# ---- design 1 ----
Fig. 1: design 1, placement density heat map
10 x 10 tiles, from white (low) to dark blue (high), 0 to 100% covered.
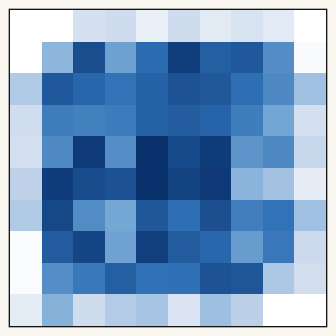

==> config.mk <==
export PLATFORM = sky130hd
export DESIGN_NAME = seq_pattern_detector_flat
export DESIGN_NICKNAME = d
export VERILOG_FILES = /design/src/rtl/seq_pattern_detector_pkg.sv /design/src/rtl/seq_pattern_detector_if.sv /design/src/rtl/seq_pattern_detector_sat_counter.sv /design/src/rtl/seq_pattern_detector.sv /design/src/flat_wrapper.sv
export SDC_FILE = /design/constraint.sdc
export NUM_CORES = 1
export LEC_CHECK = 0
export ABC_AREA = 1
export CAP_MARGIN = 0
export CORE_MARGIN = 2
export CORE_UTILIZATION = 40
export CTS_CLUSTER_DIAMETER = 150
export DETAILED_ROUTE_END_ITERATION = 10
export PLACE_DENSITY_LB_ADDON = 0.08
export SETUP_SLACK_MARGIN = 0.15
export SLEW_MARGIN = 10
export SYNTH_ARGS = -nofsm -noshare
export SYNTH_HDL_FRONTEND = slang
export SYNTH_HIERARCHICAL = 1
export SYNTH_SLANG_ARGS = --single-unit
==> constraint.sdc <==
create_clock -name clock -period 1.75 [get_ports clock]
set_clock_uncertainty 0.15 [all_clocks]
set_input_delay 0.2625 -clock clock [delete_from_list [all_inputs] [get_ports clock]]
set_output_delay 0.2625 -clock clock [all_outputs]
set_load 0.005 [all_outputs]
==> src/rtl/seq_pattern_detector_pkg.sv <==
// Shared constants and helpers for the serial pattern detector.
// No logic; compile-time values only.
// No flow control involved.
package seq_det_pkg;

  localparam logic OVERLAP_ON  = 1'b1;
  localparam logic OVERLAP_OFF = 1'b0;

  // Default 4-sample "1 x x 1" configuration.
  localparam logic [3:0] DEFAULT_PATTERN   = 4'b1001;
  localparam logic [3:0] DEFAULT_CARE_MASK = 4'b1001;

  // Bits needed to hold a fill level of 0..len-1.
  function automatic int fill_width(input int len);
    return (len <= 2) ? 1 : $clog2(len);
  endfunction

endpackage

==> src/rtl/seq_pattern_detector_if.sv <==
// Stream, configuration and status bundle of the pattern detector.
// No logic; wiring only.
// No flow control: enable qualifies each sample, nothing pushes back.
interface seq_pattern_detector_if #(
  parameter int LEN   = 4,
  parameter int CNT_W = 8
);
  import seq_det_pkg::*;

  logic             w;
  logic             enable;
  logic [LEN-1:0]   pattern;
  logic [LEN-1:0]   care_mask;
  logic             overlap;
  logic             cnt_clear;
  logic             z;
  logic [CNT_W-1:0] match_count;

  modport master (
    output w, enable, pattern, care_mask, overlap, cnt_clear,
    input  z, match_count
  );

  modport slave (
    input  w, enable, pattern, care_mask, overlap, cnt_clear,
    output z, match_count
  );

endinterface

==> src/rtl/seq_pattern_detector_sat_counter.sv <==
// Saturating up-counter with synchronous clear taking priority over increment.
// Count updates one cycle after inc/clr.
// No backpressure; holds at all-ones instead of wrapping.
module sat_counter #(
  parameter int W = 8
) (
  input  logic         clock,
  input  logic         Reset,
  input  logic         inc,
  input  logic         clr,
  output logic [W-1:0] count
);

  // Clear wins; otherwise count up until all ones, then hold.
  always_ff @(posedge clock or negedge Reset) begin
    if (!Reset) begin
      count <= '0;
    end else if (clr) begin
      count <= '0;
    end else if (inc && (count != {W{1'b1}})) begin
      count <= count + 1'b1;
    end
  end

endmodule

==> src/rtl/seq_pattern_detector.sv <==
// Serial pattern detector: z flags the last LEN samples matching pattern under care_mask.
// z is combinational (same cycle as the sample); SEQ_DET_MATCH_REG_EN registers it (+1 cycle).
// No backpressure; enable=0 stalls the history and count, never drops a sample.
module seq_pattern_detector
  import seq_det_pkg::*;
#(
  parameter int LEN   = 4,
  parameter int CNT_W = 8
) (
  input logic                    clock,
  input logic                    Reset,
  seq_pattern_detector_if.slave  bus
);

  localparam int             FW        = fill_width(LEN);
  localparam logic [FW-1:0]  FILL_FULL = FW'(LEN - 1);

  logic [LEN-2:0]   hist;
  logic [FW-1:0]    fill;
  logic [LEN-1:0]   window;
  logic             match;
  logic [CNT_W-1:0] count;

  // Oldest sample sits in the MSB, the live input in bit 0.
  assign window = {hist, bus.w};

  // Match needs a full history even when the upper mask bits are don't-care.
  always_comb begin
    match = 1'b0;
    if (bus.enable && (fill == FILL_FULL)) begin
      match = (((window ^ bus.pattern) & bus.care_mask) == '0);
    end
  end

  // History shift and fill tracking; a non-overlapping match restarts collection.
  always_ff @(posedge clock or negedge Reset) begin
    if (!Reset) begin
      hist <= '0;
      fill <= '0;
    end else if (bus.enable) begin
      if (match && (bus.overlap == OVERLAP_OFF)) begin
        hist <= '0;
        fill <= '0;
      end else begin
        hist <= window[LEN-2:0];
        if (fill != FILL_FULL) begin
          fill <= fill + 1'b1;
        end
      end
    end
  end

  sat_counter #(.W(CNT_W)) u_match_cnt (
    .clock (clock),
    .Reset (Reset),
    .inc   (match),
    .clr   (bus.cnt_clear),
    .count (count)
  );

  assign bus.match_count = count;

`ifdef SEQ_DET_MATCH_REG_EN
  logic z_q;

  // One-cycle pulse after the matching sample; not gated by the next cycle's enable.
  always_ff @(posedge clock or negedge Reset) begin
    if (!Reset) begin
      z_q <= 1'b0;
    end else begin
      z_q <= match;
    end
  end

  assign bus.z = z_q;
`else
  assign bus.z = match;
`endif

endmodule

==> src/flat_wrapper.sv <==
// flat-port wrapper written by rule: the top's interface ports become plain ports
module seq_pattern_detector_flat import seq_det_pkg::*;
#(
  parameter int LEN   = 4,
  parameter int CNT_W = 8
)
  (clock, Reset, bus_w, bus_enable, bus_pattern, bus_care_mask, bus_overlap, bus_cnt_clear, bus_z, bus_match_count);
  seq_pattern_detector_if #(.LEN(LEN), .CNT_W(CNT_W)) bus_i ();
  input logic clock;
  input logic Reset;
  input wire logic [$bits(bus_i.w)-1:0] bus_w;
  input wire logic [$bits(bus_i.enable)-1:0] bus_enable;
  input wire logic [$bits(bus_i.pattern)-1:0] bus_pattern;
  input wire logic [$bits(bus_i.care_mask)-1:0] bus_care_mask;
  input wire logic [$bits(bus_i.overlap)-1:0] bus_overlap;
  input wire logic [$bits(bus_i.cnt_clear)-1:0] bus_cnt_clear;
  output wire logic [$bits(bus_i.z)-1:0] bus_z;
  output wire logic [$bits(bus_i.match_count)-1:0] bus_match_count;
  assign bus_i.w = bus_w;
  assign bus_i.enable = bus_enable;
  assign bus_i.pattern = bus_pattern;
  assign bus_i.care_mask = bus_care_mask;
  assign bus_i.overlap = bus_overlap;
  assign bus_i.cnt_clear = bus_cnt_clear;
  assign bus_z = bus_i.z;
  assign bus_match_count = bus_i.match_count;
  seq_pattern_detector #(.LEN(LEN), .CNT_W(CNT_W)) u_core (.clock(clock), .Reset(Reset), .bus(bus_i));
endmodule
# ---- design 2 ----
[config.mk]
export PLATFORM = sky130hd
export DESIGN_NAME = nn_layer_window_framer
export DESIGN_NICKNAME = d
export VERILOG_FILES = /design/src/rtl/nn_layer_pkg.sv /design/src/rtl/nn_window_shift.sv /design/src/rtl/nn_layer_window_framer.sv
export SDC_FILE = /design/constraint.sdc
export NUM_CORES = 1
export LEC_CHECK = 0
export CORE_AREA = 4 4 294 296
export CTS_BUF_LIST = sky130_fd_sc_hd__clkbuf_4 sky130_fd_sc_hd__clkbuf_8
export DETAILED_ROUTE_END_ITERATION = 12
export DIE_AREA = 0 0 298 300
export PLACE_DENSITY = 0.41
export SYNTH_ARGS = -nofsm -noshare
export SYNTH_HDL_FRONTEND = slang
export SYNTH_SLANG_ARGS = --single-unit
[constraint.sdc]
create_clock -name clk -period 24.7 [get_ports clk]
set_clock_uncertainty 0.2 [all_clocks]
set_input_delay 4.94 -clock clk [delete_from_list [all_inputs] [get_ports clk]]
set_output_delay 4.94 -clock clk [all_outputs]
set_load 0.005 [all_outputs]
[src/rtl/nn_layer_pkg.sv]
// Shared constants and types for the fully-connected ECG layer datapath.
// Lane geometry and neuron latency are kept here so the framer matches the neurons.
package nn_layer_pkg;

    localparam int NN_DW       = 24;
    localparam int NN_SW       = 8;
    localparam int NN_NODE_LAT = 3;

    typedef enum logic [1:0] {
        FILL    = 2'd0,
        PRESENT = 2'd1,
        SLIDE   = 2'd2
    } framer_state_t;

    // Bit offset of a lane inside a flattened window vector.
    function automatic int lane_lsb(input int lane, input int dw);
        return lane * dw;
    endfunction

endpackage

[src/rtl/nn_window_shift.sv]
// N_IN-lane shift register: new zero-extended sample enters the top lane,
// lane 0 (oldest) falls out. Clear zeroes every lane.
module nn_window_shift
    import nn_layer_pkg::*;
#(
    parameter int N_IN = 30,
    parameter int DW   = NN_DW,
    parameter int SW   = NN_SW
) (
    input  logic                 clk,
    input  logic                 reset,
    input  logic                 clear,
    input  logic                 shift_en,
    input  logic [SW-1:0]        din,
    output logic [N_IN*DW-1:0]   lanes
);

    logic [DW-1:0] lane_q [N_IN];

    always_ff @(posedge clk) begin
        if (reset || clear) begin
            for (int i = 0; i < N_IN; i++) lane_q[i] <= '0;
        end else if (shift_en) begin
            for (int i = 0; i < N_IN - 1; i++) lane_q[i] <= lane_q[i+1];
            lane_q[N_IN-1] <= DW'(din);
        end
    end

    for (genvar g = 0; g < N_IN; g++) begin : g_flat
        assign lanes[lane_lsb(g, DW) +: DW] = lane_q[g];
    end

endmodule

[src/rtl/nn_layer_window_framer.sv]
// Sliding-window framer feeding a fully-connected neuron layer: fills N_IN lanes,
// holds the window for the neuron latency, strobes when layer outputs are valid.
module nn_layer_window_framer
    import nn_layer_pkg::*;
#(
    parameter int N_IN   = 30,
    parameter int DW     = NN_DW,
    parameter int SW     = NN_SW,
    parameter int STRIDE = 10,
    parameter int LAT    = NN_NODE_LAT,
    parameter int FCW    = 16
) (
    input  logic               clk,
    input  logic               reset,
    input  logic               flush,
    input  logic               s_valid,
    output logic               s_ready,
    input  logic [SW-1:0]      s_data,
    output logic [N_IN*DW-1:0] a_flat,
    output logic               a_valid,
    output logic               o_strobe,
    output logic [FCW-1:0]     frame_cnt
);

    localparam int CW = $clog2(N_IN + 1);
    localparam int LW = $clog2(LAT + 2);

    framer_state_t state;
    logic [CW-1:0] cnt;
    logic [LW-1:0] lat_cnt;
    logic [CW-1:0] fill_last;
    logic          accept;
    logic          lat_done;

    assign s_ready   = (state == FILL || state == SLIDE) && !flush;
    assign accept    = s_valid && s_ready;
    assign lat_done  = (state == PRESENT) && (lat_cnt == LW'(LAT));
    assign o_strobe  = lat_done && !flush;
    // First window needs the full fan-in; later windows only STRIDE fresh samples.
    assign fill_last = (state == FILL) ? CW'(N_IN - 1) : CW'(STRIDE - 1);

    always_ff @(posedge clk) begin
        if (reset) begin
            state     <= FILL;
            cnt       <= '0;
            lat_cnt   <= '0;
            a_valid   <= 1'b0;
            frame_cnt <= '0;
        end else if (flush) begin
            state   <= FILL;
            cnt     <= '0;
            lat_cnt <= '0;
            a_valid <= 1'b0;
        end else begin
            case (state)
                FILL, SLIDE: begin
                    if (accept) begin
                        if (cnt == fill_last) begin
                            state   <= PRESENT;
                            cnt     <= '0;
                            lat_cnt <= '0;
                            a_valid <= 1'b1;
                        end else begin
                            cnt <= cnt + 1'b1;
                        end
                    end
                end
                PRESENT: begin
                    if (lat_done) begin
                        state     <= SLIDE;
                        cnt       <= '0;
                        a_valid   <= 1'b0;
                        frame_cnt <= frame_cnt + 1'b1;
                    end else begin
                        lat_cnt <= lat_cnt + 1'b1;
                    end
                end
                default: begin
                    state   <= FILL;
                    a_valid <= 1'b0;
                end
            endcase
        end
    end

    nn_window_shift #(
        .N_IN (N_IN),
        .DW   (DW),
        .SW   (SW)
    ) u_shift (
        .clk      (clk),
        .reset    (reset),
        .clear    (flush),
        .shift_en (accept),
        .din      (s_data),
        .lanes    (a_flat)
    );

endmodule
# ---- design 3 ----
File: src/rtl/mem_arb_pkg.sv
// Shared types and constants for the two-port cache-line memory arbiter.
package mem_arb_pkg;

  localparam int ADDR_W_DEF = 32;
  localparam int DATA_W_DEF = 256;
  localparam int WDOG_W     = 16;

  typedef enum logic [1:0] {
    IDLE = 2'd0,
    BUSY = 2'd1,
    DONE = 2'd2
  } state_t;

endpackage

File: src/rtl/mem_arb_timer.sv
// Watchdog down-counter: clear loads LOAD, enable decrements, tc flags the LOAD-th enabled cycle.
module mem_arb_timer
  import mem_arb_pkg::*;
#(
  parameter int WIDTH = WDOG_W,
  parameter int LOAD  = 255
) (
  input  logic clk,
  input  logic rst,
  input  logic clear,
  input  logic enable,
  output logic tc
);

  logic [WIDTH-1:0] count;

  always_ff @(posedge clk) begin
    if (rst) begin
      count <= '0;
    end else if (clear) begin
      count <= WIDTH'(LOAD);
    end else if (enable && (count != '0)) begin
      count <= count - WIDTH'(1);
    end
  end

  // A count of one means this is the last permitted cycle of waiting.
  assign tc = (count == WIDTH'(1));

endmodule

File: src/rtl/mem_arbiter.sv
// Round-robin arbiter giving an icache (m0) and a dcache (m1) access to one line-wide memory port.
//
// state | meaning
// IDLE  | waiting for a request; grants and launches the memory access
// BUSY  | memory access outstanding; watchdog running
// DONE  | ack pulse to the granted port; memory enable low
module mem_arbiter
  import mem_arb_pkg::*;
#(
  parameter int ADDR_W  = ADDR_W_DEF,
  parameter int DATA_W  = DATA_W_DEF,
  parameter int TIMEOUT = 255
) (
  input  logic              clk_i,
  input  logic              rst_i,
  input  logic              m0_req_i,
  input  logic              m0_write_i,
  input  logic [ADDR_W-1:0] m0_addr_i,
  input  logic [DATA_W-1:0] m0_data_i,
  output logic              m0_ack_o,
  input  logic              m1_req_i,
  input  logic              m1_write_i,
  input  logic [ADDR_W-1:0] m1_addr_i,
  input  logic [DATA_W-1:0] m1_data_i,
  output logic              m1_ack_o,
  output logic [DATA_W-1:0] rdata_o,
  output logic              err_o,
  output logic              mem_enable_o,
  output logic              mem_write_o,
  output logic [ADDR_W-1:0] mem_addr_o,
  output logic [DATA_W-1:0] mem_data_o,
  input  logic [DATA_W-1:0] mem_data_i,
  input  logic              mem_ack_i
);

  state_t state;
  logic   last_grant;
  logic   grant;
  logic   any_req;
  logic   pick;
  logic   wd_clear;
  logic   wd_enable;
  logic   wd_tc;

  // On a tie the port that was not served last wins; a lone requester always wins.
  always_comb begin
    any_req = m0_req_i | m1_req_i;
    pick    = 1'b0;
    if (m0_req_i && m1_req_i) begin
      pick = ~last_grant;
    end else begin
      pick = m1_req_i;
    end
  end

  assign wd_clear  = (state == IDLE) && any_req;
  assign wd_enable = (state == BUSY);

  mem_arb_timer #(
    .WIDTH (WDOG_W),
    .LOAD  (TIMEOUT)
  ) u_timer (
    .clk    (clk_i),
    .rst    (rst_i),
    .clear  (wd_clear),
    .enable (wd_enable),
    .tc     (wd_tc)
  );

  always_ff @(posedge clk_i) begin
    if (rst_i) begin
      state        <= IDLE;
      last_grant   <= 1'b1;
      grant        <= 1'b0;
      mem_enable_o <= 1'b0;
      mem_write_o  <= 1'b0;
      mem_addr_o   <= '0;
      mem_data_o   <= '0;
      rdata_o      <= '0;
      m0_ack_o     <= 1'b0;
      m1_ack_o     <= 1'b0;
      err_o        <= 1'b0;
    end else begin
      case (state)
        IDLE: begin
          m0_ack_o <= 1'b0;
          m1_ack_o <= 1'b0;
          if (any_req) begin
            grant        <= pick;
            last_grant   <= pick;
            mem_enable_o <= 1'b1;
            mem_write_o  <= pick ? m1_write_i : m0_write_i;
            mem_addr_o   <= pick ? m1_addr_i  : m0_addr_i;
            mem_data_o   <= pick ? m1_data_i  : m0_data_i;
            state        <= BUSY;
          end
        end
        BUSY: begin
          // A completion arriving on the timeout cycle is still a normal completion.
          if (mem_ack_i) begin
            if (!mem_write_o) begin
              rdata_o <= mem_data_i;
            end
            mem_enable_o <= 1'b0;
            m0_ack_o     <= ~grant;
            m1_ack_o     <= grant;
            state        <= DONE;
          end else if (wd_tc) begin
            mem_enable_o <= 1'b0;
            err_o        <= 1'b1;
            m0_ack_o     <= ~grant;
            m1_ack_o     <= grant;
            state        <= DONE;
          end
        end
        DONE: begin
          m0_ack_o <= 1'b0;
          m1_ack_o <= 1'b0;
          state    <= IDLE;
        end
        default: begin
          state <= IDLE;
        end
      endcase
    end
  end

endmodule

File: config.mk
export PLATFORM = sky130hd
export DESIGN_NAME = mem_arbiter
export DESIGN_NICKNAME = d
export VERILOG_FILES = /design/src/rtl/mem_arb_pkg.sv /design/src/rtl/mem_arb_timer.sv /design/src/rtl/mem_arbiter.sv
export SDC_FILE = /design/constraint.sdc
export NUM_CORES = 1
export LEC_CHECK = 0
export CAP_MARGIN = 40
export CORE_AREA = 2 2 547 549
export DETAILED_ROUTE_END_ITERATION = 10
export DIE_AREA = 0 0 549 551
export HOLD_SLACK_MARGIN = 0.15
export SKIP_LAST_GASP = 1
export SLEW_MARGIN = 40
export SYNTH_ARGS = -nofsm -noshare
export SYNTH_HDL_FRONTEND = slang
export SYNTH_SLANG_ARGS = --single-unit
File: constraint.sdc
create_clock -name clk_i -period 2.3 [get_ports clk_i]
set_clock_uncertainty 0.05 [all_clocks]
set_input_delay 0.575 -clock clk_i [delete_from_list [all_inputs] [get_ports clk_i]]
set_output_delay 0.575 -clock clk_i [all_outputs]
set_load 0.01 [all_outputs]
# ---- design 4 ----
<file path="config.mk">
export PLATFORM = sky130hd
export DESIGN_NAME = delay_wakeup_mc
export DESIGN_NICKNAME = d
export VERILOG_FILES = /design/src/rtl/delay_wakeup_mc.sv
export SDC_FILE = /design/constraint.sdc
export NUM_CORES = 1
export LEC_CHECK = 0
export CAP_MARGIN = 20
export CELL_PAD_IN_SITES_DETAIL_PLACEMENT = 1
export CELL_PAD_IN_SITES_GLOBAL_PLACEMENT = 2
export CORE_UTILIZATION = 31
export DETAILED_ROUTE_END_ITERATION = 8
export HOLD_SLACK_MARGIN = 0.05
export PLACE_DENSITY_LB_ADDON = 0.1
export SKIP_LAST_GASP = 1
export SYNTH_ARGS = -nofsm -noshare
export SYNTH_HDL_FRONTEND = slang
export SYNTH_SLANG_ARGS = --single-unit
</file>
<file path="constraint.sdc">
create_clock -name clk -period 2.55 [get_ports clk]
set_input_delay 0.51 -clock clk [delete_from_list [all_inputs] [get_ports clk]]
set_output_delay 0.51 -clock clk [all_outputs]
set_load 0.01 [all_outputs]
</file>
<file path="src/rtl/delay_wakeup_mc.sv">
// Multi-channel delay/wakeup timer: per-channel one-shot or periodic wake pulses.
// Define DWK_RETRIGGER_EN to let start restart a channel that is already counting.
module delay_wakeup_mc #(
  parameter int unsigned CH = 4,
  parameter int unsigned W  = 8
) (
  input  logic            clk,
  input  logic            rst,
  input  logic [CH-1:0]   start,
  input  logic [CH*W-1:0] wdy,
  input  logic [CH-1:0]   mode,
  input  logic [CH-1:0]   abort,
  output logic [CH-1:0]   valid,
  output logic [CH-1:0]   busy,
  output logic            any_valid
);

  typedef enum logic {StIdle, StCount} state_e;

  localparam logic [W-1:0] One = {{(W-1){1'b0}}, 1'b1};

  for (genvar i = 0; i < CH; i++) begin : g_ch
    state_e       state_q, state_d;
    logic [W-1:0] cnt_q, cnt_d;
    logic [W-1:0] reload_q, reload_d;
    logic         per_q, per_d;
    logic         valid_q, valid_d;
    logic [W-1:0] d;

    assign d = wdy[i*W +: W];

    always_comb begin
      state_d  = state_q;
      cnt_d    = cnt_q;
      reload_d = reload_q;
      per_d    = per_q;
      valid_d  = 1'b0;
      if (abort[i]) begin
        state_d = StIdle;
      end else begin
        unique case (state_q)
          StIdle: begin
            if (start[i]) begin
              if (d == '0) begin
                // Zero delay fires immediately, even in periodic mode
                valid_d = 1'b1;
              end else begin
                cnt_d    = d - One;
                reload_d = d;
                per_d    = mode[i];
                state_d  = StCount;
              end
            end
          end
          StCount: begin
`ifdef DWK_RETRIGGER_EN
            if (start[i]) begin
              // Restart beats a pulse due on this same edge
              if (d == '0) begin
                valid_d = 1'b1;
                state_d = StIdle;
              end else begin
                cnt_d    = d - One;
                reload_d = d;
                per_d    = mode[i];
              end
            end else
`endif
            if (cnt_q != '0) begin
              cnt_d = cnt_q - One;
            end else begin
              valid_d = 1'b1;
              if (per_q) begin
                cnt_d = reload_q - One;
              end else begin
                state_d = StIdle;
              end
            end
          end
          default: state_d = StIdle;
        endcase
      end
    end

    always_ff @(posedge clk) begin
      if (!rst) begin
        state_q  <= StIdle;
        cnt_q    <= '0;
        reload_q <= '0;
        per_q    <= 1'b0;
        valid_q  <= 1'b0;
      end else begin
        state_q  <= state_d;
        cnt_q    <= cnt_d;
        reload_q <= reload_d;
        per_q    <= per_d;
        valid_q  <= valid_d;
      end
    end

    assign valid[i] = valid_q;
    assign busy[i]  = (state_q == StCount);
  end

  assign any_valid = |valid;

endmodule

</file>
# ---- design 5 ----
File: src/rtl/audio_pkg.sv
// Shared types and constants for the audio sample scheduler.
// Latency: n/a (declarations only).
// Backpressure: n/a.
package audio_pkg;

    localparam int SAMPLE_W = 24;

    typedef logic [SAMPLE_W-1:0] sample_t;

    typedef struct packed {
        sample_t left;
        sample_t right;
    } stereo_t;

    localparam logic [2:0] S_IDLE    = 3'd0;
    localparam logic [2:0] S_START_L = 3'd1;
    localparam logic [2:0] S_WAIT_L  = 3'd2;
    localparam logic [2:0] S_START_R = 3'd3;
    localparam logic [2:0] S_WAIT_R  = 3'd4;
    localparam logic [2:0] S_PUSH    = 3'd5;

    typedef enum logic [2:0] {
        IDLE    = S_IDLE,
        START_L = S_START_L,
        WAIT_L  = S_WAIT_L,
        START_R = S_START_R,
        WAIT_R  = S_WAIT_R,
        PUSH    = S_PUSH
    } sched_state_t;

    localparam logic CH_LEFT  = 1'b0;
    localparam logic CH_RIGHT = 1'b1;

endpackage

File: src/rtl/sample_pair_fifo.sv
// Synchronous FIFO of stereo pairs with registered pointers and level.
// Latency: push visible at head/level the cycle after the push edge.
// Backpressure: push ignored when full unless a pop frees a slot that cycle.
module sample_pair_fifo
    import audio_pkg::*;
#(
    parameter type T     = stereo_t,
    parameter int  DEPTH = 4
) (
    input  logic                     clk,
    input  logic                     reset,
    input  logic                     push,
    input  T                         push_dat,
    input  logic                     pop,
    output T                         head_dat,
    output logic                     full,
    output logic                     empty,
    output logic [$clog2(DEPTH):0]   level
);

    localparam int AW = $clog2(DEPTH);

    T               mem [DEPTH];
    logic [AW-1:0]  wr_ptr;
    logic [AW-1:0]  rd_ptr;
    logic [AW:0]    count;
    logic           do_push;
    logic           do_pop;

    assign empty    = (count == '0);
    assign full     = (count == (AW+1)'(DEPTH));
    assign level    = count;
    assign head_dat = mem[rd_ptr];

    // A pop on a full FIFO frees the slot the simultaneous push lands in.
    assign do_pop  = pop & ~empty;
    assign do_push = push & (~full | do_pop);

    always_ff @(posedge clk) begin
        if (reset) begin
            wr_ptr <= '0;
            rd_ptr <= '0;
            count  <= '0;
        end else begin
            if (do_push) wr_ptr <= wr_ptr + 1'b1;
            if (do_pop)  rd_ptr <= rd_ptr + 1'b1;
            case ({do_push, do_pop})
                2'b10:   count <= count + 1'b1;
                2'b01:   count <= count - 1'b1;
                default: count <= count;
            endcase
        end
    end

    always_ff @(posedge clk) begin
        if (do_push) mem[wr_ptr] <= push_dat;
    end

endmodule

File: src/rtl/audio_sample_sched.sv
// Sequences codec stereo samples through one shared FIR engine and buffers results for the DAC.
// Latency: bypass read->push 1 cycle; filtered read->push 3+2*Lf cycles.
// Backpressure: full FIFO drops the pair (overrun); empty FIFO feeds zeros (underrun).
module audio_sample_sched
    import audio_pkg::*;
#(
    parameter int DATA_W     = SAMPLE_W,
    parameter int FIFO_DEPTH = 4,
    parameter int MAX_WAIT   = 255
) (
    input  logic                          CLOCK_50,
    input  logic                          reset,
    input  logic                          read_ready,
    input  logic [DATA_W-1:0]             readdata_left,
    input  logic [DATA_W-1:0]             readdata_right,
    output logic                          read,
    input  logic                          write_ready,
    output logic                          write,
    output logic [DATA_W-1:0]             writedata_left,
    output logic [DATA_W-1:0]             writedata_right,
    input  logic                          bypass,
    output logic                          filt_start,
    output logic                          filt_sel,
    output logic [DATA_W-1:0]             filt_in,
    input  logic                          filt_done,
    input  logic [DATA_W-1:0]             filt_out,
    output logic [$clog2(FIFO_DEPTH):0]   fifo_level,
    output logic                          overrun,
    output logic                          underrun,
    output logic                          filt_fault
);

    localparam int CW = $clog2(MAX_WAIT + 1);

    typedef struct packed {
        logic [DATA_W-1:0] left;
        logic [DATA_W-1:0] right;
    } pair_t;

    logic [2:0]         state_q;
    logic [DATA_W-1:0]  smp_l_q;
    logic [DATA_W-1:0]  smp_r_q;
    logic [DATA_W-1:0]  res_l_q;
    logic [DATA_W-1:0]  res_r_q;
    logic [CW-1:0]      wait_q;
    logic               primed_q;
    logic               overrun_q;
    logic               underrun_q;
    logic               fault_q;
    logic               write_q;

    logic               timeout;
    logic               fifo_push;
    logic               fifo_full;
    logic               fifo_empty;
    logic               push_ok;
    pair_t              push_pair;
    pair_t              head_pair;

    assign timeout = (wait_q == CW'(MAX_WAIT - 1));

    assign read = ~reset & (state_q == S_IDLE) & read_ready;

    // write drops for one cycle after each pulse, even with write_ready held.
    assign write = ~reset & write_ready & ~write_q;

    assign writedata_left  = (write & ~fifo_empty) ? head_pair.left  : '0;
    assign writedata_right = (write & ~fifo_empty) ? head_pair.right : '0;

    assign filt_start = (state_q == S_START_L) | (state_q == S_START_R);
    assign filt_sel   = (state_q == S_START_R) ? CH_RIGHT : CH_LEFT;
    assign filt_in    = (state_q == S_START_L) ? smp_l_q :
                        (state_q == S_START_R) ? smp_r_q : '0;

    assign fifo_push       = (state_q == S_PUSH);
    assign push_pair.left  = res_l_q;
    assign push_pair.right = res_r_q;
    assign push_ok         = ~fifo_full | (write & ~fifo_empty);

    assign overrun    = overrun_q;
    assign underrun   = underrun_q;
    assign filt_fault = fault_q;

    always_ff @(posedge CLOCK_50) begin
        if (reset) begin
            state_q    <= S_IDLE;
            smp_l_q    <= '0;
            smp_r_q    <= '0;
            res_l_q    <= '0;
            res_r_q    <= '0;
            wait_q     <= '0;
            primed_q   <= 1'b0;
            overrun_q  <= 1'b0;
            underrun_q <= 1'b0;
            fault_q    <= 1'b0;
            write_q    <= 1'b0;
        end else begin
            case (state_q)
                S_IDLE: begin
                    if (read_ready) begin
                        smp_l_q <= readdata_left;
                        smp_r_q <= readdata_right;
                        res_l_q <= readdata_left;
                        res_r_q <= readdata_right;
                        state_q <= bypass ? S_PUSH : S_START_L;
                    end
                end
                S_START_L: begin
                    wait_q  <= '0;
                    state_q <= S_WAIT_L;
                end
                S_WAIT_L: begin
                    if (filt_done) begin
                        res_l_q <= filt_out;
                        state_q <= S_START_R;
                    end else if (timeout) begin
                        res_l_q <= '0;
                        fault_q <= 1'b1;
                        state_q <= S_START_R;
                    end else begin
                        wait_q <= wait_q + 1'b1;
                    end
                end
                S_START_R: begin
                    wait_q  <= '0;
                    state_q <= S_WAIT_R;
                end
                S_WAIT_R: begin
                    if (filt_done) begin
                        res_r_q <= filt_out;
                        state_q <= S_PUSH;
                    end else if (timeout) begin
                        res_r_q <= '0;
                        fault_q <= 1'b1;
                        state_q <= S_PUSH;
                    end else begin
                        wait_q <= wait_q + 1'b1;
                    end
                end
                S_PUSH: begin
                    if (push_ok) primed_q  <= 1'b1;
                    else         overrun_q <= 1'b1;
                    state_q <= S_IDLE;
                end
                default: state_q <= S_IDLE;
            endcase

            // Zeros before the first real pair are start-up silence, not an underrun.
            if (write & fifo_empty & primed_q) underrun_q <= 1'b1;
            write_q <= write;
        end
    end

    sample_pair_fifo #(
        .T     (pair_t),
        .DEPTH (FIFO_DEPTH)
    ) u_fifo (
        .clk      (CLOCK_50),
        .reset    (reset),
        .push     (fifo_push),
        .push_dat (push_pair),
        .pop      (write),
        .head_dat (head_pair),
        .full     (fifo_full),
        .empty    (fifo_empty),
        .level    (fifo_level)
    );

endmodule
File: config.mk
export PLATFORM = sky130hd
export DESIGN_NAME = audio_sample_sched
export DESIGN_NICKNAME = d
export VERILOG_FILES = /design/src/rtl/audio_pkg.sv /design/src/rtl/sample_pair_fifo.sv /design/src/rtl/audio_sample_sched.sv
export SDC_FILE = /design/constraint.sdc
export NUM_CORES = 1
export LEC_CHECK = 0
export CAP_MARGIN = 10
export CORE_MARGIN = 1
export CORE_UTILIZATION = 50
export DETAILED_ROUTE_END_ITERATION = 12
export PLACE_DENSITY = 0.82
export SYNTH_ARGS = -nofsm -noshare
export SYNTH_HDL_FRONTEND = slang
export SYNTH_SLANG_ARGS = --single-unit
File: constraint.sdc
create_clock -name CLOCK_50 -period 2.7 [get_ports CLOCK_50]
set_input_delay 0.27 -clock CLOCK_50 [delete_from_list [all_inputs] [get_ports CLOCK_50]]
set_output_delay 0.27 -clock CLOCK_50 [all_outputs]
set_load 0.01 [all_outputs]
Fig. 2: design 3, cells colored by class
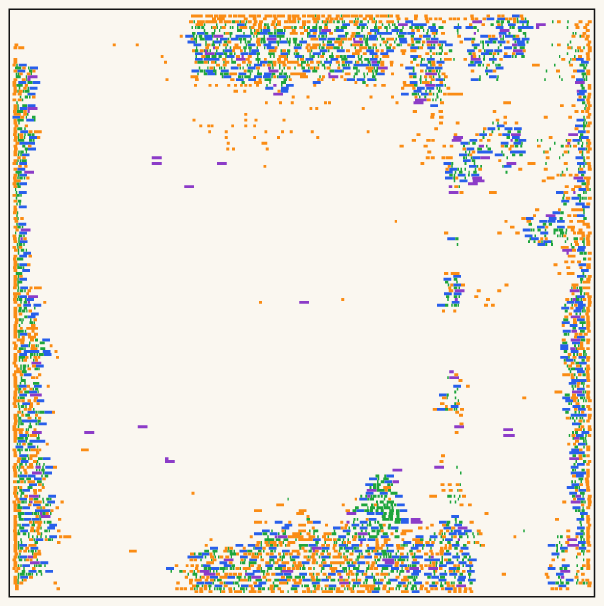
class	color	cells	share of their area
remaining buffers and delay cells	orange	1,555	39%
remaining logic cells	green	2,036	25%
registers	blue	569	29%
clock drivers and dummy loads	purple	141	6.9%
core area: 296,000 sq um
Final Util: 14.8%
FP Rows: 200
Seq area share: 26.0%

Fig. 3: design 3, the metal 3 layer
The bar under the picture is 200 um long.
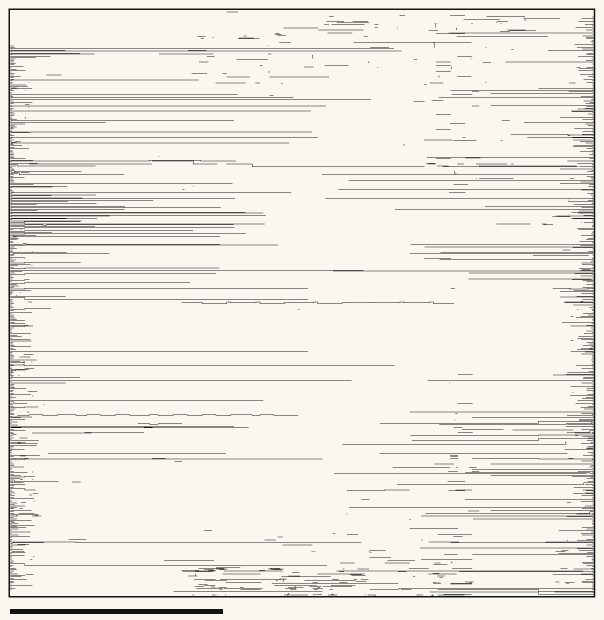
main direction	horizontal
wire length on this layer	32.2 mm
nets with wire on the layer	941
longest straight run	367 um
share of all routed wire	16%
Post-Route WL: 203,000 um
met3 usage: 8.52%

==> results_dict.tcl, design 3 <==
# implementation run metrics
set metrics [dict create \
    whs_path_depth 3 \
    dp_slack_ns -0.126 \
    layout_top_cell "nand2_1" \
    area_leaders "dfxtp_1, nand2_1, a311oi_1" \
    worstPathArrival_ns 1.62 \
    clock_power_share_pct 40.4 \
    edf_count 0 \
    stdcell_count 8266 \
    nets 5084 \
    io_pins 1388 \
    hold_viol 0 \
    maxSlewViolCount 0 \
    drive_gt1_share_pct 11.7 \
    antenna_left 0 \
    grt_remaining_overflow 0 \
    cp_top_family "buffers and inverters" \
    worstRegToRegCells 6 \
    muxShareOfSynthArea_pct 0.141 \
    vias 26500 \
    rsz0062_at_grt "no" \
    status "finished, final reports clean" \
    htreeDepth 3 \
]
[design 3: cell families (layout without fill, tap and decap cells)]
family	after synthesis	count (layout)
and+or+nand+nor	1447	1447
AOI/OAI and AO/OA	581	581
DFF	569	569
buffers and inverters	254	1698
adders and majority gates	3	3
muxes	3	3
other	0	26
[design 3: cell type report]
class                   instances  area (sq um)
repair buffers               1555         15100
clock inverters                34           434
flip-flops and latches        569         11400
diodes                         26          65.1
well taps                    3939          4930
fillers                     34000        252000
clock buffers                 107          2240
inverters                       2          7.51
multi-input cells            2034          9740
[design 3: layer usage]
layer / vias up / GRT usage [%]
li1: 12500 / -
met1: 12400 / 13.5
met2: 1377 / 20.4
met3: 222 / 8.52
met4: 32 / 4.15
met5: - / 0
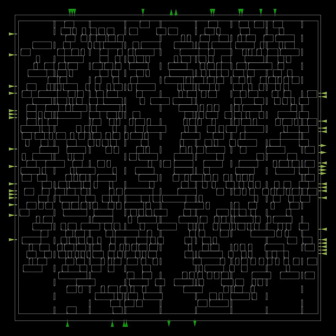
Fig. 4. Cell placement (design 4).
FP Rows: 42
fin cells: 767
core area: 13,300 sq um

==> results_dict.tcl, design 4 <==
# implementation run metrics
set metrics [dict create \
    grt_use_total_pct 19.0 \
    htreeDepth 3 \
    fmaxAchievable_mhz 415 \
    numCtsBuffers 9 \
    setup_ws_ns 0.142 \
    ys_ff 76 \
    pwr-share-comb_pct 19.4 \
    switchingPower_mw 0.923 \
    grt_pass1_vias 4179 \
    io_buffer_count 54 \
    cts_setup_buffers 0 \
    status "finished, final reports clean" \
    slew_headroom_pct 63.4 \
    power.share.switching_pct 27.3 \
    ff_type "dfxtp_1" \
    layout_top_cells "nor2_1, dfxtp_1, clkdlybuf4s50_1" \
    ctsHoldBuffers 0 \
    warning_count 26 \
    grt_max_degree 23 \
    edf_count 0 \
    avgSynthCellArea_sq_um 8.26 \
    pwr-share-seq_pct 39.4 \
    critPathLaunchType "register" \
    place_congestion 0.776 \
    crit_type "register to register" \
    synth.distinct_cells 61 \
    fp.dieArea_sq_um 14200 \
    yosys_warnings 0 \
    antennaDiodeCount 0 \
    synthTopCellsByCount "nor2_1, dfxtp_1, a21oi_1, mux2i_1" \
    cts.clk_slew.worst_paths_ns 0.06 \
    maxSlewViolCount 0 \
    io_pins 55 \
    antenna_left 0 \
    power_combinational_mw 0.657 \
    synthSimpleGateAreaFrac_pct 24.2 \
    dp_slack_ns 0.0234 \
    finClkSkew_ns 0.00387 \
    fin_crit_ns 2.41 \
]
## design 4: cell type report
type                            instances  area, sq um
Multi-Input combinational cell        387         2500
Clock inverter                          4         72.6
Timing Repair Buffer                   95          848
Clock buffer                           12          246
Sequential cell                        76         1520
Inverter                               17         63.8
Tap cell                              176          220
Fill cell                            1610         7880
## design 4: metrics by stage
stage          instance area [sq um]  cells
2_1_floorplan                   4260    516
3_3_place_gp                    5150    751
3_5_place_dp                    5150    751
4_1_cts                         5470    767
5_1_grt                         5470    767
6_report                        5470    767
## design 4: worst max-delay path, cell delays in order (launching register included)
cell and delay, ns:
dfxtp_1 0.34, or4_1 0.55, o311a_1 0.33, or2_1 0.29, ha_1 0.23, o21a_1 0.12, a21boi_0 0.12, o21ai_0 0.20
mux2i_1 0.10, nor2_1 0.08
## design 4: per-layer routing
| metal | vias up | share of wire, % | track usage [%] |
|---|---|---|---|
| met1 | 1899 | 49 | 24.0 |
| met4 | 0 | 1.4 | 6.01 |
| met5 | - | 0 | 0 |
| li1 | 2021 | - | - |
| met2 | 58 | 46 | 31.4 |
| met3 | 11 | 3.4 | 4.69 |
Fig. 5: design 5, the metal 3 layer
The bar under the picture is 50 um long.
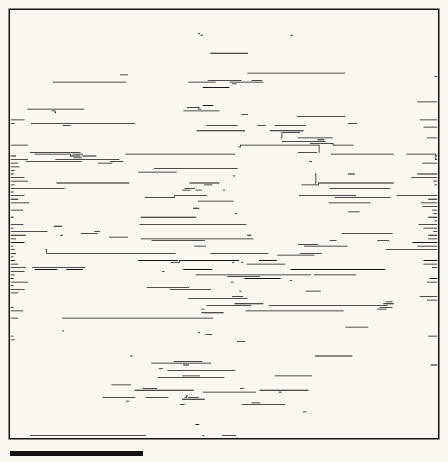
longest straight run	56.8 um
share of all routed wire	7.0%
wire length on this layer	2,240 um
nets with wire on the layer	178
met3 usage: 2.77%
Post-Route WL: 31,900 um
Vias: 8,674

==> results_dict.tcl, design 5 <==
# implementation run metrics
set metrics [dict create \
    status "finished, final reports clean" \
    grt_antenna_before_repair 2 \
    wl_met2_um 15300 \
    most_common_cell "edfxtp_1" \
    clockBufferDepth 3 \
    crit_path_end "writedata_right[23]" \
    area_leaders "edfxtp_1, dfxtp_1, mux4_2" \
    synthArstFlopShare_pct 0 \
    critPathLaunchType "register" \
    synth.distinct_cells 51 \
    yosys_warnings 0 \
    grt_pass1_vias 8327 \
    crit_type "register to primary output" \
    crit_required_ns 2.43 \
    synthCells 974 \
    antenna_left 0 \
    place_congestion 0.816 \
    rsz0062_at_grt "yes" \
    p_clk_mw 4.26 \
    syn_to_final_growth_pct 26.1 \
    muxShareOfSynthArea_pct 10.5 \
    hold_path_class "input pin to register" \
    place_hpwl_um 20200 \
    die_x_um 162 \
    tns_ns 0 \
    drc_errors 0 \
    fp.dieArea_sq_um 26100 \
    maxSlewViolCount 0 \
    cts_setup_buffers 2 \
    crit_path_max_incr_delay_ns 0.56 \
    firstDrtPassIters 5 \
    worstMarginPinSlew_ns 1.19 \
    nets 1230 \
    numCtsBuffers 31 \
    synthSimpleGateAreaFrac_pct 13.1 \
    power_mw 14.7 \
    power.share.switching_pct 30.3 \
    fp_nets 1059 \
    intPower_mw 10.3 \
    ys_sh_adder_pct 0.748 \
]
==> design 5: layer usage <==
layer / global-route usage, % / up-vias
met1: 34.7 / 4284
met3: 2.77 / 46
li1: - / 3955
met2: 39.7 / 389
met4: 8.32 / 0
met5: 0 / -
==> design 5: kinds of logic (layout without fill, tap and decap cells) <==
kind of cell,count (synthesis),in the layout
compound gates,129,129
other cells,0,2
simple gates,362,362
flops,313,313
buf+inv,84,279
mux,74,74
fa+ha+maj,7,7
xor+xnor,5,5
==> design 5: area by class of cell <==
cell class / instances / share of cell area, %
Antenna cell: 2 / 0.0312
Multi-Input combinational cell: 577 / 26.1
Timing Repair Buffer: 212 / 13.6
Clock buffer: 42 / 5.22
Sequential cell: 313 / 51.1
Clock inverter: 15 / 1.12
Inverter: 10 / 0.250
Tap cell: 330 / 2.57
==> design 5: layout by cell type (no fill, tap or decap), drive strengths merged, types with 5 or more instances in the layout <==
cell,instances
inv,10
nor2,142
and2,30
clkbuf,42
clkdlybuf4s50,127
dlymetal6s2s,13
ha,6
and3,50
mux4,48
buf,54
mux2i,26
nand3,7
nand4,5
or4,5
clkinv,8
nand2,104
a21oi,55
dlygate4sd2,18
dfxtp,121
edfxtp,192
o221a,48
Fig. 6: design 1, cells colored by class
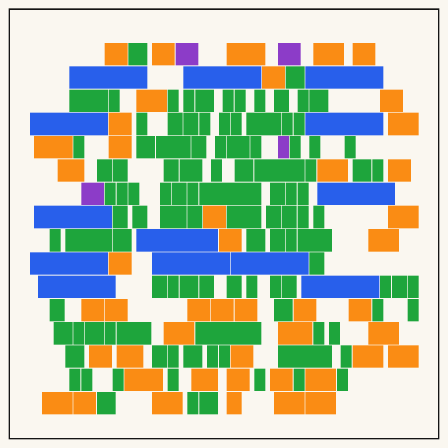
class	color	cells	share of their area
remaining buffers and delay cells	orange	46	29%
clock drivers and dummy loads	purple	4	1.9%
remaining logic cells	green	110	45%
registers	blue	13	24%
Final Cell Area: 1400 sq um
FP Rows: 16
Seq area share: 23.3%
Final Util: 70.8%

About Fig. 1:
tiles over 75% full	35%
mean over tiles	55%
densest ninth of the die	center
nearly empty tiles	6.0%
fullest tile	100%
fp util: 42.8%
core area: 1980 sq um

==> results_dict.tcl, design 1 <==
# implementation run metrics
set metrics [dict create \
    status "finished, final reports clean" \
    pwr-share-seq_pct 39.4 \
    power_mw 0.922 \
    antennaDiodeCount 0 \
    muxShareOfSynthArea_pct 0 \
    firstDrtPassIters 4 \
    edf_count 0 \
    p_leak_nw 0.720 \
    totalWireLength_um 2180 \
    nNonClkBuffers 46 \
    compound_area_share_pct 7.52 \
    drv_cap 0 \
    ys_sh_adder_pct 2.95 \
    pwr-share-comb_pct 40.7 \
    drc_errors 0 \
    rsz0062_at_grt "yes" \
    clockBufferDepth 2 \
    nClkBuffers 4 \
]
[design 1: power by group through the flow]
stage                     sequential [mW]  clock, mW  combinational, mW
after global routing                0.366      0.215              0.417
after CTS                           0.362      0.195              0.350
after global placement              0.373          0              0.268
after detailed placement            0.374          0              0.282
after floorplan                     0.371          0              0.141
final                               0.363      0.184              0.375
[design 1: layer usage]
layer | global-route usage [%] | vias up | part of all wire [%]
li1 | - | 491 | -
met1 | 25.3 | 434 | 45
met2 | 30.5 | 21 | 50
met3 | 4.85 | 2 | 5.4
met4 | 5.56 | 0 | 0.46
met5 | 0 | - | 0
[design 1: worst max-delay path by stage]
stage / slack (ns) / endpoint
floorplan: 0.14 / u_core/u_match_cnt/count[7]
global placement: -0.38 / bus_z
detailed placement: -0.41 / bus_z
CTS: 0.01 / bus_z
global route: -0.07 / u_core/u_match_cnt/count[7]
finish: 0.04 / bus_z
[design 1: flip-flops by register name, summed over array words and instances (netlist names)]
signal / cells
u_core/u_match_cnt/count: 8
u_core/hist: 3
u_core/fill: 2
[design 1: kinds of logic (layout without fill, tap and decap cells)]
logic type	count (synthesis)	in the layout
AOI/OAI and AO/OA	11	11
adders and majority gates	2	2
buffers and inverters	20	69
DFF	13	13
and+or+nand+nor	78	78
Fig. 7: design 2, cells colored by class
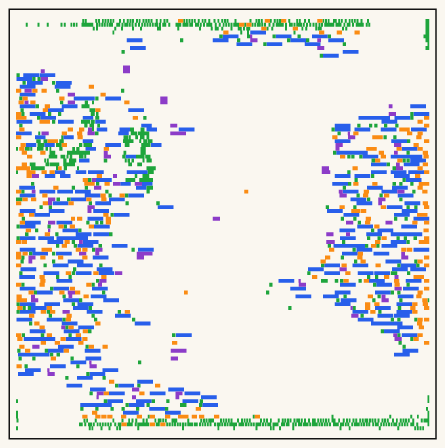
class	color	cells	share of their area
remaining buffers and delay cells	orange	277	17%
remaining logic cells	green	846	26%
registers	blue	267	49%
clock drivers and dummy loads	purple	100	7.4%
FP Rows: 106
Seq area share: 45.2%

==> results_dict.tcl, design 2 <==
# implementation run metrics
set metrics [dict create \
    grt_antenna_before_repair 1 \
    fillers 9159 \
    ff_type "edfxtp_1" \
    nNonClkBuffers 277 \
    xor_area_share_pct 0.698 \
    rsz0062_at_grt "no" \
    edf_count 240 \
    grt_pass1_vias 7584 \
    die_x_um 298 \
    nets 1463 \
    flops 267 \
    finalInstanceArea_sq_um 17200 \
    place_congestion 0.718 \
    dominant_cells "sequential cells" \
    logic_family "buffers and inverters" \
    grt_remaining_overflow 0 \
    warning_count 27 \
    grt_pass1_wl_um 51200 \
    clock-sinks 267 \
    status "finished, final reports clean" \
    worstPathArrival_ns 6.82 \
    stdcell_count 2571 \
    muxShareOfSynthArea_pct 0.308 \
    antennaDiodeCount 1 \
    holdWs_ns 0.292 \
    synthCells 1146 \
    tns_ns 0 \
    yosys_area_sq_um 13800 \
    synthSimpleGateAreaFrac_pct 13.9 \
    place_hpwl_um 26000 \
    hold_path_class "register to register" \
    use_met3_pct 5.07 \
    initial_utilization_pct 16.5 \
    yosys_warnings 0 \
    ys_ff 267 \
    setup_ws_ns 12.74 \
    vias 7406 \
    cts.clk_slew.worst_paths_ns 0.05 \
    cp_cell_sequence "clkdlybuf4s50_1 > nand4bb_1 > inv_8 > clkdlybuf4s50_1" \
    cts_tree "built" \
    io_buffer_count 270 \
    cp-end-kind "primary output" \
    power.density_nw_per_um2 65.4 \
    logic_area_sq_um 4110 \
    cts_setup_buffers 0 \
    syn_to_final_growth_pct 24.2 \
    tap_cells 1080 \
]
-- design 2: state kept, by name (all words and copies together), names as in the netlist --
register        cells
u_shift.lane_q    240
lat_cnt             3
frame_cnt          16
cnt                 5
state               2
a_valid             1
-- design 2: power by group --
group / switching [mW] / internal [mW]
Combinational: 0.0544 / 0.0436
Clock: 0.206 / 0.288
Sequential: 0.0130 / 0.517
-- design 2: worst paths after layout --
kind                                 end  startpoint  cells past startpoint
hold / removal                   a_valid     a_valid                      1
hold reg to reg                  a_valid     a_valid                      1
setup reg to reg  u_shift.lane_q[0][127]    state[0]                      5
setup / recovery                o_strobe       flush                      4
-- design 2: cells in the mapped netlist (all sizes together) (3+ instances only) --
library cell	n	area, sq um
or2	3	18.8
xnor2	5	43.8
nand2	15	63.8
nor2	18	70.1
nand3	10	50.1
and2	242	1520
xor2	6	52.6
o21ai	3	15.0
clkbuf	29	116
ha	5	62.6
nor2b	3	18.8
inv	5	26.3
buf	483	3630
edfxtp	240	7210
o31ai	4	30.0
a21oi	12	60.1
dfxtp	27	541
nand4	4	25.0
o211ai	3	22.5

==> gallery <==
Sequential cells colored by netlist name.
shot_01.png
The bar under the picture is 20 um long. Other cells in gray.
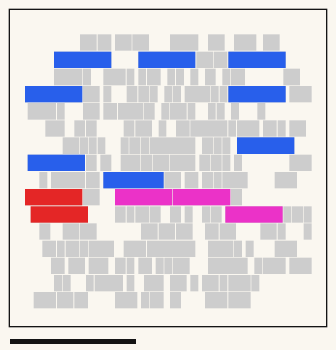
shot_02.png
The bar under the picture is 20 um long. Other sequential cells in the stronger gray, the rest of the logic in the fainter gray.
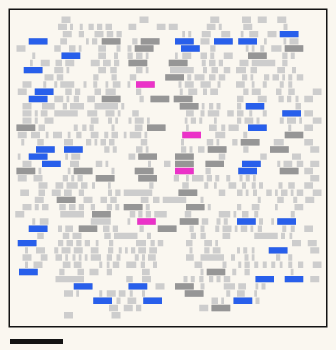
shot_03.png
The bar under the picture is 50 um long. Other sequential cells in the stronger gray, the rest of the logic in the fainter gray.
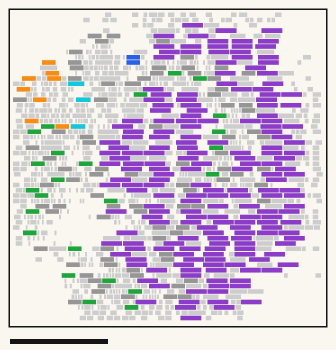
shot_04.png
The bar under the picture is 100 um long. Other sequential cells in the stronger gray, the rest of the logic in the fainter gray.
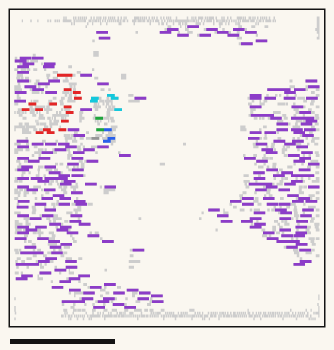
shot_05.png
The bar under the picture is 200 um long. Other sequential cells in the stronger gray, the rest of the logic in the fainter gray.
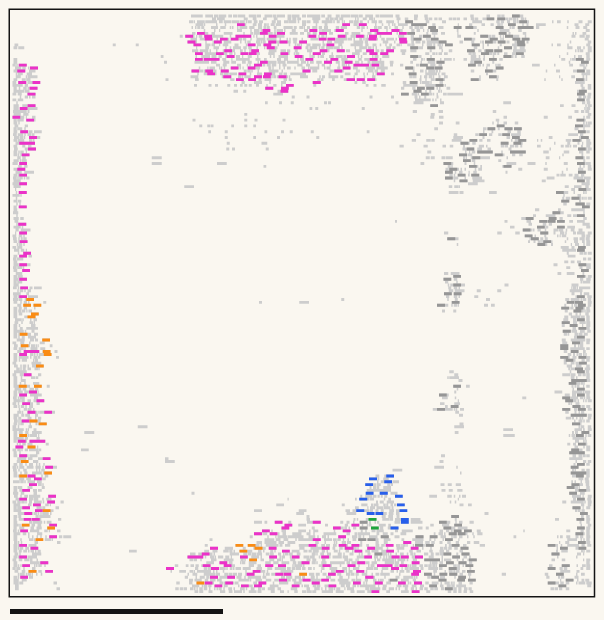
shot_03.png -> design 5
shot_05.png -> design 3
shot_04.png -> design 2
shot_02.png -> design 4
shot_01.png -> design 1
The one with the most cells is shot_05.png.


# ---- design 6 ----
Fig. 8: design 6, cells colored by class
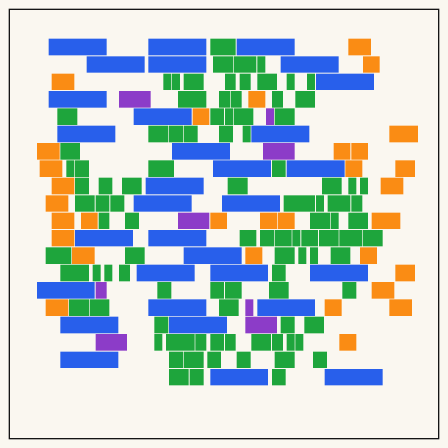

[config.mk]
export PLATFORM = sky130hd
export DESIGN_NAME = countdown_start_ctrl
export DESIGN_NICKNAME = d
export VERILOG_FILES = /design/src/rtl/countdown_start_ctrl.sv
export SDC_FILE = /design/constraint.sdc
export NUM_CORES = 1
export LEC_CHECK = 0
export CAP_MARGIN = 20
export CORE_MARGIN = 3
export CORE_UTILIZATION = 40
export DETAILED_ROUTE_END_ITERATION = 6
export HOLD_SLACK_MARGIN = 0.15
export SLEW_MARGIN = 20
export SYNTH_ARGS = -nofsm -noshare
export SYNTH_HDL_FRONTEND = slang
export SYNTH_SLANG_ARGS = --single-unit
[constraint.sdc]
create_clock -name clk -period 2.1 [get_ports clk]
set_input_delay 0.42 -clock clk [delete_from_list [all_inputs] [get_ports clk]]
set_output_delay 0.42 -clock clk [all_outputs]
set_load 0.01 [all_outputs]
[src/rtl/countdown_start_ctrl.sv]
// Start controller for the 5-bit countdown counter: debounces the push-button and
// drives the counter's level start/ready handshake with auto-repeat, abort and ack timeout.
module countdown_start_ctrl #(
  parameter int DEBOUNCE_CYCLES = 4,
  parameter int ACK_TIMEOUT     = 16,
  parameter int RUNS_W          = 8
) (
  input  logic              clk,
  input  logic              rst,
  input  logic              btn_in,
  input  logic              repeat_en,
  input  logic              abort,
  input  logic              ready,
  output logic              start,
  output logic              busy,
  output logic              done_pulse,
  output logic              err,
  output logic [RUNS_W-1:0] runs
);

  typedef enum logic [2:0] {
    S_IDLE,
    S_LAUNCH,
    S_RUN,
    S_DONE,
    S_GAP,
    S_ERROR
  } state_t;

  localparam logic [7:0]        DB_LAST  = 8'(DEBOUNCE_CYCLES - 1);
  localparam logic [7:0]        TO_LAST  = 8'(ACK_TIMEOUT - 1);
  localparam logic [RUNS_W-1:0] RUNS_MAX = '1;

  logic       sync1, sync2;
  logic       db_level, db_prev;
  logic [7:0] db_cnt;
  logic [7:0] to_cnt;
  logic       press;
  state_t     state, state_nxt;

  // NOTE: clocked state uses non-blocking assignments so every flop samples
  // the pre-edge values of the others, independent of statement order.
  always_ff @(posedge clk or negedge rst) begin
    if (!rst) begin
      sync1 <= 1'b0;
      sync2 <= 1'b0;
    end else begin
      sync1 <= btn_in;
      sync2 <= sync1;
    end
  end

  // The debounced level only follows sync2 after DEBOUNCE_CYCLES disagreeing samples in a row.
  always_ff @(posedge clk or negedge rst) begin
    if (!rst) begin
      db_level <= 1'b0;
      db_prev  <= 1'b0;
      db_cnt   <= '0;
    end else begin
      db_prev <= db_level;
      if (sync2 == db_level) begin
        db_cnt <= '0;
      end else if (db_cnt == DB_LAST) begin
        db_level <= sync2;
        db_cnt   <= '0;
      end else begin
        db_cnt <= db_cnt + 8'd1;
      end
    end
  end

  assign press = db_level & ~db_prev;

  always_ff @(posedge clk or negedge rst) begin
    if (!rst) state <= S_IDLE;
    else      state <= state_nxt;
  end

  // NOTE: next state gets its default before the case so no path leaves it
  // unassigned, which would otherwise infer a latch.
  always_comb begin
    state_nxt = state;
    unique case (state)
      S_IDLE:   if (press && ready) state_nxt = S_LAUNCH;
      S_LAUNCH: begin
        if (abort)                  state_nxt = S_IDLE;
        else if (!ready)            state_nxt = S_RUN;
        else if (to_cnt == TO_LAST) state_nxt = S_ERROR;
      end
      S_RUN: begin
        if (abort)      state_nxt = S_IDLE;
        else if (ready) state_nxt = S_DONE;
      end
      S_DONE:   state_nxt = (repeat_en && !abort) ? S_GAP : S_IDLE;
      S_GAP:    state_nxt = (repeat_en && !abort) ? S_LAUNCH : S_IDLE;
      S_ERROR:  if (press) state_nxt = S_IDLE;
      default:  state_nxt = S_IDLE;
    endcase
  end

  // Ack timeout counts cycles spent in LAUNCH; any exit clears it.
  always_ff @(posedge clk or negedge rst) begin
    if (!rst) begin
      to_cnt <= '0;
    end else if (state == S_LAUNCH && state_nxt == S_LAUNCH) begin
      to_cnt <= to_cnt + 8'd1;
    end else begin
      to_cnt <= '0;
    end
  end

  // A completion is counted on the RUN->DONE edge so runs is already updated during done_pulse.
  always_ff @(posedge clk or negedge rst) begin
    if (!rst) begin
      runs <= '0;
    end else if (state == S_RUN && state_nxt == S_DONE && runs != RUNS_MAX) begin
      runs <= runs + 1'b1;
    end
  end

  assign start      = (state == S_LAUNCH) || (state == S_RUN);
  assign busy       = (state == S_LAUNCH) || (state == S_RUN) || (state == S_GAP);
  assign done_pulse = (state == S_DONE);
  assign err        = (state == S_ERROR);

endmodule

# ---- design 7 ----
### config.mk
export PLATFORM = sky130hd
export DESIGN_NAME = mux_2x1_rr_merge_flat
export DESIGN_NICKNAME = d
export VERILOG_FILES = /design/src/rtl/mux_2x1_rr_merge_if.sv /design/src/rtl/mux_2x1_rr_merge.sv /design/src/flat_wrapper.sv
export SDC_FILE = /design/constraint.sdc
export NUM_CORES = 1
export LEC_CHECK = 0
export CORE_ASPECT_RATIO = 1.5
export CORE_MARGIN = 1.5
export CORE_UTILIZATION = 35
export DETAILED_ROUTE_END_ITERATION = 8
export PLACE_DENSITY = 0.74
export SLEW_MARGIN = 20
export SYNTH_ARGS = -nofsm -noshare
export SYNTH_HDL_FRONTEND = slang
export SYNTH_SLANG_ARGS = --single-unit
### constraint.sdc
create_clock -name clk -period 2 [get_ports clk]
set_input_delay 0.4 -clock clk [delete_from_list [all_inputs] [get_ports clk]]
set_output_delay 0.4 -clock clk [all_outputs]
set_load 0.03 [all_outputs]
### src/rtl/mux_2x1_rr_merge_if.sv
// Two-source merge bundle: A and B valid/ready input streams, one registered output stream and the grant.
interface mux_2x1_rr_merge_if #(
  parameter int WIDTH = 8
);
  logic             a_valid;
  logic             a_ready;
  logic [WIDTH-1:0] a_data;
  logic             a_last;
  logic             b_valid;
  logic             b_ready;
  logic [WIDTH-1:0] b_data;
  logic             b_last;
  logic             out_valid;
  logic             out_ready;
  logic [WIDTH-1:0] out_data;
  logic             out_last;
  logic             out_sel;
  logic             sel;

  modport master (
    output a_valid, a_data, a_last,
    output b_valid, b_data, b_last,
    output out_ready,
    input  a_ready, b_ready,
    input  out_valid, out_data, out_last, out_sel, sel
  );

  modport slave (
    input  a_valid, a_data, a_last,
    input  b_valid, b_data, b_last,
    input  out_ready,
    output a_ready, b_ready,
    output out_valid, out_data, out_last, out_sel, sel
  );
endinterface

### src/rtl/mux_2x1_rr_merge.sv
// Round-robin 2:1 stream merge with packet lock into a single-entry output register.
// Latency 1 cycle; loads while draining, so a full register with out_ready=0 deasserts both readies.
module mux_2x1_rr_merge #(
  parameter int WIDTH    = 8,
  parameter bit PKT_LOCK = 1'b1
) (
  input  logic                  clk,
  input  logic                  rst_n,
  mux_2x1_rr_merge_if.slave     bus
);

  typedef enum logic [1:0] {IDLE, LOCK_A, LOCK_B} state_t;

  state_t           state_q, state_d;
  logic             ptr_q, ptr_d;
  logic             out_valid_q, out_valid_d;
  logic [WIDTH-1:0] out_data_q, out_data_d;
  logic             out_last_q, out_last_d;
  logic             out_sel_q, out_sel_d;

  logic             grant;
  logic             load_en;
  logic             take;
  logic             beat_last;

  // Grant follows the lock; when unlocked, a lone requester wins, otherwise the pointer decides.
  always_comb begin
    grant = ptr_q;
    case (state_q)
      LOCK_A:  grant = 1'b1;
      LOCK_B:  grant = 1'b0;
      default: begin
        if (bus.a_valid && !bus.b_valid)      grant = 1'b1;
        else if (bus.b_valid && !bus.a_valid) grant = 1'b0;
      end
    endcase
  end

  assign load_en   = !out_valid_q || bus.out_ready;
  assign take      = load_en && (grant ? bus.a_valid : bus.b_valid);
  assign beat_last = grant ? bus.a_last : bus.b_last;

  always_comb begin
    state_d     = state_q;
    ptr_d       = ptr_q;
    out_valid_d = out_valid_q;
    out_data_d  = out_data_q;
    out_last_d  = out_last_q;
    out_sel_d   = out_sel_q;
    if (take) begin
      out_valid_d = 1'b1;
      out_data_d  = grant ? bus.a_data : bus.b_data;
      out_last_d  = beat_last;
      out_sel_d   = grant;
      if (beat_last || !PKT_LOCK) begin
        state_d = IDLE;
        ptr_d   = !grant;
      end else begin
        state_d = grant ? LOCK_A : LOCK_B;
      end
    end else if (bus.out_ready) begin
      out_valid_d = 1'b0;
    end
  end

  always_ff @(posedge clk or negedge rst_n) begin
    if (!rst_n) begin
      state_q     <= IDLE;
      ptr_q       <= 1'b1;
      out_valid_q <= 1'b0;
      out_data_q  <= '0;
      out_last_q  <= 1'b0;
      out_sel_q   <= 1'b0;
    end else begin
      state_q     <= state_d;
      ptr_q       <= ptr_d;
      out_valid_q <= out_valid_d;
      out_data_q  <= out_data_d;
      out_last_q  <= out_last_d;
      out_sel_q   <= out_sel_d;
    end
  end

  assign bus.sel       = grant;
  assign bus.a_ready   = load_en && grant;
  assign bus.b_ready   = load_en && !grant;
  assign bus.out_valid = out_valid_q;
  assign bus.out_data  = out_data_q;
  assign bus.out_last  = out_last_q;
  assign bus.out_sel   = out_sel_q;

endmodule

### src/flat_wrapper.sv
// flat-port wrapper written by rule: the top's interface ports become plain ports
module mux_2x1_rr_merge_flat 
#(
  parameter int WIDTH    = 8,
  parameter bit PKT_LOCK = 1'b1
)
  (clk, rst_n, bus_a_valid, bus_a_data, bus_a_last, bus_b_valid, bus_b_data, bus_b_last, bus_out_ready, bus_a_ready, bus_b_ready, bus_out_valid, bus_out_data, bus_out_last, bus_out_sel, bus_sel);
  mux_2x1_rr_merge_if #(.WIDTH(WIDTH)) bus_i ();
  input  logic clk;
  input  logic rst_n;
  input wire logic [$bits(bus_i.a_valid)-1:0] bus_a_valid;
  input wire logic [$bits(bus_i.a_data)-1:0] bus_a_data;
  input wire logic [$bits(bus_i.a_last)-1:0] bus_a_last;
  input wire logic [$bits(bus_i.b_valid)-1:0] bus_b_valid;
  input wire logic [$bits(bus_i.b_data)-1:0] bus_b_data;
  input wire logic [$bits(bus_i.b_last)-1:0] bus_b_last;
  input wire logic [$bits(bus_i.out_ready)-1:0] bus_out_ready;
  output wire logic [$bits(bus_i.a_ready)-1:0] bus_a_ready;
  output wire logic [$bits(bus_i.b_ready)-1:0] bus_b_ready;
  output wire logic [$bits(bus_i.out_valid)-1:0] bus_out_valid;
  output wire logic [$bits(bus_i.out_data)-1:0] bus_out_data;
  output wire logic [$bits(bus_i.out_last)-1:0] bus_out_last;
  output wire logic [$bits(bus_i.out_sel)-1:0] bus_out_sel;
  output wire logic [$bits(bus_i.sel)-1:0] bus_sel;
  assign bus_i.a_valid = bus_a_valid;
  assign bus_i.a_data = bus_a_data;
  assign bus_i.a_last = bus_a_last;
  assign bus_i.b_valid = bus_b_valid;
  assign bus_i.b_data = bus_b_data;
  assign bus_i.b_last = bus_b_last;
  assign bus_i.out_ready = bus_out_ready;
  assign bus_a_ready = bus_i.a_ready;
  assign bus_b_ready = bus_i.b_ready;
  assign bus_out_valid = bus_i.out_valid;
  assign bus_out_data = bus_i.out_data;
  assign bus_out_last = bus_i.out_last;
  assign bus_out_sel = bus_i.out_sel;
  assign bus_sel = bus_i.sel;
  mux_2x1_rr_merge #(.WIDTH(WIDTH), .PKT_LOCK(PKT_LOCK)) u_core (.clk(clk), .rst_n(rst_n), .bus(bus_i));
endmodule
# ---- design 8 ----
File: src/rtl/hd_link_ctrl.sv
// Half-duplex single-wire link: frames TX words onto a shared line behind a pass gate, deserialises RX frames.
// Outputs registered (TX_READY comb); TX held off while busy or line low; RX has no backpressure.
module hd_link_ctrl #(
    parameter int WIDTH = 8,
    parameter int GUARD = 2
) (
    input  logic             CLK,
    input  logic             RN,
    input  logic [WIDTH-1:0] TX_DATA,
    input  logic             TX_VALID,
    output logic             TX_READY,
    output logic [WIDTH-1:0] RX_DATA,
    output logic             RX_VALID,
    output logic             FRAME_ERR,
    output logic             BUSY,
    input  logic             LINE_IN,
    output logic             LINE_OUT,
    output logic             EN,
    output logic             ENB
);

    localparam int MAXC = (WIDTH + 1 > GUARD - 1) ? WIDTH + 1 : GUARD - 1;
    localparam int CW   = $clog2(MAXC + 1);

    localparam logic [CW-1:0] C_WIDTH = CW'(WIDTH);
    localparam logic [CW-1:0] C_STOP  = CW'(WIDTH + 1);
    localparam logic [CW-1:0] C_GLAST = CW'(GUARD - 1);
    localparam logic [CW-1:0] C_ONE   = CW'(1);

    typedef enum logic [2:0] {
        LISTEN   = 3'd0,
        TURN_ON  = 3'd1,
        SEND     = 3'd2,
        TURN_OFF = 3'd3,
        RECV     = 3'd4
    } state_t;

    state_t           r_state;
    logic [CW-1:0]    r_cnt;
    logic [WIDTH-1:0] r_tx_sh;
    logic [WIDTH-1:0] r_rx_sh;
    logic [WIDTH-1:0] r_rx_data;
    logic             r_rx_vld;
    logic             r_frame_err;
    logic             r_busy;
    logic             r_line_out;
    logic             r_en;
    logic             r_enb;

    logic             w_tx_ready;
    logic [WIDTH:0]   w_rx_cat;

    assign w_tx_ready = (r_state == LISTEN) && LINE_IN && RN;
    // Received bits arrive LSB first, so new bits enter at the MSB and shift down.
    assign w_rx_cat   = {LINE_IN, r_rx_sh};

    always_ff @(posedge CLK or negedge RN) begin
        if (!RN) begin
            r_state     <= LISTEN;
            r_cnt       <= '0;
            r_tx_sh     <= '0;
            r_rx_sh     <= '0;
            r_rx_data   <= '0;
            r_rx_vld    <= 1'b0;
            r_frame_err <= 1'b0;
            r_busy      <= 1'b0;
            r_line_out  <= 1'b1;
            r_en        <= 1'b0;
            r_enb       <= 1'b1;
        end else begin
            r_rx_vld    <= 1'b0;
            r_frame_err <= 1'b0;
            case (r_state)
                LISTEN: begin
                    if (!LINE_IN) begin
                        r_state <= RECV;
                        r_cnt   <= '0;
                        r_busy  <= 1'b1;
                    end else if (TX_VALID && w_tx_ready) begin
                        r_state    <= TURN_ON;
                        r_cnt      <= '0;
                        r_tx_sh    <= TX_DATA;
                        r_busy     <= 1'b1;
                        r_en       <= 1'b1;
                        r_enb      <= 1'b0;
                        r_line_out <= 1'b1;
                    end
                end
                TURN_ON: begin
                    if (r_cnt == C_GLAST) begin
                        r_state    <= SEND;
                        r_cnt      <= '0;
                        r_line_out <= 1'b0;
                    end else begin
                        r_cnt <= r_cnt + C_ONE;
                    end
                end
                SEND: begin
                    // r_cnt is the index of the bit currently on the line (0 = start).
                    if (r_cnt == C_STOP) begin
                        r_state    <= TURN_OFF;
                        r_cnt      <= '0;
                        r_en       <= 1'b0;
                        r_enb      <= 1'b1;
                        r_line_out <= 1'b1;
                    end else if (r_cnt == C_WIDTH) begin
                        r_line_out <= 1'b1;
                        r_cnt      <= r_cnt + C_ONE;
                    end else begin
                        r_line_out <= r_tx_sh[0];
                        r_tx_sh    <= r_tx_sh >> 1;
                        r_cnt      <= r_cnt + C_ONE;
                    end
                end
                TURN_OFF: begin
                    if (r_cnt == C_GLAST) begin
                        r_state <= LISTEN;
                        r_busy  <= 1'b0;
                    end else begin
                        r_cnt <= r_cnt + C_ONE;
                    end
                end
                RECV: begin
                    if (r_cnt == C_WIDTH) begin
                        r_state <= LISTEN;
                        r_busy  <= 1'b0;
                        if (LINE_IN) begin
                            r_rx_data <= r_rx_sh;
                            r_rx_vld  <= 1'b1;
                        end else begin
                            r_frame_err <= 1'b1;
                        end
                    end else begin
                        r_rx_sh <= w_rx_cat[WIDTH:1];
                        r_cnt   <= r_cnt + C_ONE;
                    end
                end
                default: begin
                    r_state    <= LISTEN;
                    r_busy     <= 1'b0;
                    r_en       <= 1'b0;
                    r_enb      <= 1'b1;
                    r_line_out <= 1'b1;
                end
            endcase
        end
    end

    assign TX_READY  = w_tx_ready;
    assign RX_DATA   = r_rx_data;
    assign RX_VALID  = r_rx_vld;
    assign FRAME_ERR = r_frame_err;
    assign BUSY      = r_busy;
    assign LINE_OUT  = r_line_out;
    assign EN        = r_en;
    assign ENB       = r_enb;

endmodule

File: config.mk
export PLATFORM = sky130hd
export DESIGN_NAME = hd_link_ctrl
export DESIGN_NICKNAME = d
export VERILOG_FILES = /design/src/rtl/hd_link_ctrl.sv
export SDC_FILE = /design/constraint.sdc
export NUM_CORES = 1
export LEC_CHECK = 0
export ABC_AREA = 1
export CAP_MARGIN = 20
export CORE_MARGIN = 2
export CORE_UTILIZATION = 54
export DETAILED_ROUTE_END_ITERATION = 8
export HOLD_SLACK_MARGIN = 0.06
export PLACE_DENSITY = 0.84
export SLEW_MARGIN = 20
export SYNTH_ARGS = -nofsm -noshare
export SYNTH_HDL_FRONTEND = slang
export SYNTH_SLANG_ARGS = --single-unit
File: constraint.sdc
create_clock -name CLK -period 1.7 [get_ports CLK]
set_input_delay 0.17 -clock CLK [delete_from_list [all_inputs] [get_ports CLK]]
set_output_delay 0.17 -clock CLK [all_outputs]
set_load 0.01 [all_outputs]
# ---- design 9 ----
File: src/rtl/ram_port_arbiter_pkg.sv
`default_nettype none
// ============================================================================
// Module   : ram_port_arbiter_pkg
// Purpose  : Shared types and default widths for the RAM port arbiter.
//            Read-owner encoding tags which requester the word coming back
//            from the RAM belongs to.
// Ports    : none (package)
// Revision : 1.0  initial release
// ============================================================================
package ram_port_arbiter_pkg;

  // Default widths, mirroring the core's common width constants.
  localparam int unsigned DEF_ADDR_WIDTH   = 8;
  localparam int unsigned DEF_WORD_WIDTH   = 8;
  localparam int unsigned DEF_STARVE_LIMIT = 4;
  localparam int unsigned DEF_CNT_WIDTH    = 3;

  // Owner of the read launched on the previous edge.
  typedef enum logic [1:0] {
    RD_NONE = 2'd0,
    RD_IF   = 2'd1,
    RD_LS   = 2'd2
  } rd_owner_e;

endpackage
`default_nettype wire

File: src/rtl/ram_starve_counter.sv
`default_nettype none
// ============================================================================
// Module   : ram_starve_counter
// Purpose  : Saturating count of consecutive cycles in which the instruction
//            fetch requester asked for the read port and was denied.
//            at_limit tells the arbiter to let fetch win the next conflict.
// Ports    : clk      - clock, state on rising edge
//            rst_n    - asynchronous active-low reset
//            req      - fetch requesting this cycle
//            gnt      - fetch granted this cycle
//            at_limit - counter equals STARVE_LIMIT
// Revision : 1.0  initial release
// ============================================================================
module ram_starve_counter
  import ram_port_arbiter_pkg::*;
#(
  parameter int unsigned CNT_WIDTH    = DEF_CNT_WIDTH,
  parameter int unsigned STARVE_LIMIT = DEF_STARVE_LIMIT
) (
  input  logic clk,
  input  logic rst_n,
  input  logic req,
  input  logic gnt,
  output logic at_limit
);

  localparam logic [CNT_WIDTH-1:0] CNT_MAX = '1;
  localparam logic [CNT_WIDTH-1:0] LIMIT   = CNT_WIDTH'(STARVE_LIMIT);
  localparam logic [CNT_WIDTH-1:0] ONE     = CNT_WIDTH'(1);

  logic [CNT_WIDTH-1:0] r_cnt;

  // A grant always clears; a denied request counts up but never wraps.
  always_ff @(posedge clk or negedge rst_n) begin
    if (!rst_n) begin
      r_cnt <= '0;
    end else if (gnt) begin
      r_cnt <= '0;
    end else if (req && (r_cnt != CNT_MAX)) begin
      r_cnt <= r_cnt + ONE;
    end
  end

  assign at_limit = (r_cnt == LIMIT);

endmodule
`default_nettype wire

File: src/rtl/ram_port_arbiter.sv
`default_nettype none
// ============================================================================
// Module   : ram_port_arbiter
// Purpose  : Shares one synchronous RAM (1-cycle registered read port plus an
//            independent write port) between instruction fetch (IF, reads
//            only) and load/store (LS, read or write). LS writes are always
//            granted; read conflicts go to LS unless IF has been starved for
//            STARVE_LIMIT cycles. The owner of each read is tracked so the
//            returned word is qualified to the right requester.
// Config   : `define RAM_WRITE_BYPASS_EN forwards write data to a read of the
//            same address granted in the same cycle (otherwise the RAM's
//            read-before-write data is returned).
// Ports    : gclk, nreset                  - clock, async active-low reset
//            IfReq/IfAddr/IfGnt             - fetch request side
//            IfRvalid/IfRdata               - fetch response side
//            LsReq/LsWe/LsAddr/LsWdata/LsGnt - load/store request side
//            LsRvalid/LsRdata               - load/store response side
//            RamWriteEnable/RamWriteAddr/RamWriteData - RAM write port
//            RamReadAddr/RamReadData        - RAM read port
// Revision : 1.0  initial release
// ============================================================================
module ram_port_arbiter
  import ram_port_arbiter_pkg::*;
#(
  parameter int unsigned ADDR_WIDTH   = DEF_ADDR_WIDTH,
  parameter int unsigned WORD_WIDTH   = DEF_WORD_WIDTH,
  parameter int unsigned STARVE_LIMIT = DEF_STARVE_LIMIT,
  parameter int unsigned CNT_WIDTH    = DEF_CNT_WIDTH
) (
  input  logic                  gclk,
  input  logic                  nreset,
  input  logic                  IfReq,
  input  logic [ADDR_WIDTH-1:0] IfAddr,
  output logic                  IfGnt,
  output logic                  IfRvalid,
  output logic [WORD_WIDTH-1:0] IfRdata,
  input  logic                  LsReq,
  input  logic                  LsWe,
  input  logic [ADDR_WIDTH-1:0] LsAddr,
  input  logic [WORD_WIDTH-1:0] LsWdata,
  output logic                  LsGnt,
  output logic                  LsRvalid,
  output logic [WORD_WIDTH-1:0] LsRdata,
  output logic                  RamWriteEnable,
  output logic [ADDR_WIDTH-1:0] RamReadAddr,
  output logic [ADDR_WIDTH-1:0] RamWriteAddr,
  output logic [WORD_WIDTH-1:0] RamWriteData,
  input  logic [WORD_WIDTH-1:0] RamReadData
);

  logic                  w_ls_rd;
  logic                  w_ls_wr;
  logic                  w_at_limit;
  logic                  w_if_gnt;
  logic                  w_ls_rd_gnt;
  logic                  w_wr_gnt;
  logic [ADDR_WIDTH-1:0] w_rd_addr;
  rd_owner_e             w_owner_nxt;
  rd_owner_e             r_owner;
  logic [WORD_WIDTH-1:0] w_rd_data;

  assign w_ls_rd = LsReq & ~LsWe;
  assign w_ls_wr = LsReq &  LsWe;

  ram_starve_counter #(
    .CNT_WIDTH    (CNT_WIDTH),
    .STARVE_LIMIT (STARVE_LIMIT)
  ) u_starve_counter (
    .clk      (gclk),
    .rst_n    (nreset),
    .req      (IfReq),
    .gnt      (w_if_gnt),
    .at_limit (w_at_limit)
  );

  // Read-port arbitration. Grants are forced low while reset is asserted so
  // nothing is launched into the RAM during reset.
  always_comb begin
    w_if_gnt    = 1'b0;
    w_ls_rd_gnt = 1'b0;
    w_wr_gnt    = 1'b0;
    w_owner_nxt = RD_NONE;
    w_rd_addr   = '0;
    if (nreset) begin
      w_wr_gnt = w_ls_wr;
      if (IfReq && w_ls_rd) begin
        if (w_at_limit) begin
          w_if_gnt = 1'b1;
        end else begin
          w_ls_rd_gnt = 1'b1;
        end
      end else begin
        w_if_gnt    = IfReq;
        w_ls_rd_gnt = w_ls_rd;
      end
    end
    if (w_if_gnt) begin
      w_owner_nxt = RD_IF;
      w_rd_addr   = IfAddr;
    end else if (w_ls_rd_gnt) begin
      w_owner_nxt = RD_LS;
      w_rd_addr   = LsAddr;
    end
  end

  assign IfGnt          = w_if_gnt;
  assign LsGnt          = w_ls_rd_gnt | w_wr_gnt;
  assign RamReadAddr    = w_rd_addr;
  assign RamWriteEnable = w_wr_gnt;
  assign RamWriteAddr   = w_wr_gnt ? LsAddr  : '0;
  assign RamWriteData   = w_wr_gnt ? LsWdata : '0;

  // The owner register lines up with the RAM's one-cycle read latency.
  always_ff @(posedge gclk or negedge nreset) begin
    if (!nreset) begin
      r_owner <= RD_NONE;
    end else begin
      r_owner <= w_owner_nxt;
    end
  end

`ifdef RAM_WRITE_BYPASS_EN
  logic                  r_fwd_hit;
  logic [WORD_WIDTH-1:0] r_fwd_data;

  // The RAM reads before it writes, so a same-cycle collision would return
  // stale data; capture the write data and substitute it on the response.
  always_ff @(posedge gclk or negedge nreset) begin
    if (!nreset) begin
      r_fwd_hit  <= 1'b0;
      r_fwd_data <= '0;
    end else begin
      r_fwd_hit  <= w_wr_gnt & (w_if_gnt | w_ls_rd_gnt) & (LsAddr == w_rd_addr);
      r_fwd_data <= RamWriteData;
    end
  end

  assign w_rd_data = r_fwd_hit ? r_fwd_data : RamReadData;
`else
  assign w_rd_data = RamReadData;
`endif

  assign IfRvalid = (r_owner == RD_IF);
  assign LsRvalid = (r_owner == RD_LS);
  assign IfRdata  = w_rd_data;
  assign LsRdata  = w_rd_data;

endmodule
`default_nettype wire

File: config.mk
export PLATFORM = sky130hd
export DESIGN_NAME = ram_port_arbiter
export DESIGN_NICKNAME = d
export VERILOG_FILES = /design/src/rtl/ram_port_arbiter_pkg.sv /design/src/rtl/ram_starve_counter.sv /design/src/rtl/ram_port_arbiter.sv
export SDC_FILE = /design/constraint.sdc
export NUM_CORES = 1
export LEC_CHECK = 0
export CAP_MARGIN = 20
export CORE_AREA = 4 4 55 57
export CTS_BUF_LIST = sky130_fd_sc_hd__clkbuf_4
export DETAILED_ROUTE_END_ITERATION = 8
export DIE_AREA = 0 0 59 61
export HOLD_SLACK_MARGIN = 0.06
export PLACE_DENSITY = 0.79
export RECOVER_POWER = 100
export REMOVE_ABC_BUFFERS = 1
export SLEW_MARGIN = 10
export SYNTH_ARGS = -nofsm -noshare
export SYNTH_HDL_FRONTEND = slang
export SYNTH_HIERARCHICAL = 1
export SYNTH_SLANG_ARGS = --single-unit
File: constraint.sdc
create_clock -name gclk -period 2.2 [get_ports gclk]
set_input_delay 0.44 -clock gclk [delete_from_list [all_inputs] [get_ports gclk]]
set_output_delay 0.44 -clock gclk [all_outputs]
set_load 0.02 [all_outputs]

==> gallery <==
The metal 3 layer.
The bar under the picture is 20 um long.
(a)
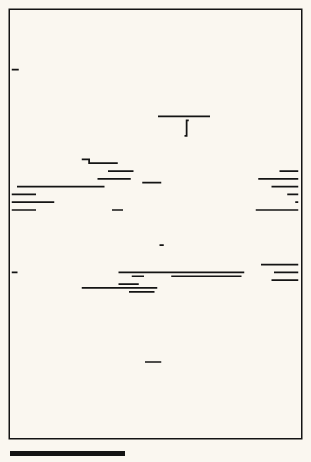
(b)
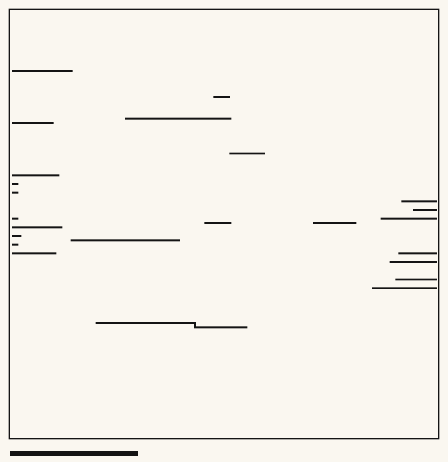
(c)
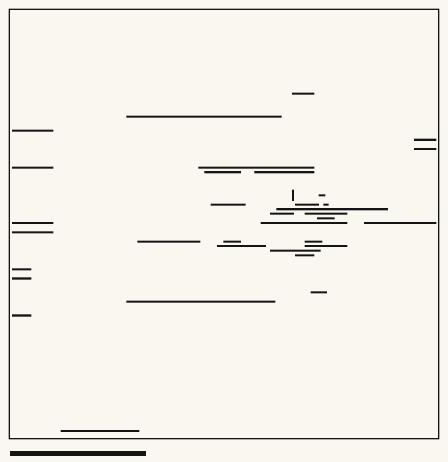
(d)
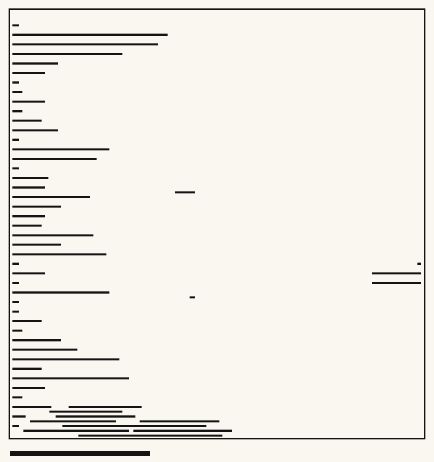
(c) is design 8.
(a) is design 7.
(b) is design 6.
(d) is design 9.

Fig. 9: design 8, sequential cells colored by netlist name
The bar under the picture is 20 um long. Other sequential cells in the stronger gray, the rest of the logic in the fainter gray.
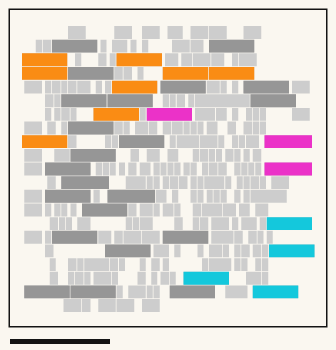
name in the netlist	color	sequential cells
RX_DATA	orange	8
r_state	magenta	3
r_cnt	cyan	4
not colored	22
Storage cell area: 931 sq um
Final Util: 69.8%
Seq. pwr: 1.33 mW

==> results_dict.tcl, design 8 <==
# implementation run metrics
set metrics [dict create \
    holdWs_ns 0.352 \
    numCtsBuffers 5 \
    grt_max_degree 23 \
    logic_gate_count 154 \
    slowest_stage "dfstp_2" \
    vias 1579 \
    drt_iter0_markers 90 \
    pwr-share-comb_pct 40.9 \
    seq_share_pct 40.0 \
    status "finished, final reports clean" \
    ff_type "dfrtp_1" \
    layout_top_cells "nand2_1, inv_1, dfrtp_1" \
    synthSimpleGateAreaFrac_pct 27.9 \
    hold_path_class "input pin to asynchronous set/reset pin" \
    setup_ws_ns 0.100 \
    cp_cell_sequence "clkdlybuf4s50_1" \
    io_buffer_count 26 \
    place_area_sq_um 2200 \
    muxShareOfSynthArea_pct 0 \
    fillers 273 \
    cp_num_buf_inv 1 \
    yosys_warnings 0 \
    fmaxAchievable_mhz 625 \
    grt_remaining_overflow 0 \
    synthTopCellsByCount "nand2_1, dfrtp_1, inv_1" \
    grt_antenna_before_repair 0 \
    fin_crit_ns 1.60 \
    ctsHoldBuffers 1 \
    io_pins 27 \
    finClkSkew_ns 0.00762 \
    post-synth-top-area-cell "dfrtp_1" \
    regToRegStartpoint "r_cnt[0]" \
    yosys_area_sq_um 1880 \
    ys_cells 230 \
    pwr-share-seq_pct 39.6 \
    tap_cells 46 \
]
design 8: kinds of logic (layout without fill, tap and decap cells):
kind of cell,count (synthesis),in the layout
DFF,37,37
xor gates and xnor gates,2,2
and+or+nand+nor,115,115
buffers and inverters,39,79
adders and majority gates,3,3
AOI/OAI and AO/OA,34,34
design 8: power groups by stage:
stage | clock (mW) | combinational (mW) | sequential [mW]
after floorplan | 0 | 0.977 | 1.33
after global placement | 0 | 1.31 | 1.33
after detailed placement | 0 | 1.35 | 1.34
after CTS | 0.661 | 1.37 | 1.33
after global routing | 0.703 | 1.57 | 1.36
final | 0.654 | 1.37 | 1.33
design 8: per-layer routing:
metal  vias up  share of wire [%]  GRT usage (%)
met4         0                2.7           8.33
li1        795                  -              -
met1       719                 45           26.8
met2        52                 47           33.5
met5         -                  0              0
met3        13                6.0           6.31
design 8: final timing paths:
path,end,slack [ns]
worst max-delay path,LINE_OUT,0.10
worst min-delay path,EN,0.35
worst max register to register,r_cnt[0],0.15
worst min register to register,BUSY,0.48
max in group asynchronous,RX_VALID,1.10
min in group CLK,r_tx_sh[7],0.39
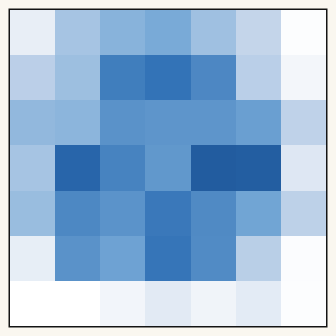
Fig. 10. Placement density heat map (design 6).
7 x 7 tiles, from white (low) to dark blue (high), 0 to 100% covered.
mean over tiles	41%
nearly empty tiles	10%
tiles over 75% full	6.1%
fullest tile	82%
core area: 3470 sq um
Final Util: 54.1%
fp util: 42.9%

About Fig. 8:
class	color	cells	share of their area
remaining buffers and delay cells	orange	31	15%
registers	blue	31	43%
clock drivers and dummy loads	purple	8	4.5%
remaining logic cells	green	99	38%
Final Cell Area: 1880 sq um
Seq area share: 41.3%
FP Rows: 21

==> results_dict.tcl, design 6 <==
# implementation run metrics
set metrics [dict create \
    whs_path_depth 0 \
    ctsHoldBuffers 0 \
    status "finished, final reports clean" \
    ys_sh_adder_pct 2.52 \
    layout_top_cells "dfrtp_1, buf_4, nor2_1, clkdlybuf4s50_1, xor2_1" \
    post-synth-top-area-cell "dfrtp_1" \
    clockBufferDepth 2 \
    worstMarginPinSlew_ns 0.486 \
    firstDrtPassIters 4 \
    compound_area_share_pct 3.70 \
    drv_cap 0 \
    yosys.area.top_type_share_pct 52.1 \
    place_inst 207 \
    yosys_warnings 0 \
    synthTopCellsByCount "dfrtp_1, nor2_1, xor2_1" \
    fmaxAchievable_mhz 478 \
    cp-end-kind "register" \
    logic_family "simple AND/OR/NAND/NOR gates" \
    htreeDepth 2 \
    tns_ns 0 \
    pwr-share-comb_pct 25.1 \
]
## design 6: per-stage QoR
step / util, % / instance area [sq um] / setup slack [ns] / power [mW]
global placement: 51.4 / 1780 / -0.429 / 1.12
detailed placement: 51.4 / 1780 / -0.499 / 1.13
finish: 54.1 / 1880 / 0.00781 / 1.55
global route: 54.1 / 1880 / -0.0574 / 1.66
floorplan: - / 1490 / -0.0605 / 0.944
CTS: 54.1 / 1880 / -0.00401 / 1.58
## design 6: layout make-up
cell class              count  area, sq um  share of cell area (%)
clock inverters             1         5.00                   0.266
repair buffers             31          278                    14.8
flip-flops and latches     31          776                    41.3
clock buffers               7         76.3                    4.06
inverters                   2         7.51                   0.400
well taps                  46         57.6                    3.06
multi-input cells          97          678                    36.1
## design 6: registers in the layout, indices dropped and copies added (netlist names)
register / cells
state: 3
sync2: 1
to_cnt: 8
runs: 8
db_cnt: 8
sync1: 1
db_prev: 1
db_level: 1
## design 6: per-layer routing
| layer | global-route usage [%] | wire [um] | part of all wire [%] |
|---|---|---|---|
| met1 | 19.0 | 1360 | 47 |
| met2 | 23.3 | 1300 | 45 |
| met3 | 6.07 | 162 | 5.6 |
| met4 | 6.84 | 59 | 2.0 |
| met5 | 0 | 0 | 0 |
Fig. 11: design 9, placement density heat map
6 x 6 tiles, from white (low) to dark blue (high), 0 to 100% covered.
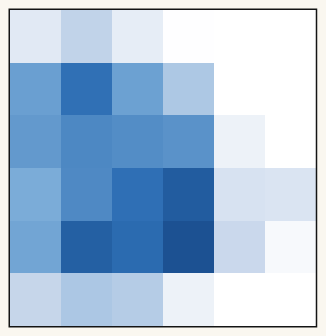
nearly empty tiles	22%
emptiest ninth of the die	upper right
fullest tile	87%
mean over tiles	35%
core area: 2480 sq um
fp util: 25.3%
Final Util: 51.8%

==> results_dict.tcl, design 9 <==
# implementation run metrics
set metrics [dict create \
    clock-sinks 5 \
    synth.distinct_cells 22 \
    grt_pass1_wl_um 3750 \
    ys_cells 71 \
    worstMarginPinSlew_ns 0.255 \
    ctsHoldBuffers 0 \
    muxShareOfSynthArea_pct 1.80 \
    place_congestion 0.784 \
    yosys.area.top_type_share_pct 20.4 \
    grt_use_met1_pct 12.6 \
    maxSlewViolCount 0 \
    power_mw 0.608 \
    place_area_sq_um 1190 \
    fmaxAchievable_mhz 470 \
    layout_top_cells "clkdlybuf4s50_1, clkdlybuf4s15_2, and2_1" \
    cp_cell_sequence "inv_2 > ha_4 > and2_4 > a211oi_4 > buf_12 > buf_12 > a22o_1 > buf_6" \
    status "finished, final reports clean" \
    seq_share_pct 9.75 \
    finClkSkew_ns 0.00217 \
    wl_per_cell_um 15.0 \
    hold_viol 0 \
    nClkBuffers 4 \
    post-synth-top-area-cell "buf_4" \
    inv_count 2 \
    cp-end-kind "primary output" \
    ir_drop_mv 0.235 \
    clockNetworkAreaShare_pct 2.34 \
    warning_count 28 \
    grt_remaining_overflow 0 \
    htreeDepth 1 \
    flops 5 \
    logic_gate_count 46 \
    drive_gt1_share_pct 42.1 \
    antennaDiodeCount 0 \
    antenna_left 0 \
    setup_violations 0 \
    ys_sh_adder_pct 6.00 \
    top_layer "met4" \
    fin_crit_ns 2.13 \
    synthSimpleGateAreaFrac_pct 31.0 \
    dominant_cells "buffers" \
]
-- design 9: through the flow --
step,hold slack (ns),util [%],setup TNS (ns)
floorplan,0.144,-,0
global placement,0.631,48.2,-9.73
detailed placement,0.652,48.2,-9.84
CTS,0.310,50.4,-0.00179
global route,0.403,51.8,-0.0485
finish,0.348,51.8,0
-- design 9: report_power, final --
group / leakage (nW) / internal, mW / switching, mW
Clock: 0.0184 / 0.0810 / 0.0398
Combinational: 0.490 / 0.204 / 0.149
Sequential: 0.0649 / 0.118 / 0.0155
-- design 9: flip-flops by register name, summed over array words and instances (netlist names) --
| register | count |
|---|---|
| r_owner | 2 |
| u_starve_counter/r_cnt | 3 |
-- design 9: final timing paths --
path	depth (start not counted)	start	end
worst max-delay path	8	u_starve_counter/r_cnt[1]	RamReadAddr[6]
worst min-delay path	2	nreset	u_starve_counter/r_cnt[2]
worst max register to register	8	u_starve_counter/r_cnt[1]	u_starve_counter/r_cnt[0]
worst min register to register	3	u_starve_counter/r_cnt[2]	u_starve_counter/r_cnt[2]
max in group asynchronous	2	nreset	u_starve_counter/r_cnt[0]
min in group gclk	3	u_starve_counter/r_cnt[2]	u_starve_counter/r_cnt[2]
Fig. 12: design 7, placement density heat map
5 x 7 tiles, from white (low) to dark blue (high), 0 to 100% covered.
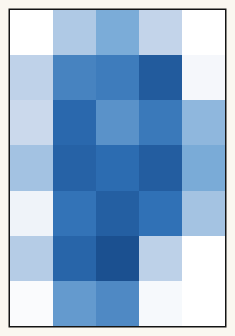
nearly empty tiles	11%
mean over tiles	45%
fullest tile	87%
tiles over 75% full	23%
fp util: 37.2%
core area: 3220 sq um
Final Util: 54.7%

Fig. 13: design 7, cells colored by class
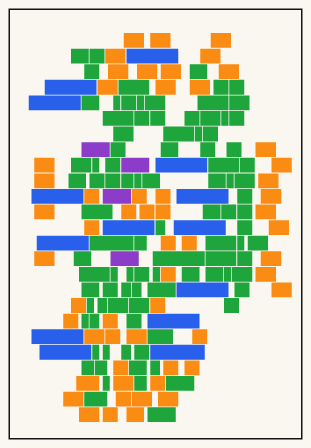
class	color	cells	share of their area
registers	blue	14	21%
remaining buffers and delay cells	orange	56	30%
clock drivers and dummy loads	purple	4	3.2%
remaining logic cells	green	96	47%
FP Rows: 25
Final Cell Area: 1760 sq um
Seq area share: 19.9%

==> results_dict.tcl, design 7 <==
# implementation run metrics
set metrics [dict create \
    status "finished, final reports clean" \
    crit_type "register to primary output" \
    fin_crit_ns 1.94 \
    clockNetworkAreaShare_pct 3.12 \
    postSynthSeqShare_pct 29.3 \
    worstRegToRegCells 6 \
    power_mw 2.81 \
    syn_to_final_growth_pct 47.1 \
    fp.dieArea_sq_um 3790 \
    ir_drop_mv 1.05 \
    crit_required_ns 1.60 \
    avgSynthCellArea_sq_um 10.1 \
    path_depth 6 \
    wl_per_cell_um 16.4 \
    sh_comb_area_pct 44.8 \
    ys_ff 14 \
    hold_viol 0 \
    synthCells 119 \
    reg2reg_to "u_core.bus.out_data[1]" \
    maxSlewViolCount 0 \
    place_congestion 0.825 \
    yosys_warnings 0 \
    area_leaders "dfrtp_1, a2111oi_2, mux2i_1" \
    worstPathArrival_ns 1.54 \
    fp_nets 143 \
    slew_headroom_pct 71.0 \
    grt_antenna_before_repair 0 \
    drive_gt1_share_pct 30.0 \
    finalCritPeriodShare_pct 97.2 \
    grt_pass1_vias 1224 \
    nClkBuffers 4 \
    antenna_left 0 \
    place_hpwl_um 2490 \
    cp-end-kind "primary output" \
    dp_slack_ns -0.107 \
    cts.clk_slew.worst_paths_ns 0.07 \
]
-- design 7: logic make-up after synthesis --
logic type	share of synthesized area [%]
AND-OR/OR-AND	42.6
AND/OR/NAND/NOR	11.9
flip-flops	29.3
buffers and inverters	7.62
multiplexers	7.52
adder cells (fa/ha/maj)	1.04
-- design 7: per-layer routing --
layer | up-vias | global-route usage (%) | part of all wire [%]
li1 | 565 | - | -
met1 | 599 | 23.1 | 38
met2 | 44 | 36.0 | 55
met3 | 7 | 1.98 | 4.6
met4 | 0 | 7.81 | 1.7
met5 | - | 0 | 0
-- design 7: flip-flops by register name (all words and copies together) (netlist names) --
register / cells
u_core.bus.out_data: 8
u_core.bus.out_last: 1
u_core.bus.out_sel: 1
u_core.bus.out_valid: 1
u_core.ptr_q: 1
u_core.state_q: 2
-- design 7: what timing repair did --
| action | in CTS | in global routing |
|---|---|---|
| gates resized | 5 | 3 |
| endpoints found under the setup margin | 3 | 3 |
| pin swaps | 0 | 1 |
| hold buffers | 0 | 0 |
| setup buffers | 2 | 1 |

# ---- design 10 ----
Fig. 14: design 10, cell placement
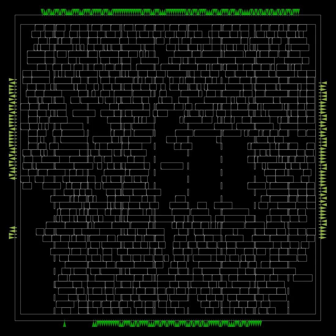

**src/rtl/riscv_arb_pkg.sv**
```systemverilog
// Shared types and constants for the IFU/LSU unified-memory arbiter.
package riscv_arb_pkg;

  localparam int unsigned ARB_ADDR_W      = 32;
  localparam int unsigned ARB_DATA_W      = 32;
  localparam int unsigned ARB_TIMEOUT_CYC = 255;

  // Widest byte-enable vector supported; users cast down to their BE width.
  localparam int unsigned ARB_BE_MAX_W = 64;
  localparam logic [ARB_BE_MAX_W-1:0] BE_FULL = '1;

  typedef enum logic [1:0] {
    ST_IDLE     = 2'd0,
    ST_WAIT_IF  = 2'd1,
    ST_WAIT_LSU = 2'd2
  } arb_state_e;

  typedef enum logic {
    GNT_IFU = 1'b0,
    GNT_LSU = 1'b1
  } arb_gnt_e;

  // Watchdog counter width; a disabled watchdog still needs one bit.
  function automatic int unsigned cnt_width(input int unsigned timeout);
    return (timeout == 0) ? 1 : $clog2(timeout + 1);
  endfunction

endpackage

```
**src/rtl/riscv_arb_watchdog.sv**
```systemverilog
// Saturating cycle counter that flags a memory transaction as hung.
module riscv_arb_watchdog
  import riscv_arb_pkg::*;
#(
  parameter int unsigned TIMEOUT_CYC = ARB_TIMEOUT_CYC
) (
  input  logic clk_i,
  input  logic rst_i,
  input  logic clr_i,
  input  logic en_i,
  output logic expired_c
);

  localparam int unsigned CNT_W = cnt_width(TIMEOUT_CYC);
  localparam logic [CNT_W-1:0] CNT_MAX = CNT_W'(TIMEOUT_CYC);

  logic [CNT_W-1:0] cnt;

  // Count outstanding cycles; hold at the limit instead of wrapping.
  always_ff @(posedge clk_i) begin
    if (rst_i || clr_i) begin
      cnt <= '0;
    end else if (en_i && (cnt != CNT_MAX)) begin
      cnt <= cnt + CNT_W'(1);
    end
  end

  // A zero limit means the watchdog never fires.
  assign expired_c = (TIMEOUT_CYC != 0) && (cnt == CNT_MAX);

endmodule

```
**src/rtl/riscv_mem_arbiter.sv**
```systemverilog
// Round-robin arbiter sharing one single-port memory between fetch and load/store.
module riscv_mem_arbiter
  import riscv_arb_pkg::*;
#(
  parameter int unsigned ADDR_W      = ARB_ADDR_W,
  parameter int unsigned DATA_W      = ARB_DATA_W,
  parameter int unsigned TIMEOUT_CYC = ARB_TIMEOUT_CYC
) (
  input  logic                clk_i,
  input  logic                rst_i,
  input  logic                ifu_req_i,
  input  logic [ADDR_W-1:0]   ifu_addr_i,
  output logic [DATA_W-1:0]   ifu_rdata_o,
  output logic                ifu_ack_o,
  output logic                ifu_err_o,
  input  logic                lsu_req_i,
  input  logic                lsu_we_i,
  input  logic [DATA_W/8-1:0] lsu_be_i,
  input  logic [ADDR_W-1:0]   lsu_addr_i,
  input  logic [DATA_W-1:0]   lsu_wdata_i,
  output logic [DATA_W-1:0]   lsu_rdata_o,
  output logic                lsu_ack_o,
  output logic                lsu_err_o,
  output logic                mem_req_o,
  output logic                mem_we_o,
  output logic [DATA_W/8-1:0] mem_be_o,
  output logic [ADDR_W-1:0]   mem_addr_o,
  output logic [DATA_W-1:0]   mem_wdata_o,
  input  logic [DATA_W-1:0]   mem_rdata_i,
  input  logic                mem_rvalid_i
);

  localparam int unsigned BE_W = DATA_W / 8;
  localparam logic [BE_W-1:0] BE_ALL = BE_W'(BE_FULL);

  arb_state_e state;
  arb_gnt_e   last_grant;
  arb_gnt_e   pick_gnt;
  logic       ifu_elig;
  logic       lsu_elig;
  logic       pick_valid;
  logic       wd_clr;
  logic       wd_en;
  logic       wd_expired;

  // Pick the next requester; a port in its ack cycle is not re-granted.
  always_comb begin
    ifu_elig   = ifu_req_i && !ifu_ack_o;
    lsu_elig   = lsu_req_i && !lsu_ack_o;
    pick_valid = ifu_elig || lsu_elig;
    pick_gnt   = GNT_IFU;
    if (ifu_elig && lsu_elig) begin
      pick_gnt = (last_grant == GNT_IFU) ? GNT_LSU : GNT_IFU;
    end else if (lsu_elig) begin
      pick_gnt = GNT_LSU;
    end
  end

  // Watchdog restarts while idle and runs while a transaction is outstanding.
  assign wd_clr = (state == ST_IDLE);
  assign wd_en  = (state != ST_IDLE);

  riscv_arb_watchdog #(
    .TIMEOUT_CYC (TIMEOUT_CYC)
  ) u_watchdog (
    .clk_i     (clk_i),
    .rst_i     (rst_i),
    .clr_i     (wd_clr),
    .en_i      (wd_en),
    .expired_c (wd_expired)
  );

  // Arbiter FSM with registered memory-side and requester-side outputs.
  always_ff @(posedge clk_i) begin
    if (rst_i) begin
      state       <= ST_IDLE;
      last_grant  <= GNT_IFU;
      mem_req_o   <= 1'b0;
      mem_we_o    <= 1'b0;
      mem_be_o    <= '0;
      mem_addr_o  <= '0;
      mem_wdata_o <= '0;
      ifu_rdata_o <= '0;
      ifu_ack_o   <= 1'b0;
      ifu_err_o   <= 1'b0;
      lsu_rdata_o <= '0;
      lsu_ack_o   <= 1'b0;
      lsu_err_o   <= 1'b0;
    end else begin
      mem_req_o <= 1'b0;
      ifu_ack_o <= 1'b0;
      ifu_err_o <= 1'b0;
      lsu_ack_o <= 1'b0;
      lsu_err_o <= 1'b0;
      case (state)
        ST_IDLE: begin
          if (pick_valid) begin
            last_grant <= pick_gnt;
            mem_req_o  <= 1'b1;
            if (pick_gnt == GNT_LSU) begin
              state       <= ST_WAIT_LSU;
              mem_we_o    <= lsu_we_i;
              mem_be_o    <= lsu_be_i;
              mem_addr_o  <= lsu_addr_i;
              mem_wdata_o <= lsu_wdata_i;
            end else begin
              state       <= ST_WAIT_IF;
              mem_we_o    <= 1'b0;
              mem_be_o    <= BE_ALL;
              mem_addr_o  <= ifu_addr_i;
              mem_wdata_o <= '0;
            end
          end
        end
        ST_WAIT_IF: begin
          if (mem_rvalid_i) begin
            state       <= ST_IDLE;
            ifu_ack_o   <= 1'b1;
            ifu_rdata_o <= mem_rdata_i;
          end else if (wd_expired) begin
            state       <= ST_IDLE;
            ifu_ack_o   <= 1'b1;
            ifu_err_o   <= 1'b1;
            ifu_rdata_o <= '0;
          end
        end
        ST_WAIT_LSU: begin
          if (mem_rvalid_i) begin
            state       <= ST_IDLE;
            lsu_ack_o   <= 1'b1;
            lsu_rdata_o <= mem_rdata_i;
          end else if (wd_expired) begin
            state       <= ST_IDLE;
            lsu_ack_o   <= 1'b1;
            lsu_err_o   <= 1'b1;
            lsu_rdata_o <= '0;
          end
        end
        default: state <= ST_IDLE;
      endcase
    end
  end

endmodule

```
**config.mk**
```make
export PLATFORM = sky130hd
export DESIGN_NAME = riscv_mem_arbiter
export DESIGN_NICKNAME = d
export VERILOG_FILES = /design/src/rtl/riscv_arb_pkg.sv /design/src/rtl/riscv_arb_watchdog.sv /design/src/rtl/riscv_mem_arbiter.sv
export SDC_FILE = /design/constraint.sdc
export NUM_CORES = 1
export LEC_CHECK = 0
export CORE_MARGIN = 2
export CORE_UTILIZATION = 35
export CTS_CLUSTER_DIAMETER = 60
export DETAILED_ROUTE_END_ITERATION = 8
export GPL_ROUTABILITY_DRIVEN = 0
export GPL_TIMING_DRIVEN = 0
export PLACE_DENSITY = 0.76
export SYNTH_ARGS = -nofsm -noshare
export SYNTH_HDL_FRONTEND = slang
export SYNTH_SLANG_ARGS = --single-unit
```
**constraint.sdc**
```tcl
create_clock -name clk_i -period 1.7 [get_ports clk_i]
set_clock_uncertainty 0.15 [all_clocks]
set_input_delay 0.51 -clock clk_i [delete_from_list [all_inputs] [get_ports clk_i]]
set_output_delay 0.51 -clock clk_i [all_outputs]
set_load 0.005 [all_outputs]
```
# ---- design 11 ----
[src/rtl/adder_pipe.sv]
// adder_pipe: WIDTH-bit add/subtract unit split into STAGES equal chunks.
// Each pipeline stage resolves one CW-bit chunk, so the carry chain per
// cycle is CW = WIDTH/STAGES bits. Operands and results use valid/ready
// with full back-pressure: the whole pipe advances together or holds.
// Optional feature: define ADDER_PIPE_OVERFLOW_EN to add the overflow_o
// port (signed overflow, aligned with sum_o).
module adder_pipe #(
  parameter int WIDTH  = 32,
  parameter int STAGES = 4
) (
  input  logic             clk_i,
  input  logic             rst_ni,
  input  logic             valid_i,
  output logic             ready_o,
  input  logic [WIDTH-1:0] a_i,
  input  logic [WIDTH-1:0] b_i,
  input  logic             carry_i,
  input  logic             sub_i,
  output logic             valid_o,
  input  logic             ready_i,
  output logic [WIDTH-1:0] sum_o,
  output logic             carry_o
`ifdef ADDER_PIPE_OVERFLOW_EN
  ,
  output logic             overflow_o
`endif
);

  localparam int CW = WIDTH / STAGES;

  // Effective operands: subtraction is A + ~B + ~borrow.
  logic [WIDTH-1:0] b_eff_s;
  logic             c_eff_s;
  logic             adv_s;

  assign b_eff_s = sub_i ? ~b_i : b_i;
  assign c_eff_s = carry_i ^ sub_i;

  // Global advance: the pipe moves unless a finished result is blocked.
  assign adv_s   = !valid_o || ready_i;
  assign ready_o = adv_s;

  // Per-stage state. Operand registers carry the still-unresolved upper
  // chunks; sum_r holds the chunks resolved so far.
  logic             v_r   [STAGES];
  logic [WIDTH-1:0] a_r   [STAGES];
  logic [WIDTH-1:0] b_r   [STAGES];
  logic [WIDTH-1:0] sum_r [STAGES];
  logic             c_r   [STAGES];

  // Per-stage next-state values.
  logic             src_v_s   [STAGES];
  logic [WIDTH-1:0] src_a_s   [STAGES];
  logic [WIDTH-1:0] src_b_s   [STAGES];
  logic [WIDTH-1:0] src_sum_s [STAGES];
  logic             src_c_s   [STAGES];
  logic [WIDTH-1:0] nxt_sum_s [STAGES];
  logic             nxt_c_s   [STAGES];

  for (genvar k = 0; k < STAGES; k++) begin : g_stage
    logic [CW:0]      chunk_s;
    logic [WIDTH-1:0] merged_s;

    if (k == 0) begin : g_src_in
      assign src_v_s[k]   = valid_i;
      assign src_a_s[k]   = a_i;
      assign src_b_s[k]   = b_eff_s;
      assign src_c_s[k]   = c_eff_s;
      assign src_sum_s[k] = {WIDTH{1'b0}};
    end else begin : g_src_prev
      assign src_v_s[k]   = v_r[k-1];
      assign src_a_s[k]   = a_r[k-1];
      assign src_b_s[k]   = b_r[k-1];
      assign src_c_s[k]   = c_r[k-1];
      assign src_sum_s[k] = sum_r[k-1];
    end

    // Chunk k add: a CW-bit ripple with carry-in from the previous chunk.
    assign chunk_s = {1'b0, src_a_s[k][k*CW +: CW]}
                   + {1'b0, src_b_s[k][k*CW +: CW]}
                   + {{CW{1'b0}}, src_c_s[k]};

    // Merge the freshly resolved chunk into the partial sum.
    always_comb begin
      merged_s = src_sum_s[k];
      merged_s[k*CW +: CW] = chunk_s[CW-1:0];
    end

    assign nxt_sum_s[k] = merged_s;
    assign nxt_c_s[k]   = chunk_s[CW];
  end

  // Pipeline registers: cleared on reset, all stages shift together on advance.
  always_ff @(posedge clk_i or negedge rst_ni) begin
    if (!rst_ni) begin
      for (int k = 0; k < STAGES; k++) begin
        v_r[k]   <= 1'b0;
        a_r[k]   <= {WIDTH{1'b0}};
        b_r[k]   <= {WIDTH{1'b0}};
        sum_r[k] <= {WIDTH{1'b0}};
        c_r[k]   <= 1'b0;
      end
    end else if (adv_s) begin
      for (int k = 0; k < STAGES; k++) begin
        v_r[k]   <= src_v_s[k];
        a_r[k]   <= src_a_s[k];
        b_r[k]   <= src_b_s[k];
        sum_r[k] <= nxt_sum_s[k];
        c_r[k]   <= nxt_c_s[k];
      end
    end else begin
      for (int k = 0; k < STAGES; k++) begin
        v_r[k]   <= v_r[k];
        a_r[k]   <= a_r[k];
        b_r[k]   <= b_r[k];
        sum_r[k] <= sum_r[k];
        c_r[k]   <= c_r[k];
      end
    end
  end

  assign valid_o = v_r[STAGES-1];
  assign sum_o   = sum_r[STAGES-1];
  assign carry_o = c_r[STAGES-1];

  // The last stage has no further chunk to resolve; its operand copies are
  // dead and left for synthesis to trim.
  logic unused_s;
  assign unused_s = ^{a_r[STAGES-1], b_r[STAGES-1]};

`ifdef ADDER_PIPE_OVERFLOW_EN
  // Signed overflow uses the operand sign bits entering the last stage.
  logic ovf_nxt_s;
  logic ovf_r;

  assign ovf_nxt_s = (src_a_s[STAGES-1][WIDTH-1] == src_b_s[STAGES-1][WIDTH-1])
                  && (nxt_sum_s[STAGES-1][WIDTH-1] != src_a_s[STAGES-1][WIDTH-1]);

  // Overflow flag register, advancing in lockstep with the last stage.
  always_ff @(posedge clk_i or negedge rst_ni) begin
    if (!rst_ni) begin
      ovf_r <= 1'b0;
    end else if (adv_s) begin
      ovf_r <= ovf_nxt_s;
    end else begin
      ovf_r <= ovf_r;
    end
  end

  assign overflow_o = ovf_r;
`endif

endmodule

[config.mk]
export PLATFORM = sky130hd
export DESIGN_NAME = adder_pipe
export DESIGN_NICKNAME = d
export VERILOG_FILES = /design/src/rtl/adder_pipe.sv
export SDC_FILE = /design/constraint.sdc
export NUM_CORES = 1
export LEC_CHECK = 0
export ABC_CLOCK_PERIOD_IN_PS = 2800
export CAP_MARGIN = 20
export CELL_PAD_IN_SITES_DETAIL_PLACEMENT = 2
export CELL_PAD_IN_SITES_GLOBAL_PLACEMENT = 2
export CORE_MARGIN = 1.5
export CORE_UTILIZATION = 34
export DETAILED_ROUTE_END_ITERATION = 12
export GPL_ROUTABILITY_DRIVEN = 0
export PLACE_DENSITY_LB_ADDON = 0.12
export SETUP_SLACK_MARGIN = 0.2
export SKIP_LAST_GASP = 1
export SYNTH_ARGS = -nofsm -noshare
export SYNTH_HDL_FRONTEND = slang
export SYNTH_SLANG_ARGS = --single-unit
[constraint.sdc]
create_clock -name clk_i -period 2.8 [get_ports clk_i]
set_input_delay 0.28 -clock clk_i [delete_from_list [all_inputs] [get_ports clk_i]]
set_output_delay 0.28 -clock clk_i [all_outputs]
set_load 0.005 [all_outputs]
# ---- design 12 ----
`config.mk`:
```
export PLATFORM = sky130hd
export DESIGN_NAME = word_set_bank
export DESIGN_NICKNAME = d
export VERILOG_FILES = /design/src/rtl/word_set_pkg.sv /design/src/rtl/word_set_slot.sv /design/src/rtl/word_set_bank.sv
export SDC_FILE = /design/constraint.sdc
export NUM_CORES = 1
export LEC_CHECK = 0
export CORE_MARGIN = 2
export CORE_UTILIZATION = 51
export CTS_BUF_LIST = sky130_fd_sc_hd__clkbuf_4
export DETAILED_ROUTE_END_ITERATION = 7
export GPL_TIMING_DRIVEN = 0
export HOLD_SLACK_MARGIN = 0.12
export PLACE_DENSITY = 0.92
export REMOVE_ABC_BUFFERS = 1
export SYNTH_ARGS = -nofsm -noshare
export SYNTH_HDL_FRONTEND = slang
export SYNTH_SLANG_ARGS = --single-unit
```
`constraint.sdc`:
```
create_clock -name clk -period 1.42 [get_ports clk]
set_clock_uncertainty 0.05 [all_clocks]
set_input_delay 0.213 -clock clk [delete_from_list [all_inputs] [get_ports clk]]
set_output_delay 0.213 -clock clk [all_outputs]
set_load 0.01 [all_outputs]
```
`src/rtl/word_set_pkg.sv`:
```
// Shared types and sizing helpers for the word set collector.
package word_set_pkg;

    typedef enum logic {
        FILL = 1'b0,
        WAIT = 1'b1
    } setState_e;

    localparam int DEFAULT_WIDTH = 4;
    localparam int DEFAULT_NCH   = 2;

    // Slot index width; never narrower than one bit.
    function automatic int idxWidth(input int n);
        int w;
        w = $clog2(n);
        return (w < 1) ? 1 : w;
    endfunction

endpackage

```
`src/rtl/word_set_slot.sv`:
```
// One WIDTH-bit storage slot: load enable plus synchronous clear.
module word_set_slot #(
    parameter int WIDTH = 4
) (
    input  logic             clk,
    input  logic             rst_n,
    input  logic             clr,
    input  logic             load,
    input  logic [WIDTH-1:0] d,
    output logic [WIDTH-1:0] q
);

    logic [WIDTH-1:0] qReg;

    always_ff @(posedge clk) begin
        if (!rst_n || clr) begin
            qReg <= '0;
        end else if (load) begin
            qReg <= d;
        end
    end

    assign q = qReg;

endmodule

```
`src/rtl/word_set_bank.sv`:
```
// Serial-to-parallel word set collector with separate fill and output banks.
// Optional per-channel parity output when WORD_SET_PARITY_EN is defined.
module word_set_bank
    import word_set_pkg::*;
#(
    parameter int WIDTH = DEFAULT_WIDTH,
    parameter int NCH   = DEFAULT_NCH
) (
    input  logic                   clk,
    input  logic                   rst_n,
    input  logic                   bitEnable,
    input  logic                   clear,
    input  logic                   in_valid,
    output logic                   in_ready,
    input  logic [WIDTH-1:0]       in_word,
    output logic                   out_valid,
    input  logic                   out_ack,
    output logic [NCH*WIDTH-1:0]   out_words
`ifdef WORD_SET_PARITY_EN
    ,
    output logic [NCH-1:0]         out_parity
`endif
);

    localparam int IW = idxWidth(NCH);
    localparam logic [IW-1:0] LAST_IDX = IW'(NCH - 1);

    setState_e      stateReg, stateNext;
    logic [IW-1:0]  idxReg, idxNext;
    logic           outValidReg, outValidNext;

    logic           clrEff;
    logic           accept;
    logic           ackEff;
    logic           isLast;
    logic           outFree;
    logic           outLoad;

    logic [WIDTH-1:0] fillQ [NCH];
    logic [WIDTH-1:0] outQ  [NCH];
    logic [WIDTH-1:0] outD  [NCH];
    logic [NCH-1:0]   fillLoad;

    always_comb begin
        clrEff       = clear & bitEnable;
        in_ready     = bitEnable & (stateReg == FILL);
        accept       = in_valid & in_ready;
        ackEff       = out_ack & outValidReg & bitEnable;
        isLast       = (idxReg == LAST_IDX);
        outFree      = ~outValidReg | ackEff;
        stateNext    = stateReg;
        idxNext      = idxReg;
        outValidNext = outValidReg;
        outLoad      = 1'b0;
        if (bitEnable) begin
            case (stateReg)
                FILL: begin
                    if (accept && !isLast) begin
                        idxNext = idxReg + IW'(1);
                    end
                    if (accept && isLast) begin
                        if (outFree) begin
                            outLoad      = 1'b1;
                            outValidNext = 1'b1;
                            idxNext      = '0;
                        end else begin
                            stateNext = WAIT;
                        end
                    end else if (ackEff) begin
                        outValidNext = 1'b0;
                    end
                end
                WAIT: begin
                    // Held set moves out as the consumer frees the bank; valid stays high.
                    if (ackEff) begin
                        outLoad   = 1'b1;
                        idxNext   = '0;
                        stateNext = FILL;
                    end
                end
                default: stateNext = FILL;
            endcase
        end
    end

    always_ff @(posedge clk) begin
        if (!rst_n || clrEff) begin
            stateReg    <= FILL;
            idxReg      <= '0;
            outValidReg <= 1'b0;
        end else begin
            stateReg    <= stateNext;
            idxReg      <= idxNext;
            outValidReg <= outValidNext;
        end
    end

    genvar gi;
    generate
        for (gi = 0; gi < NCH; gi++) begin : g_slot
            assign fillLoad[gi] = accept & (idxReg == IW'(gi));

            // The last channel bypasses the fill bank when a set completes in FILL.
            if (gi == NCH - 1) begin : g_last
                assign outD[gi] = (stateReg == FILL) ? in_word : fillQ[gi];
            end else begin : g_mid
                assign outD[gi] = fillQ[gi];
            end

            word_set_slot #(.WIDTH(WIDTH)) uFill (
                .clk   (clk),
                .rst_n (rst_n),
                .clr   (clrEff),
                .load  (fillLoad[gi]),
                .d     (in_word),
                .q     (fillQ[gi])
            );

            word_set_slot #(.WIDTH(WIDTH)) uOut (
                .clk   (clk),
                .rst_n (rst_n),
                .clr   (clrEff),
                .load  (outLoad),
                .d     (outD[gi]),
                .q     (outQ[gi])
            );

            assign out_words[gi*WIDTH +: WIDTH] = outQ[gi] & {WIDTH{bitEnable}};
        end
    endgenerate

    assign out_valid = outValidReg & bitEnable;

`ifdef WORD_SET_PARITY_EN
    logic [NCH-1:0] parityReg;

    always_ff @(posedge clk) begin
        if (!rst_n || clrEff) begin
            parityReg <= '0;
        end else if (outLoad) begin
            for (int k = 0; k < NCH; k++) begin
                parityReg[k] <= ^outD[k];
            end
        end
    end

    assign out_parity = parityReg & {NCH{bitEnable}};
`endif

endmodule

```
# ---- design 13 ----
==> config.mk <==
export PLATFORM = sky130hd
export DESIGN_NAME = aes192_request_scheduler_flat
export DESIGN_NICKNAME = d
export VERILOG_FILES = /design/src/rtl/aes192_request_scheduler_if.sv /design/src/rtl/aes192_request_scheduler.sv /design/src/flat_wrapper.sv
export SDC_FILE = /design/constraint.sdc
export NUM_CORES = 1
export LEC_CHECK = 0
export ABC_AREA = 1
export CORE_AREA = 3 3 475 477
export CTS_CLUSTER_DIAMETER = 30
export DETAILED_ROUTE_END_ITERATION = 7
export DIE_AREA = 0 0 478 480
export PLACE_DENSITY = 0.3
export SETUP_SLACK_MARGIN = 0.1
export SLEW_MARGIN = 20
export SYNTH_ARGS = -nofsm -noshare
export SYNTH_HDL_FRONTEND = slang
export SYNTH_SLANG_ARGS = --single-unit
==> constraint.sdc <==
create_clock -name clk -period 32.7 [get_ports clk]
set_input_delay 6.54 -clock clk [delete_from_list [all_inputs] [get_ports clk]]
set_output_delay 6.54 -clock clk [all_outputs]
set_load 0.01 [all_outputs]
==> src/rtl/aes192_request_scheduler_if.sv <==
// Requester, response and core-operand bundle for aes192_request_scheduler.
// master = requesters plus core result source; slave = the scheduler.
interface aes192_request_scheduler_if;
  localparam int unsigned DATA_W = 128;
  localparam int unsigned KEY_W  = 192;

  logic [1:0]        req_valid;
  logic [1:0]        req_ready;
  logic [0:DATA_W-1] req_data_0;
  logic [0:DATA_W-1] req_data_1;
  logic [0:KEY_W-1]  req_key_0;
  logic [0:KEY_W-1]  req_key_1;
  logic [1:0]        rsp_valid;
  logic [1:0]        rsp_ready;
  logic [0:DATA_W-1] rsp_data;
  logic [0:DATA_W-1] core_data;
  logic [0:KEY_W-1]  core_key;
  logic [0:DATA_W-1] core_result;
  logic              busy;

  modport master (
    output req_valid, req_data_0, req_data_1, req_key_0, req_key_1,
           rsp_ready, core_result,
    input  req_ready, rsp_valid, rsp_data, core_data, core_key, busy
  );

  modport slave (
    input  req_valid, req_data_0, req_data_1, req_key_0, req_key_1,
           rsp_ready, core_result,
    output req_ready, rsp_valid, rsp_data, core_data, core_key, busy
  );
endinterface

==> src/rtl/aes192_request_scheduler.sv <==
// Round-robin sequencer sharing one AES-192 core between two requesters:
// accept, hold operands for CORE_LATENCY cycles, capture and return result.
module aes192_request_scheduler #(
  parameter int unsigned CORE_LATENCY = 12
) (
  input  logic                          clk,
  input  logic                          rst,
  aes192_request_scheduler_if.slave     bus
);
  localparam int unsigned DATA_W = 128;
  localparam int unsigned KEY_W  = 192;
  localparam int unsigned CNT_W  = $clog2(CORE_LATENCY + 1);

  typedef enum logic [1:0] {IDLE, RUN, RESP} state_e;

  state_e            state_q, state_d;
  logic [CNT_W-1:0]  cnt_q, cnt_d;
  logic              prio_q, prio_d;
  logic              owner_q, owner_d;
  logic [1:0]        rsp_valid_q, rsp_valid_d;
  logic [0:DATA_W-1] core_data_q, core_data_d;
  logic [0:KEY_W-1]  core_key_q, core_key_d;
  logic [0:DATA_W-1] rsp_data_q, rsp_data_d;

  logic              grant_c;
  logic              any_req_c;

  // Single requester wins outright; on contention the priority pointer decides.
  always_comb begin
    grant_c = 1'b0;
    if (bus.req_valid == 2'b11) begin
      grant_c = prio_q;
    end else if (bus.req_valid[1]) begin
      grant_c = 1'b1;
    end
  end

  assign any_req_c = |bus.req_valid;

  assign bus.req_ready = (state_q == IDLE && !rst && any_req_c)
                         ? (grant_c ? 2'b10 : 2'b01) : 2'b00;
  assign bus.rsp_valid = rsp_valid_q;
  assign bus.rsp_data  = rsp_data_q;
  assign bus.core_data = core_data_q;
  assign bus.core_key  = core_key_q;
  assign bus.busy      = (state_q != IDLE);

  always_comb begin
    state_d     = state_q;
    cnt_d       = cnt_q;
    prio_d      = prio_q;
    owner_d     = owner_q;
    rsp_valid_d = rsp_valid_q;
    core_data_d = core_data_q;
    core_key_d  = core_key_q;
    rsp_data_d  = rsp_data_q;

    case (state_q)
      IDLE: begin
        if (any_req_c) begin
          core_data_d = grant_c ? bus.req_data_1 : bus.req_data_0;
          core_key_d  = grant_c ? bus.req_key_1  : bus.req_key_0;
          owner_d     = grant_c;
          prio_d      = ~grant_c;
          cnt_d       = CNT_W'(CORE_LATENCY);
          state_d     = RUN;
        end
      end
      RUN: begin
        cnt_d = cnt_q - CNT_W'(1);
        // Operands have been stable CORE_LATENCY cycles at this edge.
        if (cnt_q == CNT_W'(1)) begin
          rsp_data_d  = bus.core_result;
          rsp_valid_d = owner_q ? 2'b10 : 2'b01;
          state_d     = RESP;
        end
      end
      RESP: begin
        if (bus.rsp_ready[owner_q]) begin
          rsp_valid_d = 2'b00;
          state_d     = IDLE;
        end
      end
      default: begin
        state_d = IDLE;
      end
    endcase
  end

  always_ff @(posedge clk or posedge rst) begin
    if (rst) begin
      state_q     <= IDLE;
      cnt_q       <= '0;
      prio_q      <= 1'b0;
      owner_q     <= 1'b0;
      rsp_valid_q <= 2'b00;
      core_data_q <= '0;
      core_key_q  <= '0;
      rsp_data_q  <= '0;
    end else begin
      state_q     <= state_d;
      cnt_q       <= cnt_d;
      prio_q      <= prio_d;
      owner_q     <= owner_d;
      rsp_valid_q <= rsp_valid_d;
      core_data_q <= core_data_d;
      core_key_q  <= core_key_d;
      rsp_data_q  <= rsp_data_d;
    end
  end
endmodule

==> src/flat_wrapper.sv <==
// flat-port wrapper written by rule: the top's interface ports become plain ports
module aes192_request_scheduler_flat 
#(
  parameter int unsigned CORE_LATENCY = 12
)
  (clk, rst, bus_req_valid, bus_req_data_0, bus_req_data_1, bus_req_key_0, bus_req_key_1, bus_rsp_ready, bus_core_result, bus_req_ready, bus_rsp_valid, bus_rsp_data, bus_core_data, bus_core_key, bus_busy);
  aes192_request_scheduler_if bus_i ();
  input  logic clk;
  input  logic rst;
  input wire logic [$bits(bus_i.req_valid)-1:0] bus_req_valid;
  input wire logic [$bits(bus_i.req_data_0)-1:0] bus_req_data_0;
  input wire logic [$bits(bus_i.req_data_1)-1:0] bus_req_data_1;
  input wire logic [$bits(bus_i.req_key_0)-1:0] bus_req_key_0;
  input wire logic [$bits(bus_i.req_key_1)-1:0] bus_req_key_1;
  input wire logic [$bits(bus_i.rsp_ready)-1:0] bus_rsp_ready;
  input wire logic [$bits(bus_i.core_result)-1:0] bus_core_result;
  output wire logic [$bits(bus_i.req_ready)-1:0] bus_req_ready;
  output wire logic [$bits(bus_i.rsp_valid)-1:0] bus_rsp_valid;
  output wire logic [$bits(bus_i.rsp_data)-1:0] bus_rsp_data;
  output wire logic [$bits(bus_i.core_data)-1:0] bus_core_data;
  output wire logic [$bits(bus_i.core_key)-1:0] bus_core_key;
  output wire logic [$bits(bus_i.busy)-1:0] bus_busy;
  assign bus_i.req_valid = bus_req_valid;
  assign bus_i.req_data_0 = bus_req_data_0;
  assign bus_i.req_data_1 = bus_req_data_1;
  assign bus_i.req_key_0 = bus_req_key_0;
  assign bus_i.req_key_1 = bus_req_key_1;
  assign bus_i.rsp_ready = bus_rsp_ready;
  assign bus_i.core_result = bus_core_result;
  assign bus_req_ready = bus_i.req_ready;
  assign bus_rsp_valid = bus_i.rsp_valid;
  assign bus_rsp_data = bus_i.rsp_data;
  assign bus_core_data = bus_i.core_data;
  assign bus_core_key = bus_i.core_key;
  assign bus_busy = bus_i.busy;
  aes192_request_scheduler #(.CORE_LATENCY(CORE_LATENCY)) u_core (.clk(clk), .rst(rst), .bus(bus_i));
endmodule

==> notes/layouts.md <==
Pictures saved along the way, in no particular order.

Placement density heat map.
picture 1
24 x 24 tiles, from white (low) to dark blue (high), 0 to 100% covered.
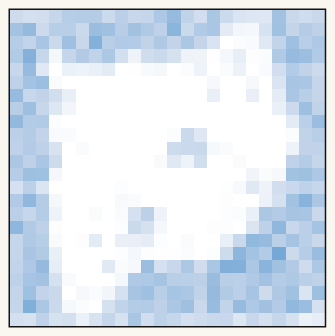
picture 2
9 x 9 tiles, from white (low) to dark blue (high), 0 to 100% covered.
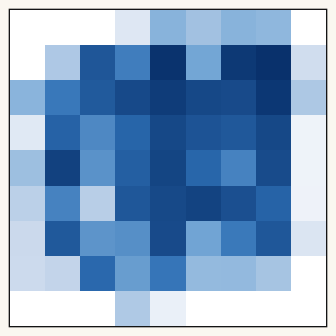
picture 3
16 x 16 tiles, from white (low) to dark blue (high), 0 to 100% covered.
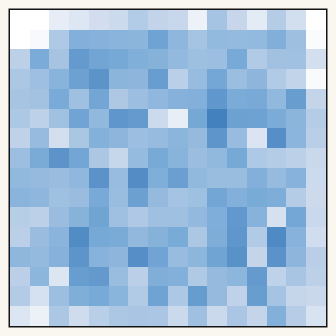
picture 4
13 x 13 tiles, from white (low) to dark blue (high), 0 to 100% covered.
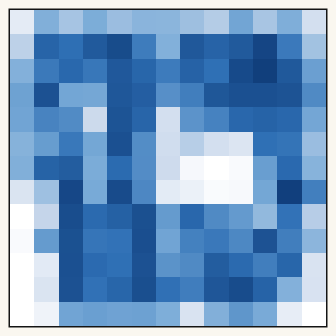
| picture | from |
|---|---|
| picture 2 | design 12 |
| picture 3 | design 11 |
| picture 1 | design 13 |
| picture 4 | design 10 |
Of these, lowest utilization: picture 1

Key to picture 2:
densest ninth of the die	center
mean over tiles	51%
tiles over 75% full	37%
fullest tile	100%
emptiest ninth of the die	lower right

Fig. 15: design 12, the metal 2 layer
The bar under the picture is 10 um long.
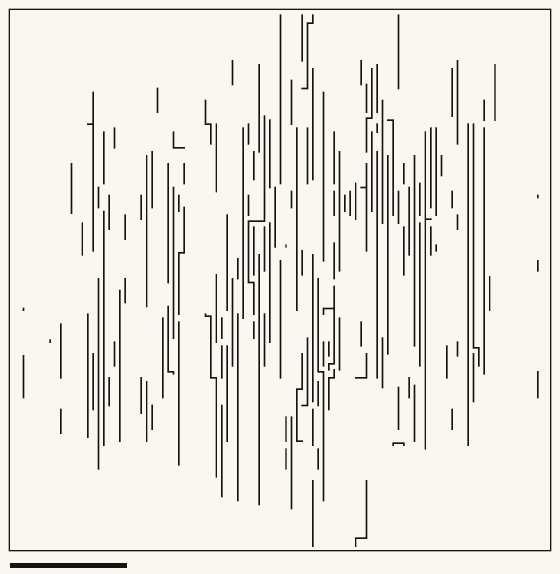
share of all routed wire	50%
longest straight run	27.5 um
met2 usage: 32.5%
Post-Route WL: 1860 um
Vias: 707

Fig. 16: design 12, cells colored by class
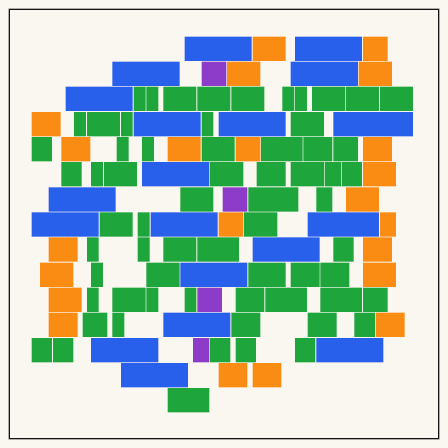
class	color	cells	share of their area
remaining logic cells	green	65	45%
clock drivers and dummy loads	purple	4	2.5%
registers	blue	19	35%
remaining buffers and delay cells	orange	22	18%
FP Rows: 15
Final Cell Area: 1130 sq um

==> results_dict.tcl, design 12 <==
# implementation run metrics
set metrics [dict create \
    status "finished, final reports clean" \
    crit_start "stateReg" \
    grt_antenna_before_repair 0 \
    regArea_sq_um 385 \
    setup_ws_ns 0.0566 \
    ys_ff 19 \
    critPathLaunchType "register" \
    whs_path_depth 2 \
    syn_to_final_growth_pct 23.9 \
    layout_top_cell "dfxtp_1" \
    vias_per_cell 5.24 \
    clock-sinks 19 \
    drive_gt1_share_pct 19.1 \
    cts_tree "built" \
    fin_crit_ns 1.36 \
    maxSlewViolCount 0 \
    crit_required_ns 1.16 \
    grt_use_total_pct 19.4 \
]
## design 12: what timing repair did
action,in CTS,in global routing
pin swaps,0,0
gates resized,20,0
setup endpoints to repair,29,1
buffers inserted,0,3
cloned,0,0
## design 12: state kept, by name, summed over array words and instances (netlist names)
name / count
g_slot.uFill.q: 8
g_slot.uOut.q: 8
idxReg: 1
outValidReg: 1
stateReg: 1
## design 12: routing by layer
metal	vias up	part of all wire (%)	wire, um
met1	326	45	829
met5	-	0	0
met2	20	50	924
li1	359	-	-
met3	2	4.8	89
met4	0	0.65	12
## design 12: synthesized netlist by cell type, types with 2 or more instances
master	instances
and2_1	9
a41oi_1	5
nand2_1	10
buf_2	2
nor2_1	8
mux2i_1	16
a211oi_2	4
dfxtp_1	19
a21oi_1	2
buf_6	2
## design 12: final cells by class
class	count	share of cell area (%)
clock buffers	3	1.99
repair buffers	22	17.3
well taps	25	2.76
clock inverters	1	0.442
flip-flops and latches	19	34.0
multi-input cells	65	43.5
## design 12: cells by family (layout without fill, tap and decap cells)
kind of cell,after synthesis,in the layout,synth area share [%]
simple gates,34,34,20.7
flops,19,19,41.6
mux,16,16,17.5
compound gates,15,15,15.7
buf+inv,6,26,4.51
Fig. 17: design 13, cells colored by class
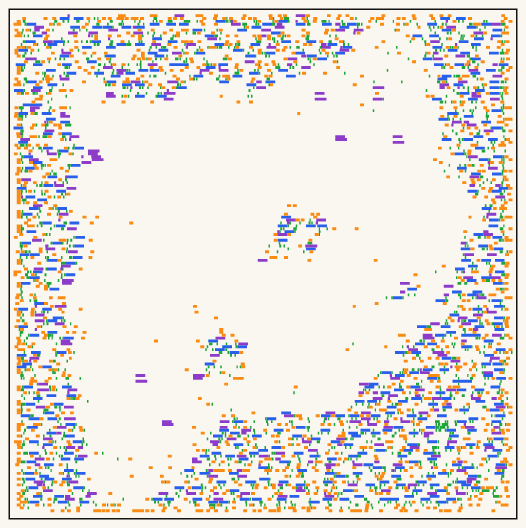
class	color	cells	share of their area
remaining buffers and delay cells	orange	1,254	34%
clock drivers and dummy loads	purple	343	17%
registers	blue	458	31%
remaining logic cells	green	1,719	19%
Seq area share: 27.9%
Final Util: 18.5%
core area: 222,000 sq um
FP Rows: 173

==> results_dict.tcl, design 13 <==
# implementation run metrics
set metrics [dict create \
    crit_path_end "bus_req_ready[1]" \
    numCtsBuffers 190 \
    status "finished, final reports clean" \
    finalInstanceArea_sq_um 41100 \
    place_hpwl_um 126000 \
    ff_type "dfrtp_1" \
    ys_ff 458 \
    firstDrtPassIters 5 \
    rsz0062_at_grt "no" \
    clockBufferDepth 3 \
    path_depth 7 \
    ys_cells 2311 \
    place_area_sq_um 34600 \
    compound_area_share_pct 0.243 \
    ys_sh_adder_pct 0.131 \
    crit_start "bus_req_valid[0]" \
    grt_max_degree 130 \
    cp_num_buf_inv 3 \
    die_x_um 478 \
    yosys_area_sq_um 19100 \
    root_buffer "clkbuf_16" \
    grt_remaining_overflow 0 \
    post-synth-top-area-cell "dfrtp_1" \
    maxSlewViolCount 0 \
    io_buffer_count 1226 \
]
[design 13: layout make-up]
class	instances	area share [%]
diodes	24	0.146
clock buffers	314	14.1
flip-flops and latches	458	27.9
inverters	11	0.125
clock inverters	29	1.46
well taps	2975	9.06
repair buffers	1254	30.5
multi-input cells	1708	16.8
[design 13: cells in the final DEF (no fill, tap or decap), types with 2 or more instances in the layout]
cell             count
nand2_1           1362
clkdlybuf4s50_1   1226
dfrtp_1            458
nand3_1            323
clkbuf_16          191
clkbuf_1            68
clkbuf_8            55
buf_4               25
diode_2             24
clkinv_16           12
clkinv_2            10
inv_1                8
o21ai_0              6
nor2_1               6
bufinv_16            5
buf_12               3
nor2_4               2
ha_1                 2
inv_16               2
[design 13: flip-flops by register name, indices dropped and copies added (netlist names)]
name                  cells
u_core.bus.core_key     192
u_core.bus.core_data    128
u_core.bus.rsp_data     128
u_core.cnt_q              4
u_core.bus.rsp_valid      2
u_core.state_q            2
u_core.owner_q            1
u_core.prio_q             1
[design 13: report_power, final]
part	switching [mW]	total, mW	internal, mW
Clock	0.513	1.74	1.23
Combinational	0.815	1.54	0.725
Sequential	0.187	1.04	0.856
Total	1.52	4.32	2.81
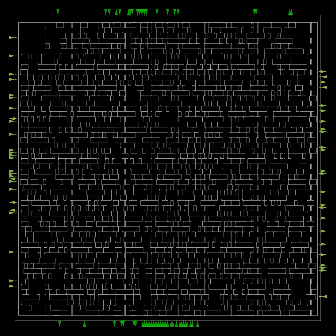
Fig. 18. Cell placement (design 11).
Final Util: 43.3%
FP Rows: 56

Fig. 19: design 11, sequential cells colored by netlist name
The bar under the picture is 50 um long. Other sequential cells in the stronger gray, the rest of the logic in the fainter gray.
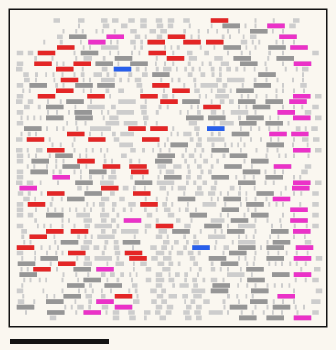
name in the netlist	color	sequential cells
b_r	red	48
sum_o	magenta	32
c_r	blue	3
not colored	101
Seq. pwr: 4.52 mW
Seq area share: 44.9%
Storage cell area: 4600 sq um

==> results_dict.tcl, design 11 <==
# implementation run metrics
set metrics [dict create \
    status "finished, final reports clean" \
    fmaxAchievable_mhz 415 \
    wl_per_cell_um 15.3 \
    avgSynthCellArea_sq_um 9.12 \
    area_leaders "dfrtp_1, nand2_1, ha_1" \
    grt_max_degree 132 \
    rsz0062_at_grt "no" \
    root_buffer "clkbuf_16" \
    maxSlewViolCount 0 \
    clock-sinks 184 \
    die_x_um 159 \
    dp_slack_ns 0.0418 \
    regToRegStartpoint "a_r[56]" \
    worstRegToRegCells 8 \
    fp_nets 1013 \
    pwr-share-comb_pct 37.9 \
    grt_pass1_vias 6935 \
    edf_count 0 \
    worstPathArrival_ns 2.70 \
    htreeDepth 4 \
    antenna_left 0 \
    postSynthSeqShare_pct 55.7 \
    synthTopCellsByCount "nand2_1, dfrtp_1, o21ai_0" \
    io_pins 105 \
    p_leak_nw 4.91 \
    layout_top_cell "nand2_1" \
    drc_errors 0 \
    clock_latency_ns 0.43 \
]
[design 11: logic make-up after synthesis]
kind of cell | count (synthesis) | share of synthesized area, %
AND-OR/OR-AND | 118 | 8.41
buffers and inverters | 55 | 2.81
adder cells (fa/ha/maj) | 36 | 6.17
AND/OR/NAND/NOR | 467 | 22.0
flip-flops | 184 | 55.7
XOR/XNOR | 47 | 4.98
[design 11: power groups by stage]
| stage | sequential (mW) | combinational, mW | clock [mW] |
|---|---|---|---|
| after floorplan | 4.41 | 2.76 | 0 |
| after global placement | 4.53 | 4.09 | 0 |
| after detailed placement | 4.59 | 4.26 | 0 |
| after CTS | 4.55 | 4.34 | 2.49 |
| after global routing | 4.71 | 4.87 | 2.57 |
| final | 4.52 | 4.22 | 2.39 |
[design 11: worst min-delay path: cells and delay by family]
kind / cells / cell delay (ns)
xor+xnor: 1 / 0.17
buf+inv: 1 / 0.21
compound gates: 1 / 0.07
[design 11: layer usage]
metal	up-vias	global-route usage [%]	wire length [um]
met3	20	3.28	432
li1	3091	-	-
met2	74	29.6	10200
met5	-	0	0
met4	0	5.92	354
met1	3112	22.4	9430
Fig. 20: design 10, cells colored by class
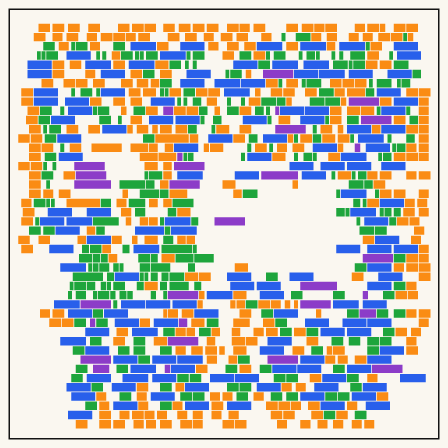
class	color	cells	share of their area
registers	blue	149	33%
remaining buffers and delay cells	orange	353	37%
clock drivers and dummy loads	purple	30	6.5%
remaining logic cells	green	270	23%
Seq area share: 32.5%
FP Rows: 44
Final Util: 63.7%

Notes on Fig. 14 above:
flop count: 149
number of fill cells: 1,163
fin cells: 987
tap cells: 184

==> results_dict.tcl, design 10 <==
# implementation run metrics
set metrics [dict create \
    status "finished with violations" \
    violations "negative setup slack" \
    setup_ws_ns -0.0413 \
    grt_max_degree 17 \
    die_height_um 126 \
    firstDrtPassIters 6 \
    hold_path_end "ifu_rdata_o[11]" \
    crit_type "register to register" \
    min_from "ifu_rdata_o[11]" \
    p_leak_nw 4.00 \
    nets 933 \
    synthSimpleGateAreaFrac_pct 9.41 \
    grt_remaining_overflow 0 \
    regToRegStartpoint "state[1]" \
    root_buffer "clkbuf_16" \
    worstMarginPinSlew_ns 0.504 \
    avgSynthCellArea_sq_um 11.2 \
    muxShareOfSynthArea_pct 0.382 \
    post-synth-top-area-cell "dfxtp_1" \
    vias_per_cell 5.52 \
    grt_use_met1_pct 26.9 \
    setup_violations 3 \
    reg2reg_slack_ns -0.04 \
    antennaDiodeCount 1 \
    io_buffer_count 275 \
    power.density_nw_per_um2 1060 \
    grt_antenna_before_repair 0 \
    grt_pass1_wl_um 29100 \
]
==> design 10: worst max-delay path by stage <==
stage                  start                end  slack (ns)
detailed placement     rst_i     mem_addr_o[28]       -0.89
floorplan           state[0]     mem_addr_o[15]      0.0006
finish              state[1]  u_watchdog.cnt[7]       -0.04
global placement       rst_i        mem_be_o[1]       -0.86
global route        state[1]  u_watchdog.cnt[7]       -0.11
CTS                 state[1]      mem_addr_o[0]       -0.09
==> design 10: cells in the final DEF, fill, tap and decap left out, drive strengths merged, types with 6 or more instances in the layout <==
cell type	count
dfxtp	149
clkdlybuf4s50	135
dlygate4sd2	89
nor2	80
a32o	64
buf	64
clkdlybuf4s15	44
clkbuf	41
a22oi	33
a222oi	32
clkinv	6
==> design 10: timing repair <==
action / 4_1_cts / 5_1_grt
pin swaps: 16 / 24
setup endpoints to repair: 279 / 199
setup buffers: 16 / 10
endpoints found under the hold margin: 0 / 0
resized: 231 / 107
gates cloned: 2 / 3
==> design 10: power breakdown <==
group          switching, mW  internal, mW  leakage (nW)
Sequential             0.157          3.77          1.23
Combinational          0.960          1.18          2.48
Clock                   1.39          2.35         0.291
Total                   2.51          7.31          4.00


==> layout pictures side by side <==
Placement density heat map.
image #1
16 x 16 tiles, from white (low) to dark blue (high), 0 to 100% covered.
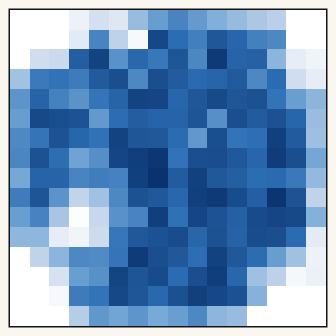
image #2
6 x 6 tiles, from white (low) to dark blue (high), 0 to 100% covered.
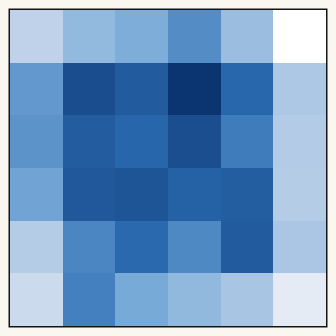
image #3
12 x 12 tiles, from white (low) to dark blue (high), 0 to 100% covered.
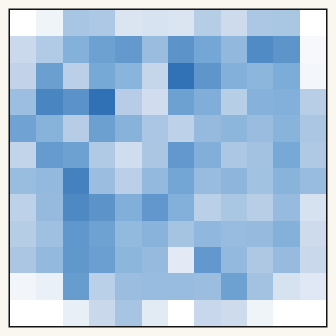
image #4
30 x 30 tiles, from white (low) to dark blue (high), 0 to 100% covered.
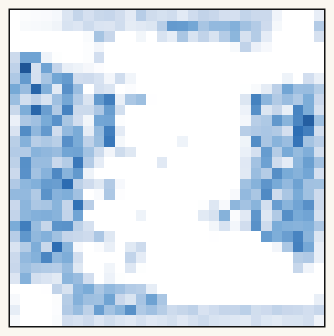
image #5
27 x 28 tiles, from white (low) to dark blue (high), 0 to 100% covered.
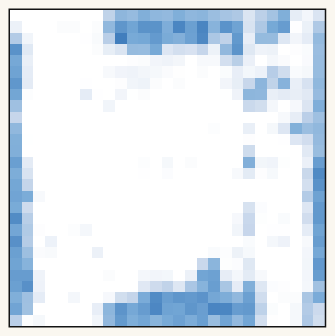
- lowest utilization: image #5
Image #4 is design 2.
Image #3 is design 4.
Image #2 is design 8.
Image #1 is design 5.
Image #5 is design 3.


==> notes/layouts.md <==
Pictures saved along the way, in no particular order.

Cells colored by class.
Plate I
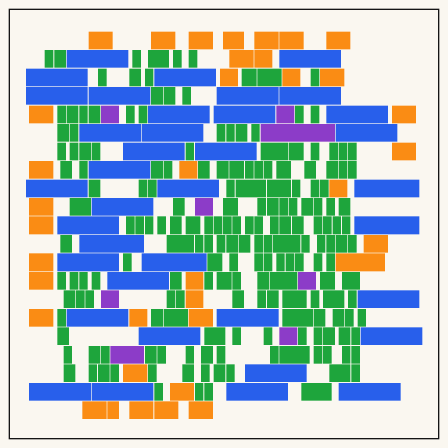
Plate II
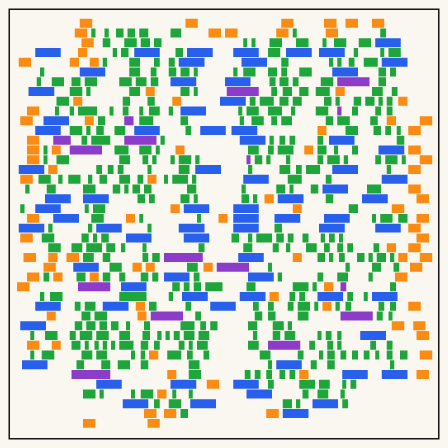
Plate III
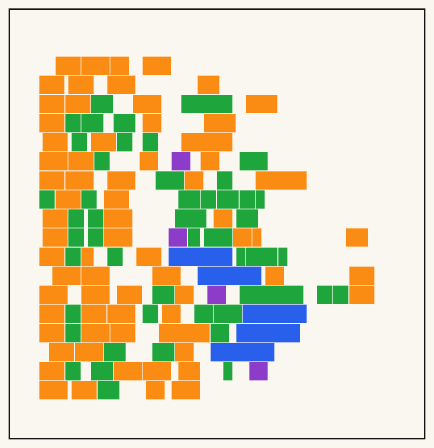
Plate IV
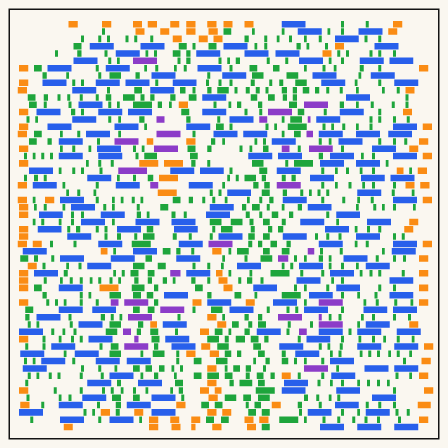
Plate V
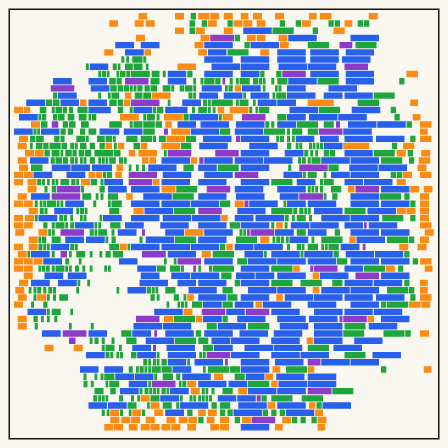
- most sequential cells: Plate V
| picture | from |
|---|---|
| Plate II | design 4 |
| Plate III | design 9 |
| Plate IV | design 11 |
| Plate I | design 8 |
| Plate V | design 5 |

Power is estimated from default activity; no workload was simulated.
